==================== ifetch_prefetch_queue
Figure 1. Congestion heat map (ifetch_prefetch_queue).
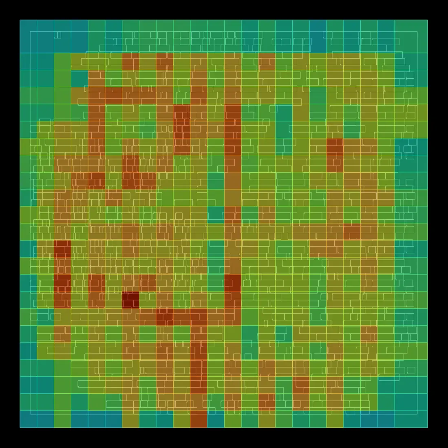

===== config.mk =====
export PLATFORM = sky130hd
export DESIGN_NAME = ifetch_prefetch_queue
export DESIGN_NICKNAME = d
export VERILOG_FILES = /design/src/rtl/ifetch_prefetch_queue.sv
export SDC_FILE = /design/constraint.sdc
export NUM_CORES = 1
export LEC_CHECK = 0
export ABC_AREA = 0
export CAP_MARGIN = 20
export CORE_MARGIN = 4
export CORE_UTILIZATION = 51
export CTS_BUF_LIST = sky130_fd_sc_hd__clkbuf_4 sky130_fd_sc_hd__clkbuf_8
export CTS_CLUSTER_SIZE = 24
export DETAILED_ROUTE_END_ITERATION = 16
export HOLD_SLACK_MARGIN = 0.15
export PLACE_DENSITY = 0.82
export SLEW_MARGIN = 15
export SYNTH_ARGS = -nofsm -noshare
export SYNTH_HDL_FRONTEND = slang
export SYNTH_SLANG_ARGS = --single-unit

===== constraint.sdc =====
create_clock -name clk_i -period 2.95 [get_ports clk_i]
set_clock_uncertainty 0.1 [all_clocks]
set_input_delay 0.295 -clock clk_i [delete_from_list [all_inputs] [get_ports clk_i]]
set_output_delay 0.295 -clock clk_i [all_outputs]
set_load 0.05 [all_outputs]

===== src/rtl/ifetch_prefetch_queue.sv =====
`default_nettype none
// ============================================================================
// Module   : ifetch_prefetch_queue
// Purpose  : Prefetch queue between a multi-cycle instruction memory and the
//            IF/ID register. Issues sequential word fetches ahead of the
//            pipeline, buffers {pc, instruction} pairs in a circular FIFO and
//            presents the oldest pair with a valid/ready handshake. A redirect
//            flushes buffered and in-flight instructions and restarts fetching
//            at the target.
// Ports    : clk_i, rst_n_i (sync, active-low)
//            redirect_i, redirect_pc_i        - flush / restart request
//            mem_req_o, mem_addr_o            - fetch request to memory
//            mem_ack_i, mem_data_i            - memory response
//            inst_valid_o, inst_ready_i       - head-entry handshake
//            inst_pc_o, inst_o                - head entry
//            count_o                          - number of buffered entries
// Options  : IFETCH_BYPASS_EN - when defined, an ack arriving while the FIFO
//            is empty is presented on the output in the same cycle.
// Revision : 1.0 - initial release
// ============================================================================
module ifetch_prefetch_queue #(
  parameter int          DEPTH    = 4,
  parameter logic [31:0] RESET_PC = 32'h0000_0000
) (
  input  logic                     clk_i,
  input  logic                     rst_n_i,
  input  logic                     redirect_i,
  input  logic [31:0]              redirect_pc_i,
  output logic                     mem_req_o,
  output logic [31:0]              mem_addr_o,
  input  logic                     mem_ack_i,
  input  logic [31:0]              mem_data_i,
  output logic                     inst_valid_o,
  input  logic                     inst_ready_i,
  output logic [31:0]              inst_pc_o,
  output logic [31:0]              inst_o,
  output logic [$clog2(DEPTH):0]   count_o
);

  localparam int             AW   = $clog2(DEPTH);
  localparam int             CW   = AW + 1;
  localparam logic [CW-1:0]  FULL = CW'(DEPTH);

  typedef enum logic [1:0] {
    IDLE    = 2'd0,
    WAIT    = 2'd1,
    DISCARD = 2'd2
  } state_t;

  state_t          state, state_next;
  logic [31:0]     fetch_pc;
  logic [31:0]     hold_addr;
  logic [AW-1:0]   rd_ptr, wr_ptr;
  logic [CW-1:0]   count, count_next;
  logic [31:0]     pc_buf   [DEPTH];
  logic [31:0]     inst_buf [DEPTH];

  logic            ack_take;
  logic            bypass_hit;
  logic            push;
  logic            fifo_pop;

  // Datapath control: redirect outranks both push and pop.
  always_comb begin
    ack_take = (state == WAIT) && mem_ack_i && !redirect_i;
`ifdef IFETCH_BYPASS_EN
    bypass_hit = ack_take && (count == '0);
`else
    bypass_hit = 1'b0;
`endif
    inst_valid_o = (count != '0) || bypass_hit;
    inst_o       = bypass_hit ? mem_data_i : inst_buf[rd_ptr];
    inst_pc_o    = bypass_hit ? fetch_pc   : pc_buf[rd_ptr];
    fifo_pop     = (count != '0) && inst_ready_i && !redirect_i;
    // A bypassed word that is accepted immediately never enters the FIFO.
    push         = ack_take && !(bypass_hit && inst_ready_i);
    if (redirect_i) begin
      count_next = '0;
    end else begin
      count_next = count + {{(CW-1){1'b0}}, push} - {{(CW-1){1'b0}}, fifo_pop};
    end
  end

  // Next-state and memory-request outputs.
  always_comb begin
    state_next = state;
    mem_req_o  = 1'b0;
    mem_addr_o = fetch_pc;
    case (state)
      IDLE: begin
        if (!redirect_i && (count < FULL)) begin
          state_next = WAIT;
        end
      end
      WAIT: begin
        mem_req_o = 1'b1;
        if (redirect_i) begin
          // A same-cycle ack completes the old request; otherwise its
          // response is still owed and must be swallowed.
          state_next = mem_ack_i ? IDLE : DISCARD;
        end else if (mem_ack_i) begin
          state_next = (count_next < FULL) ? WAIT : IDLE;
        end
      end
      DISCARD: begin
        // fetch_pc already holds the new target; keep the old address
        // on the bus until the abandoned request is acknowledged.
        mem_req_o  = 1'b1;
        mem_addr_o = hold_addr;
        if (mem_ack_i) begin
          state_next = (!redirect_i && (count_next < FULL)) ? WAIT : IDLE;
        end
      end
      default: begin
        state_next = IDLE;
      end
    endcase
  end

  always_ff @(posedge clk_i) begin
    if (!rst_n_i) begin
      state    <= IDLE;
      fetch_pc <= RESET_PC;
      rd_ptr   <= '0;
      wr_ptr   <= '0;
      count    <= '0;
    end else begin
      state <= state_next;
      count <= count_next;
      if (redirect_i) begin
        fetch_pc <= {redirect_pc_i[31:2], 2'b00};
        rd_ptr   <= '0;
        wr_ptr   <= '0;
      end else begin
        if (ack_take) begin
          fetch_pc <= fetch_pc + 32'd4;
        end
        if (push) begin
          wr_ptr <= wr_ptr + AW'(1);
        end
        if (fifo_pop) begin
          rd_ptr <= rd_ptr + AW'(1);
        end
      end
    end
  end

  // Storage and the in-flight address copy need no reset.
  always_ff @(posedge clk_i) begin
    if (state != DISCARD) begin
      hold_addr <= fetch_pc;
    end
    if (push) begin
      pc_buf[wr_ptr]   <= fetch_pc;
      inst_buf[wr_ptr] <= mem_data_i;
    end
  end

  assign count_o = count;

endmodule
`default_nettype wire


==================== m_mem_arb
--- src/rtl/m_mem_arb.sv ---
// m_mem_arb: shares one memory port between a fetch (I) and a data (D) requester, with one
// outstanding transaction and a wait timeout. Define MEM_ARB_FAIRNESS_EN to enable the I-starvation streak limit.
module m_mem_arb #(
   parameter int STREAK_MAX = 4,
   parameter int TMO        = 255
) (
   input  logic        w_clk,
   input  logic        w_rst_n,
   input  logic        w_i_req,
   input  logic [31:0] w_i_addr,
   output logic        w_i_gnt,
   output logic        w_i_rvalid,
   output logic [31:0] w_i_rdata,
   input  logic        w_d_req,
   input  logic        w_d_we,
   input  logic [31:0] w_d_addr,
   input  logic [31:0] w_d_wdata,
   output logic        w_d_gnt,
   output logic        w_d_rvalid,
   output logic [31:0] w_d_rdata,
   output logic        w_m_req,
   output logic        w_m_we,
   output logic [31:0] w_m_addr,
   output logic [31:0] w_m_wdata,
   input  logic        w_m_rdy,
   input  logic        w_m_rvalid,
   input  logic [31:0] w_m_rdata,
   output logic        w_err
);

   typedef enum logic [1:0] {IDLE, BUSY_I, BUSY_D} state_e;

   state_e      state_q, state_d;
   logic [9:0]  tmo_q, tmo_d;
   logic        err_q, err_d;
   logic        sel_i, tmo_hit, fair_override;
   logic        m_req, m_we, i_gnt, d_gnt, i_rvalid, d_rvalid;
   logic [31:0] m_addr, m_wdata, i_rdata, d_rdata;

`ifdef MEM_ARB_FAIRNESS_EN
   logic [3:0]  streak_q, streak_d;

   assign fair_override = (streak_q == 4'(STREAK_MAX));

   always_comb begin
      streak_d = streak_q;
      if (i_gnt)
         streak_d = '0;
      else if (d_gnt && w_i_req && !fair_override)
         streak_d = streak_q + 4'd1;
   end
`else
   logic unused_streak_max;
   assign unused_streak_max = |4'(STREAK_MAX);
   assign fair_override     = 1'b0;
`endif

   assign sel_i   = w_i_req && (!w_d_req || fair_override);
   assign tmo_hit = (tmo_q == 10'(TMO - 1));

   // NOTE: every signal gets a default at the top of the block so no path can infer a latch.
   always_comb begin
      state_d  = state_q;
      tmo_d    = tmo_q;
      err_d    = err_q;
      m_req    = 1'b0;
      m_we     = 1'b0;
      m_addr   = '0;
      m_wdata  = '0;
      i_gnt    = 1'b0;
      d_gnt    = 1'b0;
      i_rvalid = 1'b0;
      d_rvalid = 1'b0;
      i_rdata  = '0;
      d_rdata  = '0;
      case (state_q)
         IDLE: begin
            m_req = w_i_req || w_d_req;
            if (sel_i) begin
               m_addr = w_i_addr;
               i_gnt  = w_m_rdy;
            end else if (w_d_req) begin
               m_addr  = w_d_addr;
               m_we    = w_d_we;
               m_wdata = w_d_wdata;
               d_gnt   = w_m_rdy;
            end
            if (m_req && w_m_rdy) begin
               state_d = sel_i ? BUSY_I : BUSY_D;
               tmo_d   = '0;
            end
         end
         BUSY_I, BUSY_D: begin
            // A completion in the timeout cycle wins: data is delivered and no error is flagged.
            if (w_m_rvalid || tmo_hit) begin
               state_d = IDLE;
               if (!w_m_rvalid)
                  err_d = 1'b1;
            end else begin
               tmo_d = tmo_q + 10'd1;
            end
            if (state_q == BUSY_I) begin
               i_rvalid = w_m_rvalid || tmo_hit;
               i_rdata  = w_m_rvalid ? w_m_rdata : '0;
            end else begin
               d_rvalid = w_m_rvalid || tmo_hit;
               d_rdata  = w_m_rvalid ? w_m_rdata : '0;
            end
         end
         default: state_d = IDLE;
      endcase
   end

   // Outputs are forced to zero while reset is asserted; next-state logic stays ungated.
   always_comb begin
      w_m_req    = w_rst_n && m_req;
      w_m_we     = w_rst_n && m_we;
      w_m_addr   = w_rst_n ? m_addr  : '0;
      w_m_wdata  = w_rst_n ? m_wdata : '0;
      w_i_gnt    = w_rst_n && i_gnt;
      w_d_gnt    = w_rst_n && d_gnt;
      w_i_rvalid = w_rst_n && i_rvalid;
      w_d_rvalid = w_rst_n && d_rvalid;
      w_i_rdata  = w_rst_n ? i_rdata : '0;
      w_d_rdata  = w_rst_n ? d_rdata : '0;
      w_err      = err_q;
   end

   // NOTE: sequential state uses non-blocking assignments so all registers update together.
   always_ff @(posedge w_clk or negedge w_rst_n) begin
      if (!w_rst_n) begin
         state_q  <= IDLE;
         tmo_q    <= '0;
         err_q    <= 1'b0;
`ifdef MEM_ARB_FAIRNESS_EN
         streak_q <= '0;
`endif
      end else begin
         state_q  <= state_d;
         tmo_q    <= tmo_d;
         err_q    <= err_d;
`ifdef MEM_ARB_FAIRNESS_EN
         streak_q <= streak_d;
`endif
      end
   end

endmodule

--- config.mk ---
export PLATFORM = sky130hd
export DESIGN_NAME = m_mem_arb
export DESIGN_NICKNAME = d
export VERILOG_FILES = /design/src/rtl/m_mem_arb.sv
export SDC_FILE = /design/constraint.sdc
export NUM_CORES = 1
export LEC_CHECK = 0
export CAP_MARGIN = 30
export CORE_AREA = 2 2 105 107
export CTS_CLUSTER_SIZE = 20
export DETAILED_ROUTE_END_ITERATION = 6
export DIE_AREA = 0 0 107 109
export PLACE_DENSITY = 0.66
export SLEW_MARGIN = 20
export SYNTH_ARGS = -nofsm -noshare
export SYNTH_HDL_FRONTEND = slang
export SYNTH_SLANG_ARGS = --single-unit
--- constraint.sdc ---
create_clock -name w_clk -period 2.05 [get_ports w_clk]
set_input_delay 0.41 -clock w_clk [delete_from_list [all_inputs] [get_ports w_clk]]
set_output_delay 0.41 -clock w_clk [all_outputs]
set_load 0.02 [all_outputs]
==================== pl_fetch_pc_unit
===== src/rtl/pl_fetch_pc_unit.sv =====
// pl_fetch_pc_unit: fetch-stage PC with fixed-priority next-PC select and a circular return-address stack
module pl_fetch_pc_unit #(
  parameter int WIDTH = 32,
  parameter logic [WIDTH-1:0] RESET_PC = 32'h0000_0000,
  parameter logic [WIDTH-1:0] EXC_VECTOR = 32'h8000_0180,
  parameter int STEP = 4,
  parameter int RAS_DEPTH = 4,
  localparam int CW = $clog2(RAS_DEPTH + 1),
  localparam int PW = $clog2(RAS_DEPTH)
) (
  input  logic             clk,
  input  logic             reset,
  input  logic             enable,
  input  logic             exc_valid,
  input  logic             redirect_valid,
  input  logic [WIDTH-1:0] redirect_pc,
  input  logic             ras_push,
  input  logic [WIDTH-1:0] ras_link,
  input  logic             pred_ret,
  output logic [WIDTH-1:0] pc,
  output logic [WIDTH-1:0] pc_plus_step,
  output logic             pred_taken,
  output logic [WIDTH-1:0] ras_top,
  output logic [CW-1:0]    ras_count
);
  logic [WIDTH-1:0] ras_q [RAS_DEPTH];
  logic [PW-1:0]    ptr, ptr_inc, ptr_dec;
  logic [WIDTH-1:0] next_pc;
  logic             push, pop;
  assign pc_plus_step = pc + WIDTH'(STEP);
  assign pred_taken   = pred_ret && (ras_count != '0);
  assign ras_top      = (ras_count != '0) ? ras_q[ptr] : '0;
  assign ptr_inc      = ptr + 1'b1;
  assign ptr_dec      = ptr - 1'b1;
  // a pop only happens when the prediction actually steers the PC
  assign pop  = enable && !exc_valid && !redirect_valid && pred_taken;
  assign push = ras_push && enable && !exc_valid;
  always_comb
    next_pc = exc_valid      ? EXC_VECTOR :
              redirect_valid ? redirect_pc :
              !enable        ? pc :
              pred_taken     ? ras_top : pc_plus_step;
  always_ff @(posedge clk) begin
    if (reset) begin
      pc        <= RESET_PC;
      ptr       <= '0;
      ras_count <= '0;
      ras_q     <= '{default: '0};
    end else begin
      pc <= next_pc;
      if (exc_valid) begin
        ptr       <= '0;
        ras_count <= '0;
      end else if (push && pop) begin
        ras_q[ptr] <= ras_link;
      end else if (push) begin
        ras_q[ptr_inc] <= ras_link;
        ptr            <= ptr_inc;
        ras_count      <= (ras_count == CW'(RAS_DEPTH)) ? ras_count : ras_count + 1'b1;
      end else if (pop) begin
        ptr       <= ptr_dec;
        ras_count <= ras_count - 1'b1;
      end
    end
  end
endmodule

===== config.mk =====
export PLATFORM = sky130hd
export DESIGN_NAME = pl_fetch_pc_unit
export DESIGN_NICKNAME = d
export VERILOG_FILES = /design/src/rtl/pl_fetch_pc_unit.sv
export SDC_FILE = /design/constraint.sdc
export NUM_CORES = 1
export LEC_CHECK = 0
export ABC_CLOCK_PERIOD_IN_PS = 4300
export CAP_MARGIN = 20
export CORE_MARGIN = 2
export CORE_UTILIZATION = 45
export CTS_BUF_LIST = sky130_fd_sc_hd__clkbuf_16
export CTS_CLUSTER_SIZE = 8
export DETAILED_ROUTE_END_ITERATION = 8
export GPL_TIMING_DRIVEN = 0
export PLACE_DENSITY_LB_ADDON = 0.08
export SKIP_LAST_GASP = 1
export SLEW_MARGIN = 10
export SYNTH_ARGS = -nofsm -noshare
export SYNTH_HDL_FRONTEND = slang
export SYNTH_SLANG_ARGS = --single-unit

===== constraint.sdc =====
create_clock -name clk -period 4.3 [get_ports clk]
set_clock_uncertainty 0.05 [all_clocks]
set_input_delay 1.075 -clock clk [delete_from_list [all_inputs] [get_ports clk]]
set_output_delay 1.075 -clock clk [all_outputs]
set_load 0.01 [all_outputs]

==================== mem_io_arbiter
===== src/rtl/mem_io_arbiter.sv =====
// mem_io_arbiter: shares the single-port data memory and the switch/LED
// registers between the CPU load/store path and the UART program loader.
// Each access runs IDLE -> ACCESS (-> RESP for reads) -> IDLE.
// Optional build macro: ARB_ROUND_ROBIN_EN (round-robin tie-break instead of
// fixed loader priority).
module mem_io_arbiter #(
    parameter int                    ADDR_WIDTH = 32,
    parameter int                    DATA_WIDTH = 32,
    parameter logic [ADDR_WIDTH-11:0] IO_BASE   = 22'h3FFFFF,
    parameter logic [7:0]            LED_OFS    = 8'h60,
    parameter logic [7:0]            SW_OFS     = 8'h70
) (
    input  logic                  clk,
    input  logic                  rst,
    input  logic                  cpu_req,
    input  logic                  cpu_we,
    input  logic [ADDR_WIDTH-1:0] cpu_addr,
    input  logic [DATA_WIDTH-1:0] cpu_wdata,
    output logic [DATA_WIDTH-1:0] cpu_rdata,
    output logic                  cpu_done,
    output logic                  cpu_stall,
    input  logic                  ldr_req,
    input  logic                  ldr_we,
    input  logic [ADDR_WIDTH-1:0] ldr_addr,
    input  logic [DATA_WIDTH-1:0] ldr_wdata,
    output logic [DATA_WIDTH-1:0] ldr_rdata,
    output logic                  ldr_done,
    output logic                  mem_we,
    output logic [ADDR_WIDTH-1:0] mem_addr,
    output logic [DATA_WIDTH-1:0] mem_wdata,
    input  logic [DATA_WIDTH-1:0] mem_rdata,
    input  logic [15:0]           switch,
    output logic [15:0]           led
);

    typedef enum logic [1:0] {
        S_IDLE   = 2'd0,
        S_ACCESS = 2'd1,
        S_RESP   = 2'd2
    } state_t;

    // owner encoding: 0 = CPU, 1 = loader
    state_t                state_q, state_d;
    logic                  owner_q, owner_d;
    logic                  we_q, we_d;
    logic [ADDR_WIDTH-1:0] addr_q, addr_d;
    logic [DATA_WIDTH-1:0] wdata_q, wdata_d;
    logic [15:0]           led_q, led_d;
    logic [15:0]           sw_q, sw_d;
    logic [DATA_WIDTH-1:0] cpu_rdata_q, cpu_rdata_d;
    logic [DATA_WIDTH-1:0] ldr_rdata_q, ldr_rdata_d;
`ifdef ARB_ROUND_ROBIN_EN
    logic                  last_owner_q, last_owner_d;
`endif

    logic                  grant_ldr;
    logic                  is_io;
    logic                  done;
    logic [DATA_WIDTH-1:0] resp_data;

    // Decode the latched address and select the read-response source.
    always_comb begin
        is_io     = (addr_q[ADDR_WIDTH-1:10] == IO_BASE);
        resp_data = mem_rdata;
        if (is_io) begin
            if (addr_q[7:0] == SW_OFS)
                resp_data = {{(DATA_WIDTH-16){1'b0}}, sw_q};
            else
                resp_data = '0;
        end
    end

    // Arbitration, next-state and datapath updates.
    always_comb begin
        state_d     = state_q;
        owner_d     = owner_q;
        we_d        = we_q;
        addr_d      = addr_q;
        wdata_d     = wdata_q;
        led_d       = led_q;
        sw_d        = sw_q;
        cpu_rdata_d = cpu_rdata_q;
        ldr_rdata_d = ldr_rdata_q;
        mem_we      = 1'b0;
        done        = 1'b0;
`ifdef ARB_ROUND_ROBIN_EN
        last_owner_d = last_owner_q;
        // On a tie the requester that did not own the bus last time wins.
        grant_ldr    = ldr_req && (!cpu_req || !last_owner_q);
`else
        grant_ldr    = ldr_req;
`endif
        case (state_q)
            S_IDLE: begin
                if (cpu_req || ldr_req) begin
                    owner_d = grant_ldr;
                    we_d    = grant_ldr ? ldr_we    : cpu_we;
                    addr_d  = grant_ldr ? ldr_addr  : cpu_addr;
                    wdata_d = grant_ldr ? ldr_wdata : cpu_wdata;
                    state_d = S_ACCESS;
`ifdef ARB_ROUND_ROBIN_EN
                    last_owner_d = grant_ldr;
`endif
                end
            end
            S_ACCESS: begin
                mem_we = we_q && !is_io;
                sw_d   = switch;
                if (we_q && is_io && (addr_q[7:0] == LED_OFS))
                    led_d = wdata_q[15:0];
                if (we_q) begin
                    done    = 1'b1;
                    state_d = S_IDLE;
                end else begin
                    state_d = S_RESP;
                end
            end
            S_RESP: begin
                done = 1'b1;
                if (owner_q) ldr_rdata_d = resp_data;
                else         cpu_rdata_d = resp_data;
                state_d = S_IDLE;
            end
            default: state_d = S_IDLE;
        endcase
    end

    // State and data registers; reset aborts any access in flight.
    always_ff @(posedge clk or negedge rst) begin
        if (!rst) begin
            state_q     <= S_IDLE;
            owner_q     <= 1'b0;
            we_q        <= 1'b0;
            addr_q      <= '0;
            wdata_q     <= '0;
            led_q       <= '0;
            sw_q        <= '0;
            cpu_rdata_q <= '0;
            ldr_rdata_q <= '0;
        end else begin
            state_q     <= state_d;
            owner_q     <= owner_d;
            we_q        <= we_d;
            addr_q      <= addr_d;
            wdata_q     <= wdata_d;
            led_q       <= led_d;
            sw_q        <= sw_d;
            cpu_rdata_q <= cpu_rdata_d;
            ldr_rdata_q <= ldr_rdata_d;
        end
    end

`ifdef ARB_ROUND_ROBIN_EN
    // Remembers the most recent grant; reset to CPU so the loader wins the first tie.
    always_ff @(posedge clk or negedge rst) begin
        if (!rst) last_owner_q <= 1'b0;
        else      last_owner_q <= last_owner_d;
    end
`endif

    // Response outputs: read data passes straight through during RESP, then is held.
    always_comb begin
        cpu_done  = done && !owner_q;
        ldr_done  = done &&  owner_q;
        cpu_rdata = (state_q == S_RESP && !owner_q) ? resp_data : cpu_rdata_q;
        ldr_rdata = (state_q == S_RESP &&  owner_q) ? resp_data : ldr_rdata_q;
        cpu_stall = cpu_req && !cpu_done;
        mem_addr  = addr_q;
        mem_wdata = wdata_q;
        led       = led_q;
    end

endmodule


===== config.mk =====
export PLATFORM = sky130hd
export DESIGN_NAME = mem_io_arbiter
export DESIGN_NICKNAME = d
export VERILOG_FILES = /design/src/rtl/mem_io_arbiter.sv
export SDC_FILE = /design/constraint.sdc
export NUM_CORES = 1
export LEC_CHECK = 0
export ABC_AREA = 1
export ABC_CLOCK_PERIOD_IN_PS = 1700
export CORE_MARGIN = 1
export CORE_UTILIZATION = 42
export CTS_CLUSTER_SIZE = 40
export DETAILED_ROUTE_END_ITERATION = 6
export GPL_ROUTABILITY_DRIVEN = 0
export GPL_TIMING_DRIVEN = 0
export PLACE_DENSITY_LB_ADDON = 0.25
export SETUP_SLACK_MARGIN = 0.5
export SYNTH_ARGS = -nofsm -noshare
export SYNTH_HDL_FRONTEND = slang
export SYNTH_SLANG_ARGS = --single-unit

===== constraint.sdc =====
create_clock -name clk -period 1.7 [get_ports clk]
set_input_delay 0.255 -clock clk [delete_from_list [all_inputs] [get_ports clk]]
set_output_delay 0.255 -clock clk [all_outputs]
set_load 0.02 [all_outputs]

==================== board_uart_tx
[config.mk]
export PLATFORM = sky130hd
export DESIGN_NAME = board_uart_tx
export DESIGN_NICKNAME = d
export VERILOG_FILES = /design/src/rtl/board_uart_tx.sv
export SDC_FILE = /design/constraint.sdc
export NUM_CORES = 1
export LEC_CHECK = 0
export ABC_AREA = 0
export CORE_MARGIN = 2
export CORE_UTILIZATION = 51
export DETAILED_ROUTE_END_ITERATION = 8
export GPL_TIMING_DRIVEN = 0
export PLACE_DENSITY = 0.89
export SETUP_SLACK_MARGIN = 0.02
export SYNTH_ARGS = -nofsm -noshare
export SYNTH_HDL_FRONTEND = slang
export SYNTH_SLANG_ARGS = --single-unit
[constraint.sdc]
create_clock -name clk -period 17.05 [get_ports clk]
set_input_delay 3.41 -clock clk [delete_from_list [all_inputs] [get_ports clk]]
set_output_delay 3.41 -clock clk [all_outputs]
set_load 0.05 [all_outputs]
[src/rtl/board_uart_tx.sv]
// board_uart_tx: snapshots the two 121-cell board planes, the game status and
// the state score on a start pulse, packs them into a fixed 36-byte frame
// (header, packed cells, status, score, XOR checksum) and shifts the frame
// out 8N1 on tx with no gaps between bytes.
//
// Handshake: start is a single-cycle request that is accepted only in a cycle
// where busy = 0; a start seen while busy = 1 is dropped, not queued. done
// pulses for one cycle after the last stop bit, and in that same cycle
// busy = 0, so a new start may be accepted there.
module board_uart_tx #(
    parameter int CLKS_PER_BIT = 217
) (
    input  logic         clk,
    input  logic         rst,
    input  logic         start,
    input  logic [0:241] board,
    input  logic [1:0]   game_status,
    input  logic [15:0]  score,
    output logic         tx,
    output logic         busy,
    output logic         done
);

    localparam int             CW        = (CLKS_PER_BIT > 1) ? $clog2(CLKS_PER_BIT) : 1;
    localparam logic [CW-1:0]  CNT_LAST  = CW'(CLKS_PER_BIT - 1);
    localparam logic [5:0]     LAST_BYTE = 6'd35;
    localparam logic [7:0]     HEADER    = 8'hA5;

    typedef enum logic [1:0] {
        IDLE,
        START_BIT,
        DATA,
        STOP_BIT
    } state_t;

    state_t         state;
    logic [CW-1:0]  clk_cnt;
    logic [2:0]     bit_idx;
    logic [5:0]     byte_idx;
    logic [7:0]     shift_q;
    logic [7:0]     chk_q;

    // Snapshot taken in the start-accept cycle
    logic [0:241]   board_q;
    logic [1:0]     status_q;
    logic [15:0]    score_q;

    // Packed cell stream: cell c occupies bits [2c+1:2c]; cells 121..127 stay 0
    logic [255:0]   cells;
    logic [5:0]     next_idx;
    logic [7:0]     next_byte;

    // Pack the snapshot planes into 2-bit cell codes {player1, player0}
    always_comb begin
        cells = '0;
        for (int c = 0; c < 121; c++) begin
            cells[2*c +: 2] = {board_q[121+c], board_q[c]};
        end
    end

    // Select the byte that follows the one currently on the line
    always_comb begin
        next_idx  = byte_idx + 6'd1;
        next_byte = 8'h00;
        if (next_idx == 6'd0) begin
            next_byte = HEADER;
        end else if (next_idx <= 6'd31) begin
            // byte 1+k carries cells 4k..4k+3, i.e. cells[8k +: 8] with k = byte_idx
            next_byte = cells[{byte_idx[4:0], 3'b000} +: 8];
        end else if (next_idx == 6'd32) begin
            next_byte = {6'b0, status_q};
        end else if (next_idx == 6'd33) begin
            next_byte = score_q[15:8];
        end else if (next_idx == 6'd34) begin
            next_byte = score_q[7:0];
        end else begin
            next_byte = chk_q;
        end
    end

    // Frame sequencer: IDLE -> START_BIT -> DATA x8 -> STOP_BIT, per byte
    always_ff @(posedge clk) begin
        if (rst) begin
            state    <= IDLE;
            tx       <= 1'b1;
            busy     <= 1'b0;
            done     <= 1'b0;
            clk_cnt  <= '0;
            bit_idx  <= '0;
            byte_idx <= '0;
            shift_q  <= '0;
            chk_q    <= '0;
        end else begin
            done <= 1'b0;
            case (state)
                IDLE: begin
                    tx   <= 1'b1;
                    busy <= 1'b0;
                    if (start) begin
                        board_q  <= board;
                        status_q <= game_status;
                        score_q  <= score;
                        state    <= START_BIT;
                        tx       <= 1'b0;
                        busy     <= 1'b1;
                        clk_cnt  <= '0;
                        bit_idx  <= '0;
                        byte_idx <= '0;
                        shift_q  <= HEADER;
                        chk_q    <= '0;
                    end
                end

                START_BIT: begin
                    if (clk_cnt == CNT_LAST) begin
                        clk_cnt <= '0;
                        bit_idx <= '0;
                        state   <= DATA;
                        tx      <= shift_q[0];
                    end else begin
                        clk_cnt <= clk_cnt + 1'b1;
                    end
                end

                DATA: begin
                    if (clk_cnt == CNT_LAST) begin
                        clk_cnt <= '0;
                        if (bit_idx == 3'd7) begin
                            state <= STOP_BIT;
                            tx    <= 1'b1;
                        end else begin
                            bit_idx <= bit_idx + 3'd1;
                            shift_q <= {1'b0, shift_q[7:1]};
                            tx      <= shift_q[1];
                        end
                    end else begin
                        clk_cnt <= clk_cnt + 1'b1;
                    end
                end

                STOP_BIT: begin
                    if (clk_cnt == CNT_LAST) begin
                        clk_cnt <= '0;
                        if (byte_idx == LAST_BYTE) begin
                            state <= IDLE;
                            tx    <= 1'b1;
                            busy  <= 1'b0;
                            done  <= 1'b1;
                        end else begin
                            byte_idx <= next_idx;
                            shift_q  <= next_byte;
                            // checksum covers bytes 1..34 only
                            if (next_idx != LAST_BYTE) begin
                                chk_q <= chk_q ^ next_byte;
                            end
                            state <= START_BIT;
                            tx    <= 1'b0;
                        end
                    end else begin
                        clk_cnt <= clk_cnt + 1'b1;
                    end
                end

                default: begin
                    state <= IDLE;
                    tx    <= 1'b1;
                    busy  <= 1'b0;
                end
            endcase
        end
    end

endmodule
Figure 2. Metal 4 (pl_fetch_pc_unit).
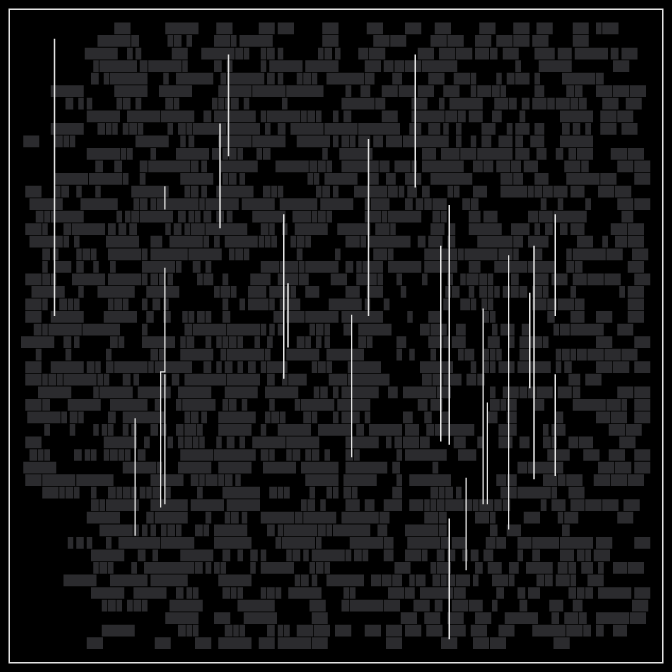
The layer carries 737 um of wire. The wires run mostly vertical. 16 nets have wire on it. The layer holds 2.5% of the routed length.
Via Count: 8437
drt total wl: 29200 um

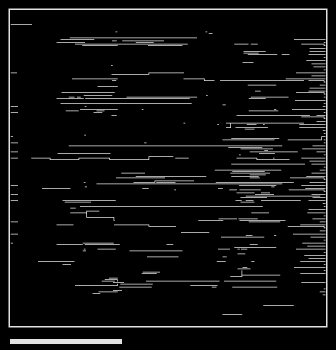
Figure 3: pl_fetch_pc_unit, met3 routing.
Bar = 50 um.
The layer holds 9.5% of the routed length. The layer carries 2780 um of wire.
met3 layer usage reported by global route: 7.15%

==> ds_physical_params.txt, pl_fetch_pc_unit <==
Physical design parameters

Parameter                              Value

Run
  Log Warnings .................. 32

Synth
  Main kind of combinational logic by area .................. simple AND/OR/NAND/NOR gates
  Synth top cells by count .................. 301 x sky130_fd_sc_hd__nand2_1, 165 x sky130_fd_sc_hd__dfxtp_1, 159 x sky130_fd_sc_hd__a21oi_1
  Post-synthesis xor/xnor area fraction .................. 3.30%
  Yosys cell count .................. 1044

Clock network
  Later-pin clock latency in the skew report .................. about 0.43 ns

Setup path
  Critical setup path kind .................. reg2out
  Cell mode on critical path .................. sky130_fd_sc_hd__buf_2

Route
  Number of antenna-violating nets in the routed design .................. 0
  Metal1 wirelength .................. 12300 um

Die
  Die span in x .................. ~140 um

Power and ir drop
  Switch share .................. a little over a quarter
  Leak pwr .................. 0.00376 uW

Layout
  Number of flip-flops and latches .................. around 170
  Clock buffers and inverters, area share .................. approximately 5.1%
  Number of nets in the layout .................. 1311

Final timing
  Final Hold Vio Count .................. 0

Place
  Final weighted congestion of routability-driven global placement .................. 0.966

Run status
  Outcome .................. completed
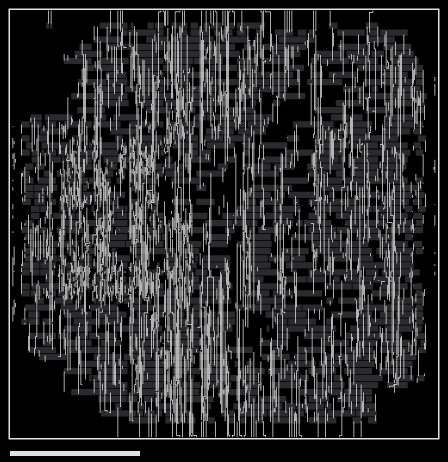
Figure 4: ifetch_prefetch_queue, met2 routing.
Bar = 50 um.
881 nets have wire on it. The longest straight run is 73.4 um. The layer holds 50% of the routed length. The wires run mostly vertical.
drt total wl: 27000 um
Via Count: 7209
global routing usage on met2: 32.3%

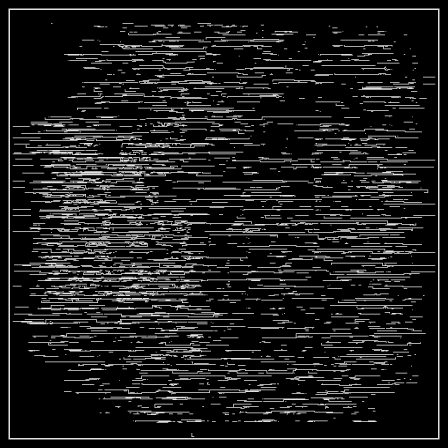
Figure 5: ifetch_prefetch_queue, met1 routing.
The wires run mostly horizontal. The layer carries 11600 um of wire. 904 nets have wire on it. The longest straight run is 55.2 um.
met1 routing resource usage after global routing: 27.7%

About Figure 1:
global-route total usage across every layer: 19.6%
final core utilization: 65.1%
met3 layer usage reported by global route: 3.57%
post-detailed-route wirelength per cell: 21.1 um

==> ds_physical_params.txt, ifetch_prefetch_queue <==
Physical design parameters

Parameter                              Value

Route
  DRC violations left .................. 0

Clock network
  Clock input transition at the sequential cells of the worst setup and hold paths .................. ~0.070 ns
  Root cell of the clock tree .................. sky130_fd_sc_hd__clkbuf_8
  Clock tree from TritonCTS .................. done

Final timing
  Setup repair after global routing missed its margin .................. no
  Actual transition at the worst max-transition pin .................. 0.664 ns
  Tmin final .................. about 2.8 ns

Die
  Placeable core region .................. between 20000 and 25000 um^2
  Die outline height .................. ~170 um

Setup path
  Sort of element at the start of the critical path .................. flop
  CP Max Fanout .................. 20
  Critical path cell sequence .................. buf_12 > mux4_2 > clkdlybuf4s50_1
  Kind of end point of the critical path .................. output pin

Global route
  First-pass GRT wire length .................. about 40000 um
  Number of global-route vias before repair .................. just over 7000

Layout
  Count of antenna diodes in the layout .................. 0
  Max FFs per register .................. about 130

Place
  Pre-CTS setup slack .................. about 0.11 ns
  Final weighted congestion of routability-driven global placement .................. about 0.84

Synth
  Number of enable flip-flop cells .................. roughly 280
  Synth top cells by count .................. 278 x sky130_fd_sc_hd__edfxtp_1, 62 x sky130_fd_sc_hd__mux4_2, 41 x sky130_fd_sc_hd__dfxtp_1
  Mean cell area of the mapped netlist .................. about 18 um^2
  AO/OA Area Share .................. 3.79%
  Yosys cell count .................. 689

Power and ir drop
  Power density normalized to cell area .................. approximately 600 nW/um^2

Run status
  Outcome .................. completed
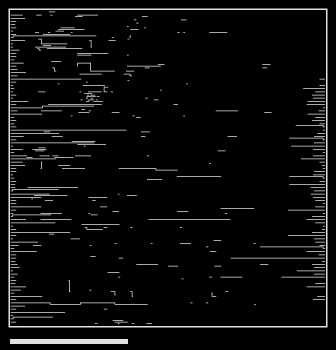
Figure 6: mem_io_arbiter, met3 routing.
Bar = 50 um.
The wires run mostly horizontal. The layer carries 1820 um of wire. The layer holds 5.9% of the routed length.
drt total wl: 30900 um
Via Count: 8327
met3 layer usage reported by global route: 7.26%

==> ds_physical_params.txt, mem_io_arbiter <==
Physical design parameters

Parameter                              Value

Synth
  Async S/R FF share, synth .................. 100%
  Top FF cell, synth .................. sky130_fd_sc_hd__dfrtp_1
  Number of enable flip-flop cells .................. 0
  Synth top cells by count .................. 296 x sky130_fd_sc_hd__nand2_1, 164 x sky130_fd_sc_hd__dfrtp_1, 73 x sky130_fd_sc_hd__nor2_1
  Mean cell area of the mapped netlist .................. between 8 and 9 um^2
  Post-synthesis instance area .................. 7360 um^2

Power and ir drop
  Total power consumption of the routed design .................. approximately 28000 uW
  Sequential power .................. 6930 uW
  Portion of total power attributed to sequential cells .................. between 20% and 30%
  Fraction of power consumed by combinational cells .................. 61.6%

Final timing
  Final Hold Vio Count .................. 66
  Total of endpoints with negative setup slack in the final report .................. roughly 140
  Final setup margin .................. -0.629 ns
  Actual transition at the worst max-transition pin .................. 0.566 ns
  Count of final max-slew check failures .................. 0
  Post-route clock period utilization .................. 137%
  Worst-case hold slack .................. -0.246 ns

Setup path
  Largest stage delay on the critical path .................. 0.41 ns
  Kind of end point of the critical path .................. output pin
  Capturing instance or port of the critical path .................. cpu_rdata[10]
  Sort of element at the start of the critical path .................. flop
  Worst reg2reg startpoint .................. state_q[1]$_DFFE_PN0P_

Place
  Count of buffers from port buffering .................. 329
  Detailed placement HPWL .................. between 15000 and 20000 um

Global route
  Met1 routing resource usage after global routing .................. 31.9%
  Global routing usage on met2 .................. around 50%
  Pin count of the biggest net entering global routing .................. approximately 100
  Gr busiest metal .................. met2

Run status
  Violations in the final reports .................. negative hold slack, negative setup slack
  Outcome .................. complete, but fails checks

Die
  Num ports .................. roughly 330
  Core utilization before placement .................. between 40% and 50%
  Placeable core region .................. 17200 um^2
  Chip area .................. between 15000 and 20000 um^2

Layout
  Share of final layout cell area taken by non-clock buffers .................. approximately a third
  Combinational Gates .................. 600
  Count of antenna diodes in the layout .................. 0

Run
  Number of max-cap violations .................. 0

Route
  DRC violations left .................. 0
  Metal1 wirelength .................. around 11000 um

Clock network
  Root cell of the clock tree .................. sky130_fd_sc_hd__clkbuf_16
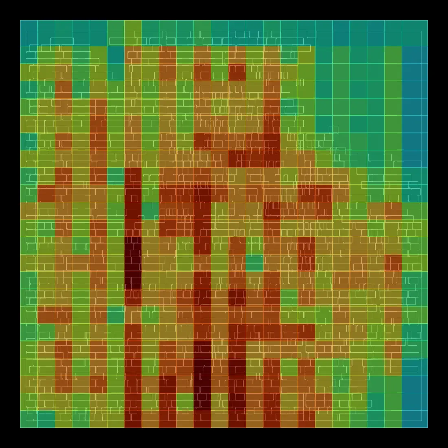
Figure 7: board_uart_tx, congestion heat map.
global-route total usage across every layer: 25.4%
global routing usage on met2: 45.0%

==> ds_physical_params.txt, board_uart_tx <==
Physical design parameters

Parameter                              Value

Run status
  Outcome .................. completed

Synth
  Number of instances in the synthesized netlist .................. ~830
  Main kind of combinational logic by area .................. multiplexers
  Adder-cell share of the synthesized area .................. around 1.5%

Layout
  Register bank with the most flops .................. board_q
  Clock buffer count .................. 34
  Comb/total area .................. between 20 and 25%

Setup path
  Kind of end point of the critical path .................. flop

Die
  Die outline height .................. 162 um
  Chip area .................. ~26000 um^2

Run
  Number of max-cap violations .................. 0

Power and ir drop
  Cell internal pwr .................. roughly 1500 uW
  Net load switching power .................. 522 uW
  Largest power group .................. registers
  Leak pwr .................. around 0.0057 uW

Route
  Metal1 wirelength .................. about 12000 um
  Routed met2 length .................. about 17000 um
  Number of vias per cell .................. 5.85
  Via Count .................. 8664

Clock network
  Clock tree from TritonCTS .................. done

Global route
  Number of global-route vias before repair .................. 8915
  First-pass GRT wire length .................. 50300 um

Worst hold path
  Class of the most critical hold timing path .................. reg2reg
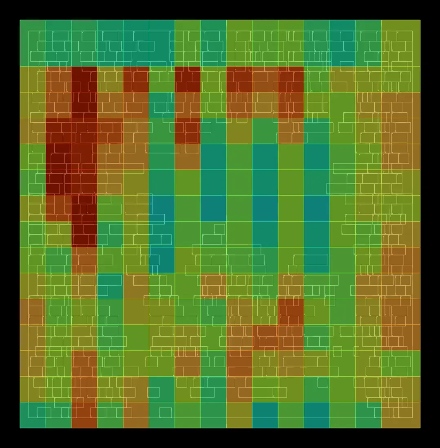
Figure 8: m_mem_arb, congestion heat map.
gr busiest metal: met2
global routing usage on met2: 35.0%
post-detailed-route wirelength per cell: 18.0 um
met3 layer usage reported by global route: 5.26%

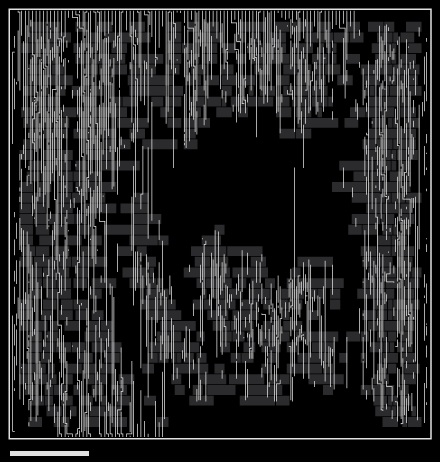
Figure 9: m_mem_arb, met2 routing.
Bar = 20 um.
The longest straight run is 53.0 um. The layer carries 7380 um of wire. The layer holds 56% of the routed length. The wires run mostly vertical.
drt total wl: 13100 um
Via Count: 3355

==> ds_physical_params.txt, m_mem_arb <==
Physical design parameters

Parameter                              Value

Route
  Detail Route met3 WL .................. 1160 um
  Number of antenna-violating nets in the routed design .................. 0
  First-pass DRT Iterations .................. 4

Run status
  Violations in the final reports .................. negative setup slack
  Outcome .................. complete, but fails checks

Setup path
  Cell mode on critical path .................. sky130_fd_sc_hd__buf_6
  Sort of element at the start of the critical path .................. flop
  Critical setup path kind .................. reg2out
  Worst reg2reg startpoint .................. tmo_q[0]$_DFFE_PN0P_
  Critical path data arrival time .................. 1.73 ns

Final timing
  Count of final max-slew check failures .................. 0
  Final setup margin .................. -0.0946 ns
  Actual transition at the worst max-transition pin .................. about 0.29 ns
  Tmin final .................. approximately 2.1 ns
  Total of endpoints with negative setup slack in the final report .................. ~63
  Setup repair after global routing missed its margin .................. yes
  Worst-case hold slack .................. 0.464 ns

Layout
  Top class by area .................. non-clock buffers
  Clock buffers and inverters, area share .................. less than 1%
  Number of standard cells in the final layout excluding fillers .................. 729
  Logic area .................. 1770 um^2
  Most numerous logic cell after layout .................. sky130_fd_sc_hd__clkdlybuf4s50_1
  Total of fill cells in the finished design .................. 976
  Comb/total area .................. around 30%
  Share of final layout cell area taken by non-clock buffers .................. 60.2%

Place
  Final weighted congestion of routability-driven global placement .................. around 0.9
  Pre-CTS setup slack .................. -0.728 ns

Power and ir drop
  Total power consumption of the routed design .................. 3150 uW
  Switch share .................. 42.6%

Global route
  Global-route total usage across every layer .................. 17.5%

Worst hold path
  Hold Path Depth .................. 1

Clock network
  Later-pin clock latency in the skew report .................. between 0.2 and 0.3 ns
  Count of cells resized by post-cts repair .................. between 500 and 600

Synth
  Synth flops .................. 13
  Number of instances in the synthesized netlist .................. between 200 and 300
  Mux share of post-synthesis cell area .................. roughly 1.8%
  AO/OA Area Share .................. approximately a quarter
  Synth area leader .................. sky130_fd_sc_hd__dfrtp_1
  Post-synthesis instance area .................. between 1500 and 2000 um^2

Die
  Die outline height .................. ~110 um
  Core utilization before placement .................. between 10% and 20%
  # Taps .................. 140

==================== branch_history_table
[config.mk]
export PLATFORM = sky130hd
export DESIGN_NAME = branch_history_table
export DESIGN_NICKNAME = d
export VERILOG_FILES = /design/src/rtl/bp_pkg.sv /design/src/rtl/sat_counter2.sv /design/src/rtl/branch_history_table.sv
export SDC_FILE = /design/constraint.sdc
export NUM_CORES = 1
export LEC_CHECK = 0
export CAP_MARGIN = 10
export CELL_PAD_IN_SITES_DETAIL_PLACEMENT = 0
export CELL_PAD_IN_SITES_GLOBAL_PLACEMENT = 1
export CORE_UTILIZATION = 44
export DETAILED_ROUTE_END_ITERATION = 16
export GPL_TIMING_DRIVEN = 0
export PLACE_DENSITY_LB_ADDON = 0.1
export SLEW_MARGIN = 20
export SYNTH_ARGS = -nofsm -noshare
export SYNTH_HDL_FRONTEND = slang
export SYNTH_SLANG_ARGS = --single-unit
[constraint.sdc]
create_clock -name clk -period 3.6 [get_ports clk]
set_input_delay 0.36 -clock clk [delete_from_list [all_inputs] [get_ports clk]]
set_output_delay 0.36 -clock clk [all_outputs]
set_load 0.005 [all_outputs]
[src/rtl/bp_pkg.sv]
// Shared definitions for the branch direction predictor: 2-bit counter states,
// the default reset state and the PC-to-table index mapping.
package bp_pkg;

    typedef enum logic [1:0] {
        SNT = 2'b00,
        WNT = 2'b01,
        WT  = 2'b10,
        ST  = 2'b11
    } cnt_state_t;

    localparam logic [1:0] CNT_INIT_DEFAULT = WNT;

    // Word-aligned index: drops pc[1:0] and keeps the next idx_w bits.
    function automatic logic [31:0] idx(input logic [31:0] pc, input int idx_w);
        return (pc >> 2) & ((32'd1 << idx_w) - 32'd1);
    endfunction

endpackage

[src/rtl/sat_counter2.sv]
// Next-state function of a 2-bit saturating up/down counter.
module sat_counter2
    import bp_pkg::*;
(
    input  logic [1:0] cnt,
    input  logic       taken,
    output logic [1:0] cnt_next
);

    always_comb begin
        cnt_next = cnt;
        if (taken) begin
            if (cnt != ST) cnt_next = cnt + 2'd1;
        end else begin
            if (cnt != SNT) cnt_next = cnt - 2'd1;
        end
    end

endmodule

[src/rtl/branch_history_table.sv]
// Untagged table of 2-bit counters: combinational lookup at IF, training at EX,
// mispredict flag for flush logic and saturating branch/miss perf counters.
module branch_history_table
    import bp_pkg::*;
#(
    parameter int         ENTRIES  = 64,
    parameter int         IDX_W    = 6,
    parameter logic [1:0] CNT_INIT = CNT_INIT_DEFAULT,
    parameter int         STAT_W   = 32
) (
    input  logic              clk,
    input  logic              rst_n,
    input  logic [31:0]       if_pc,
    input  logic              if_is_branch,
    output logic              if_pred_taken,
    input  logic              ex_valid,
    input  logic              ex_stall,
    input  logic [31:0]       ex_pc,
    input  logic              ex_taken,
    input  logic              ex_pred_taken,
    output logic              ex_mispredict,
    output logic [STAT_W-1:0] br_count,
    output logic [STAT_W-1:0] miss_count
);

    logic [1:0]       table_q [ENTRIES];
    logic [IDX_W-1:0] if_idx;
    logic [IDX_W-1:0] ex_idx;
    logic [1:0]       ex_cnt_next;
    logic             update;

    function automatic logic [STAT_W-1:0] sat_inc(input logic [STAT_W-1:0] v);
        return (&v) ? v : v + STAT_W'(1);
    endfunction

    assign if_idx = IDX_W'(idx(if_pc, IDX_W));
    assign ex_idx = IDX_W'(idx(ex_pc, IDX_W));
    assign update = ex_valid & ~ex_stall;

    // Gating by if_is_branch keeps an unknown if_pc from reaching the prediction.
    assign if_pred_taken = if_is_branch & table_q[if_idx][1];
    assign ex_mispredict = update & (ex_taken ^ ex_pred_taken);

    sat_counter2 u_sat (
        .cnt      (table_q[ex_idx]),
        .taken    (ex_taken),
        .cnt_next (ex_cnt_next)
    );

    always_ff @(posedge clk or negedge rst_n) begin
        if (!rst_n) begin
            for (int i = 0; i < ENTRIES; i++) table_q[i] <= CNT_INIT;
        end else if (update) begin
            table_q[ex_idx] <= ex_cnt_next;
        end
    end

    always_ff @(posedge clk or negedge rst_n) begin
        if (!rst_n) begin
            br_count   <= '0;
            miss_count <= '0;
        end else if (update) begin
            br_count <= sat_inc(br_count);
            if (ex_mispredict) miss_count <= sat_inc(miss_count);
        end
    end

endmodule

==================== mem_bus_arbiter_flat
File: src/rtl/mem_ctrl_pkg.sv
// Shared types and constants for the memory bus arbiter.
package mem_ctrl_pkg;

  typedef enum logic [2:0] {
    IDLE,
    SETUP,
    ACCESS,
    RECOVER,
    DONE
  } state_t;

  localparam logic RW_READ  = 1'b1;
  localparam logic RW_WRITE = 1'b0;

  localparam logic PORT_IF = 1'b0;
  localparam logic PORT_D  = 1'b1;

  // Wide enough for the largest allowed data burst (15)
  localparam int unsigned CNT_W = 4;

endpackage

File: src/rtl/mem_bus_arbiter_if.sv
// Requester ports and memory bus of the arbiter, bundled for connection.
interface mem_bus_arbiter_if #(
  parameter int unsigned ADDR_W = 16,
  parameter int unsigned DATA_W = 16
);

  logic              if_req;
  logic [ADDR_W-1:0] if_addr;
  logic [DATA_W-1:0] if_rdata;
  logic              if_ack;

  logic              d_req;
  logic              d_we;
  logic [ADDR_W-1:0] d_addr;
  logic [DATA_W-1:0] d_wdata;
  logic [DATA_W-1:0] d_rdata;
  logic              d_ack;

  logic [ADDR_W-1:0] mem_addr;
  logic              mem_request;
  logic              mem_rw;
  logic [DATA_W-1:0] mem_wdata;
  logic [DATA_W-1:0] mem_rdata;
  logic              mem_wait;

  logic              grant_d;

  // Arbiter side
  modport master (
    input  if_req, if_addr, d_req, d_we, d_addr, d_wdata, mem_rdata, mem_wait,
    output if_rdata, if_ack, d_rdata, d_ack,
           mem_addr, mem_request, mem_rw, mem_wdata, grant_d
  );

  // Requesters and memory side
  modport slave (
    output if_req, if_addr, d_req, d_we, d_addr, d_wdata, mem_rdata, mem_wait,
    input  if_rdata, if_ack, d_rdata, d_ack,
           mem_addr, mem_request, mem_rw, mem_wdata, grant_d
  );

endinterface

File: src/rtl/mem_arb_pick.sv
// Data-priority arbitration with a burst limit that forces a pending fetch through.
module mem_arb_pick
  import mem_ctrl_pkg::*;
#(
  parameter int unsigned MAX_D_BURST = 4
) (
  input  logic clk,
  input  logic reset,
  input  logic if_req,
  input  logic d_req,
  input  logic take,
  output logic pick_d
);

  logic [CNT_W-1:0] burst_cnt;

  assign pick_d = d_req && !(if_req && (burst_cnt == CNT_W'(MAX_D_BURST)));

  // Counts data grants made while fetch is waiting
  always_ff @(posedge clk or posedge reset) begin
    if (reset) begin
      burst_cnt <= '0;
    end else if (!if_req) begin
      burst_cnt <= '0;
    end else if (take) begin
      burst_cnt <= pick_d ? burst_cnt + CNT_W'(1) : '0;
    end
  end

endmodule

File: src/rtl/mem_bus_arbiter.sv
// Sequences the shared asynchronous memory bus for the fetch and data ports.
module mem_bus_arbiter
  import mem_ctrl_pkg::*;
#(
  parameter int unsigned ADDR_W      = 16,
  parameter int unsigned DATA_W      = 16,
  parameter int unsigned MAX_D_BURST = 4
) (
  input  logic              clk,
  input  logic              reset,
  mem_bus_arbiter_if.master bus
);

  state_t state;
  logic   lat_we;
  logic   take;
  logic   pick_d;

  assign take = (state == IDLE) && (bus.if_req || bus.d_req);

  mem_arb_pick #(
    .MAX_D_BURST (MAX_D_BURST)
  ) u_pick (
    .clk    (clk),
    .reset  (reset),
    .if_req (bus.if_req),
    .d_req  (bus.d_req),
    .take   (take),
    .pick_d (pick_d)
  );

  // mem_addr/mem_wdata double as the transaction latches, so they stay
  // stable across the whole write strobe and the recovery cycle
  always_ff @(posedge clk or posedge reset) begin
    if (reset) begin
      state           <= IDLE;
      lat_we          <= 1'b0;
      bus.mem_addr    <= '0;
      bus.mem_wdata   <= '0;
      bus.mem_request <= 1'b0;
      bus.mem_rw      <= RW_READ;
      bus.if_rdata    <= '0;
      bus.d_rdata     <= '0;
      bus.if_ack      <= 1'b0;
      bus.d_ack       <= 1'b0;
      bus.grant_d     <= 1'b0;
    end else begin
      bus.if_ack <= 1'b0;
      bus.d_ack  <= 1'b0;
      case (state)
        IDLE: begin
          if (take) begin
            bus.grant_d     <= pick_d ? PORT_D : PORT_IF;
            lat_we          <= pick_d && bus.d_we;
            bus.mem_addr    <= ADDR_W'(pick_d ? bus.d_addr : bus.if_addr);
            if (pick_d) begin
              bus.mem_wdata <= DATA_W'(bus.d_wdata);
            end
            bus.mem_request <= 1'b1;
            bus.mem_rw      <= RW_READ;
            state           <= SETUP;
          end
        end
        SETUP: begin
          bus.mem_rw <= lat_we ? RW_WRITE : RW_READ;
          state      <= ACCESS;
        end
        ACCESS: begin
          if (!bus.mem_wait) begin
            if (lat_we) begin
              bus.mem_rw <= RW_READ;
              state      <= RECOVER;
            end else begin
              if (bus.grant_d) begin
                bus.d_rdata  <= DATA_W'(bus.mem_rdata);
                bus.d_ack    <= 1'b1;
              end else begin
                bus.if_rdata <= DATA_W'(bus.mem_rdata);
                bus.if_ack   <= 1'b1;
              end
              bus.mem_request <= 1'b0;
              state           <= DONE;
            end
          end
        end
        RECOVER: begin
          bus.mem_request <= 1'b0;
          bus.d_ack       <= bus.grant_d;
          bus.if_ack      <= !bus.grant_d;
          state           <= DONE;
        end
        DONE: begin
          state <= IDLE;
        end
        default: begin
          state <= IDLE;
        end
      endcase
    end
  end

endmodule
File: src/flat_wrapper.sv
// flat-port wrapper written by rule: the top's interface ports become plain ports
module mem_bus_arbiter_flat import mem_ctrl_pkg::*;
#(
  parameter int unsigned ADDR_W      = 16,
  parameter int unsigned DATA_W      = 16,
  parameter int unsigned MAX_D_BURST = 4
)
  (clk, reset, bus_if_req, bus_if_addr, bus_d_req, bus_d_we, bus_d_addr, bus_d_wdata, bus_mem_rdata, bus_mem_wait, bus_if_rdata, bus_if_ack, bus_d_rdata, bus_d_ack, bus_mem_addr, bus_mem_request, bus_mem_rw, bus_mem_wdata, bus_grant_d);
  mem_bus_arbiter_if #(.ADDR_W(ADDR_W), .DATA_W(DATA_W)) bus_i ();
  input  logic clk;
  input  logic reset;
  input wire logic [$bits(bus_i.if_req)-1:0] bus_if_req;
  input wire logic [$bits(bus_i.if_addr)-1:0] bus_if_addr;
  input wire logic [$bits(bus_i.d_req)-1:0] bus_d_req;
  input wire logic [$bits(bus_i.d_we)-1:0] bus_d_we;
  input wire logic [$bits(bus_i.d_addr)-1:0] bus_d_addr;
  input wire logic [$bits(bus_i.d_wdata)-1:0] bus_d_wdata;
  input wire logic [$bits(bus_i.mem_rdata)-1:0] bus_mem_rdata;
  input wire logic [$bits(bus_i.mem_wait)-1:0] bus_mem_wait;
  output wire logic [$bits(bus_i.if_rdata)-1:0] bus_if_rdata;
  output wire logic [$bits(bus_i.if_ack)-1:0] bus_if_ack;
  output wire logic [$bits(bus_i.d_rdata)-1:0] bus_d_rdata;
  output wire logic [$bits(bus_i.d_ack)-1:0] bus_d_ack;
  output wire logic [$bits(bus_i.mem_addr)-1:0] bus_mem_addr;
  output wire logic [$bits(bus_i.mem_request)-1:0] bus_mem_request;
  output wire logic [$bits(bus_i.mem_rw)-1:0] bus_mem_rw;
  output wire logic [$bits(bus_i.mem_wdata)-1:0] bus_mem_wdata;
  output wire logic [$bits(bus_i.grant_d)-1:0] bus_grant_d;
  assign bus_i.if_req = bus_if_req;
  assign bus_i.if_addr = bus_if_addr;
  assign bus_i.d_req = bus_d_req;
  assign bus_i.d_we = bus_d_we;
  assign bus_i.d_addr = bus_d_addr;
  assign bus_i.d_wdata = bus_d_wdata;
  assign bus_i.mem_rdata = bus_mem_rdata;
  assign bus_i.mem_wait = bus_mem_wait;
  assign bus_if_rdata = bus_i.if_rdata;
  assign bus_if_ack = bus_i.if_ack;
  assign bus_d_rdata = bus_i.d_rdata;
  assign bus_d_ack = bus_i.d_ack;
  assign bus_mem_addr = bus_i.mem_addr;
  assign bus_mem_request = bus_i.mem_request;
  assign bus_mem_rw = bus_i.mem_rw;
  assign bus_mem_wdata = bus_i.mem_wdata;
  assign bus_grant_d = bus_i.grant_d;
  mem_bus_arbiter #(.ADDR_W(ADDR_W), .DATA_W(DATA_W), .MAX_D_BURST(MAX_D_BURST)) u_core (.clk(clk), .reset(reset), .bus(bus_i));
endmodule
File: config.mk
export PLATFORM = sky130hd
export DESIGN_NAME = mem_bus_arbiter_flat
export DESIGN_NICKNAME = d
export VERILOG_FILES = /design/src/rtl/mem_ctrl_pkg.sv /design/src/rtl/mem_bus_arbiter_if.sv /design/src/rtl/mem_arb_pick.sv /design/src/rtl/mem_bus_arbiter.sv /design/src/flat_wrapper.sv
export SDC_FILE = /design/constraint.sdc
export NUM_CORES = 1
export LEC_CHECK = 0
export CAP_MARGIN = 5
export CORE_AREA = 2 2 68 134
export CTS_CLUSTER_SIZE = 10
export DETAILED_ROUTE_END_ITERATION = 12
export DIE_AREA = 0 0 70 136
export GPL_ROUTABILITY_DRIVEN = 0
export GPL_TIMING_DRIVEN = 0
export PLACE_DENSITY = 0.77
export SLEW_MARGIN = 10
export SYNTH_ARGS = -nofsm -noshare
export SYNTH_HDL_FRONTEND = slang
export SYNTH_HIERARCHICAL = 1
export SYNTH_SLANG_ARGS = --single-unit
export TNS_END_PERCENT = 30
File: constraint.sdc
create_clock -name clk -period 2.6 [get_ports clk]
set_input_delay 0.52 -clock clk [delete_from_list [all_inputs] [get_ports clk]]
set_output_delay 0.52 -clock clk [all_outputs]
set_load 0.1 [all_outputs]
==================== lcd_frame_monitor
`config.mk`:
```
export PLATFORM = sky130hd
export DESIGN_NAME = lcd_frame_monitor
export DESIGN_NICKNAME = d
export VERILOG_FILES = /design/src/rtl/lcd_frame_monitor.sv
export SDC_FILE = /design/constraint.sdc
export NUM_CORES = 1
export LEC_CHECK = 0
export CORE_ASPECT_RATIO = 1.25
export CORE_MARGIN = 1.5
export CORE_UTILIZATION = 39
export DETAILED_ROUTE_END_ITERATION = 16
export SYNTH_ARGS = -nofsm -noshare
export SYNTH_HDL_FRONTEND = slang
export SYNTH_SLANG_ARGS = --single-unit
export TNS_END_PERCENT = 20
```
`constraint.sdc`:
```
create_clock -name clk_i -period 3.3 [get_ports clk_i]
set_input_delay 0.66 -clock clk_i [delete_from_list [all_inputs] [get_ports clk_i]]
set_output_delay 0.66 -clock clk_i [all_outputs]
set_load 0.005 [all_outputs]
```
`src/rtl/lcd_frame_monitor.sv`:
```
// lcd_frame_monitor: samples the LCD HD/VD/DEN/RGB stream once per pixel
// strobe, measures line and frame geometry, accumulates a per-frame RGB
// checksum and publishes a compact per-frame verdict on every VD fall.
module lcd_frame_monitor #(
   parameter int unsigned H_ACTIVE = 800,
   parameter int unsigned V_ACTIVE = 480,
   parameter int unsigned H_TOTAL  = 1056
) (
   input  logic        clk_i,
   input  logic        rst_i,
   input  logic        pix_en_i,
   input  logic        hd_i,
   input  logic        vd_i,
   input  logic        den_i,
   input  logic [7:0]  r_i,
   input  logic [7:0]  g_i,
   input  logic [7:0]  b_i,
   output logic        frame_done_o,
   output logic        frame_ok_o,
   output logic [9:0]  lines_o,
   output logic [10:0] last_line_pix_o,
   output logic [23:0] checksum_o,
   output logic [7:0]  err_cnt_o
);

   localparam int unsigned PIX_W  = 11;
   localparam int unsigned LINE_W = 10;
   localparam int unsigned CSUM_W = 24;
   localparam int unsigned ERR_W  = 8;

   localparam logic [PIX_W-1:0]  PIX_MAX    = {PIX_W{1'b1}};
   localparam logic [LINE_W-1:0] LINE_MAX   = {LINE_W{1'b1}};
   localparam logic [ERR_W-1:0]  ERR_MAX    = {ERR_W{1'b1}};
   localparam logic [PIX_W-1:0]  H_ACTIVE_C = PIX_W'(H_ACTIVE);
   localparam logic [PIX_W-1:0]  H_TOTAL_C  = PIX_W'(H_TOTAL);
   localparam logic [LINE_W-1:0] V_ACTIVE_C = LINE_W'(V_ACTIVE);

   typedef enum logic {
      WAIT_VD  = 1'b0,
      IN_FRAME = 1'b1
   } state_e;

   state_e             state_q, state_d;

   // previous-sample registers for edge detection
   logic               hd_prev_q, hd_prev_d;
   logic               vd_prev_q, vd_prev_d;
   logic               den_prev_q, den_prev_d;

   // per-frame working state
   logic [PIX_W-1:0]   pix_cnt_q, pix_cnt_d;
   logic [LINE_W-1:0]  line_cnt_q, line_cnt_d;
   logic [PIX_W-1:0]   hcnt_q, hcnt_d;
   logic               hd_seen_q, hd_seen_d;
   logic               line_err_q, line_err_d;
   logic [CSUM_W-1:0]  csum_q, csum_d;

   // reported values
   logic               frame_done_q, frame_done_d;
   logic               frame_ok_q, frame_ok_d;
   logic [LINE_W-1:0]  lines_q, lines_d;
   logic [PIX_W-1:0]   last_line_pix_q, last_line_pix_d;
   logic [CSUM_W-1:0]  checksum_q, checksum_d;
   logic [ERR_W-1:0]   err_cnt_q, err_cnt_d;

   logic               hd_fall_c;
   logic               vd_fall_c;
   logic               den_fall_c;
   logic               frame_good_c;

   assign hd_fall_c  = hd_prev_q  & ~hd_i;
   assign vd_fall_c  = vd_prev_q  & ~vd_i;
   assign den_fall_c = den_prev_q & ~den_i;

   // next-state: line/frame accounting, evaluated only on pixel strobes
   always_comb begin
      state_d         = state_q;
      hd_prev_d       = hd_prev_q;
      vd_prev_d       = vd_prev_q;
      den_prev_d      = den_prev_q;
      pix_cnt_d       = pix_cnt_q;
      line_cnt_d      = line_cnt_q;
      hcnt_d          = hcnt_q;
      hd_seen_d       = hd_seen_q;
      line_err_d      = line_err_q;
      csum_d          = csum_q;
      frame_done_d    = 1'b0;
      frame_ok_d      = frame_ok_q;
      lines_d         = lines_q;
      last_line_pix_d = last_line_pix_q;
      checksum_d      = checksum_q;
      err_cnt_d       = err_cnt_q;
      frame_good_c    = 1'b0;

      if (pix_en_i) begin
         hd_prev_d  = hd_i;
         vd_prev_d  = vd_i;
         den_prev_d = den_i;

         case (state_q)
            WAIT_VD: begin
               if (vd_fall_c) begin
                  pix_cnt_d  = '0;
                  line_cnt_d = '0;
                  hcnt_d     = '0;
                  hd_seen_d  = 1'b0;
                  line_err_d = 1'b0;
                  csum_d     = '0;
                  state_d    = IN_FRAME;
               end
            end

            IN_FRAME: begin
               // active pixel: count it and fold it into the checksum
               if (den_i) begin
                  if (pix_cnt_q != PIX_MAX) begin
                     pix_cnt_d = pix_cnt_q + PIX_W'(1);
                  end
                  csum_d = csum_q + {r_i, g_i, b_i};
               end

               // DEN fall closes the current line
               if (den_fall_c) begin
                  last_line_pix_d = pix_cnt_q;
                  if (pix_cnt_q != H_ACTIVE_C) begin
                     line_err_d = 1'b1;
                  end
                  if (line_cnt_q != LINE_MAX) begin
                     line_cnt_d = line_cnt_q + LINE_W'(1);
                  end
                  pix_cnt_d = '0;
               end

               // HD period check; the first HD fall of a frame only arms it
               if (hd_fall_c) begin
                  if (hd_seen_q && (hcnt_q != H_TOTAL_C)) begin
                     line_err_d = 1'b1;
                  end
                  hcnt_d    = PIX_W'(1);
                  hd_seen_d = 1'b1;
               end else if (hcnt_q != PIX_MAX) begin
                  hcnt_d = hcnt_q + PIX_W'(1);
               end

               // VD fall publishes the report including this strobe's events
               if (vd_fall_c) begin
                  frame_good_c = (line_cnt_d == V_ACTIVE_C) && !line_err_d;
                  lines_d      = line_cnt_d;
                  checksum_d   = csum_d;
                  frame_ok_d   = frame_good_c;
                  frame_done_d = 1'b1;
                  if (!frame_good_c && (err_cnt_q != ERR_MAX)) begin
                     err_cnt_d = err_cnt_q + ERR_W'(1);
                  end
                  pix_cnt_d  = '0;
                  line_cnt_d = '0;
                  hcnt_d     = '0;
                  hd_seen_d  = 1'b0;
                  line_err_d = 1'b0;
                  csum_d     = '0;
               end
            end

            default: state_d = WAIT_VD;
         endcase
      end
   end

   // state and output registers with synchronous reset
   always_ff @(posedge clk_i) begin
      if (rst_i) begin
         state_q         <= WAIT_VD;
         hd_prev_q       <= 1'b1;
         vd_prev_q       <= 1'b1;
         den_prev_q      <= 1'b0;
         pix_cnt_q       <= '0;
         line_cnt_q      <= '0;
         hcnt_q          <= '0;
         hd_seen_q       <= 1'b0;
         line_err_q      <= 1'b0;
         csum_q          <= '0;
         frame_done_q    <= 1'b0;
         frame_ok_q      <= 1'b0;
         lines_q         <= '0;
         last_line_pix_q <= '0;
         checksum_q      <= '0;
         err_cnt_q       <= '0;
      end else begin
         state_q         <= state_d;
         hd_prev_q       <= hd_prev_d;
         vd_prev_q       <= vd_prev_d;
         den_prev_q      <= den_prev_d;
         pix_cnt_q       <= pix_cnt_d;
         line_cnt_q      <= line_cnt_d;
         hcnt_q          <= hcnt_d;
         hd_seen_q       <= hd_seen_d;
         line_err_q      <= line_err_d;
         csum_q          <= csum_d;
         frame_done_q    <= frame_done_d;
         frame_ok_q      <= frame_ok_d;
         lines_q         <= lines_d;
         last_line_pix_q <= last_line_pix_d;
         checksum_q      <= checksum_d;
         err_cnt_q       <= err_cnt_d;
      end
   end

   assign frame_done_o    = frame_done_q;
   assign frame_ok_o      = frame_ok_q;
   assign lines_o         = lines_q;
   assign last_line_pix_o = last_line_pix_q;
   assign checksum_o      = checksum_q;
   assign err_cnt_o       = err_cnt_q;

endmodule

```

==> notes/layouts.md <==
Pictures saved along the way, in no particular order.

Congestion heat map.
picture 1
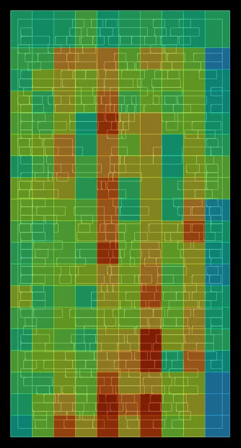
picture 2
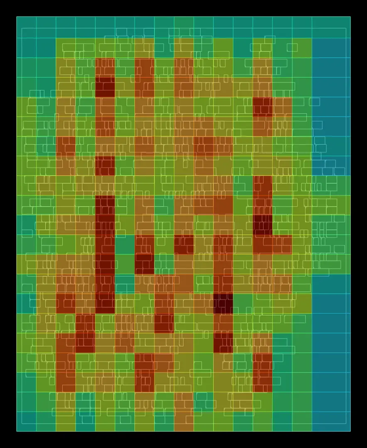
picture 3
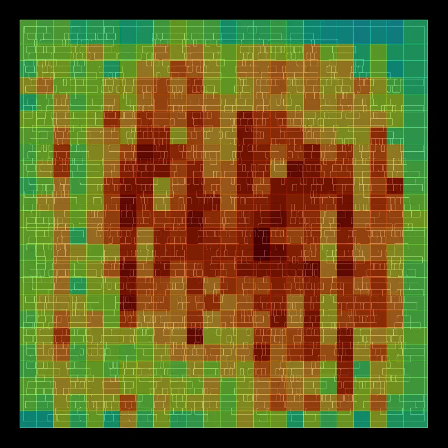
lcd_frame_monitor is picture 2.
branch_history_table is picture 3.
mem_bus_arbiter_flat is picture 1.
- highest track usage: picture 3
- lowest track usage: picture 1

Figure 10. Met3 routing (mem_bus_arbiter_flat).
Bar = 20 um.
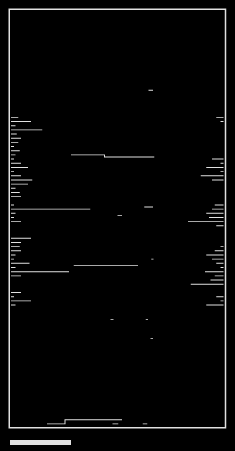
The longest straight run is 25.5 um. 70 nets have wire on it. The wires run mostly horizontal.
met3 layer usage reported by global route: 4.08%
Via Count: 2329
drt total wl: 7660 um

==> ds_physical_params.txt, mem_bus_arbiter_flat <==
Physical design parameters

Parameter                              Value

Run status
  Outcome .................. completed

Clock network
  Depth of the CTS H-tree .................. 3
  Clock tree from TritonCTS .................. done
  Clock buffer count from CTS .................. 9

Synth
  Adder-cell share of the synthesized area .................. less than 1%
  Largest cells by area after synthesis .................. sky130_fd_sc_hd__dfrtp_1 58%, sky130_fd_sc_hd__mux2_2 24%, sky130_fd_sc_hd__mux2_4 4.6%, sky130_fd_sc_hd__inv_1 1.3%, sky130_fd_sc_hd__dfstp_2 0.80%
  Main kind of combinational logic by area .................. multiplexers
  Number of instances in the synthesized netlist .................. 219

Final timing
  Final Hold Vio Count .................. 0
  Count of final max-slew check failures .................. 0

Setup path
  Required arrival time at the worst endpoint .................. roughly 2.1 ns
  Cell with the largest stage delay on the worst path .................. sky130_fd_sc_hd__clkdlybuf4s50_1
  Stages on worst setup path .................. 1
  CP Max Fanout .................. 3

Global route
  Number of global-route vias before repair .................. ~2500

Layout
  Share of final layout cell area taken by non-clock buffers .................. ~28%
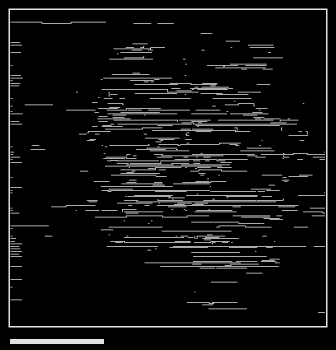
Figure 11: branch_history_table, met3 routing.
Bar = 50 um.
The wires run mostly horizontal. The layer carries 4240 um of wire. 245 nets have wire on it. The layer holds 8.9% of the routed length.
met3 layer usage reported by global route: 6.83%
Via Count: 11699
drt total wl: 47500 um

==> ds_physical_params.txt, branch_history_table <==
Physical design parameters

Parameter                              Value

Run status
  Outcome .................. completed

Layout
  Register share of the cell area .................. 34.3%
  Share of final layout cell area taken by non-clock buffers .................. between 10% and 20%
  Final core utilization .................. 52.5%
  Total of fill cells in the finished design .................. roughly 2600
  Count of antenna diodes in the layout .................. 1

Die
  Num ports .................. between 100 and 150
  Row count .................. 60

Synth
  Yosys cell count .................. between 1000 and 1500
  Number of instances in the synthesized netlist .................. 1321
  Mux share of post-synthesis cell area .................. 8.77%
  Synth area leader .................. sky130_fd_sc_hd__dfrtp_1
  Yosys simple share .................. approximately 22%
  Area of the synthesized netlist per yosys stat .................. 12200 um^2

Setup path
  Top cell family by delay on the critical path .................. buffers and inverters
  Critical setup path kind .................. in2reg
  Capture point of the worst reg-to-reg path .................. table_q[94]$_DFFE_PN1P_
  Buffer and inverter count on the worst path .................. 5

Global route
  Antenna violations before repair .................. 0
  Met1 routing resource usage after global routing .................. a little under half

Final timing
  Relative slew slack .................. a little under a third
  Post-route clock period utilization .................. between 90% and 100%

Clock network
  Root cell of the clock tree .................. sky130_fd_sc_hd__clkbuf_16
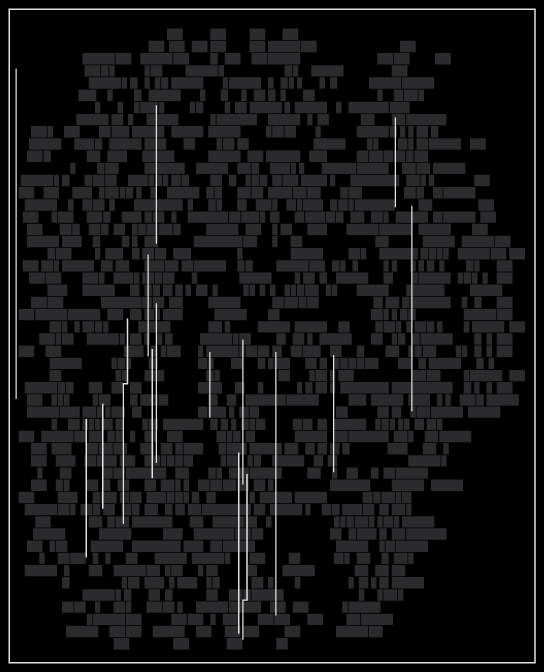
Figure 12: lcd_frame_monitor, metal 4.
14 nets have wire on it. The longest straight run is 73.4 um. The layer holds 3.3% of the routed length. The wires run mostly vertical. The layer carries 564 um of wire.
drt total wl: 17300 um
Via Count: 6077

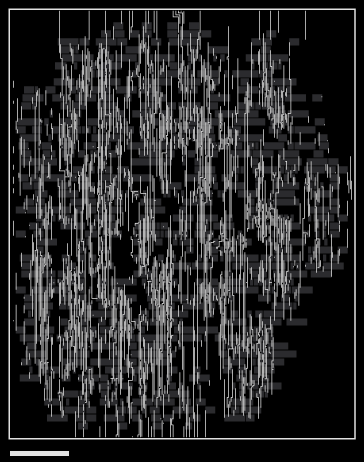
Figure 13: lcd_frame_monitor, met2 routing.
Bar = 20 um.
808 nets have wire on it. The longest straight run is 55.8 um. The wires run mostly vertical. The layer carries 8860 um of wire. The layer holds 51% of the routed length.
global routing usage on met2: 37.5%

==> ds_physical_params.txt, lcd_frame_monitor <==
Physical design parameters

Parameter                              Value

Route
  Number of vias per cell .................. roughly 5.5
  DRC violations left .................. 0

Setup path
  Worst-case reg-to-reg path depth .................. 9
  Critical setup path kind .................. in2reg
  Stages on worst setup path .................. 10
  Critical path cell sequence .................. clkdlybuf4s50_1 > ha_1 > and4_1 > o2111a_1 > nor3b_2 > nor2_1 > a211oi_2 > mux2_2 > and2_1 > a2111oi_2
  Top cell family by delay on the critical path .................. AND-OR/OR-AND gates
  Critical path data arrival time .................. between 3 and 4 ns
  Required arrival time at the worst endpoint .................. ~3.6 ns
  Worst reg2reg startpoint .................. csum_q[15]$_SDFFE_PP0P_

Layout
  Number of flip-flops and latches .................. ~120
  Share of layout cells above drive strength 1 .................. 11.2%
  Number of nets in the layout .................. 940
  Inverters excl. clock .................. 17
  Top class by area .................. multi-input combinational cells

Synth
  Nets at Floorplan .................. 836
  Top FF cell, synth .................. sky130_fd_sc_hd__dfxtp_1
  Synth area leader .................. sky130_fd_sc_hd__dfxtp_1
  Adder-cell share of the synthesized area .................. between 6 and 7%
  Cell with the most instances after synthesis .................. sky130_fd_sc_hd__dfxtp_1

Clock network
  Depth of the CTS H-tree .................. 4
  Root cell of the clock tree .................. sky130_fd_sc_hd__clkbuf_16
  Setup bufs post-CTS .................. 0

Global route
  Antenna violations before repair .................. 0
  Met1 routing resource usage after global routing .................. 24.4%
  Total congestion overflow after global routing .................. 0

Die
  Die span in x .................. around 120 um

Run
  Log Warnings .................. 28

Final timing
  Skew final .................. approximately 0.011 ns
  Final Hold Vio Count .................. 0

Place
  Final weighted congestion of routability-driven global placement .................. roughly 0.88

Run status
  Outcome .................. completed

==================== iterative_alu
Figure 14. Met3 routing (iterative_alu).
Bar = 100 um.
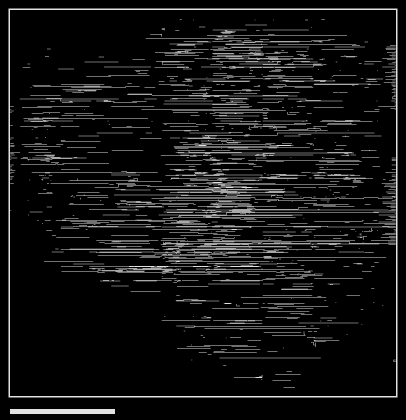

$ cat src/rtl/iterative_alu.sv
// Execute-stage ALU: single-cycle ops with registered outputs, plus iterative
// multiply/divide into hi/lo (radix-2 shift-add, restoring division).
module iterative_alu #(
  parameter  int WIDTH = 32,
  localparam int SHW   = $clog2(WIDTH)
) (
  input  logic             clock,
  input  logic             reset,
  input  logic             stall,
  input  logic             start,
  input  logic [4:0]       operation,
  input  logic [WIDTH-1:0] A,
  input  logic [WIDTH-1:0] B,
  input  logic [SHW-1:0]   shamt,
  output logic [WIDTH-1:0] result,
  output logic             overflow,
  output logic             div_by_zero,
  output logic [WIDTH-1:0] hi,
  output logic [WIDTH-1:0] lo,
  output logic             busy,
  output logic             done
);

  localparam logic [4:0] OP_ADD   = 5'd0,  OP_ADDU = 5'd1,  OP_SUB  = 5'd2,  OP_SUBU = 5'd3;
  localparam logic [4:0] OP_AND   = 5'd4,  OP_OR   = 5'd5,  OP_XOR  = 5'd6,  OP_NOR  = 5'd7;
  localparam logic [4:0] OP_SLT   = 5'd8,  OP_SLTU = 5'd9,  OP_SLL  = 5'd10, OP_SRL  = 5'd11;
  localparam logic [4:0] OP_SRA   = 5'd12, OP_MUL  = 5'd13, OP_MFHI = 5'd14, OP_MFLO = 5'd15;
  localparam logic [4:0] OP_MULT  = 5'd16, OP_MULTU = 5'd17, OP_DIV = 5'd18, OP_DIVU = 5'd19;

  localparam logic [SHW-1:0]   LAST    = SHW'(WIDTH - 1);
  localparam logic [WIDTH-1:0] MIN_NEG = {1'b1, {(WIDTH-1){1'b0}}};

  typedef enum logic [1:0] {S_IDLE, S_ITER, S_FIX} state_t;

  state_t               state;
  logic [SHW-1:0]       count;
  logic [2*WIDTH-1:0]   acc;
  logic [WIDTH-1:0]     opnd;
  logic                 neg_lo, neg_hi, is_div_r, ovf_r, dbz_r;

  // Operation decode and operand magnitudes for signed multi-cycle ops.
  logic             is_multi, is_div_op, is_signed_op, div_zero;
  logic             sign_a, sign_b;
  logic [WIDTH-1:0] mag_a, mag_b;

  always_comb begin
    is_multi     = operation inside {OP_MULT, OP_MULTU, OP_DIV, OP_DIVU};
    is_div_op    = operation inside {OP_DIV, OP_DIVU};
    is_signed_op = operation inside {OP_MULT, OP_DIV};
    div_zero     = is_div_op && (B == '0);
    sign_a       = is_signed_op & A[WIDTH-1];
    sign_b       = is_signed_op & B[WIDTH-1];
    mag_a        = sign_a ? -A : A;
    mag_b        = sign_b ? -B : B;
  end

  // Single-cycle result path.
  logic [WIDTH-1:0] sum, diff, alu_res;
  logic             alu_ovf;

  always_comb begin
    // NOTE: every always_comb output gets a default first so no path leaves it unassigned (no latch).
    alu_res = '0;
    alu_ovf = 1'b0;
    sum     = A + B;
    diff    = A - B;
    case (operation)
      OP_ADD: begin
        alu_res = sum;
        alu_ovf = (A[WIDTH-1] == B[WIDTH-1]) && (sum[WIDTH-1] != A[WIDTH-1]);
      end
      OP_ADDU: alu_res = sum;
      OP_SUB: begin
        alu_res = diff;
        alu_ovf = (A[WIDTH-1] != B[WIDTH-1]) && (diff[WIDTH-1] != A[WIDTH-1]);
      end
      OP_SUBU: alu_res = diff;
      OP_AND:  alu_res = A & B;
      OP_OR:   alu_res = A | B;
      OP_XOR:  alu_res = A ^ B;
      OP_NOR:  alu_res = ~(A | B);
      OP_SLT:  alu_res = WIDTH'($signed(A) < $signed(B));
      OP_SLTU: alu_res = WIDTH'(A < B);
      OP_SLL:  alu_res = B << shamt;
      OP_SRL:  alu_res = B >> shamt;
      OP_SRA:  alu_res = $signed(B) >>> shamt;
      OP_MUL:  alu_res = A * B;
      OP_MFHI: alu_res = hi;
      OP_MFLO: alu_res = lo;
      default: alu_res = '0;
    endcase
  end

  // One iteration step for each algorithm, and the final sign correction.
  logic [WIDTH:0]       add_sum, shl_rem, trial;
  logic [2*WIDTH-1:0]   mult_next, div_next, prod_fix;
  logic [WIDTH-1:0]     fix_hi, fix_lo, quot, rem;

  always_comb begin
    add_sum   = {1'b0, acc[2*WIDTH-1:WIDTH]} + {1'b0, (acc[0] ? opnd : '0)};
    mult_next = {add_sum, acc[WIDTH-1:1]};
    shl_rem   = {acc[2*WIDTH-1:WIDTH], acc[WIDTH-1]};
    trial     = shl_rem - {1'b0, opnd};
    div_next  = trial[WIDTH] ? {shl_rem[WIDTH-1:0], acc[WIDTH-2:0], 1'b0}
                             : {trial[WIDTH-1:0],   acc[WIDTH-2:0], 1'b1};
    prod_fix  = neg_lo ? -acc : acc;
    quot      = acc[WIDTH-1:0];
    rem       = acc[2*WIDTH-1:WIDTH];
    fix_hi    = is_div_r ? (neg_hi ? -rem : rem)   : prod_fix[2*WIDTH-1:WIDTH];
    fix_lo    = is_div_r ? (neg_lo ? -quot : quot) : prod_fix[WIDTH-1:0];
  end

  // Control FSM and architectural outputs.
  always_ff @(posedge clock) begin
    if (!reset) begin
      state       <= S_IDLE;
      result      <= '0;
      hi          <= '0;
      lo          <= '0;
      overflow    <= 1'b0;
      div_by_zero <= 1'b0;
      busy        <= 1'b0;
      done        <= 1'b0;
    end else if (!stall) begin
      done <= 1'b0;
      case (state)
        S_IDLE: begin
          if (start) begin
            if (is_multi) begin
              busy  <= 1'b1;
              state <= div_zero ? S_FIX : S_ITER;
            end else begin
              result      <= alu_res;
              overflow    <= alu_ovf;
              div_by_zero <= 1'b0;
              done        <= 1'b1;
            end
          end
        end
        S_ITER: if (count == LAST) state <= S_FIX;
        S_FIX: begin
          hi          <= fix_hi;
          lo          <= fix_lo;
          result      <= fix_lo;
          overflow    <= ovf_r;
          div_by_zero <= dbz_r;
          busy        <= 1'b0;
          done        <= 1'b1;
          state       <= S_IDLE;
        end
        default: state <= S_IDLE;
      endcase
    end
  end

  // NOTE: datapath registers carry no reset; they are always loaded on acceptance
  // before being read, and reset returns the FSM to IDLE which abandons them.
  always_ff @(posedge clock) begin
    if (!stall) begin
      case (state)
        S_IDLE: begin
          if (start && is_multi) begin
            count    <= '0;
            is_div_r <= is_div_op;
            dbz_r    <= div_zero;
            ovf_r    <= (operation == OP_DIV) && (A == MIN_NEG) && (B == '1);
            if (div_zero) begin
              acc    <= {A, {WIDTH{1'b1}}};
              opnd   <= '0;
              neg_lo <= 1'b0;
              neg_hi <= 1'b0;
            end else if (is_div_op) begin
              acc    <= {{WIDTH{1'b0}}, mag_a};
              opnd   <= mag_b;
              neg_lo <= sign_a ^ sign_b;
              neg_hi <= sign_a;
            end else begin
              acc    <= {{WIDTH{1'b0}}, mag_b};
              opnd   <= mag_a;
              neg_lo <= sign_a ^ sign_b;
              neg_hi <= sign_a ^ sign_b;
            end
          end
        end
        S_ITER: begin
          count <= count + 1'b1;
          acc   <= is_div_r ? div_next : mult_next;
        end
        default: ;
      endcase
    end
  end

endmodule

$ cat config.mk
export PLATFORM = sky130hd
export DESIGN_NAME = iterative_alu
export DESIGN_NICKNAME = d
export VERILOG_FILES = /design/src/rtl/iterative_alu.sv
export SDC_FILE = /design/constraint.sdc
export NUM_CORES = 2
export LEC_CHECK = 0
export CAP_MARGIN = 20
export CELL_PAD_IN_SITES_DETAIL_PLACEMENT = 1
export CELL_PAD_IN_SITES_GLOBAL_PLACEMENT = 2
export CORE_UTILIZATION = 30
export DETAILED_ROUTE_END_ITERATION = 8
export PLACE_DENSITY = 0.78
export SLEW_MARGIN = 0
export SYNTH_ARGS = -nofsm -noshare
export SYNTH_HDL_FRONTEND = slang
export SYNTH_SLANG_ARGS = --single-unit
$ cat constraint.sdc
create_clock -name clock -period 9.3 [get_ports clock]
set_input_delay 2.325 -clock clock [delete_from_list [all_inputs] [get_ports clock]]
set_output_delay 2.325 -clock clock [all_outputs]
set_load 0.02 [all_outputs]
==================== mem_port_arbiter
$ cat src/rtl/mem_port_arbiter.sv
// Shares one memory port between instruction fetch (IF) and data access (D): one transaction in flight,
// D wins ties, and a starvation guard lets IF win after STARVE_LIMIT D grants. Optional macro: ARB_TIMEOUT_EN.
module mem_port_arbiter #(
  parameter int ADDR_W       = 32,
  parameter int DATA_W       = 32,
  parameter int STARVE_LIMIT = 4,
  parameter int TIMEOUT      = 64
) (
  input  logic              clk,
  input  logic              rst,
  input  logic              if_req,
  input  logic [ADDR_W-1:0] if_addr,
  output logic              if_ack,
  output logic [DATA_W-1:0] if_rdata,
  input  logic              d_req,
  input  logic              d_we,
  input  logic [ADDR_W-1:0] d_addr,
  input  logic [DATA_W-1:0] d_wdata,
  output logic              d_ack,
  output logic [DATA_W-1:0] d_rdata,
  output logic              mem_req,
  output logic              mem_we,
  output logic [ADDR_W-1:0] mem_addr,
  output logic [DATA_W-1:0] mem_wdata,
  input  logic [DATA_W-1:0] mem_rdata,
  input  logic              mem_ack,
  output logic              busy,
  output logic              err
);

  typedef enum logic [1:0] {IDLE, BUSY_I, BUSY_D, RESP} state_t;

  localparam logic [3:0] STARVE_MAX = 4'(STARVE_LIMIT);

  if (STARVE_LIMIT < 1 || STARVE_LIMIT > 15 || TIMEOUT < 1) begin : g_param_check
    $error("mem_port_arbiter: STARVE_LIMIT must be 1..15 and TIMEOUT >= 1");
  end

  state_t            r_state, w_next;
  logic [ADDR_W-1:0] r_addr;
  logic [DATA_W-1:0] r_wdata, r_if_rdata, r_d_rdata;
  logic              r_we, r_owner_d;
  logic [3:0]        r_starve_cnt;
  logic              w_busy_st, w_grant, w_if_wins, w_done, w_abort, w_err;

  assign w_busy_st = (r_state == BUSY_I) || (r_state == BUSY_D);
  assign w_grant   = (r_state == IDLE) && (if_req || d_req);
  assign w_if_wins = if_req && (!d_req || (r_starve_cnt == STARVE_MAX));
  assign w_done    = w_busy_st && mem_ack;

`ifdef ARB_TIMEOUT_EN
  localparam int TMO_W = $clog2(TIMEOUT + 1);
  localparam logic [TMO_W-1:0] TMO_LAST = TMO_W'(TIMEOUT - 1);

  logic [TMO_W-1:0] r_tmo_cnt;
  logic             r_err;

  // A same-cycle mem_ack wins over the limit, so the abort requires !mem_ack.
  assign w_abort = w_busy_st && !mem_ack && (r_tmo_cnt == TMO_LAST);
  assign w_err   = (r_state == RESP) && r_err;

  always_ff @(posedge clk or posedge rst) begin
    if (rst) begin
      r_tmo_cnt <= '0;
      r_err     <= 1'b0;
    end else if (w_grant) begin
      r_tmo_cnt <= '0;
      r_err     <= 1'b0;
    end else if (w_busy_st && !mem_ack) begin
      r_tmo_cnt <= r_tmo_cnt + 1'b1;
      r_err     <= w_abort;
    end
  end
`else
  assign w_abort = 1'b0;
  assign w_err   = 1'b0;
`endif

  // NOTE: sequential state uses non-blocking (<=) so every register samples pre-edge values.
  always_ff @(posedge clk or posedge rst) begin
    if (rst) r_state <= IDLE;
    else     r_state <= w_next;
  end

  // NOTE: every combinational output gets a default first, so no path can infer a latch.
  always_comb begin
    w_next = r_state;
    case (r_state)
      IDLE:           if (w_grant) w_next = w_if_wins ? BUSY_I : BUSY_D;
      BUSY_I, BUSY_D: if (w_done || w_abort) w_next = RESP;
      RESP:           w_next = IDLE;
      default:        w_next = IDLE;
    endcase
  end

  always_comb begin
    mem_req = 1'b0;
    mem_we  = 1'b0;
    if_ack  = 1'b0;
    d_ack   = 1'b0;
    busy    = (r_state != IDLE);
    err     = w_err;
    case (r_state)
      BUSY_I: mem_req = 1'b1;
      BUSY_D: begin
        mem_req = 1'b1;
        mem_we  = r_we;
      end
      RESP: begin
        if_ack = !r_owner_d;
        d_ack  = r_owner_d;
      end
      default: ;
    endcase
  end

  assign mem_addr  = r_addr;
  assign mem_wdata = r_wdata;
  assign if_rdata  = r_if_rdata;
  assign d_rdata   = r_d_rdata;

  always_ff @(posedge clk or posedge rst) begin
    if (rst) begin
      r_addr       <= '0;
      r_wdata      <= '0;
      r_we         <= 1'b0;
      r_owner_d    <= 1'b0;
      r_starve_cnt <= '0;
      r_if_rdata   <= '0;
      r_d_rdata    <= '0;
    end else begin
      if (w_grant) begin
        r_owner_d <= !w_if_wins;
        if (w_if_wins) begin
          r_addr       <= if_addr;
          r_we         <= 1'b0;
          r_starve_cnt <= '0;
        end else begin
          r_addr  <= d_addr;
          r_we    <= d_we;
          r_wdata <= d_wdata;
          if (!if_req)                          r_starve_cnt <= '0;
          else if (r_starve_cnt != STARVE_MAX)  r_starve_cnt <= r_starve_cnt + 1'b1;
        end
      end
      if (w_done) begin
        if (r_owner_d) r_d_rdata  <= mem_rdata;
        else           r_if_rdata <= mem_rdata;
      end else if (w_abort) begin
        if (r_owner_d) r_d_rdata  <= '1;
        else           r_if_rdata <= '1;
      end
    end
  end

endmodule

$ cat config.mk
export PLATFORM = sky130hd
export DESIGN_NAME = mem_port_arbiter
export DESIGN_NICKNAME = d
export VERILOG_FILES = /design/src/rtl/mem_port_arbiter.sv
export SDC_FILE = /design/constraint.sdc
export NUM_CORES = 1
export LEC_CHECK = 0
export CAP_MARGIN = 20
export CORE_MARGIN = 3
export CORE_UTILIZATION = 45
export DETAILED_ROUTE_END_ITERATION = 7
export HOLD_SLACK_MARGIN = 0.06
export PLACE_DENSITY = 0.86
export SLEW_MARGIN = 40
export SYNTH_ARGS = -nofsm -noshare
export SYNTH_HDL_FRONTEND = slang
export SYNTH_SLANG_ARGS = --single-unit
$ cat constraint.sdc
create_clock -name clk -period 12.2 [get_ports clk]
set_input_delay 2.44 -clock clk [delete_from_list [all_inputs] [get_ports clk]]
set_output_delay 2.44 -clock clk [all_outputs]
set_load 0.01 [all_outputs]
==================== triangle_monitor
--- config.mk ---
export PLATFORM = sky130hd
export DESIGN_NAME = triangle_monitor
export DESIGN_NICKNAME = d
export VERILOG_FILES = /design/src/rtl/triangle_pkg.sv /design/src/rtl/triangle_monitor.sv
export SDC_FILE = /design/constraint.sdc
export NUM_CORES = 1
export LEC_CHECK = 0
export ABC_AREA = 1
export CAP_MARGIN = 20
export CORE_ASPECT_RATIO = 0.7
export CORE_MARGIN = 5
export CORE_UTILIZATION = 60
export CTS_BUF_LIST = sky130_fd_sc_hd__clkbuf_16
export DETAILED_ROUTE_END_ITERATION = 10
export GPL_TIMING_DRIVEN = 0
export HOLD_SLACK_MARGIN = 0.03
export PLACE_DENSITY = 0.82
export SYNTH_ARGS = -nofsm -noshare
export SYNTH_HDL_FRONTEND = slang
export SYNTH_SLANG_ARGS = --single-unit
--- constraint.sdc ---
create_clock -name clk -period 5.8 [get_ports clk]
set_clock_uncertainty 0.05 [all_clocks]
set_input_delay 1.16 -clock clk [delete_from_list [all_inputs] [get_ports clk]]
set_output_delay 1.16 -clock clk [all_outputs]
set_load 0.05 [all_outputs]
--- src/rtl/triangle_pkg.sv ---
`default_nettype none
// +-------------------------------------------------------------------+
// | triangle_pkg : shared types and step classifier for triangle IP   |
// | rev 1.0                                                           |
// +-------------------------------------------------------------------+
package triangle_pkg;

  typedef enum logic [1:0] {
    EMPTY = 2'd0,
    SEED  = 2'd1,
    UP    = 2'd2,
    DOWN  = 2'd3
  } state_t;

  typedef enum logic [1:0] {
    STEP_UP   = 2'd0,
    STEP_DOWN = 2'd1,
    STEP_BAD  = 2'd2
  } step_t;

  // Operands are zero-extended to 32 bits so +/-1 never wraps for widths up to 31.
  function automatic step_t classify_step(input logic [31:0] prev, input logic [31:0] cur);
    if (cur == prev + 32'd1) return STEP_UP;
    if (prev == cur + 32'd1) return STEP_DOWN;
    return STEP_BAD;
  endfunction

endpackage
`default_nettype wire

--- src/rtl/triangle_monitor.sv ---
`default_nettype none
// +-------------------------------------------------------------------+
// | triangle_monitor : slope/peak/trough/period checker for a         |
// | triangle sample stream, with lock indication.   rev 1.0           |
// +-------------------------------------------------------------------+
module triangle_monitor #(
  parameter int N = 8
) (
  input  logic         clk,
  input  logic         rst,
  input  logic         ena,
  input  logic [N:0]   in,
  output logic         dir,
  output logic         peak,
  output logic         trough,
  output logic [N:0]   extreme,
  output logic [N+2:0] period,
  output logic         period_valid,
  output logic         error,
  output logic         locked
);
  import triangle_pkg::*;

  localparam logic [N+2:0] c_CNT_ONE = (N+3)'(1);

  state_t       r_state;
  state_t       w_state_nxt;
  step_t        w_step;
  logic [N:0]   r_prev;
  logic [N+2:0] r_cnt;
  logic [N+2:0] w_cnt_inc;
  logic         r_armed;
  logic         r_dir;
  logic         r_peak;
  logic         r_trough;
  logic         r_err;
  logic [N:0]   r_extreme;
  logic [N+2:0] r_period;
  logic         r_period_valid;
  logic         r_locked;
  logic         w_peak;
  logic         w_trough;
  logic         w_err;

  always_comb begin
    w_step      = classify_step(32'(r_prev), 32'(in));
    w_state_nxt = r_state;
    w_peak      = 1'b0;
    w_trough    = 1'b0;
    w_err       = 1'b0;
    w_cnt_inc   = (&r_cnt) ? r_cnt : r_cnt + c_CNT_ONE;
    if (ena) begin
      case (r_state)
        EMPTY: w_state_nxt = SEED;
        SEED: begin
          case (w_step)
            STEP_UP:   w_state_nxt = UP;
            STEP_DOWN: w_state_nxt = DOWN;
            default:   w_err = 1'b1;
          endcase
        end
        UP: begin
          case (w_step)
            STEP_UP:   w_state_nxt = UP;
            STEP_DOWN: begin w_state_nxt = DOWN; w_peak = 1'b1; end
            default:   begin w_state_nxt = SEED; w_err = 1'b1; end
          endcase
        end
        DOWN: begin
          case (w_step)
            STEP_DOWN: w_state_nxt = DOWN;
            STEP_UP:   begin w_state_nxt = UP; w_trough = 1'b1; end
            default:   begin w_state_nxt = SEED; w_err = 1'b1; end
          endcase
        end
        default: w_state_nxt = EMPTY;
      endcase
    end
  end

  always_ff @(posedge clk) begin
    if (rst) begin
      r_state        <= EMPTY;
      r_prev         <= '0;
      r_cnt          <= '0;
      r_armed        <= 1'b0;
      r_dir          <= 1'b0;
      r_peak         <= 1'b0;
      r_trough       <= 1'b0;
      r_err          <= 1'b0;
      r_extreme      <= '0;
      r_period       <= '0;
      r_period_valid <= 1'b0;
      r_locked       <= 1'b0;
    end else begin
      r_peak   <= w_peak;
      r_trough <= w_trough;
      r_err    <= w_err;
      if (ena) begin
        r_state <= w_state_nxt;
        r_prev  <= in;
        r_dir   <= (w_state_nxt == UP);
        if (r_state == UP || r_state == DOWN) r_cnt <= w_cnt_inc;
        if (w_peak) r_extreme <= r_prev;
        if (w_trough) begin
          r_extreme <= r_prev;
          r_cnt     <= c_CNT_ONE;
          r_armed   <= 1'b1;
          // Only a trough that closes a counted interval yields a measurement.
          if (r_armed) begin
            r_period       <= r_cnt;
            r_period_valid <= 1'b1;
            r_locked       <= r_period_valid && (r_cnt == r_period);
          end
        end
        if (w_err) begin
          r_locked       <= 1'b0;
          r_period_valid <= 1'b0;
          r_armed        <= 1'b0;
        end
      end
    end
  end

  assign dir          = r_dir;
  assign peak         = r_peak;
  assign trough       = r_trough;
  assign extreme      = r_extreme;
  assign period       = r_period;
  assign period_valid = r_period_valid;
  assign error        = r_err;
  assign locked       = r_locked;

endmodule
`default_nettype wire

==================== fsk_frame_receiver
--- src/rtl/fsk_frame_receiver.sv ---
// FSK frame receiver: measures edge-to-edge periods of a 1-bit FSK square
// wave to recover a mark/space tone stream, then frames UART-style bytes
// (start, DATA_BITS LSB-first, stop) out of that tone stream.
module fsk_frame_receiver #(
    parameter int DATA_BITS     = 8,
    parameter int CLKS_PER_BIT  = 128,
    parameter int PERIOD_THRESH = 10,
    parameter int MAX_PERIOD    = 32
) (
    input  logic                 clk,
    input  logic                 rst,
    input  logic                 fsk_in,
    output logic [DATA_BITS-1:0] data_out,
    output logic                 data_valid,
    output logic                 frame_err,
    output logic                 carrier_ok,
    output logic                 busy
);

    localparam int PW = $clog2(MAX_PERIOD + 1);
    localparam int BW = (CLKS_PER_BIT > 2) ? $clog2(CLKS_PER_BIT) : 1;
    localparam int IW = (DATA_BITS > 1) ? $clog2(DATA_BITS) : 1;

    localparam logic [PW-1:0] CNT_MAX   = PW'(MAX_PERIOD);
    // interval = count + 1, so interval >= PERIOD_THRESH <=> count >= PERIOD_THRESH - 1
    localparam logic [PW-1:0] CNT_SPACE = PW'(PERIOD_THRESH - 1);
    localparam logic [BW-1:0] BIT_LAST  = BW'(CLKS_PER_BIT - 1);
    localparam logic [BW-1:0] HALF_LAST = BW'(CLKS_PER_BIT / 2 - 1);
    localparam logic [IW-1:0] IDX_LAST  = IW'(DATA_BITS - 1);

    typedef enum logic [1:0] {
        S_IDLE,
        S_START,
        S_DATA,
        S_STOP
    } state_t;

    logic                 r_sync1;
    logic                 r_sync2;
    logic                 r_sync_d;
    logic [PW-1:0]        r_period_cnt;
    logic                 r_armed;
    logic                 r_carrier_ok;
    logic                 r_tone;
    state_t               r_state;
    logic [BW-1:0]        r_bit_cnt;
    logic [IW-1:0]        r_idx;
    logic [DATA_BITS-1:0] r_shift;
    logic [DATA_BITS-1:0] r_data_out;
    logic                 r_data_valid;
    logic                 r_frame_err;
    logic                 r_busy;

    logic                 w_edge;
    logic                 w_lost;

    assign w_edge = r_sync2 & ~r_sync_d;
    // Counter sits at its ceiling only when no edge arrived for MAX_PERIOD clocks
    assign w_lost = (r_period_cnt == CNT_MAX);

    assign data_out   = r_data_out;
    assign data_valid = r_data_valid;
    assign frame_err  = r_frame_err;
    assign carrier_ok = r_carrier_ok;
    assign busy       = r_busy;

    // Two-flop synchroniser on the asynchronous line plus a delayed copy for rising-edge detection
    always_ff @(posedge clk or posedge rst) begin
        if (rst) begin
            r_sync1  <= 1'b0;
            r_sync2  <= 1'b0;
            r_sync_d <= 1'b0;
        end else begin
            r_sync1  <= fsk_in;
            r_sync2  <= r_sync1;
            r_sync_d <= r_sync2;
        end
    end

    // Edge-to-edge period counter; saturates so a dead line stays flagged
    always_ff @(posedge clk or posedge rst) begin
        if (rst) begin
            r_period_cnt <= '0;
        end else if (w_edge) begin
            r_period_cnt <= '0;
        end else if (!w_lost) begin
            r_period_cnt <= r_period_cnt + 1'b1;
        end
    end

    // Carrier tracking and tone classification; after a loss the first edge only re-arms
    always_ff @(posedge clk or posedge rst) begin
        if (rst) begin
            r_armed      <= 1'b0;
            r_carrier_ok <= 1'b0;
            r_tone       <= 1'b1;
        end else if (w_edge) begin
            if (r_armed && !w_lost) begin
                r_carrier_ok <= 1'b1;
                r_tone       <= (r_period_cnt >= CNT_SPACE) ? 1'b0 : 1'b1;
            end else begin
                r_armed      <= 1'b1;
                r_carrier_ok <= 1'b0;
                r_tone       <= 1'b1;
            end
        end else if (w_lost) begin
            r_armed      <= 1'b0;
            r_carrier_ok <= 1'b0;
            r_tone       <= 1'b1;
        end
    end

    // Byte framer: start qualified at half-bit, data and stop sampled one bit period apart
    always_ff @(posedge clk or posedge rst) begin
        if (rst) begin
            r_state      <= S_IDLE;
            r_bit_cnt    <= '0;
            r_idx        <= '0;
            r_shift      <= '0;
            r_data_out   <= '0;
            r_data_valid <= 1'b0;
            r_frame_err  <= 1'b0;
            r_busy       <= 1'b0;
        end else begin
            r_data_valid <= 1'b0;
            r_frame_err  <= 1'b0;
            if (r_state != S_IDLE && w_lost) begin
                // Carrier dropped mid-frame: abandon the partial byte
                r_state     <= S_IDLE;
                r_busy      <= 1'b0;
                r_bit_cnt   <= '0;
                r_frame_err <= 1'b1;
            end else begin
                case (r_state)
                    S_IDLE: begin
                        if (r_carrier_ok && !w_lost && !r_tone) begin
                            r_state   <= S_START;
                            r_bit_cnt <= '0;
                            r_busy    <= 1'b1;
                        end
                    end
                    S_START: begin
                        if (r_bit_cnt == HALF_LAST) begin
                            r_bit_cnt <= '0;
                            if (!r_tone) begin
                                r_state <= S_DATA;
                                r_idx   <= '0;
                            end else begin
                                // Space did not last half a bit: treat as a glitch
                                r_state <= S_IDLE;
                                r_busy  <= 1'b0;
                            end
                        end else begin
                            r_bit_cnt <= r_bit_cnt + 1'b1;
                        end
                    end
                    S_DATA: begin
                        if (r_bit_cnt == BIT_LAST) begin
                            r_bit_cnt      <= '0;
                            r_shift[r_idx] <= r_tone;
                            if (r_idx == IDX_LAST) begin
                                r_state <= S_STOP;
                            end else begin
                                r_idx <= r_idx + 1'b1;
                            end
                        end else begin
                            r_bit_cnt <= r_bit_cnt + 1'b1;
                        end
                    end
                    S_STOP: begin
                        if (r_bit_cnt == BIT_LAST) begin
                            r_bit_cnt <= '0;
                            r_state   <= S_IDLE;
                            r_busy    <= 1'b0;
                            if (r_tone) begin
                                r_data_out   <= r_shift;
                                r_data_valid <= 1'b1;
                            end else begin
                                r_frame_err <= 1'b1;
                            end
                        end else begin
                            r_bit_cnt <= r_bit_cnt + 1'b1;
                        end
                    end
                    default: begin
                        r_state <= S_IDLE;
                        r_busy  <= 1'b0;
                    end
                endcase
            end
        end
    end

endmodule
--- config.mk ---
export PLATFORM = sky130hd
export DESIGN_NAME = fsk_frame_receiver
export DESIGN_NICKNAME = d
export VERILOG_FILES = /design/src/rtl/fsk_frame_receiver.sv
export SDC_FILE = /design/constraint.sdc
export NUM_CORES = 1
export LEC_CHECK = 0
export ABC_CLOCK_PERIOD_IN_PS = 2140
export CAP_MARGIN = 20
export CORE_MARGIN = 3
export CORE_UTILIZATION = 35
export CTS_BUF_LIST = sky130_fd_sc_hd__clkbuf_8
export CTS_CLUSTER_DIAMETER = 50
export CTS_CLUSTER_SIZE = 20
export DETAILED_ROUTE_END_ITERATION = 6
export DONT_BUFFER_PORTS = 1
export GPL_TIMING_DRIVEN = 0
export PLACE_DENSITY = 0.62
export REMOVE_ABC_BUFFERS = 1
export SETUP_SLACK_MARGIN = 0.02
export SLEW_MARGIN = 10
export SYNTH_ARGS = -nofsm -noshare
export SYNTH_HDL_FRONTEND = slang
export SYNTH_SLANG_ARGS = --single-unit
--- constraint.sdc ---
create_clock -name clk -period 2.14 [get_ports clk]
set_input_delay 0.642 -clock clk [delete_from_list [all_inputs] [get_ports clk]]
set_output_delay 0.642 -clock clk [all_outputs]
set_load 0.01 [all_outputs]
Figure 15. Met2 routing (triangle_monitor).
Bar = 20 um.
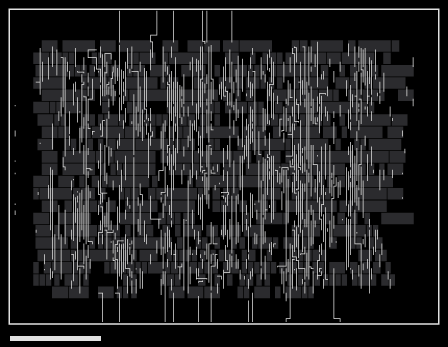
The wires run mostly vertical. 405 nets have wire on it. The longest straight run is 32.5 um. The layer carries 3060 um of wire.
drt total wl: 7940 um
global routing usage on met2: 32.6%
Via Count: 3044

==> ds_physical_params.txt, triangle_monitor <==
Physical design parameters

Parameter                              Value

Run status
  Outcome .................. completed

Synth
  Area of the synthesized netlist per yosys stat .................. 3000 um^2
  Share of the synthesized area in the top cell type .................. 32.7%
  Yosys warning count .................. 0
  Post-synthesis instance area .................. 3000 um^2
  Yosys simple share .................. 39.6%

Route
  Post-detailed-route wirelength per cell .................. approximately 13 um
  Metal1 wirelength .................. 4230 um

Setup path
  Timing startpoint of the critical path .................. in[1]
  Largest stage delay on the critical path .................. 0.54 ns
  Cell with the largest stage delay on the worst path .................. sky130_fd_sc_hd__clkdlybuf4s50_1
  Critical setup path kind .................. in2reg

Worst hold path
  Hold path endpoint .................. dir$_SDFFE_PP0P_

Layout
  Final core utilization .................. 75.1%
  Number of nets in the layout .................. around 530
  Register share of the cell area .................. 27.2%
  Most numerous logic cell after layout .................. sky130_fd_sc_hd__nand2_1
  Area added between synthesis and finish .................. 20.4%
  Share of layout cells above drive strength 1 .................. 7.69%
  Total of fill cells in the finished design .................. approximately 400
  Most common logic cells in the final layout .................. 125 x sky130_fd_sc_hd__nand2_1, 68 x sky130_fd_sc_hd__inv_1, 65 x sky130_fd_sc_hd__nor2_1

Die
  Row count .................. 21
  Die outline height .................. around 69 um

Clock network
  Later-pin clock latency in the skew report .................. approximately 0.29 ns
  Number of buffers inserted by hold repair at cts .................. 0
  Count of cells resized by post-cts repair .................. 0
  Depth of the CTS H-tree .................. 2
  Clock buffer count from CTS .................. 5

Final timing
  Final Hold Vio Count .................. 0
  Final setup margin .................. 2.49 ns
  Post-route clock period utilization .................. between 50% and 60%
  Worst-case hold slack .................. about 0.42 ns
  Actual transition at the worst max-transition pin .................. a little over 0.5 ns

Power and ir drop
  Clk pwr share .................. 43.3%
  Leak pwr .................. ~0.0018 uW

Place
  Placement Cell Area .................. ~3400 um^2
  Pre-CTS setup slack .................. between 2 and 2.5 ns
  Cell count after placement .................. slightly below 600

Global route
  Met1 routing resource usage after global routing .................. about two fifths
  Number of global-route vias before repair .................. 2703
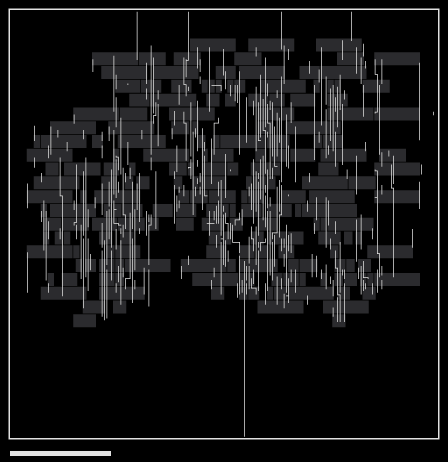
Figure 16: fsk_frame_receiver, met2 routing.
Bar = 20 um.
The layer carries 1770 um of wire. The wires run mostly vertical. The layer holds 45% of the routed length. The longest straight run is 34.5 um. 179 nets have wire on it.
global routing usage on met2: 16.6%
drt total wl: 3970 um

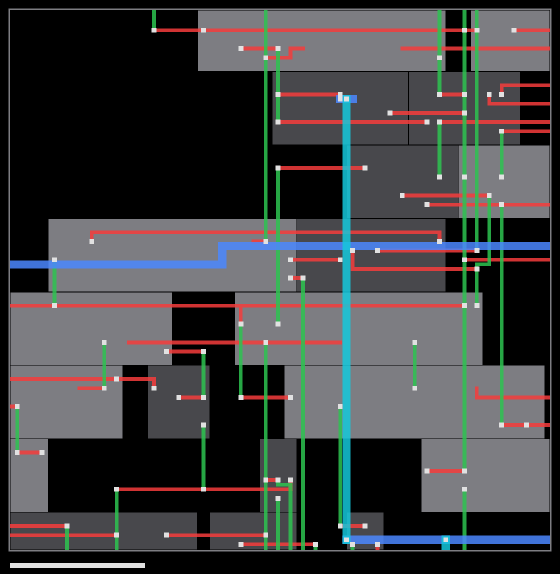
Figure 17: fsk_frame_receiver, layout detail.
Bar = 5 um. Window x 11 to 31, y 53 to 73 um. Cells in gray, sequential cells in the stronger gray; small squares are vias.
M2: shown in green. M3: shown in blue. M1: shown in red. M4: shown in cyan.
Netlist names of flops here include r_shift (2). 15 logic cells have their middle in the window. Sequential cells in the window: 6. Most frequent: dfrtp_1 (5), mux2_2 (2).

==> ds_physical_params.txt, fsk_frame_receiver <==
Physical design parameters

Parameter                              Value

Place
  Final weighted congestion of routability-driven global placement .................. approximately 0.8
  Cell count after placement .................. 259
  Count of buffers from port buffering .................. 0

Global route
  Antenna violations before repair .................. 0
  Met3 layer usage reported by global route .................. under 10%
  Number of global-route vias before repair .................. 1369
  Met1 routing resource usage after global routing .................. about 16%

Die
  Row count .................. 27
  # Taps .................. ~70
  Placeable core region .................. ~5700 um^2

Setup path
  Buffer and inverter count on the worst path .................. 0
  Largest stage delay on the critical path .................. 0.44 ns
  Required arrival time at the worst endpoint .................. ~2.3 ns

Layout
  Share of final layout cell area taken by non-clock buffers .................. ~3%

Synth
  Number of enable flip-flop cells .................. 0
  Adder-cell share of the synthesized area .................. slightly below 6%
  Synth flops .................. roughly 43

Final timing
  Final setup margin .................. 0.0646 ns

Power and ir drop
  Switch share .................. 34.3%
  Leak pwr .................. 0.00108 uW

Route
  Detail Route met3 WL .................. ~130 um

Clock network
  Root cell of the clock tree .................. sky130_fd_sc_hd__clkbuf_8

Run status
  Outcome .................. completed
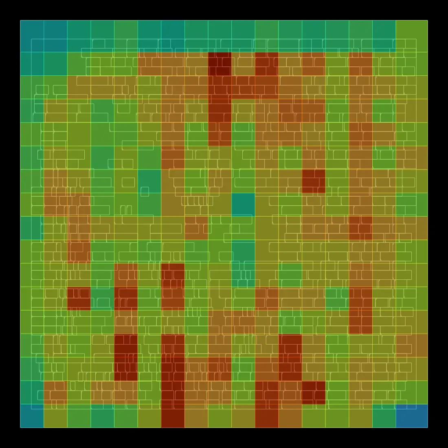
Figure 18: mem_port_arbiter, congestion heat map.
met3 layer usage reported by global route: 7.30%
final core utilization: 74.7%
post-detailed-route wirelength per cell: 19.3 um

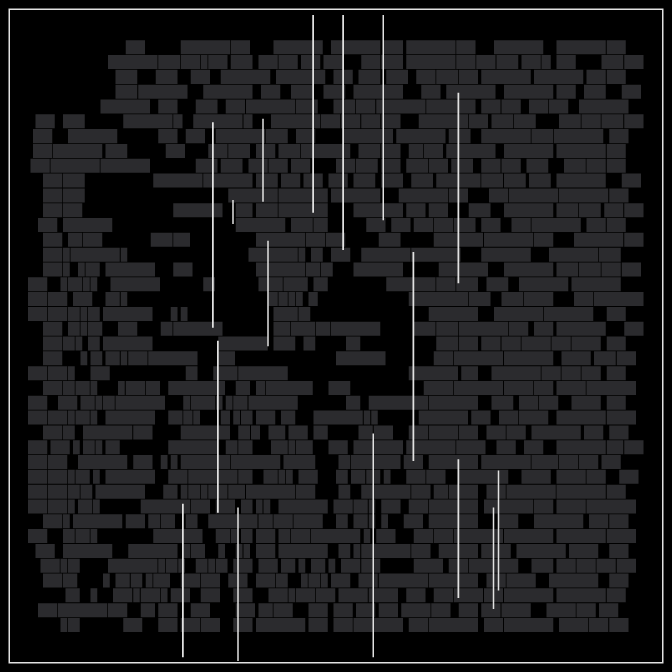
Figure 19: mem_port_arbiter, metal 4.
The longest straight run is 42.8 um. The layer carries 458 um of wire. The layer holds 2.7% of the routed length. The wires run mostly vertical. 10 nets have wire on it.
Via Count: 4697
drt total wl: 17100 um

==> ds_physical_params.txt, mem_port_arbiter <==
Physical design parameters

Parameter                              Value

Route
  Highest routed metal layer .................. met4
  First-pass DRT Iterations .................. 4
  Routed met2 length .................. ~9000 um

Place
  Placement Cell Area .................. 8590 um^2
  Detailed placement HPWL .................. approximately 12000 um
  Final weighted congestion of routability-driven global placement .................. between 0.7 and 0.8

Power and ir drop
  Cell internal pwr .................. 1670 uW
  Reported clock group power .................. 506 uW
  Net load switching power .................. between 700 and 800 uW

Setup path
  Critical setup path kind .................. reg2out
  Capture point of the worst reg-to-reg path .................. mem_wdata[31]$_DFFE_PP0P_
  Critical path cell sequence .................. inv_1 > ha_1 > buf_4 > inv_1 > clkdlybuf4s50_1
  Worst-case reg-to-reg path depth .................. 5
  Top cell family by delay on the critical path .................. buffers and inverters
  Minimum setup slack among reg-to-reg paths .................. around 9.9 ns

Layout
  Most common logic cells in the final layout .................. 266 x sky130_fd_sc_hd__clkdlybuf4s50_1, 136 x sky130_fd_sc_hd__dfrtp_1, 69 x sky130_fd_sc_hd__nand2_1
  Total of fill cells in the finished design .................. around 830
  Number of nets in the layout .................. 846
  Share of layout cells above drive strength 1 .................. 19.7%
  Clock buffers and inverters, area share .................. 6.41%

Die
  Num ports .................. about 270
  # Taps .................. between 150 and 200

Final timing
  Final setup margin .................. just under 8 ns
  Worst-case hold slack .................. between 0.4 and 0.5 ns

Clock network
  Max Root-Sink Buffers .................. 2

Global route
  Gr busiest metal .................. met2

Synth
  Async S/R FF share, synth .................. 100%
  Nets at Floorplan .................. ~590

Run status
  Outcome .................. completed
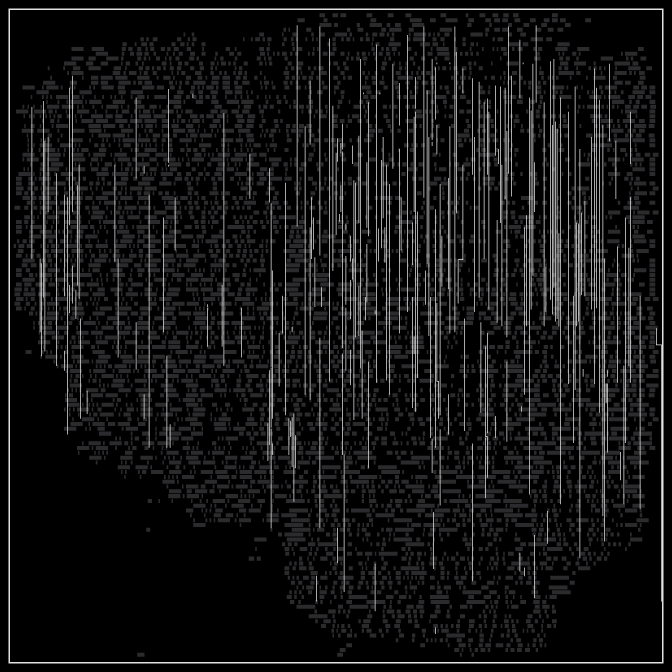
Figure 20: iterative_alu, metal 4.
The longest straight run is 231 um. The layer carries 13900 um of wire. The wires run mostly vertical. The layer holds 5.9% of the routed length. 169 nets have wire on it.
Via Count: 43028
drt total wl: 237000 um

Notes on Figure 14 above:
The layer carries 22.8 mm of wire. The longest straight run is 183 um. The wires run mostly horizontal. The layer holds 9.6% of the routed length. 798 nets have wire on it.
met3 layer usage reported by global route: 7.25%

==> ds_physical_params.txt, iterative_alu <==
Physical design parameters

Parameter                              Value

Die
  Chip area .................. 136000 um^2

Global route
  Number of global-route vias before repair .................. roughly 43000
  Gr busiest metal .................. met2

Power and ir drop
  Fraction of power consumed by combinational cells .................. 91.9%
  Switch share .................. 52.6%
  Largest voltage drop on the vdd net .................. roughly 0.0015 V
  Sequential power .................. ~1000 uW
  Reported clock group power .................. 1060 uW

Place
  Count of buffers from port buffering .................. approximately 180
  Cell count after placement .................. a little over 7000

Worst hold path
  Start point of the worst min-delay path .................. done$_SDFFE_PN0N_
  Class of the most critical hold timing path .................. reg2reg
  Hold Path Depth .................. 2

Layout
  Comb/total area .................. between 60% and 70%
  Inverters excl. clock .................. roughly 550
  Area added between synthesis and finish .................. 20.3%
  Clock buffer count .................. 33
  Register bank with the most flops .................. acc
  Combinational Gates .................. a little under 4000

Synth
  Share of the synthesized area in the top cell type .................. approximately a fifth
  Synth flops .................. approximately 210
  Largest cells by area after synthesis .................. sky130_fd_sc_hd__fa_1 20%, sky130_fd_sc_hd__ha_1 9.0%, sky130_fd_sc_hd__edfxtp_1 7.9%, sky130_fd_sc_hd__nor2_1 6.3%, sky130_fd_sc_hd__dfxtp_1 5.1%
  AO/OA Area Share .................. 18.3%
  Main kind of combinational logic by area .................. adder cells
  Synth top cells by count .................. 683 x sky130_fd_sc_hd__nor2_1, 522 x sky130_fd_sc_hd__inv_1, 509 x sky130_fd_sc_hd__nand2_1

Setup path
  Capturing instance or port of the critical path .................. result[28]$_SDFFE_PN0P_
  Timing startpoint of the critical path .................. B[13]
  Critical setup path kind .................. in2reg
  Cell mode on critical path .................. sky130_fd_sc_hd__fa_1
  CP Max Fanout .................. 9
  Buffer and inverter count on the worst path .................. 5

Run status
  Outcome .................. completed

Final timing
  Actual transition at the worst max-transition pin .................. 1.22 ns
  Final setup margin .................. 0.151 ns
  Tmin final .................. about 9.1 ns

Run
  Number of max-cap violations .................. 0
  Log Warnings .................. between 90 and 100

Route
  First-pass DRT Iterations .................. 6
  Number of design-rule violations left by the first detailed-router iteration .................. just under 5000

==================== key_cfg_ctrl
Figure 21. Metal 4 (key_cfg_ctrl).
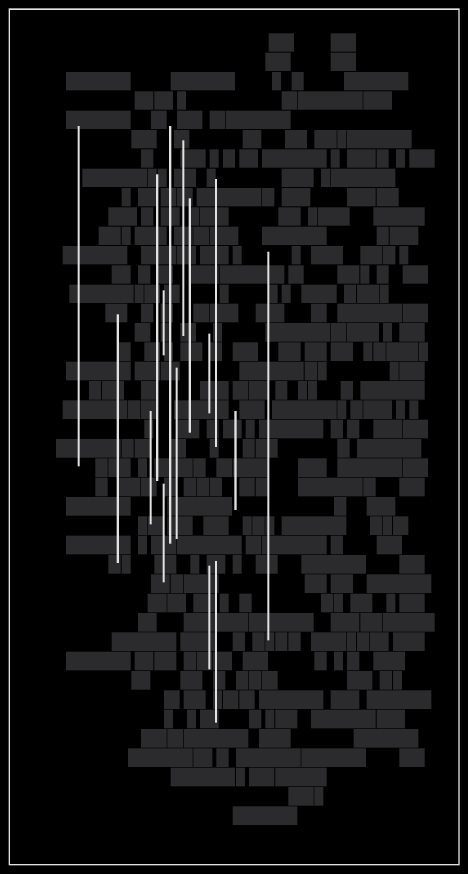

<file path="src/rtl/key_cfg_ctrl.sv">
// Three-key configuration editor. Keys edit a shadow copy of freq/rate/enable.
// The committed values are offered downstream with a valid/ready handshake.
module key_cfg_ctrl #(
  parameter logic [27:0] TIMEOUT  = 28'd200_000_000,
  parameter logic [2:0]  RATE_MAX = 3'd5
) (
  input  logic       clk,
  input  logic       rst,
  input  logic       k0,
  input  logic       k1,
  input  logic       k2,
  input  logic       cfg_ready,
  output logic       cfg_valid,
  output logic [3:0] cfg_freq,
  output logic [2:0] cfg_rate,
  output logic       cfg_en,
  output logic       editing,
  output logic [1:0] edit_field
);

  typedef enum logic [1:0] {IDLE, EDIT, COMMIT} state_t;

  state_t      state_q, state_d;
  logic [1:0]  field_q, field_d;
  logic [3:0]  sh_freq_q, sh_freq_d;
  logic [2:0]  sh_rate_q, sh_rate_d;
  logic        sh_en_q, sh_en_d;
  logic [3:0]  freq_q, freq_d;
  logic [2:0]  rate_q, rate_d;
  logic        en_q, en_d;
  logic [27:0] cnt_q, cnt_d;

  logic any_key, inc, dec;

  assign any_key = k0 | k1 | k2;
  // Opposing k1/k2 pulses cancel out.
  assign inc     = k1 & ~k2;
  assign dec     = k2 & ~k1;

  always_ff @(posedge clk or posedge rst) begin
    if (rst) begin
      state_q   <= IDLE;
      field_q   <= 2'd0;
      sh_freq_q <= 4'd0;
      sh_rate_q <= 3'd0;
      sh_en_q   <= 1'b0;
      freq_q    <= 4'd0;
      rate_q    <= 3'd0;
      en_q      <= 1'b0;
      cnt_q     <= 28'd0;
    end else begin
      state_q   <= state_d;
      field_q   <= field_d;
      sh_freq_q <= sh_freq_d;
      sh_rate_q <= sh_rate_d;
      sh_en_q   <= sh_en_d;
      freq_q    <= freq_d;
      rate_q    <= rate_d;
      en_q      <= en_d;
      cnt_q     <= cnt_d;
    end
  end

  always_comb begin
    state_d   = state_q;
    field_d   = field_q;
    sh_freq_d = sh_freq_q;
    sh_rate_d = sh_rate_q;
    sh_en_d   = sh_en_q;
    freq_d    = freq_q;
    rate_d    = rate_q;
    en_d      = en_q;
    cnt_d     = cnt_q;

    case (state_q)
      IDLE: begin
        if (k0) begin
          state_d   = EDIT;
          field_d   = 2'd0;
          sh_freq_d = freq_q;
          sh_rate_d = rate_q;
          sh_en_d   = en_q;
          cnt_d     = 28'd0;
        end
      end

      EDIT: begin
        // Any key restarts the inactivity window; an abandoned edit drops the shadow.
        if (any_key) begin
          cnt_d = 28'd0;
        end else if (cnt_q == TIMEOUT - 28'd1) begin
          state_d = IDLE;
          cnt_d   = 28'd0;
        end else begin
          cnt_d = cnt_q + 28'd1;
        end

        if (k0) begin
          if (field_q == 2'd2) begin
            state_d = COMMIT;
            freq_d  = sh_freq_q;
            rate_d  = sh_rate_q;
            en_d    = sh_en_q;
          end else begin
            field_d = field_q + 2'd1;
          end
        end else if (inc || dec) begin
          case (field_q)
            2'd0: sh_freq_d = inc ? sh_freq_q + 4'd1 : sh_freq_q - 4'd1;
            2'd1: begin
              if (inc && (sh_rate_q < RATE_MAX)) begin
                sh_rate_d = sh_rate_q + 3'd1;
              end else if (dec && (sh_rate_q != 3'd0)) begin
                sh_rate_d = sh_rate_q - 3'd1;
              end
            end
            default: sh_en_d = ~sh_en_q;
          endcase
        end
      end

      COMMIT: begin
        if (cfg_ready) begin
          state_d = IDLE;
        end
      end

      default: state_d = IDLE;
    endcase
  end

  // Decoded straight from the state so reset clears cfg_valid without a clock.
  assign cfg_valid  = (state_q == COMMIT);
  assign editing    = (state_q == EDIT);
  assign edit_field = (state_q == EDIT) ? field_q : 2'd0;
  assign cfg_freq   = freq_q;
  assign cfg_rate   = rate_q;
  assign cfg_en     = en_q;

endmodule

</file>
<file path="config.mk">
export PLATFORM = sky130hd
export DESIGN_NAME = key_cfg_ctrl
export DESIGN_NICKNAME = d
export VERILOG_FILES = /design/src/rtl/key_cfg_ctrl.sv
export SDC_FILE = /design/constraint.sdc
export NUM_CORES = 1
export LEC_CHECK = 0
export CAP_MARGIN = 20
export CORE_ASPECT_RATIO = 2
export CORE_MARGIN = 3
export CORE_UTILIZATION = 45
export CTS_BUF_LIST = sky130_fd_sc_hd__clkbuf_4 sky130_fd_sc_hd__clkbuf_8
export CTS_CLUSTER_SIZE = 40
export DETAILED_ROUTE_END_ITERATION = 12
export GPL_TIMING_DRIVEN = 0
export HOLD_SLACK_MARGIN = 0.06
export PLACE_DENSITY = 0.72
export SLEW_MARGIN = 20
export SYNTH_ARGS = -nofsm -noshare
export SYNTH_HDL_FRONTEND = slang
export SYNTH_SLANG_ARGS = --single-unit
export TNS_END_PERCENT = 1
</file>
<file path="constraint.sdc">
create_clock -name clk -period 3.59 [get_ports clk]
set_input_delay 0.718 -clock clk [delete_from_list [all_inputs] [get_ports clk]]
set_output_delay 0.718 -clock clk [all_outputs]
set_load 0.02 [all_outputs]
</file>
==================== stack_ctrl
===== src/rtl/rnbip_stack_pkg.sv =====
// Shared definitions for the stack sequencer.
//   - OP_PUSH / OP_CALL / OP_POP / OP_RET : req_op encodings
//   - ST_IDLE / ST_POP_RD                 : sequencer state encodings
//   - DEF_STACK_BASE / DEF_STACK_LIMIT    : default stack window
package rnbip_stack_pkg;

  typedef enum logic [1:0] {
    OP_PUSH = 2'b00,
    OP_CALL = 2'b01,
    OP_POP  = 2'b10,
    OP_RET  = 2'b11
  } stack_op_e;

  typedef enum logic {
    ST_IDLE   = 1'b0,
    ST_POP_RD = 1'b1
  } stack_state_e;

  localparam logic [7:0] DEF_STACK_BASE  = 8'hFF;
  localparam logic [7:0] DEF_STACK_LIMIT = 8'hC0;

endpackage


===== src/rtl/stack_ctrl.sv =====
// Stack sequencer in front of the data memory. Owns the stack pointer and
// steers the memory address/data muxes for PUSH, CALL, POP and RET. Pop data
// is captured from the memory's combinational read port and returned with a
// one-cycle valid pulse. The stack grows downward; SP points at the next free
// location.
//
// Optional feature macro: STACK_GUARD_EN
//   defined   : pushes below STACK_LIMIT and pops at STACK_BASE are refused
//               and flagged in sticky ovf_err / unf_err.
//   undefined : no checks, SP wraps modulo 256, ovf_err/unf_err tied to 0,
//               and the STACK_LIMIT parameter does not exist.
//
// Ports:
//   clk, rst            rising-edge clock, synchronous active-high reset
//   req_valid, req_op   request handshake and operation code
//   req_ready           request can be accepted (IDLE and not in reset)
//   mem_rdata           memory read data at the selected address
//   sp_out              stack pointer, memory SP address input
//   mem_wr              memory write strobe
//   sel_sp              address select, 1 = SP, 0 = R0
//   sel_rn              write-data select, 1 = R_N (PUSH), 0 = NPC (CALL)
//   rsp_valid           one-cycle pulse, rsp_data valid
//   rsp_data            popped byte, held until the next pop
//   rsp_is_ret          response belongs to a RET (1) or a POP (0)
//   sp_empty            sp_out == STACK_BASE
//   ovf_err, unf_err    sticky overflow / underflow flags
//
// state     | meaning
// ----------+---------------------------------------------------------
// ST_IDLE   | accepting requests; PUSH/CALL complete here in one cycle
// ST_POP_RD | SP already incremented, memory read at SP is captured
module stack_ctrl
  import rnbip_stack_pkg::*;
#(
`ifdef STACK_GUARD_EN
  parameter logic [7:0] STACK_LIMIT = DEF_STACK_LIMIT,
`endif
  parameter logic [7:0] STACK_BASE  = DEF_STACK_BASE
) (
  input  logic       clk,
  input  logic       rst,
  input  logic       req_valid,
  input  logic [1:0] req_op,
  output logic       req_ready,
  input  logic [7:0] mem_rdata,
  output logic [7:0] sp_out,
  output logic       mem_wr,
  output logic       sel_sp,
  output logic       sel_rn,
  output logic       rsp_valid,
  output logic [7:0] rsp_data,
  output logic       rsp_is_ret,
  output logic       sp_empty,
  output logic       ovf_err,
  output logic       unf_err
);

  stack_state_e state_q;
  stack_state_e state_d;
  stack_op_e    op;
  logic [7:0]   sp_q;
  logic         ret_q;
  logic         accept;
  logic         is_wr_op;
  logic         is_rd_op;
  logic         push_ok;
  logic         pop_ok;
  logic         push_go;
  logic         pop_go;

  assign op        = stack_op_e'(req_op);
  assign req_ready = (state_q == ST_IDLE) && !rst;
  assign accept    = req_valid && req_ready;
  assign is_wr_op  = (op == OP_PUSH) || (op == OP_CALL);
  assign is_rd_op  = (op == OP_POP)  || (op == OP_RET);

`ifdef STACK_GUARD_EN
  assign push_ok = (sp_q >= STACK_LIMIT);
  assign pop_ok  = (sp_q != STACK_BASE);
`else
  assign push_ok = 1'b1;
  assign pop_ok  = 1'b1;
`endif

  // A refused request is still consumed; it just does not move SP or write.
  assign push_go = accept && is_wr_op && push_ok;
  assign pop_go  = accept && is_rd_op && pop_ok;

  // State register
  always_ff @(posedge clk) begin
    if (rst) begin
      state_q <= ST_IDLE;
    end else begin
      state_q <= state_d;
    end
  end

  // Next-state logic
  always_comb begin
    state_d = state_q;
    case (state_q)
      ST_IDLE:   if (pop_go) state_d = ST_POP_RD;
      ST_POP_RD: state_d = ST_IDLE;
      default:   state_d = ST_IDLE;
    endcase
  end

  // Memory steering; all zero when no stack op is active so R0 addressing
  // is the default.
  always_comb begin
    mem_wr = push_go;
    sel_sp = push_go || (state_q == ST_POP_RD);
    sel_rn = push_go && (op == OP_PUSH);
  end

  // SP and response datapath
  always_ff @(posedge clk) begin
    if (rst) begin
      sp_q       <= STACK_BASE;
      ret_q      <= 1'b0;
      rsp_valid  <= 1'b0;
      rsp_data   <= 8'h00;
      rsp_is_ret <= 1'b0;
    end else begin
      rsp_valid <= (state_q == ST_POP_RD);
      if (push_go) begin
        sp_q <= sp_q - 8'd1;
      end else if (pop_go) begin
        sp_q  <= sp_q + 8'd1;
        ret_q <= (op == OP_RET);
      end
      if (state_q == ST_POP_RD) begin
        rsp_data   <= mem_rdata;
        rsp_is_ret <= ret_q;
      end
    end
  end

`ifdef STACK_GUARD_EN
  always_ff @(posedge clk) begin
    if (rst) begin
      ovf_err <= 1'b0;
      unf_err <= 1'b0;
    end else begin
      if (accept && is_wr_op && !push_ok) ovf_err <= 1'b1;
      if (accept && is_rd_op && !pop_ok)  unf_err <= 1'b1;
    end
  end
`else
  assign ovf_err = 1'b0;
  assign unf_err = 1'b0;
`endif

  assign sp_out   = sp_q;
  assign sp_empty = (sp_q == STACK_BASE);

endmodule

===== config.mk =====
export PLATFORM = sky130hd
export DESIGN_NAME = stack_ctrl
export DESIGN_NICKNAME = d
export VERILOG_FILES = /design/src/rtl/rnbip_stack_pkg.sv /design/src/rtl/stack_ctrl.sv
export SDC_FILE = /design/constraint.sdc
export NUM_CORES = 1
export LEC_CHECK = 0
export CORE_MARGIN = 10
export CORE_UTILIZATION = 45
export CTS_CLUSTER_SIZE = 10
export DETAILED_ROUTE_END_ITERATION = 6
export PLACE_DENSITY_LB_ADDON = 0.1
export SYNTH_ARGS = -nofsm -noshare
export SYNTH_HDL_FRONTEND = slang
export SYNTH_SLANG_ARGS = --single-unit

===== constraint.sdc =====
create_clock -name clk -period 6.65 [get_ports clk]
set_clock_uncertainty 0.2 [all_clocks]
set_input_delay 1.995 -clock clk [delete_from_list [all_inputs] [get_ports clk]]
set_output_delay 1.995 -clock clk [all_outputs]
set_load 0.05 [all_outputs]


==> notes/layouts.md <==
Pictures saved along the way, in no particular order.

Met3 routing.
Bar = 20 um.
panel A
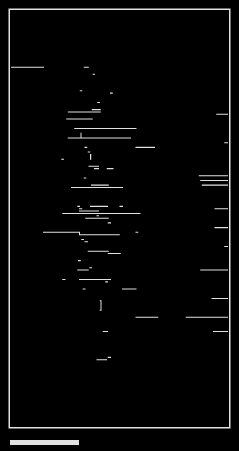
panel B
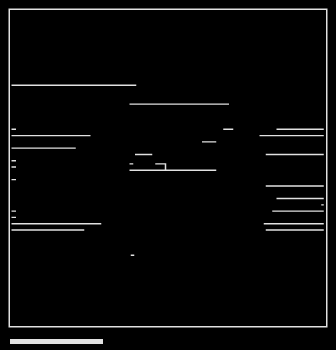
Panel A comes from key_cfg_ctrl.
Panel B comes from stack_ctrl.

Figure 22. Met1 routing (key_cfg_ctrl).
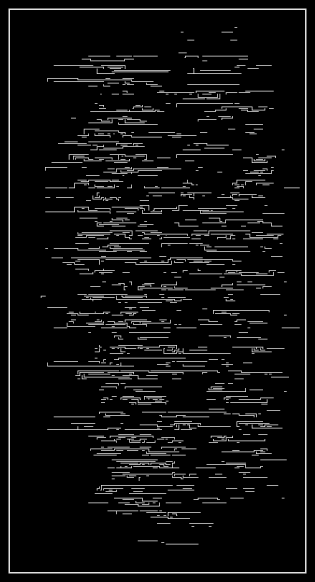
318 nets have wire on it. The layer holds 36% of the routed length.
Via Count: 2489
drt total wl: 7260 um
met1 routing resource usage after global routing: 19.3%

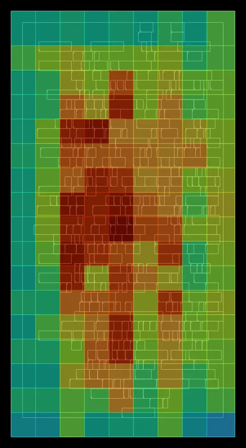
Figure 23: key_cfg_ctrl, congestion heat map.
gr busiest metal: met2
post-detailed-route wirelength per cell: 17.4 um
global routing usage on met2: 38.1%

## Picture notes: Figure 21
The layer holds 6.3% of the routed length. 16 nets have wire on it. The wires run mostly vertical. The longest straight run is 58.5 um.

==> ds_physical_params.txt, key_cfg_ctrl <==
Physical design parameters

Parameter                              Value

Synth
  Async S/R FF share, synth .................. 100%
  Synth flops .................. about 48
  Post-synthesis instance area .................. slightly below 3000 um^2
  Mean cell area of the mapped netlist .................. approximately 9.6 um^2
  Synth top cells by count .................. 48 x sky130_fd_sc_hd__dfrtp_1, 27 x sky130_fd_sc_hd__nand2_1, 19 x sky130_fd_sc_hd__o21ai_0
  Nets at Floorplan .................. approximately 320

Power and ir drop
  Power in combinational cells .................. ~840 uW
  Largest voltage drop on the vdd net .................. about 0.00024 V

Layout
  Total of fill cells in the finished design .................. a little over 600
  Inverters excl. clock .................. 11
  Share of layout cells above drive strength 1 .................. around 15%
  Top class by area .................. multi-input combinational cells
  Max FFs per register .................. 28
  Most numerous logic cell after layout .................. sky130_fd_sc_hd__dfrtp_1
  Register share of the cell area .................. a little over a third

Setup path
  Minimum setup slack among reg-to-reg paths .................. about 1.2 ns
  CP Max Fanout .................. 10
  Kind of end point of the critical path .................. output pin
  Critical path data arrival time .................. 2.20 ns
  Buffer and inverter count on the worst path .................. 3
  Top cell family by delay on the critical path .................. buffers and inverters

Die
  # Taps .................. between 80 and 90

Final timing
  Final setup margin .................. between 0.6 and 0.7 ns
  Relative slew slack .................. a little under three fifths
  Final Hold Vio Count .................. 0
  Count of final max-slew check failures .................. 0
  Setup Total Neg Slack .................. 0 ns

Run status
  Outcome .................. completed

Place
  Final weighted congestion of routability-driven global placement .................. approximately 0.86
  Placement Cell Area .................. between 3000 and 4000 um^2

Clock network
  Setup bufs post-CTS .................. 0
  Depth of the CTS H-tree .................. 2
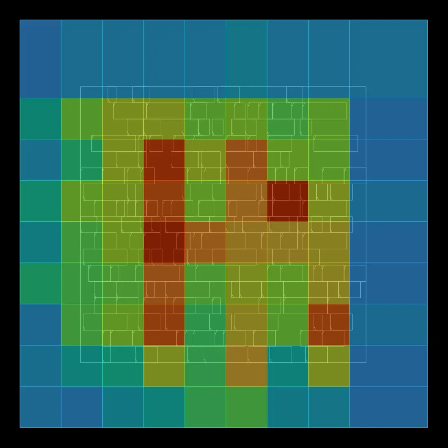
Figure 24: stack_ctrl, congestion heat map.
gr busiest metal: met2
final core utilization: 64.9%
met3 layer usage reported by global route: 5.38%
global routing usage on met2: 20.0%
met1 routing resource usage after global routing: 14.9%

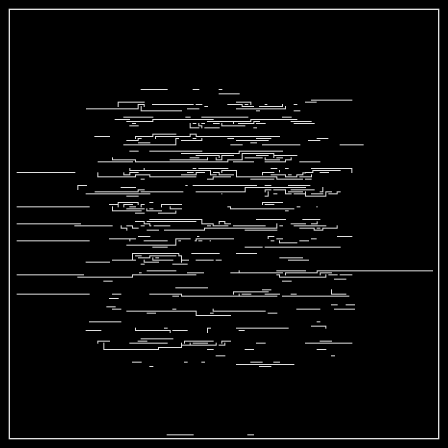
Figure 25: stack_ctrl, met1 routing.
The layer holds 42% of the routed length. The layer carries 1110 um of wire. The longest straight run is 18.4 um. 149 nets have wire on it.
Via Count: 945
drt total wl: 2660 um

==> ds_physical_params.txt, stack_ctrl <==
Physical design parameters

Parameter                              Value

Global route
  Number of global-route vias before repair .................. 995

Route
  Number of antenna-violating nets in the routed design .................. 0
  DRC violations left .................. 0
  Detail Route met3 WL .................. ~240 um

Final timing
  Highest Clock Rate .................. 172 MHz
  Post-route clock period utilization .................. 87.2%

Synth
  Yosys warning count .................. 0
  Cell with the most instances after synthesis .................. sky130_fd_sc_hd__dfxtp_1
  Unique cell types .................. 33
  Number of enable flip-flop cells .................. 0
  Async S/R FF share, synth .................. 0%
  Post-synthesis instance area .................. approximately 1000 um^2
  Top FF cell, synth .................. sky130_fd_sc_hd__dfxtp_1

Setup path
  Cell mode on critical path .................. sky130_fd_sc_hd__clkdlybuf4s50_1
  Top cell family by delay on the critical path .................. buffers and inverters
  Buffer and inverter count on the worst path .................. 2

Layout
  Total non-filler cell area in the finished layout .................. roughly 1400 um^2
  Area added between synthesis and finish .................. 36.9%
  Clock buffer count .................. 4
  Total of fill cells in the finished design .................. 200
  Sequential cell area .................. 400 um^2

Clock network
  Clock buffer count from CTS .................. 3
  Depth of the CTS H-tree .................. 1

Die
  # Taps .................. 28
  Chip area .................. about 4700 um^2
  Die span in x .................. just under 70 um

Run status
  Outcome .................. completed

Power and ir drop
  Power in combinational cells .................. ~130 uW
  Leak pwr .................. between 0.0005 and 0.0006 uW

Place
  Final weighted congestion of routability-driven global placement .................. 0.829

Worst hold path
  Class of the most critical hold timing path .................. reg2reg

==================== approx_error_monitor
Figure 26. Congestion heat map (approx_error_monitor).
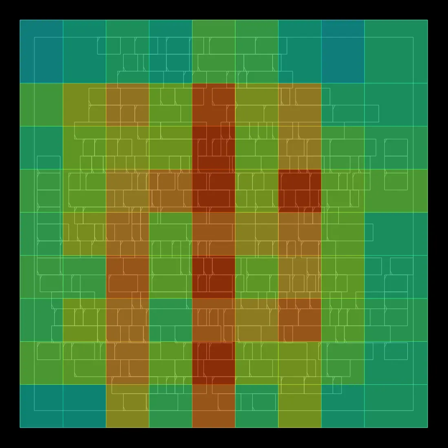

==> src/rtl/approx_eval_pkg.sv <==
// ============================================================================
// Module      : approx_eval_pkg
// Description : Shared state encoding and constants for the approximate-circuit
//               error monitor.
// Revision    : 1.0 - initial release
// ============================================================================
`default_nettype none

package approx_eval_pkg;

  typedef enum logic [1:0] {
    IDLE  = 2'd0,
    SWEEP = 2'd1,
    DRAIN = 2'd2,
    DONE  = 2'd3
  } state_t;

  localparam int unsigned DRAIN_CYCLES = 2;

endpackage

`default_nettype wire

==> src/rtl/approx_err_stage.sv <==
// ============================================================================
// Module      : approx_err_stage
// Description : Second pipeline stage. Computes the absolute difference of the
//               two output words, compares it with the threshold latched at
//               start, and accumulates max error, violation count and the
//               first violating vector.
// Revision    : 1.0 - initial release
// ============================================================================
`default_nettype none

module approx_err_stage
  import approx_eval_pkg::*;
#(
  parameter int N_IN  = 4,
  parameter int N_OUT = 3
) (
  input  logic             clk,
  input  logic             rst,
  input  logic             clr,
  input  logic [N_OUT-1:0] et,
  input  logic             s1_vld,
  input  logic [N_IN-1:0]  s1_vec,
  input  logic [N_OUT-1:0] s1_exact,
  input  logic [N_OUT-1:0] s1_approx,
  output logic [N_OUT-1:0] max_err,
  output logic [N_IN:0]    viol_cnt,
  output logic             first_viol_vld,
  output logic [N_IN-1:0]  first_viol_vec
);

  localparam logic [N_IN:0] c_viol_max = {1'b1, {N_IN{1'b0}}};

  logic [N_OUT-1:0] r_et;
  logic [N_OUT-1:0] r_max_err;
  logic [N_IN:0]    r_viol_cnt;
  logic             r_first_vld;
  logic [N_IN-1:0]  r_first_vec;

  logic [N_OUT-1:0] w_err;
  logic             w_flag;

  // Subtract the smaller from the larger so the result never wraps.
  assign w_err  = (s1_exact >= s1_approx) ? (s1_exact - s1_approx)
                                          : (s1_approx - s1_exact);
  assign w_flag = (w_err > r_et);

  always_ff @(posedge clk) begin
    if (rst) begin
      r_et        <= '0;
      r_max_err   <= '0;
      r_viol_cnt  <= '0;
      r_first_vld <= 1'b0;
      r_first_vec <= '0;
    end else if (clr) begin
      r_et        <= et;
      r_max_err   <= '0;
      r_viol_cnt  <= '0;
      r_first_vld <= 1'b0;
      r_first_vec <= '0;
    end else if (s1_vld) begin
      if (w_err > r_max_err) begin
        r_max_err <= w_err;
      end
      if (w_flag && (r_viol_cnt != c_viol_max)) begin
        r_viol_cnt <= r_viol_cnt + 1'b1;
      end
      if (w_flag && !r_first_vld) begin
        r_first_vld <= 1'b1;
        r_first_vec <= s1_vec;
      end
    end
  end

  assign max_err        = r_max_err;
  assign viol_cnt       = r_viol_cnt;
  assign first_viol_vld = r_first_vld;
  assign first_viol_vec = r_first_vec;

endmodule

`default_nettype wire

==> src/rtl/approx_error_monitor.sv <==
// ============================================================================
// Module      : approx_error_monitor
// Description : Exhaustive sweep of all input vectors into an exact and an
//               approximate circuit, with error statistics and pass verdict.
// Revision    : 1.0 - initial release
// ============================================================================
`default_nettype none

module approx_error_monitor
  import approx_eval_pkg::*;
#(
  parameter int N_IN  = 4,
  parameter int N_OUT = 3
) (
  input  logic             clk,
  input  logic             rst,
  input  logic             start,
  input  logic [N_OUT-1:0] et,
  output logic [N_IN-1:0]  vec_out,
  input  logic [N_OUT-1:0] exact_in,
  input  logic [N_OUT-1:0] approx_in,
  output logic             busy,
  output logic             done,
  output logic [N_OUT-1:0] max_err,
  output logic [N_IN:0]    viol_cnt,
  output logic             first_viol_vld,
  output logic [N_IN-1:0]  first_viol_vec,
  output logic             pass
);

  localparam logic [N_IN:0] c_last_vec = {1'b0, {N_IN{1'b1}}};

  state_t           r_state;
  state_t           w_state_nxt;
  logic [N_IN:0]    r_cnt;
  logic [1:0]       r_drain;
  logic             r_pass;
  logic             r_s1_vld;
  logic [N_IN-1:0]  r_s1_vec;
  logic [N_OUT-1:0] r_s1_exact;
  logic [N_OUT-1:0] r_s1_approx;

  logic w_start_acc;
  logic w_last_vec;
  logic w_drain_end;

  assign w_start_acc = start && ((r_state == IDLE) || (r_state == DONE));
  assign w_last_vec  = (r_cnt == c_last_vec);
  assign w_drain_end = (r_drain == 2'(DRAIN_CYCLES - 1));

  always_ff @(posedge clk) begin
    if (rst) begin
      r_state <= IDLE;
    end else begin
      r_state <= w_state_nxt;
    end
  end

  always_comb begin
    w_state_nxt = r_state;
    case (r_state)
      IDLE:    if (w_start_acc) w_state_nxt = SWEEP;
      SWEEP:   if (w_last_vec)  w_state_nxt = DRAIN;
      DRAIN:   if (w_drain_end) w_state_nxt = DONE;
      DONE:    if (w_start_acc) w_state_nxt = SWEEP;
      default: w_state_nxt = IDLE;
    endcase
  end

  always_comb begin
    busy = 1'b0;
    done = 1'b0;
    case (r_state)
      SWEEP:   busy = 1'b1;
      DRAIN:   busy = 1'b1;
      DONE:    done = 1'b1;
      default: ;
    endcase
  end

  // Counter parks on the terminal vector so vec_out holds through DRAIN/DONE.
  always_ff @(posedge clk) begin
    if (rst) begin
      r_cnt   <= '0;
      r_drain <= '0;
      r_pass  <= 1'b0;
    end else begin
      if (w_start_acc) begin
        r_cnt <= '0;
      end else if ((r_state == SWEEP) && !w_last_vec) begin
        r_cnt <= r_cnt + 1'b1;
      end

      if (r_state == DRAIN) begin
        r_drain <= r_drain + 1'b1;
      end else begin
        r_drain <= '0;
      end

      if (w_start_acc) begin
        r_pass <= 1'b0;
      end else if ((r_state == DRAIN) && w_drain_end) begin
        r_pass <= (viol_cnt == '0);
      end
    end
  end

  always_ff @(posedge clk) begin
    if (rst) begin
      r_s1_vld    <= 1'b0;
      r_s1_vec    <= '0;
      r_s1_exact  <= '0;
      r_s1_approx <= '0;
    end else begin
      r_s1_vld    <= (r_state == SWEEP);
      r_s1_vec    <= r_cnt[N_IN-1:0];
      r_s1_exact  <= exact_in;
      r_s1_approx <= approx_in;
    end
  end

  approx_err_stage #(
    .N_IN  (N_IN),
    .N_OUT (N_OUT)
  ) u_err_stage (
    .clk            (clk),
    .rst            (rst),
    .clr            (w_start_acc),
    .et             (et),
    .s1_vld         (r_s1_vld),
    .s1_vec         (r_s1_vec),
    .s1_exact       (r_s1_exact),
    .s1_approx      (r_s1_approx),
    .max_err        (max_err),
    .viol_cnt       (viol_cnt),
    .first_viol_vld (first_viol_vld),
    .first_viol_vec (first_viol_vec)
  );

  assign vec_out = r_cnt[N_IN-1:0];
  assign pass    = r_pass;

endmodule

`default_nettype wire

==> config.mk <==
export PLATFORM = sky130hd
export DESIGN_NAME = approx_error_monitor
export DESIGN_NICKNAME = d
export VERILOG_FILES = /design/src/rtl/approx_eval_pkg.sv /design/src/rtl/approx_err_stage.sv /design/src/rtl/approx_error_monitor.sv
export SDC_FILE = /design/constraint.sdc
export NUM_CORES = 1
export LEC_CHECK = 0
export CAP_MARGIN = 10
export CORE_MARGIN = 2
export CORE_UTILIZATION = 50
export DETAILED_ROUTE_END_ITERATION = 10
export PLACE_DENSITY = 0.87
export SLEW_MARGIN = 10
export SYNTH_ARGS = -nofsm -noshare
export SYNTH_HDL_FRONTEND = slang
export SYNTH_SLANG_ARGS = --single-unit
==> constraint.sdc <==
create_clock -name clk -period 5.1 [get_ports clk]
set_input_delay 0.51 -clock clk [delete_from_list [all_inputs] [get_ports clk]]
set_output_delay 0.51 -clock clk [all_outputs]
set_load 0.01 [all_outputs]
==================== reg_demux_4ch
<file path="src/rtl/reg_demux_4ch.sv">
// Registered 1-to-NCH demultiplexer with one-entry holding register per channel.
// Optional build macro AUTO_SEL_EN: round-robin internal pointer replaces the sel input.
module reg_demux_4ch #(
   parameter int WIDTH = 1,
   parameter int NCH   = 4,
   parameter int SEL_W = 2
) (
   input  logic                 clk,
   input  logic                 rst_n,
   input  logic [WIDTH-1:0]     in_data,
   input  logic                 in_valid,
   output logic                 in_ready,
   input  logic [SEL_W-1:0]     sel,
   output logic [NCH*WIDTH-1:0] out_data,
   output logic [NCH-1:0]       out_valid,
   input  logic [NCH-1:0]       out_ready,
   output logic [SEL_W-1:0]     cur_sel,
   output logic                 err_drop,
   output logic [7:0]           drop_cnt
);

   typedef enum logic {EMPTY = 1'b0, FULL = 1'b1} ch_state_t;

   ch_state_t          state_r     [NCH];
   ch_state_t          state_nxt_s [NCH];
   logic [NCH-1:0]     sel_hit_s;
   logic [NCH-1:0]     load_s;
   logic               accept_s;
   logic               drop_s;

`ifdef AUTO_SEL_EN
   logic [SEL_W-1:0]   ptr_r;
   logic               unused_sel_s;

   assign unused_sel_s = ^sel;
   assign cur_sel      = ptr_r;

   // Round-robin pointer advances only when a beat is actually taken
   always_ff @(posedge clk or negedge rst_n) begin
      if (!rst_n) begin
         ptr_r <= {SEL_W{1'b0}};
      end else if (accept_s) begin
         if (ptr_r == SEL_W'(NCH - 1)) begin
            ptr_r <= {SEL_W{1'b0}};
         end else begin
            ptr_r <= ptr_r + SEL_W'(1);
         end
      end else begin
         ptr_r <= ptr_r;
      end
   end
`else
   assign cur_sel = sel;
`endif

   // Target decode, handshake and load strobes; an out-of-range target hits no channel
   always_comb begin
      sel_hit_s = {NCH{1'b0}};
      for (int k = 0; k < NCH; k++) begin
         sel_hit_s[k] = (cur_sel == SEL_W'(k));
      end
      in_ready = ~|(sel_hit_s & out_valid & ~out_ready);
      accept_s = in_valid & in_ready;
      load_s   = sel_hit_s & {NCH{accept_s}};
      drop_s   = accept_s & ~|sel_hit_s;
   end

   // Per-channel EMPTY/FULL next state; a load wins over a simultaneous drain
   always_comb begin
      for (int k = 0; k < NCH; k++) begin
         state_nxt_s[k] = state_r[k];
         case (state_r[k])
            EMPTY: begin
               if (load_s[k]) state_nxt_s[k] = FULL;
               else           state_nxt_s[k] = EMPTY;
            end
            FULL: begin
               if (load_s[k])          state_nxt_s[k] = FULL;
               else if (out_ready[k])  state_nxt_s[k] = EMPTY;
               else                    state_nxt_s[k] = FULL;
            end
            default: state_nxt_s[k] = EMPTY;
         endcase
      end
   end

   // Channel state registers
   always_ff @(posedge clk or negedge rst_n) begin
      if (!rst_n) begin
         for (int k = 0; k < NCH; k++) state_r[k] <= EMPTY;
      end else begin
         for (int k = 0; k < NCH; k++) state_r[k] <= state_nxt_s[k];
      end
   end

   // Holding registers keep their data after a drain
   always_ff @(posedge clk or negedge rst_n) begin
      if (!rst_n) begin
         out_data <= {(NCH*WIDTH){1'b0}};
      end else begin
         for (int k = 0; k < NCH; k++) begin
            if (load_s[k]) out_data[k*WIDTH +: WIDTH] <= in_data;
            else           out_data[k*WIDTH +: WIDTH] <= out_data[k*WIDTH +: WIDTH];
         end
      end
   end

   // Drop pulse and saturating drop counter
   always_ff @(posedge clk or negedge rst_n) begin
      if (!rst_n) begin
         err_drop <= 1'b0;
         drop_cnt <= 8'h00;
      end else begin
         err_drop <= drop_s;
         if (drop_s && (drop_cnt != 8'hFF)) drop_cnt <= drop_cnt + 8'h01;
         else                               drop_cnt <= drop_cnt;
      end
   end

   always_comb begin
      for (int k = 0; k < NCH; k++) out_valid[k] = (state_r[k] == FULL);
   end

endmodule

</file>
<file path="config.mk">
export PLATFORM = sky130hd
export DESIGN_NAME = reg_demux_4ch
export DESIGN_NICKNAME = d
export VERILOG_FILES = /design/src/rtl/reg_demux_4ch.sv
export SDC_FILE = /design/constraint.sdc
export NUM_CORES = 1
export LEC_CHECK = 0
export CORE_MARGIN = 2
export CORE_UTILIZATION = 38
export CTS_CLUSTER_DIAMETER = 30
export CTS_CLUSTER_SIZE = 30
export DETAILED_ROUTE_END_ITERATION = 12
export PLACE_DENSITY_LB_ADDON = 0.15
export REMOVE_ABC_BUFFERS = 1
export SLEW_MARGIN = 10
export SYNTH_ARGS = -nofsm -noshare
export SYNTH_HDL_FRONTEND = slang
export SYNTH_SLANG_ARGS = --single-unit
</file>
<file path="constraint.sdc">
create_clock -name clk -period 1.35 [get_ports clk]
set_clock_uncertainty 0.05 [all_clocks]
set_input_delay 0.2025 -clock clk [delete_from_list [all_inputs] [get_ports clk]]
set_output_delay 0.2025 -clock clk [all_outputs]
set_load 0.01 [all_outputs]
</file>
==================== frac_multiplier
$ cat src/rtl/frac_multiplier.sv
// -----------------------------------------------------------------------------
// frac_multiplier
//
// Sequential radix-2 shift-add fractional multiplier, p = q * b. It is the
// inverse of the fractional divider: feeding it the divider's quotient and
// divisor reconstructs the dividend. It is used for remainder/consistency
// checks and for scaling by fractional gains.
//
// Number formats (plain descending vectors, bit weights noted):
//   b : ni bits,   b[ni-1] weighs 2^-1 ... b[0] weighs 2^-ni   (0.bbbb)
//   q : no+1 bits, q[no] weighs 2^0, q[no-1] weighs 2^-1 ... q[0] weighs 2^-no
//   p : ni+1 bits, p[ni] weighs 2^0,  p[ni-1] weighs 2^-1 ... p[0] weighs 2^-ni
//
// Ports:
//   clk      system clock, rising edge
//   rst_n    asynchronous active-low reset
//   start    sample operands and begin; ignored while busy
//   b        multiplicand (pure fraction)
//   q        multiplier (1 integer bit + no fraction bits)
//   busy     high while an operation is in progress
//   done     one-cycle pulse; p and inexact are valid from this cycle
//   p        product, stable until the next done
//   inexact  some discarded product bit below 2^-ni was nonzero
//
// Latency: start sampled at edge E, done high after edge E+no+1.
//
// Optional feature: define FRAC_MULTIPLIER_ROUND_EN for round-to-nearest
// (ties up, saturating). Without it the product is truncated (floor).
// -----------------------------------------------------------------------------
module frac_multiplier #(
  parameter int ni = 32,
  parameter int no = 40
) (
  input  logic          clk,
  input  logic          rst_n,
  input  logic          start,
  input  logic [ni-1:0] b,
  input  logic [no:0]   q,
  output logic          busy,
  output logic          done,
  output logic [ni:0]   p,
  output logic          inexact
);

  localparam int cw = $clog2(no + 1);
  localparam logic [cw-1:0] last = cw'(no - 1);

  typedef enum logic [1:0] {
    IDLE,
    RUN,
    FIN
  } state_t;

  state_t          state;
  state_t          state_nxt;
  logic [ni-1:0]   breg;
  logic [no:0]     mq;
  logic [ni+1:0]   acc;
  logic [ni+1:0]   sum;
  logic [ni:0]     pfinal;
  logic            sticky;
  logic            inexact_nxt;
  logic [cw-1:0]   count;

`ifdef FRAC_MULTIPLIER_ROUND_EN
  logic            guard;
  logic [ni+1:0]   rnd;
`endif

  // State register.
  always_ff @(posedge clk or negedge rst_n) begin
    if (!rst_n) begin
      state <= IDLE;
    end else begin
      state <= state_nxt;
    end
  end

  // Next-state logic: no RUN cycles, then one FIN cycle.
  always_comb begin
    state_nxt = state;
    case (state)
      IDLE:    if (start) state_nxt = RUN;
      RUN:     if (count == last) state_nxt = FIN;
      FIN:     state_nxt = IDLE;
      default: state_nxt = IDLE;
    endcase
  end

  assign busy = (state != IDLE);

  // Conditional add of b. The same adder serves RUN (followed by a shift)
  // and FIN, where the multiplier register has shifted q[no] (the integer
  // bit) down to its LSB. Sums stay below 2, so the carry bit never sets
  // in FIN and is only a headroom bit during RUN.
  always_comb begin
    sum = acc + (mq[0] ? {2'b00, breg} : '0);
`ifdef FRAC_MULTIPLIER_ROUND_EN
    // Round half up on the guard bit; saturate if rounding reaches 2.0.
    rnd         = sum + {{(ni + 1){1'b0}}, guard};
    pfinal      = rnd[ni+1] ? '1 : rnd[ni:0];
    inexact_nxt = guard | sticky;
`else
    pfinal      = sum[ni:0];
    inexact_nxt = sticky;
`endif
  end

  // Datapath and output registers.
  always_ff @(posedge clk or negedge rst_n) begin
    if (!rst_n) begin
      breg    <= '0;
      mq      <= '0;
      acc     <= '0;
      sticky  <= 1'b0;
      count   <= '0;
      p       <= '0;
      inexact <= 1'b0;
      done    <= 1'b0;
`ifdef FRAC_MULTIPLIER_ROUND_EN
      guard   <= 1'b0;
`endif
    end else begin
      done <= 1'b0;
      case (state)
        IDLE: begin
          if (start) begin
            breg   <= b;
            mq     <= q;
            acc    <= '0;
            sticky <= 1'b0;
            count  <= '0;
`ifdef FRAC_MULTIPLIER_ROUND_EN
            guard  <= 1'b0;
`endif
          end
        end
        RUN: begin
          acc   <= {1'b0, sum[ni+1:1]};
          mq    <= mq >> 1;
          count <= count + 1'b1;
`ifdef FRAC_MULTIPLIER_ROUND_EN
          // The most recent shifted-out bit is the guard; older ones
          // collapse into sticky.
          guard  <= sum[0];
          sticky <= sticky | guard;
`else
          sticky <= sticky | sum[0];
`endif
        end
        FIN: begin
          p       <= pfinal;
          inexact <= inexact_nxt;
          done    <= 1'b1;
        end
        default: ;
      endcase
    end
  end

endmodule

$ cat config.mk
export PLATFORM = sky130hd
export DESIGN_NAME = frac_multiplier
export DESIGN_NICKNAME = d
export VERILOG_FILES = /design/src/rtl/frac_multiplier.sv
export SDC_FILE = /design/constraint.sdc
export NUM_CORES = 1
export LEC_CHECK = 0
export ABC_AREA = 1
export ABC_CLOCK_PERIOD_IN_PS = 5050
export CAP_MARGIN = 20
export CORE_MARGIN = 2
export CORE_UTILIZATION = 45
export CTS_CLUSTER_SIZE = 20
export DETAILED_ROUTE_END_ITERATION = 10
export GPL_TIMING_DRIVEN = 0
export PLACE_DENSITY = 0.7
export SLEW_MARGIN = 20
export SYNTH_ARGS = -nofsm -noshare
export SYNTH_HDL_FRONTEND = slang
export SYNTH_SLANG_ARGS = --single-unit
export TNS_END_PERCENT = 1
$ cat constraint.sdc
create_clock -name clk -period 5.05 [get_ports clk]
set_input_delay 1.01 -clock clk [delete_from_list [all_inputs] [get_ports clk]]
set_output_delay 1.01 -clock clk [all_outputs]
set_load 0.01 [all_outputs]
==================== spi_regbank_flat
**src/rtl/spi_regbank_if.sv**
```systemverilog
// Bus bundle between an upstream SPI slave (byte level) and spi_regbank.
// The slave modport is the register bank's view; the master modport is the
// view of whatever drives the SPI byte stream and observes the registers.
interface spi_regbank_if;
  logic       spi_cs_i;
  logic [7:0] rx_byte_i;
  logic       new_octet_i;
  logic [7:0] status_i;
  logic [7:0] tx_byte_o;
  logic [7:0] reg0_o;
  logic [7:0] reg1_o;
  logic [7:0] reg2_o;
  logic [7:0] reg3_o;
  logic       wr_o;
  logic [1:0] wr_addr_o;

  modport slave (
    input  spi_cs_i, rx_byte_i, new_octet_i, status_i,
    output tx_byte_o, reg0_o, reg1_o, reg2_o, reg3_o, wr_o, wr_addr_o
  );

  modport master (
    output spi_cs_i, rx_byte_i, new_octet_i, status_i,
    input  tx_byte_o, reg0_o, reg1_o, reg2_o, reg3_o, wr_o, wr_addr_o
  );
endinterface

```
**src/rtl/spi_regbank.sv**
```systemverilog
// SPI-fed control register bank: 4 RW registers, status and version readback.
// Optional feature macro: SPI_REGBANK_READBACK_EN (drives tx_byte_o in READ).
//
// state | meaning
// IDLE  | CS high, or waiting for a genuine CS falling edge
// CMD   | frame open, next octet is the command byte
// WRITE | each octet writes reg[addr] (addr 0-3), addr auto-increments
// READ  | tx_byte_o presents data at addr, addr auto-increments per octet
module spi_regbank #(
  parameter logic [7:0] VERSION = 8'hA5
) (
  input logic          clk_i,
  input logic          rst_n_i,
  spi_regbank_if.slave bus
);

  typedef enum logic [1:0] {IDLE, CMD, WRITE, READ} state_t;

  state_t     state_q, state_d;
  logic       cs_s1_q, cs_s2_q, cs_prev_q;
  logic [1:0] fill_q;
  logic       oct_s1_q, oct_s2_q, oct_prev_q;
  logic [2:0] addr_q, addr_d;
  logic [7:0] reg_q [4];
  logic [7:0] tx_q, tx_d;
  logic       wr_q, wr_d;
  logic [1:0] wr_addr_q;
  logic       oct_evt, cs_fall;

  assign oct_evt = oct_s2_q & ~oct_prev_q;
  // cs_prev_q only becomes 1 from a real synchronized sample, so the reset
  // value of the synchronizer can never fake a falling edge after reset.
  assign cs_fall = ~cs_s2_q & cs_prev_q;

  // Synchronizers and edge-detect history.
  always_ff @(posedge clk_i or negedge rst_n_i) begin
    if (!rst_n_i) begin
      cs_s1_q    <= 1'b1;
      cs_s2_q    <= 1'b1;
      cs_prev_q  <= 1'b0;
      fill_q     <= 2'b00;
      oct_s1_q   <= 1'b0;
      oct_s2_q   <= 1'b0;
      oct_prev_q <= 1'b0;
    end else begin
      cs_s1_q    <= bus.spi_cs_i;
      cs_s2_q    <= cs_s1_q;
      fill_q     <= {fill_q[0], 1'b1};
      cs_prev_q  <= cs_s2_q & fill_q[1];
      oct_s1_q   <= bus.new_octet_i;
      oct_s2_q   <= oct_s1_q;
      oct_prev_q <= oct_s2_q;
    end
  end

  // Next state, address sequencing and write strobe; CS high always wins.
  always_comb begin
    state_d = state_q;
    addr_d  = addr_q;
    wr_d    = 1'b0;
    if (cs_s2_q) begin
      state_d = IDLE;
    end else begin
      case (state_q)
        IDLE: if (cs_fall) state_d = CMD;
        CMD: if (oct_evt) begin
          addr_d  = bus.rx_byte_i[2:0];
          state_d = bus.rx_byte_i[7] ? READ : WRITE;
        end
        WRITE: if (oct_evt) begin
          wr_d   = ~addr_q[2];
          addr_d = addr_q + 3'd1;
        end
        READ: if (oct_evt) addr_d = addr_q + 3'd1;
        default: state_d = IDLE;
      endcase
    end
  end

`ifdef SPI_REGBANK_READBACK_EN
  // Read data follows the upcoming address so it is ready one clock later.
  always_comb begin
    tx_d = 8'h00;
    if (state_d == READ) begin
      case (addr_d)
        3'd0: tx_d = reg_q[0];
        3'd1: tx_d = reg_q[1];
        3'd2: tx_d = reg_q[2];
        3'd3: tx_d = reg_q[3];
        3'd4: tx_d = bus.status_i;
        3'd5: tx_d = VERSION;
        default: tx_d = 8'h00;
      endcase
    end
  end
`else
  logic unused_readback;
  assign unused_readback = ^{bus.status_i, VERSION};

  // Without readback the shift-out byte is held at zero.
  always_comb begin
    tx_d = 8'h00;
  end
`endif

  // State, address, register file and output registers.
  always_ff @(posedge clk_i or negedge rst_n_i) begin
    if (!rst_n_i) begin
      state_q   <= IDLE;
      addr_q    <= 3'd0;
      reg_q[0]  <= 8'h00;
      reg_q[1]  <= 8'h80;
      reg_q[2]  <= 8'h80;
      reg_q[3]  <= 8'h00;
      tx_q      <= 8'h00;
      wr_q      <= 1'b0;
      wr_addr_q <= 2'd0;
    end else begin
      state_q <= state_d;
      addr_q  <= addr_d;
      tx_q    <= tx_d;
      wr_q    <= wr_d;
      if (wr_d) begin
        reg_q[addr_q[1:0]] <= bus.rx_byte_i;
        wr_addr_q          <= addr_q[1:0];
      end
    end
  end

  assign bus.tx_byte_o = tx_q;
  assign bus.reg0_o    = reg_q[0];
  assign bus.reg1_o    = reg_q[1];
  assign bus.reg2_o    = reg_q[2];
  assign bus.reg3_o    = reg_q[3];
  assign bus.wr_o      = wr_q;
  assign bus.wr_addr_o = wr_addr_q;

endmodule

```
**src/flat_wrapper.sv**
```systemverilog
// flat-port wrapper written by rule: the top's interface ports become plain ports
module spi_regbank_flat 
#(
  parameter logic [7:0] VERSION = 8'hA5
)
  (clk_i, rst_n_i, bus_spi_cs_i, bus_rx_byte_i, bus_new_octet_i, bus_status_i, bus_tx_byte_o, bus_reg0_o, bus_reg1_o, bus_reg2_o, bus_reg3_o, bus_wr_o, bus_wr_addr_o);
  spi_regbank_if bus_i ();
  input logic clk_i;
  input logic rst_n_i;
  input wire logic [$bits(bus_i.spi_cs_i)-1:0] bus_spi_cs_i;
  input wire logic [$bits(bus_i.rx_byte_i)-1:0] bus_rx_byte_i;
  input wire logic [$bits(bus_i.new_octet_i)-1:0] bus_new_octet_i;
  input wire logic [$bits(bus_i.status_i)-1:0] bus_status_i;
  output wire logic [$bits(bus_i.tx_byte_o)-1:0] bus_tx_byte_o;
  output wire logic [$bits(bus_i.reg0_o)-1:0] bus_reg0_o;
  output wire logic [$bits(bus_i.reg1_o)-1:0] bus_reg1_o;
  output wire logic [$bits(bus_i.reg2_o)-1:0] bus_reg2_o;
  output wire logic [$bits(bus_i.reg3_o)-1:0] bus_reg3_o;
  output wire logic [$bits(bus_i.wr_o)-1:0] bus_wr_o;
  output wire logic [$bits(bus_i.wr_addr_o)-1:0] bus_wr_addr_o;
  assign bus_i.spi_cs_i = bus_spi_cs_i;
  assign bus_i.rx_byte_i = bus_rx_byte_i;
  assign bus_i.new_octet_i = bus_new_octet_i;
  assign bus_i.status_i = bus_status_i;
  assign bus_tx_byte_o = bus_i.tx_byte_o;
  assign bus_reg0_o = bus_i.reg0_o;
  assign bus_reg1_o = bus_i.reg1_o;
  assign bus_reg2_o = bus_i.reg2_o;
  assign bus_reg3_o = bus_i.reg3_o;
  assign bus_wr_o = bus_i.wr_o;
  assign bus_wr_addr_o = bus_i.wr_addr_o;
  spi_regbank #(.VERSION(VERSION)) u_core (.clk_i(clk_i), .rst_n_i(rst_n_i), .bus(bus_i));
endmodule
```
**config.mk**
```make
export PLATFORM = sky130hd
export DESIGN_NAME = spi_regbank_flat
export DESIGN_NICKNAME = d
export VERILOG_FILES = /design/src/rtl/spi_regbank_if.sv /design/src/rtl/spi_regbank.sv /design/src/flat_wrapper.sv
export SDC_FILE = /design/constraint.sdc
export NUM_CORES = 1
export LEC_CHECK = 0
export ABC_AREA = 1
export CAP_MARGIN = 20
export CORE_MARGIN = 3
export CORE_UTILIZATION = 46
export DETAILED_ROUTE_END_ITERATION = 12
export MAX_ROUTING_LAYER = met4
export PLACE_DENSITY = 0.79
export SETUP_SLACK_MARGIN = 0.02
export SYNTH_ARGS = -nofsm -noshare
export SYNTH_HDL_FRONTEND = slang
export SYNTH_SLANG_ARGS = --single-unit
```
**constraint.sdc**
```tcl
create_clock -name clk_i -period 1.6 [get_ports clk_i]
set_input_delay 0.48 -clock clk_i [delete_from_list [all_inputs] [get_ports clk_i]]
set_output_delay 0.48 -clock clk_i [all_outputs]
set_load 0.02 [all_outputs]
```
Figure 27. Congestion heat map (spi_regbank_flat).
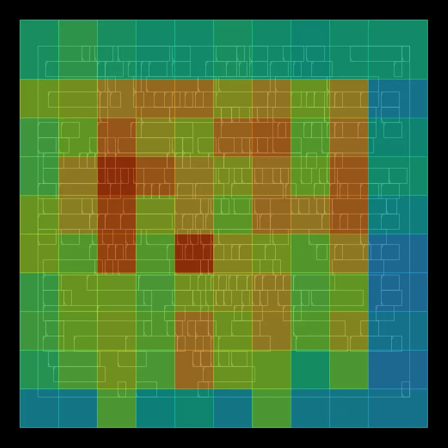
post-detailed-route wirelength per cell: 13.6 um
final core utilization: 63.3%
gr busiest metal: met2
global-route total usage across every layer: 18.8%
met3 layer usage reported by global route: 4.41%

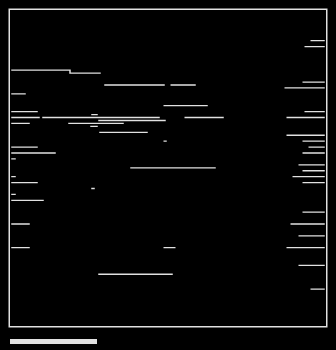
Figure 28: spi_regbank_flat, met3 routing.
Bar = 20 um.
The layer carries 336 um of wire. The longest straight run is 26.7 um. The layer holds 7.5% of the routed length. The wires run mostly horizontal. 43 nets have wire on it.
drt total wl: 4480 um
Via Count: 1634

==> ds_physical_params.txt, spi_regbank_flat <==
Physical design parameters

Parameter                              Value

Run status
  Outcome .................. completed

Synth
  Adder-cell share of the synthesized area .................. between 2 and 2.5%
  Cell with the most instances after synthesis .................. sky130_fd_sc_hd__nand2_1
  Number of instances in the synthesized netlist .................. between 200 and 250
  Synth flops .................. approximately 48
  Top FF cell, synth .................. sky130_fd_sc_hd__dfrtp_1

Power and ir drop
  Net load switching power .................. 975 uW
  Power density normalized to cell area .................. between 1000 and 1500 nW/um^2
  Switch share .................. between 30% and 40%
  Total power consumption of the routed design .................. slightly below 3000 uW
  Reported clock group power .................. around 760 uW
  Sequential power .................. between 1000 and 1500 uW
  Clk pwr share .................. around a quarter

Setup path
  Sort of element at the start of the critical path .................. flop
  Capture point of the worst reg-to-reg path .................. u_core.bus.reg0_o[1]$_DFFE_PN0P_
  Timing startpoint of the critical path .................. u_core.bus.reg2_o[5]$_DFFE_PN0P_

Layout
  Share of layout cells above drive strength 1 .................. approximately 11%
  Inverters excl. clock .................. 11
  Register share of the cell area .................. 45.9%
  Number of nets in the layout .................. roughly 300
  Sequential cell area .................. ~1200 um^2
  Area added between synthesis and finish .................. 28.4%

Final timing
  Skew final .................. a little over 0.01 ns
  Setup repair after global routing missed its margin .................. no
  Highest Clock Rate .................. 656 MHz
  Final Hold Vio Count .................. 0
  Total of endpoints with negative setup slack in the final report .................. 0

Route
  Metal1 wirelength .................. slightly below 2000 um
  Number of vias per cell .................. slightly below 5

Die
  Placeable core region .................. around 4100 um^2
  Core utilization before placement .................. 49.3%
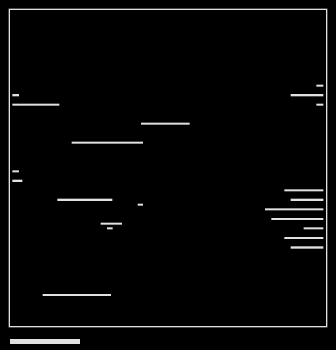
Figure 29: reg_demux_4ch, met3 routing.
Bar = 10 um.
17 nets have wire on it. The layer holds 7.2% of the routed length.
met3 layer usage reported by global route: 5.60%
Via Count: 452

==> ds_physical_params.txt, reg_demux_4ch <==
Physical design parameters

Parameter                              Value

Run status
  Outcome .................. complete, but fails checks
  Violations in the final reports .................. negative setup slack

Run
  Log Warnings .................. 27

Layout
  Register share of the cell area .................. between 40% and 50%
  Top class by area .................. registers
  Most numerous logic cell after layout .................. sky130_fd_sc_hd__dlygate4sd2_1
  Clock buffers and inverters, area share .................. 2.75%

Power and ir drop
  Switch share .................. 24.1%

Final timing
  Post-route clock period utilization .................. 121%
  Total of endpoints with negative setup slack in the final report .................. 2
  Final setup margin .................. -0.289 ns

Synth
  Number of enable flip-flop cells .................. 0
  Mean cell area of the mapped netlist .................. 13.1 um^2

Die
  Row count .................. 14

Setup path
  Worst reg2reg startpoint .................. out_valid[2]$_DFF_PN0_

Clock network
  Clock input transition at the sequential cells of the worst setup and hold paths .................. around 0.090 ns
  CTS Sinks .................. 17
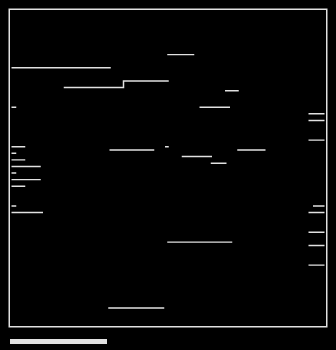
Figure 30: approx_error_monitor, met3 routing.
Bar = 20 um.
The longest straight run is 20.2 um. The layer carries 156 um of wire. The wires run mostly horizontal. 24 nets have wire on it. The layer holds 4.4% of the routed length.
Via Count: 1471
met3 layer usage reported by global route: 6.34%

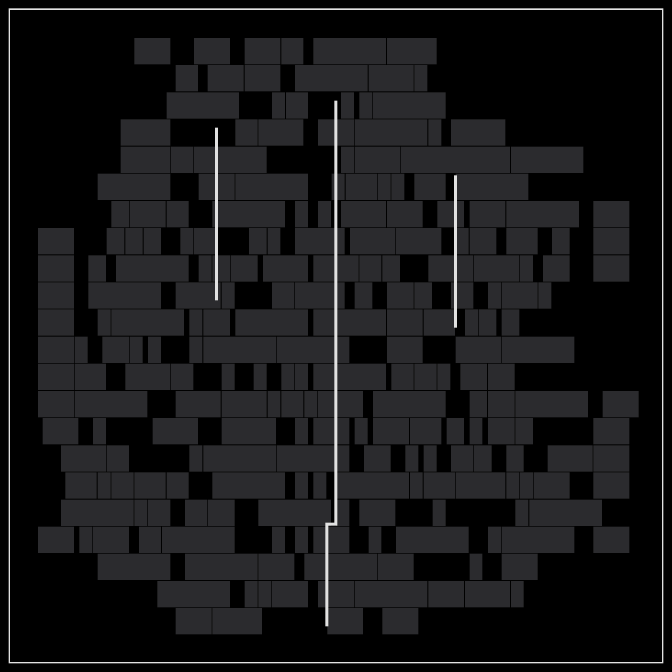
Figure 31: approx_error_monitor, metal 4.
3 nets have wire on it. The layer holds 2.4% of the routed length. The wires run mostly vertical. The longest straight run is 42.3 um.
drt total wl: 3550 um

About Figure 26:
global-route total usage across every layer: 18.9%
post-detailed-route wirelength per cell: 12.6 um
gr busiest metal: met2
global routing usage on met2: 30.7%

==> ds_physical_params.txt, approx_error_monitor <==
Physical design parameters

Parameter                              Value

Global route
  First-pass GRT wire length .................. slightly above 6000 um

Synth
  Number of instances in the synthesized netlist .................. a little over 200
  Synth area leader .................. sky130_fd_sc_hd__dfxtp_1
  Area of the synthesized netlist per yosys stat .................. around 1900 um^2
  Synth top cells by count .................. 37 x sky130_fd_sc_hd__dfxtp_1, 22 x sky130_fd_sc_hd__inv_1, 21 x sky130_fd_sc_hd__nand2_1

Route
  DRC violations left .................. 0
  Metal1 wirelength .................. ~1600 um

Power and ir drop
  Reported clock group power .................. about 270 uW
  Power in combinational cells .................. 279 uW
  Total power consumption of the routed design .................. 891 uW

Layout
  Final core utilization .................. 63.8%
  Clock buffers and inverters, area share .................. between 5 and 6%

Clock network
  Root cell of the clock tree .................. sky130_fd_sc_hd__clkbuf_8
  Clock buffer count from CTS .................. 5
  Count of cells resized by post-cts repair .................. 0
  Clock tree from TritonCTS .................. done

Place
  Count of buffers from port buffering .................. 31

Run
  Log Warnings .................. 33

Run status
  Outcome .................. completed

Final timing
  Tmin final .................. ~3.2 ns
  Actual transition at the worst max-transition pin .................. just over 0.6 ns

Setup path
  Critical setup path kind .................. reg2reg
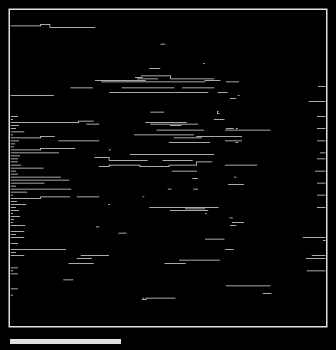
Figure 32: frac_multiplier, met3 routing.
Bar = 50 um.
The wires run mostly horizontal. The layer carries 1320 um of wire. 114 nets have wire on it. The longest straight run is 46.5 um.
Via Count: 7787
drt total wl: 22400 um

==> ds_physical_params.txt, frac_multiplier <==
Physical design parameters

Parameter                              Value

Synth
  Post-synthesis instance area .................. 8590 um^2
  Top FF cell, synth .................. sky130_fd_sc_hd__dfrtp_1
  Sequential element share of the synthesized area .................. 43.7%
  Mean cell area of the mapped netlist .................. ~7 um^2
  Yosys cell count .................. around 1200
  Main kind of combinational logic by area .................. simple AND/OR/NAND/NOR gates
  Largest cells by area after synthesis .................. sky130_fd_sc_hd__dfrtp_1 44%, sky130_fd_sc_hd__nand2_1 22%, sky130_fd_sc_hd__inv_1 9.2%, sky130_fd_sc_hd__ha_1 4.8%, sky130_fd_sc_hd__a21oi_1 3.5%
  Synth flops .................. 150
  Adder-cell share of the synthesized area .................. around 5%

Power and ir drop
  Net load switching power .................. 3130 uW
  Largest power group .................. combinational cells
  Portion of total power attributed to sequential cells .................. approximately 29%
  Clk pwr share .................. between 10% and 20%

Run status
  Outcome .................. completed

Route
  Post-detailed-route wirelength per cell .................. roughly 14 um
  Detail Route met3 WL .................. between 1000 and 1500 um

Setup path
  Top cell family by delay on the critical path .................. simple AND/OR/NAND/NOR gates
  Critical setup path kind .................. reg2reg
  Required arrival time at the worst endpoint .................. around 5.4 ns
  Kind of end point of the critical path .................. flop
  Capture point of the worst reg-to-reg path .................. p[32]$_DFFE_PN0P_

Final timing
  Worst-case hold slack .................. between 0.4 and 0.5 ns
  Tmin final .................. between 3 and 4 ns

Layout
  Clock buffer count .................. 17
  Top class by area .................. multi-input combinational cells
  Max FFs per register .................. about 41

Clock network
  Clock tree from TritonCTS .................. done

Place
  Final weighted congestion of routability-driven global placement .................. 0.916

Worst hold path
  Hold path endpoint .................. p[26]$_DFFE_PN0P_

==> gallery <==
Met1 routing.
image #1
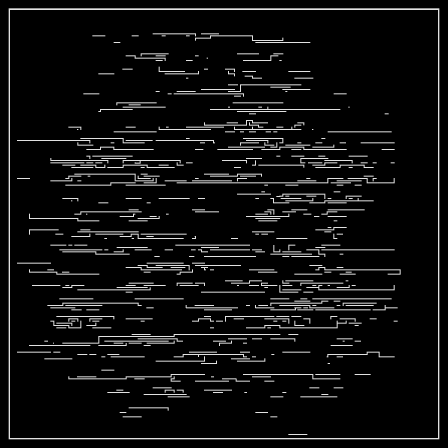
image #2
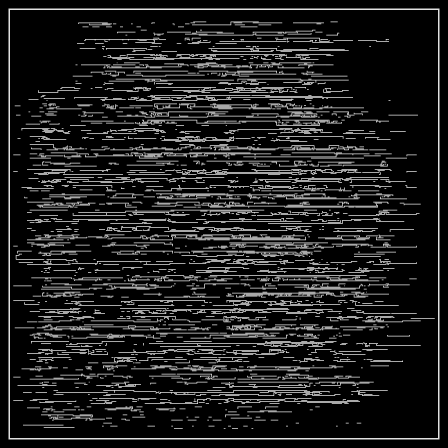
image #3
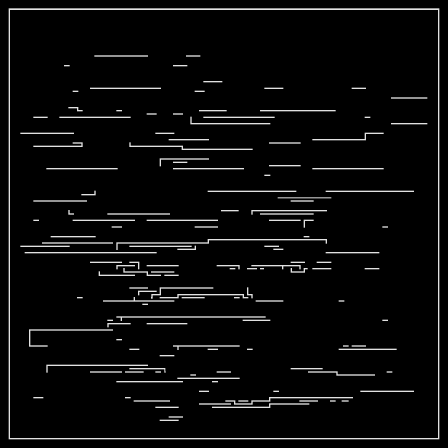
image #4
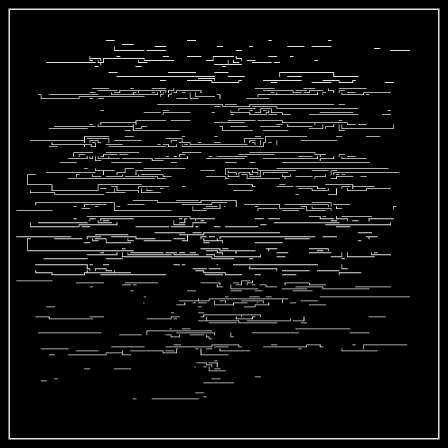
- image #4 = spi_regbank_flat
- image #1 = approx_error_monitor
- image #2 = frac_multiplier
- image #3 = reg_demux_4ch

Key to image #2:
The longest straight run is 52.0 um. The layer holds 48% of the routed length. 1336 nets have wire on it. The layer carries 10600 um of wire. The wires run mostly horizontal.



==> layout pictures side by side <==
Metal 4.
Plate I
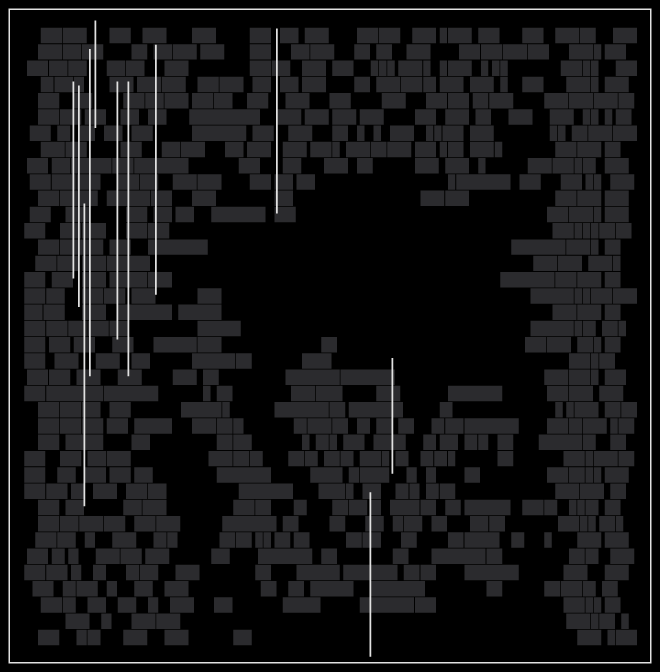
Plate II
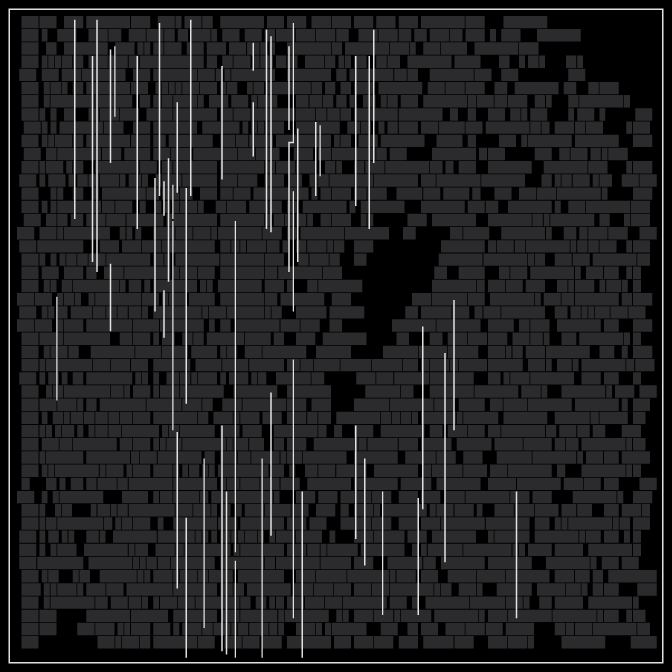
Plate III
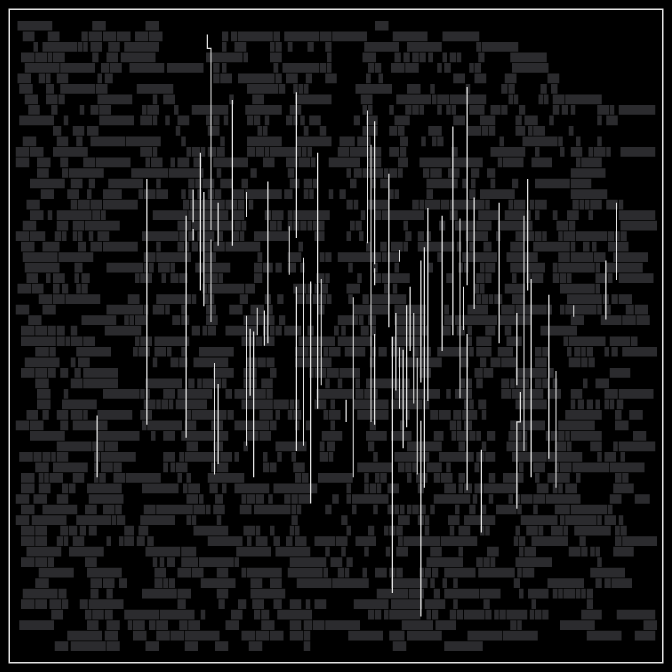
Plate IV
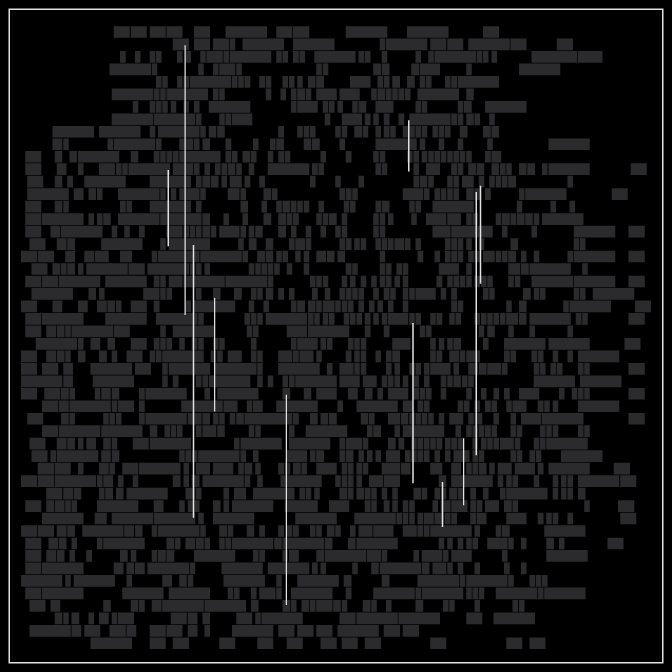
Plate V
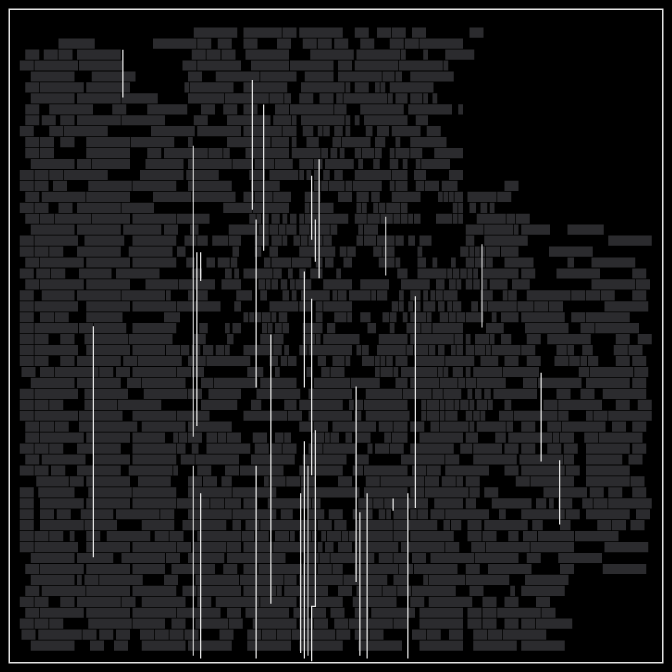
Plate VI
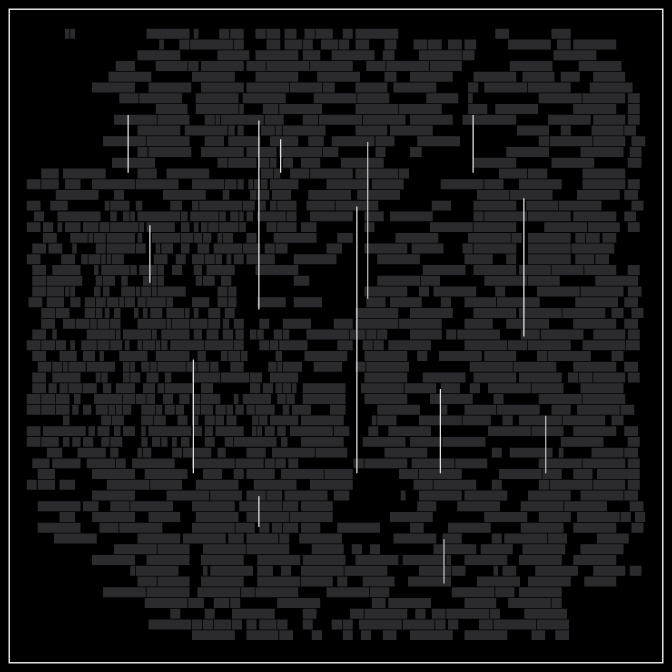
Plate V -> board_uart_tx
Plate IV -> frac_multiplier
Plate III -> branch_history_table
Plate I -> m_mem_arb
Plate VI -> ifetch_prefetch_queue
Plate II -> mem_io_arbiter

Key to Plate V:
25 nets have wire on it. The longest straight run is 72.1 um. The layer holds 3.3% of the routed length. The layer carries 1120 um of wire.


==> layout pictures side by side <==
Met1 routing.
shot_01.png
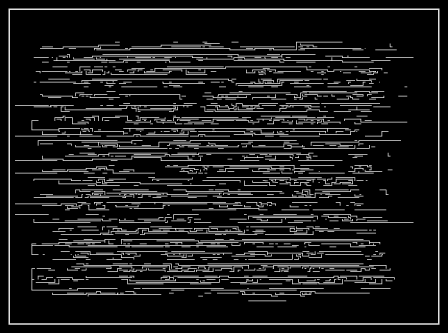
shot_02.png
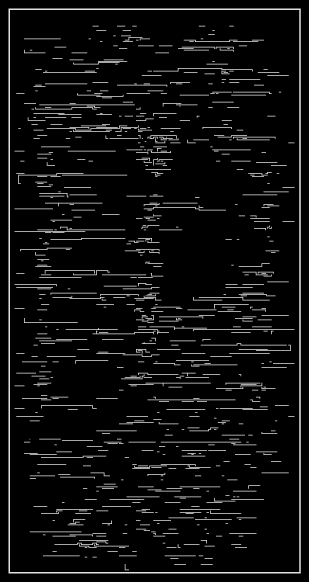
shot_03.png
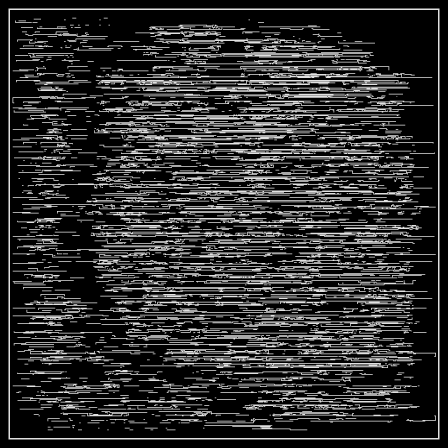
shot_04.png
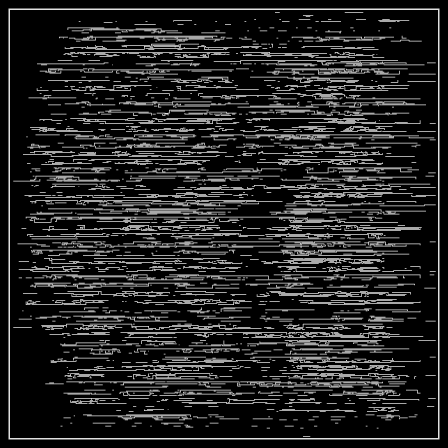
shot_05.png
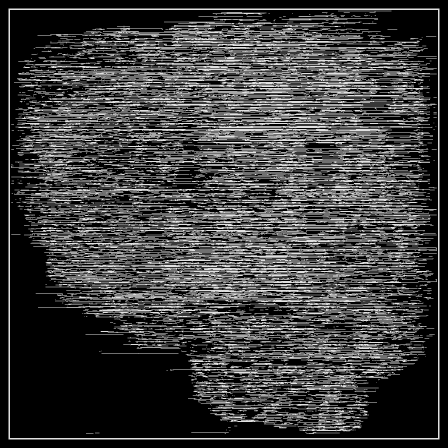
shot_06.png
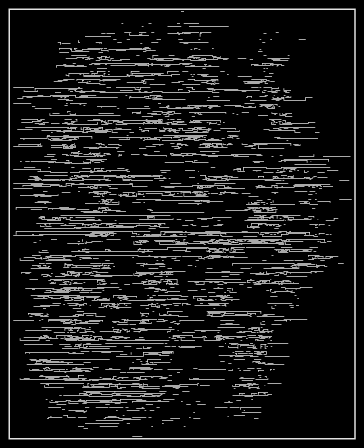
| from | picture |
|---|---|
| pl_fetch_pc_unit | shot_04.png |
| triangle_monitor | shot_01.png |
| mem_bus_arbiter_flat | shot_02.png |
| iterative_alu | shot_05.png |
| branch_history_table | shot_03.png |
| lcd_frame_monitor | shot_06.png |

Key to shot_06.png:
874 nets have wire on it. The longest straight run is 39.6 um. The layer carries 7120 um of wire. The wires run mostly horizontal. The layer holds 41% of the routed length.

No activity file was given, so power comes from the tool's default toggle rates.
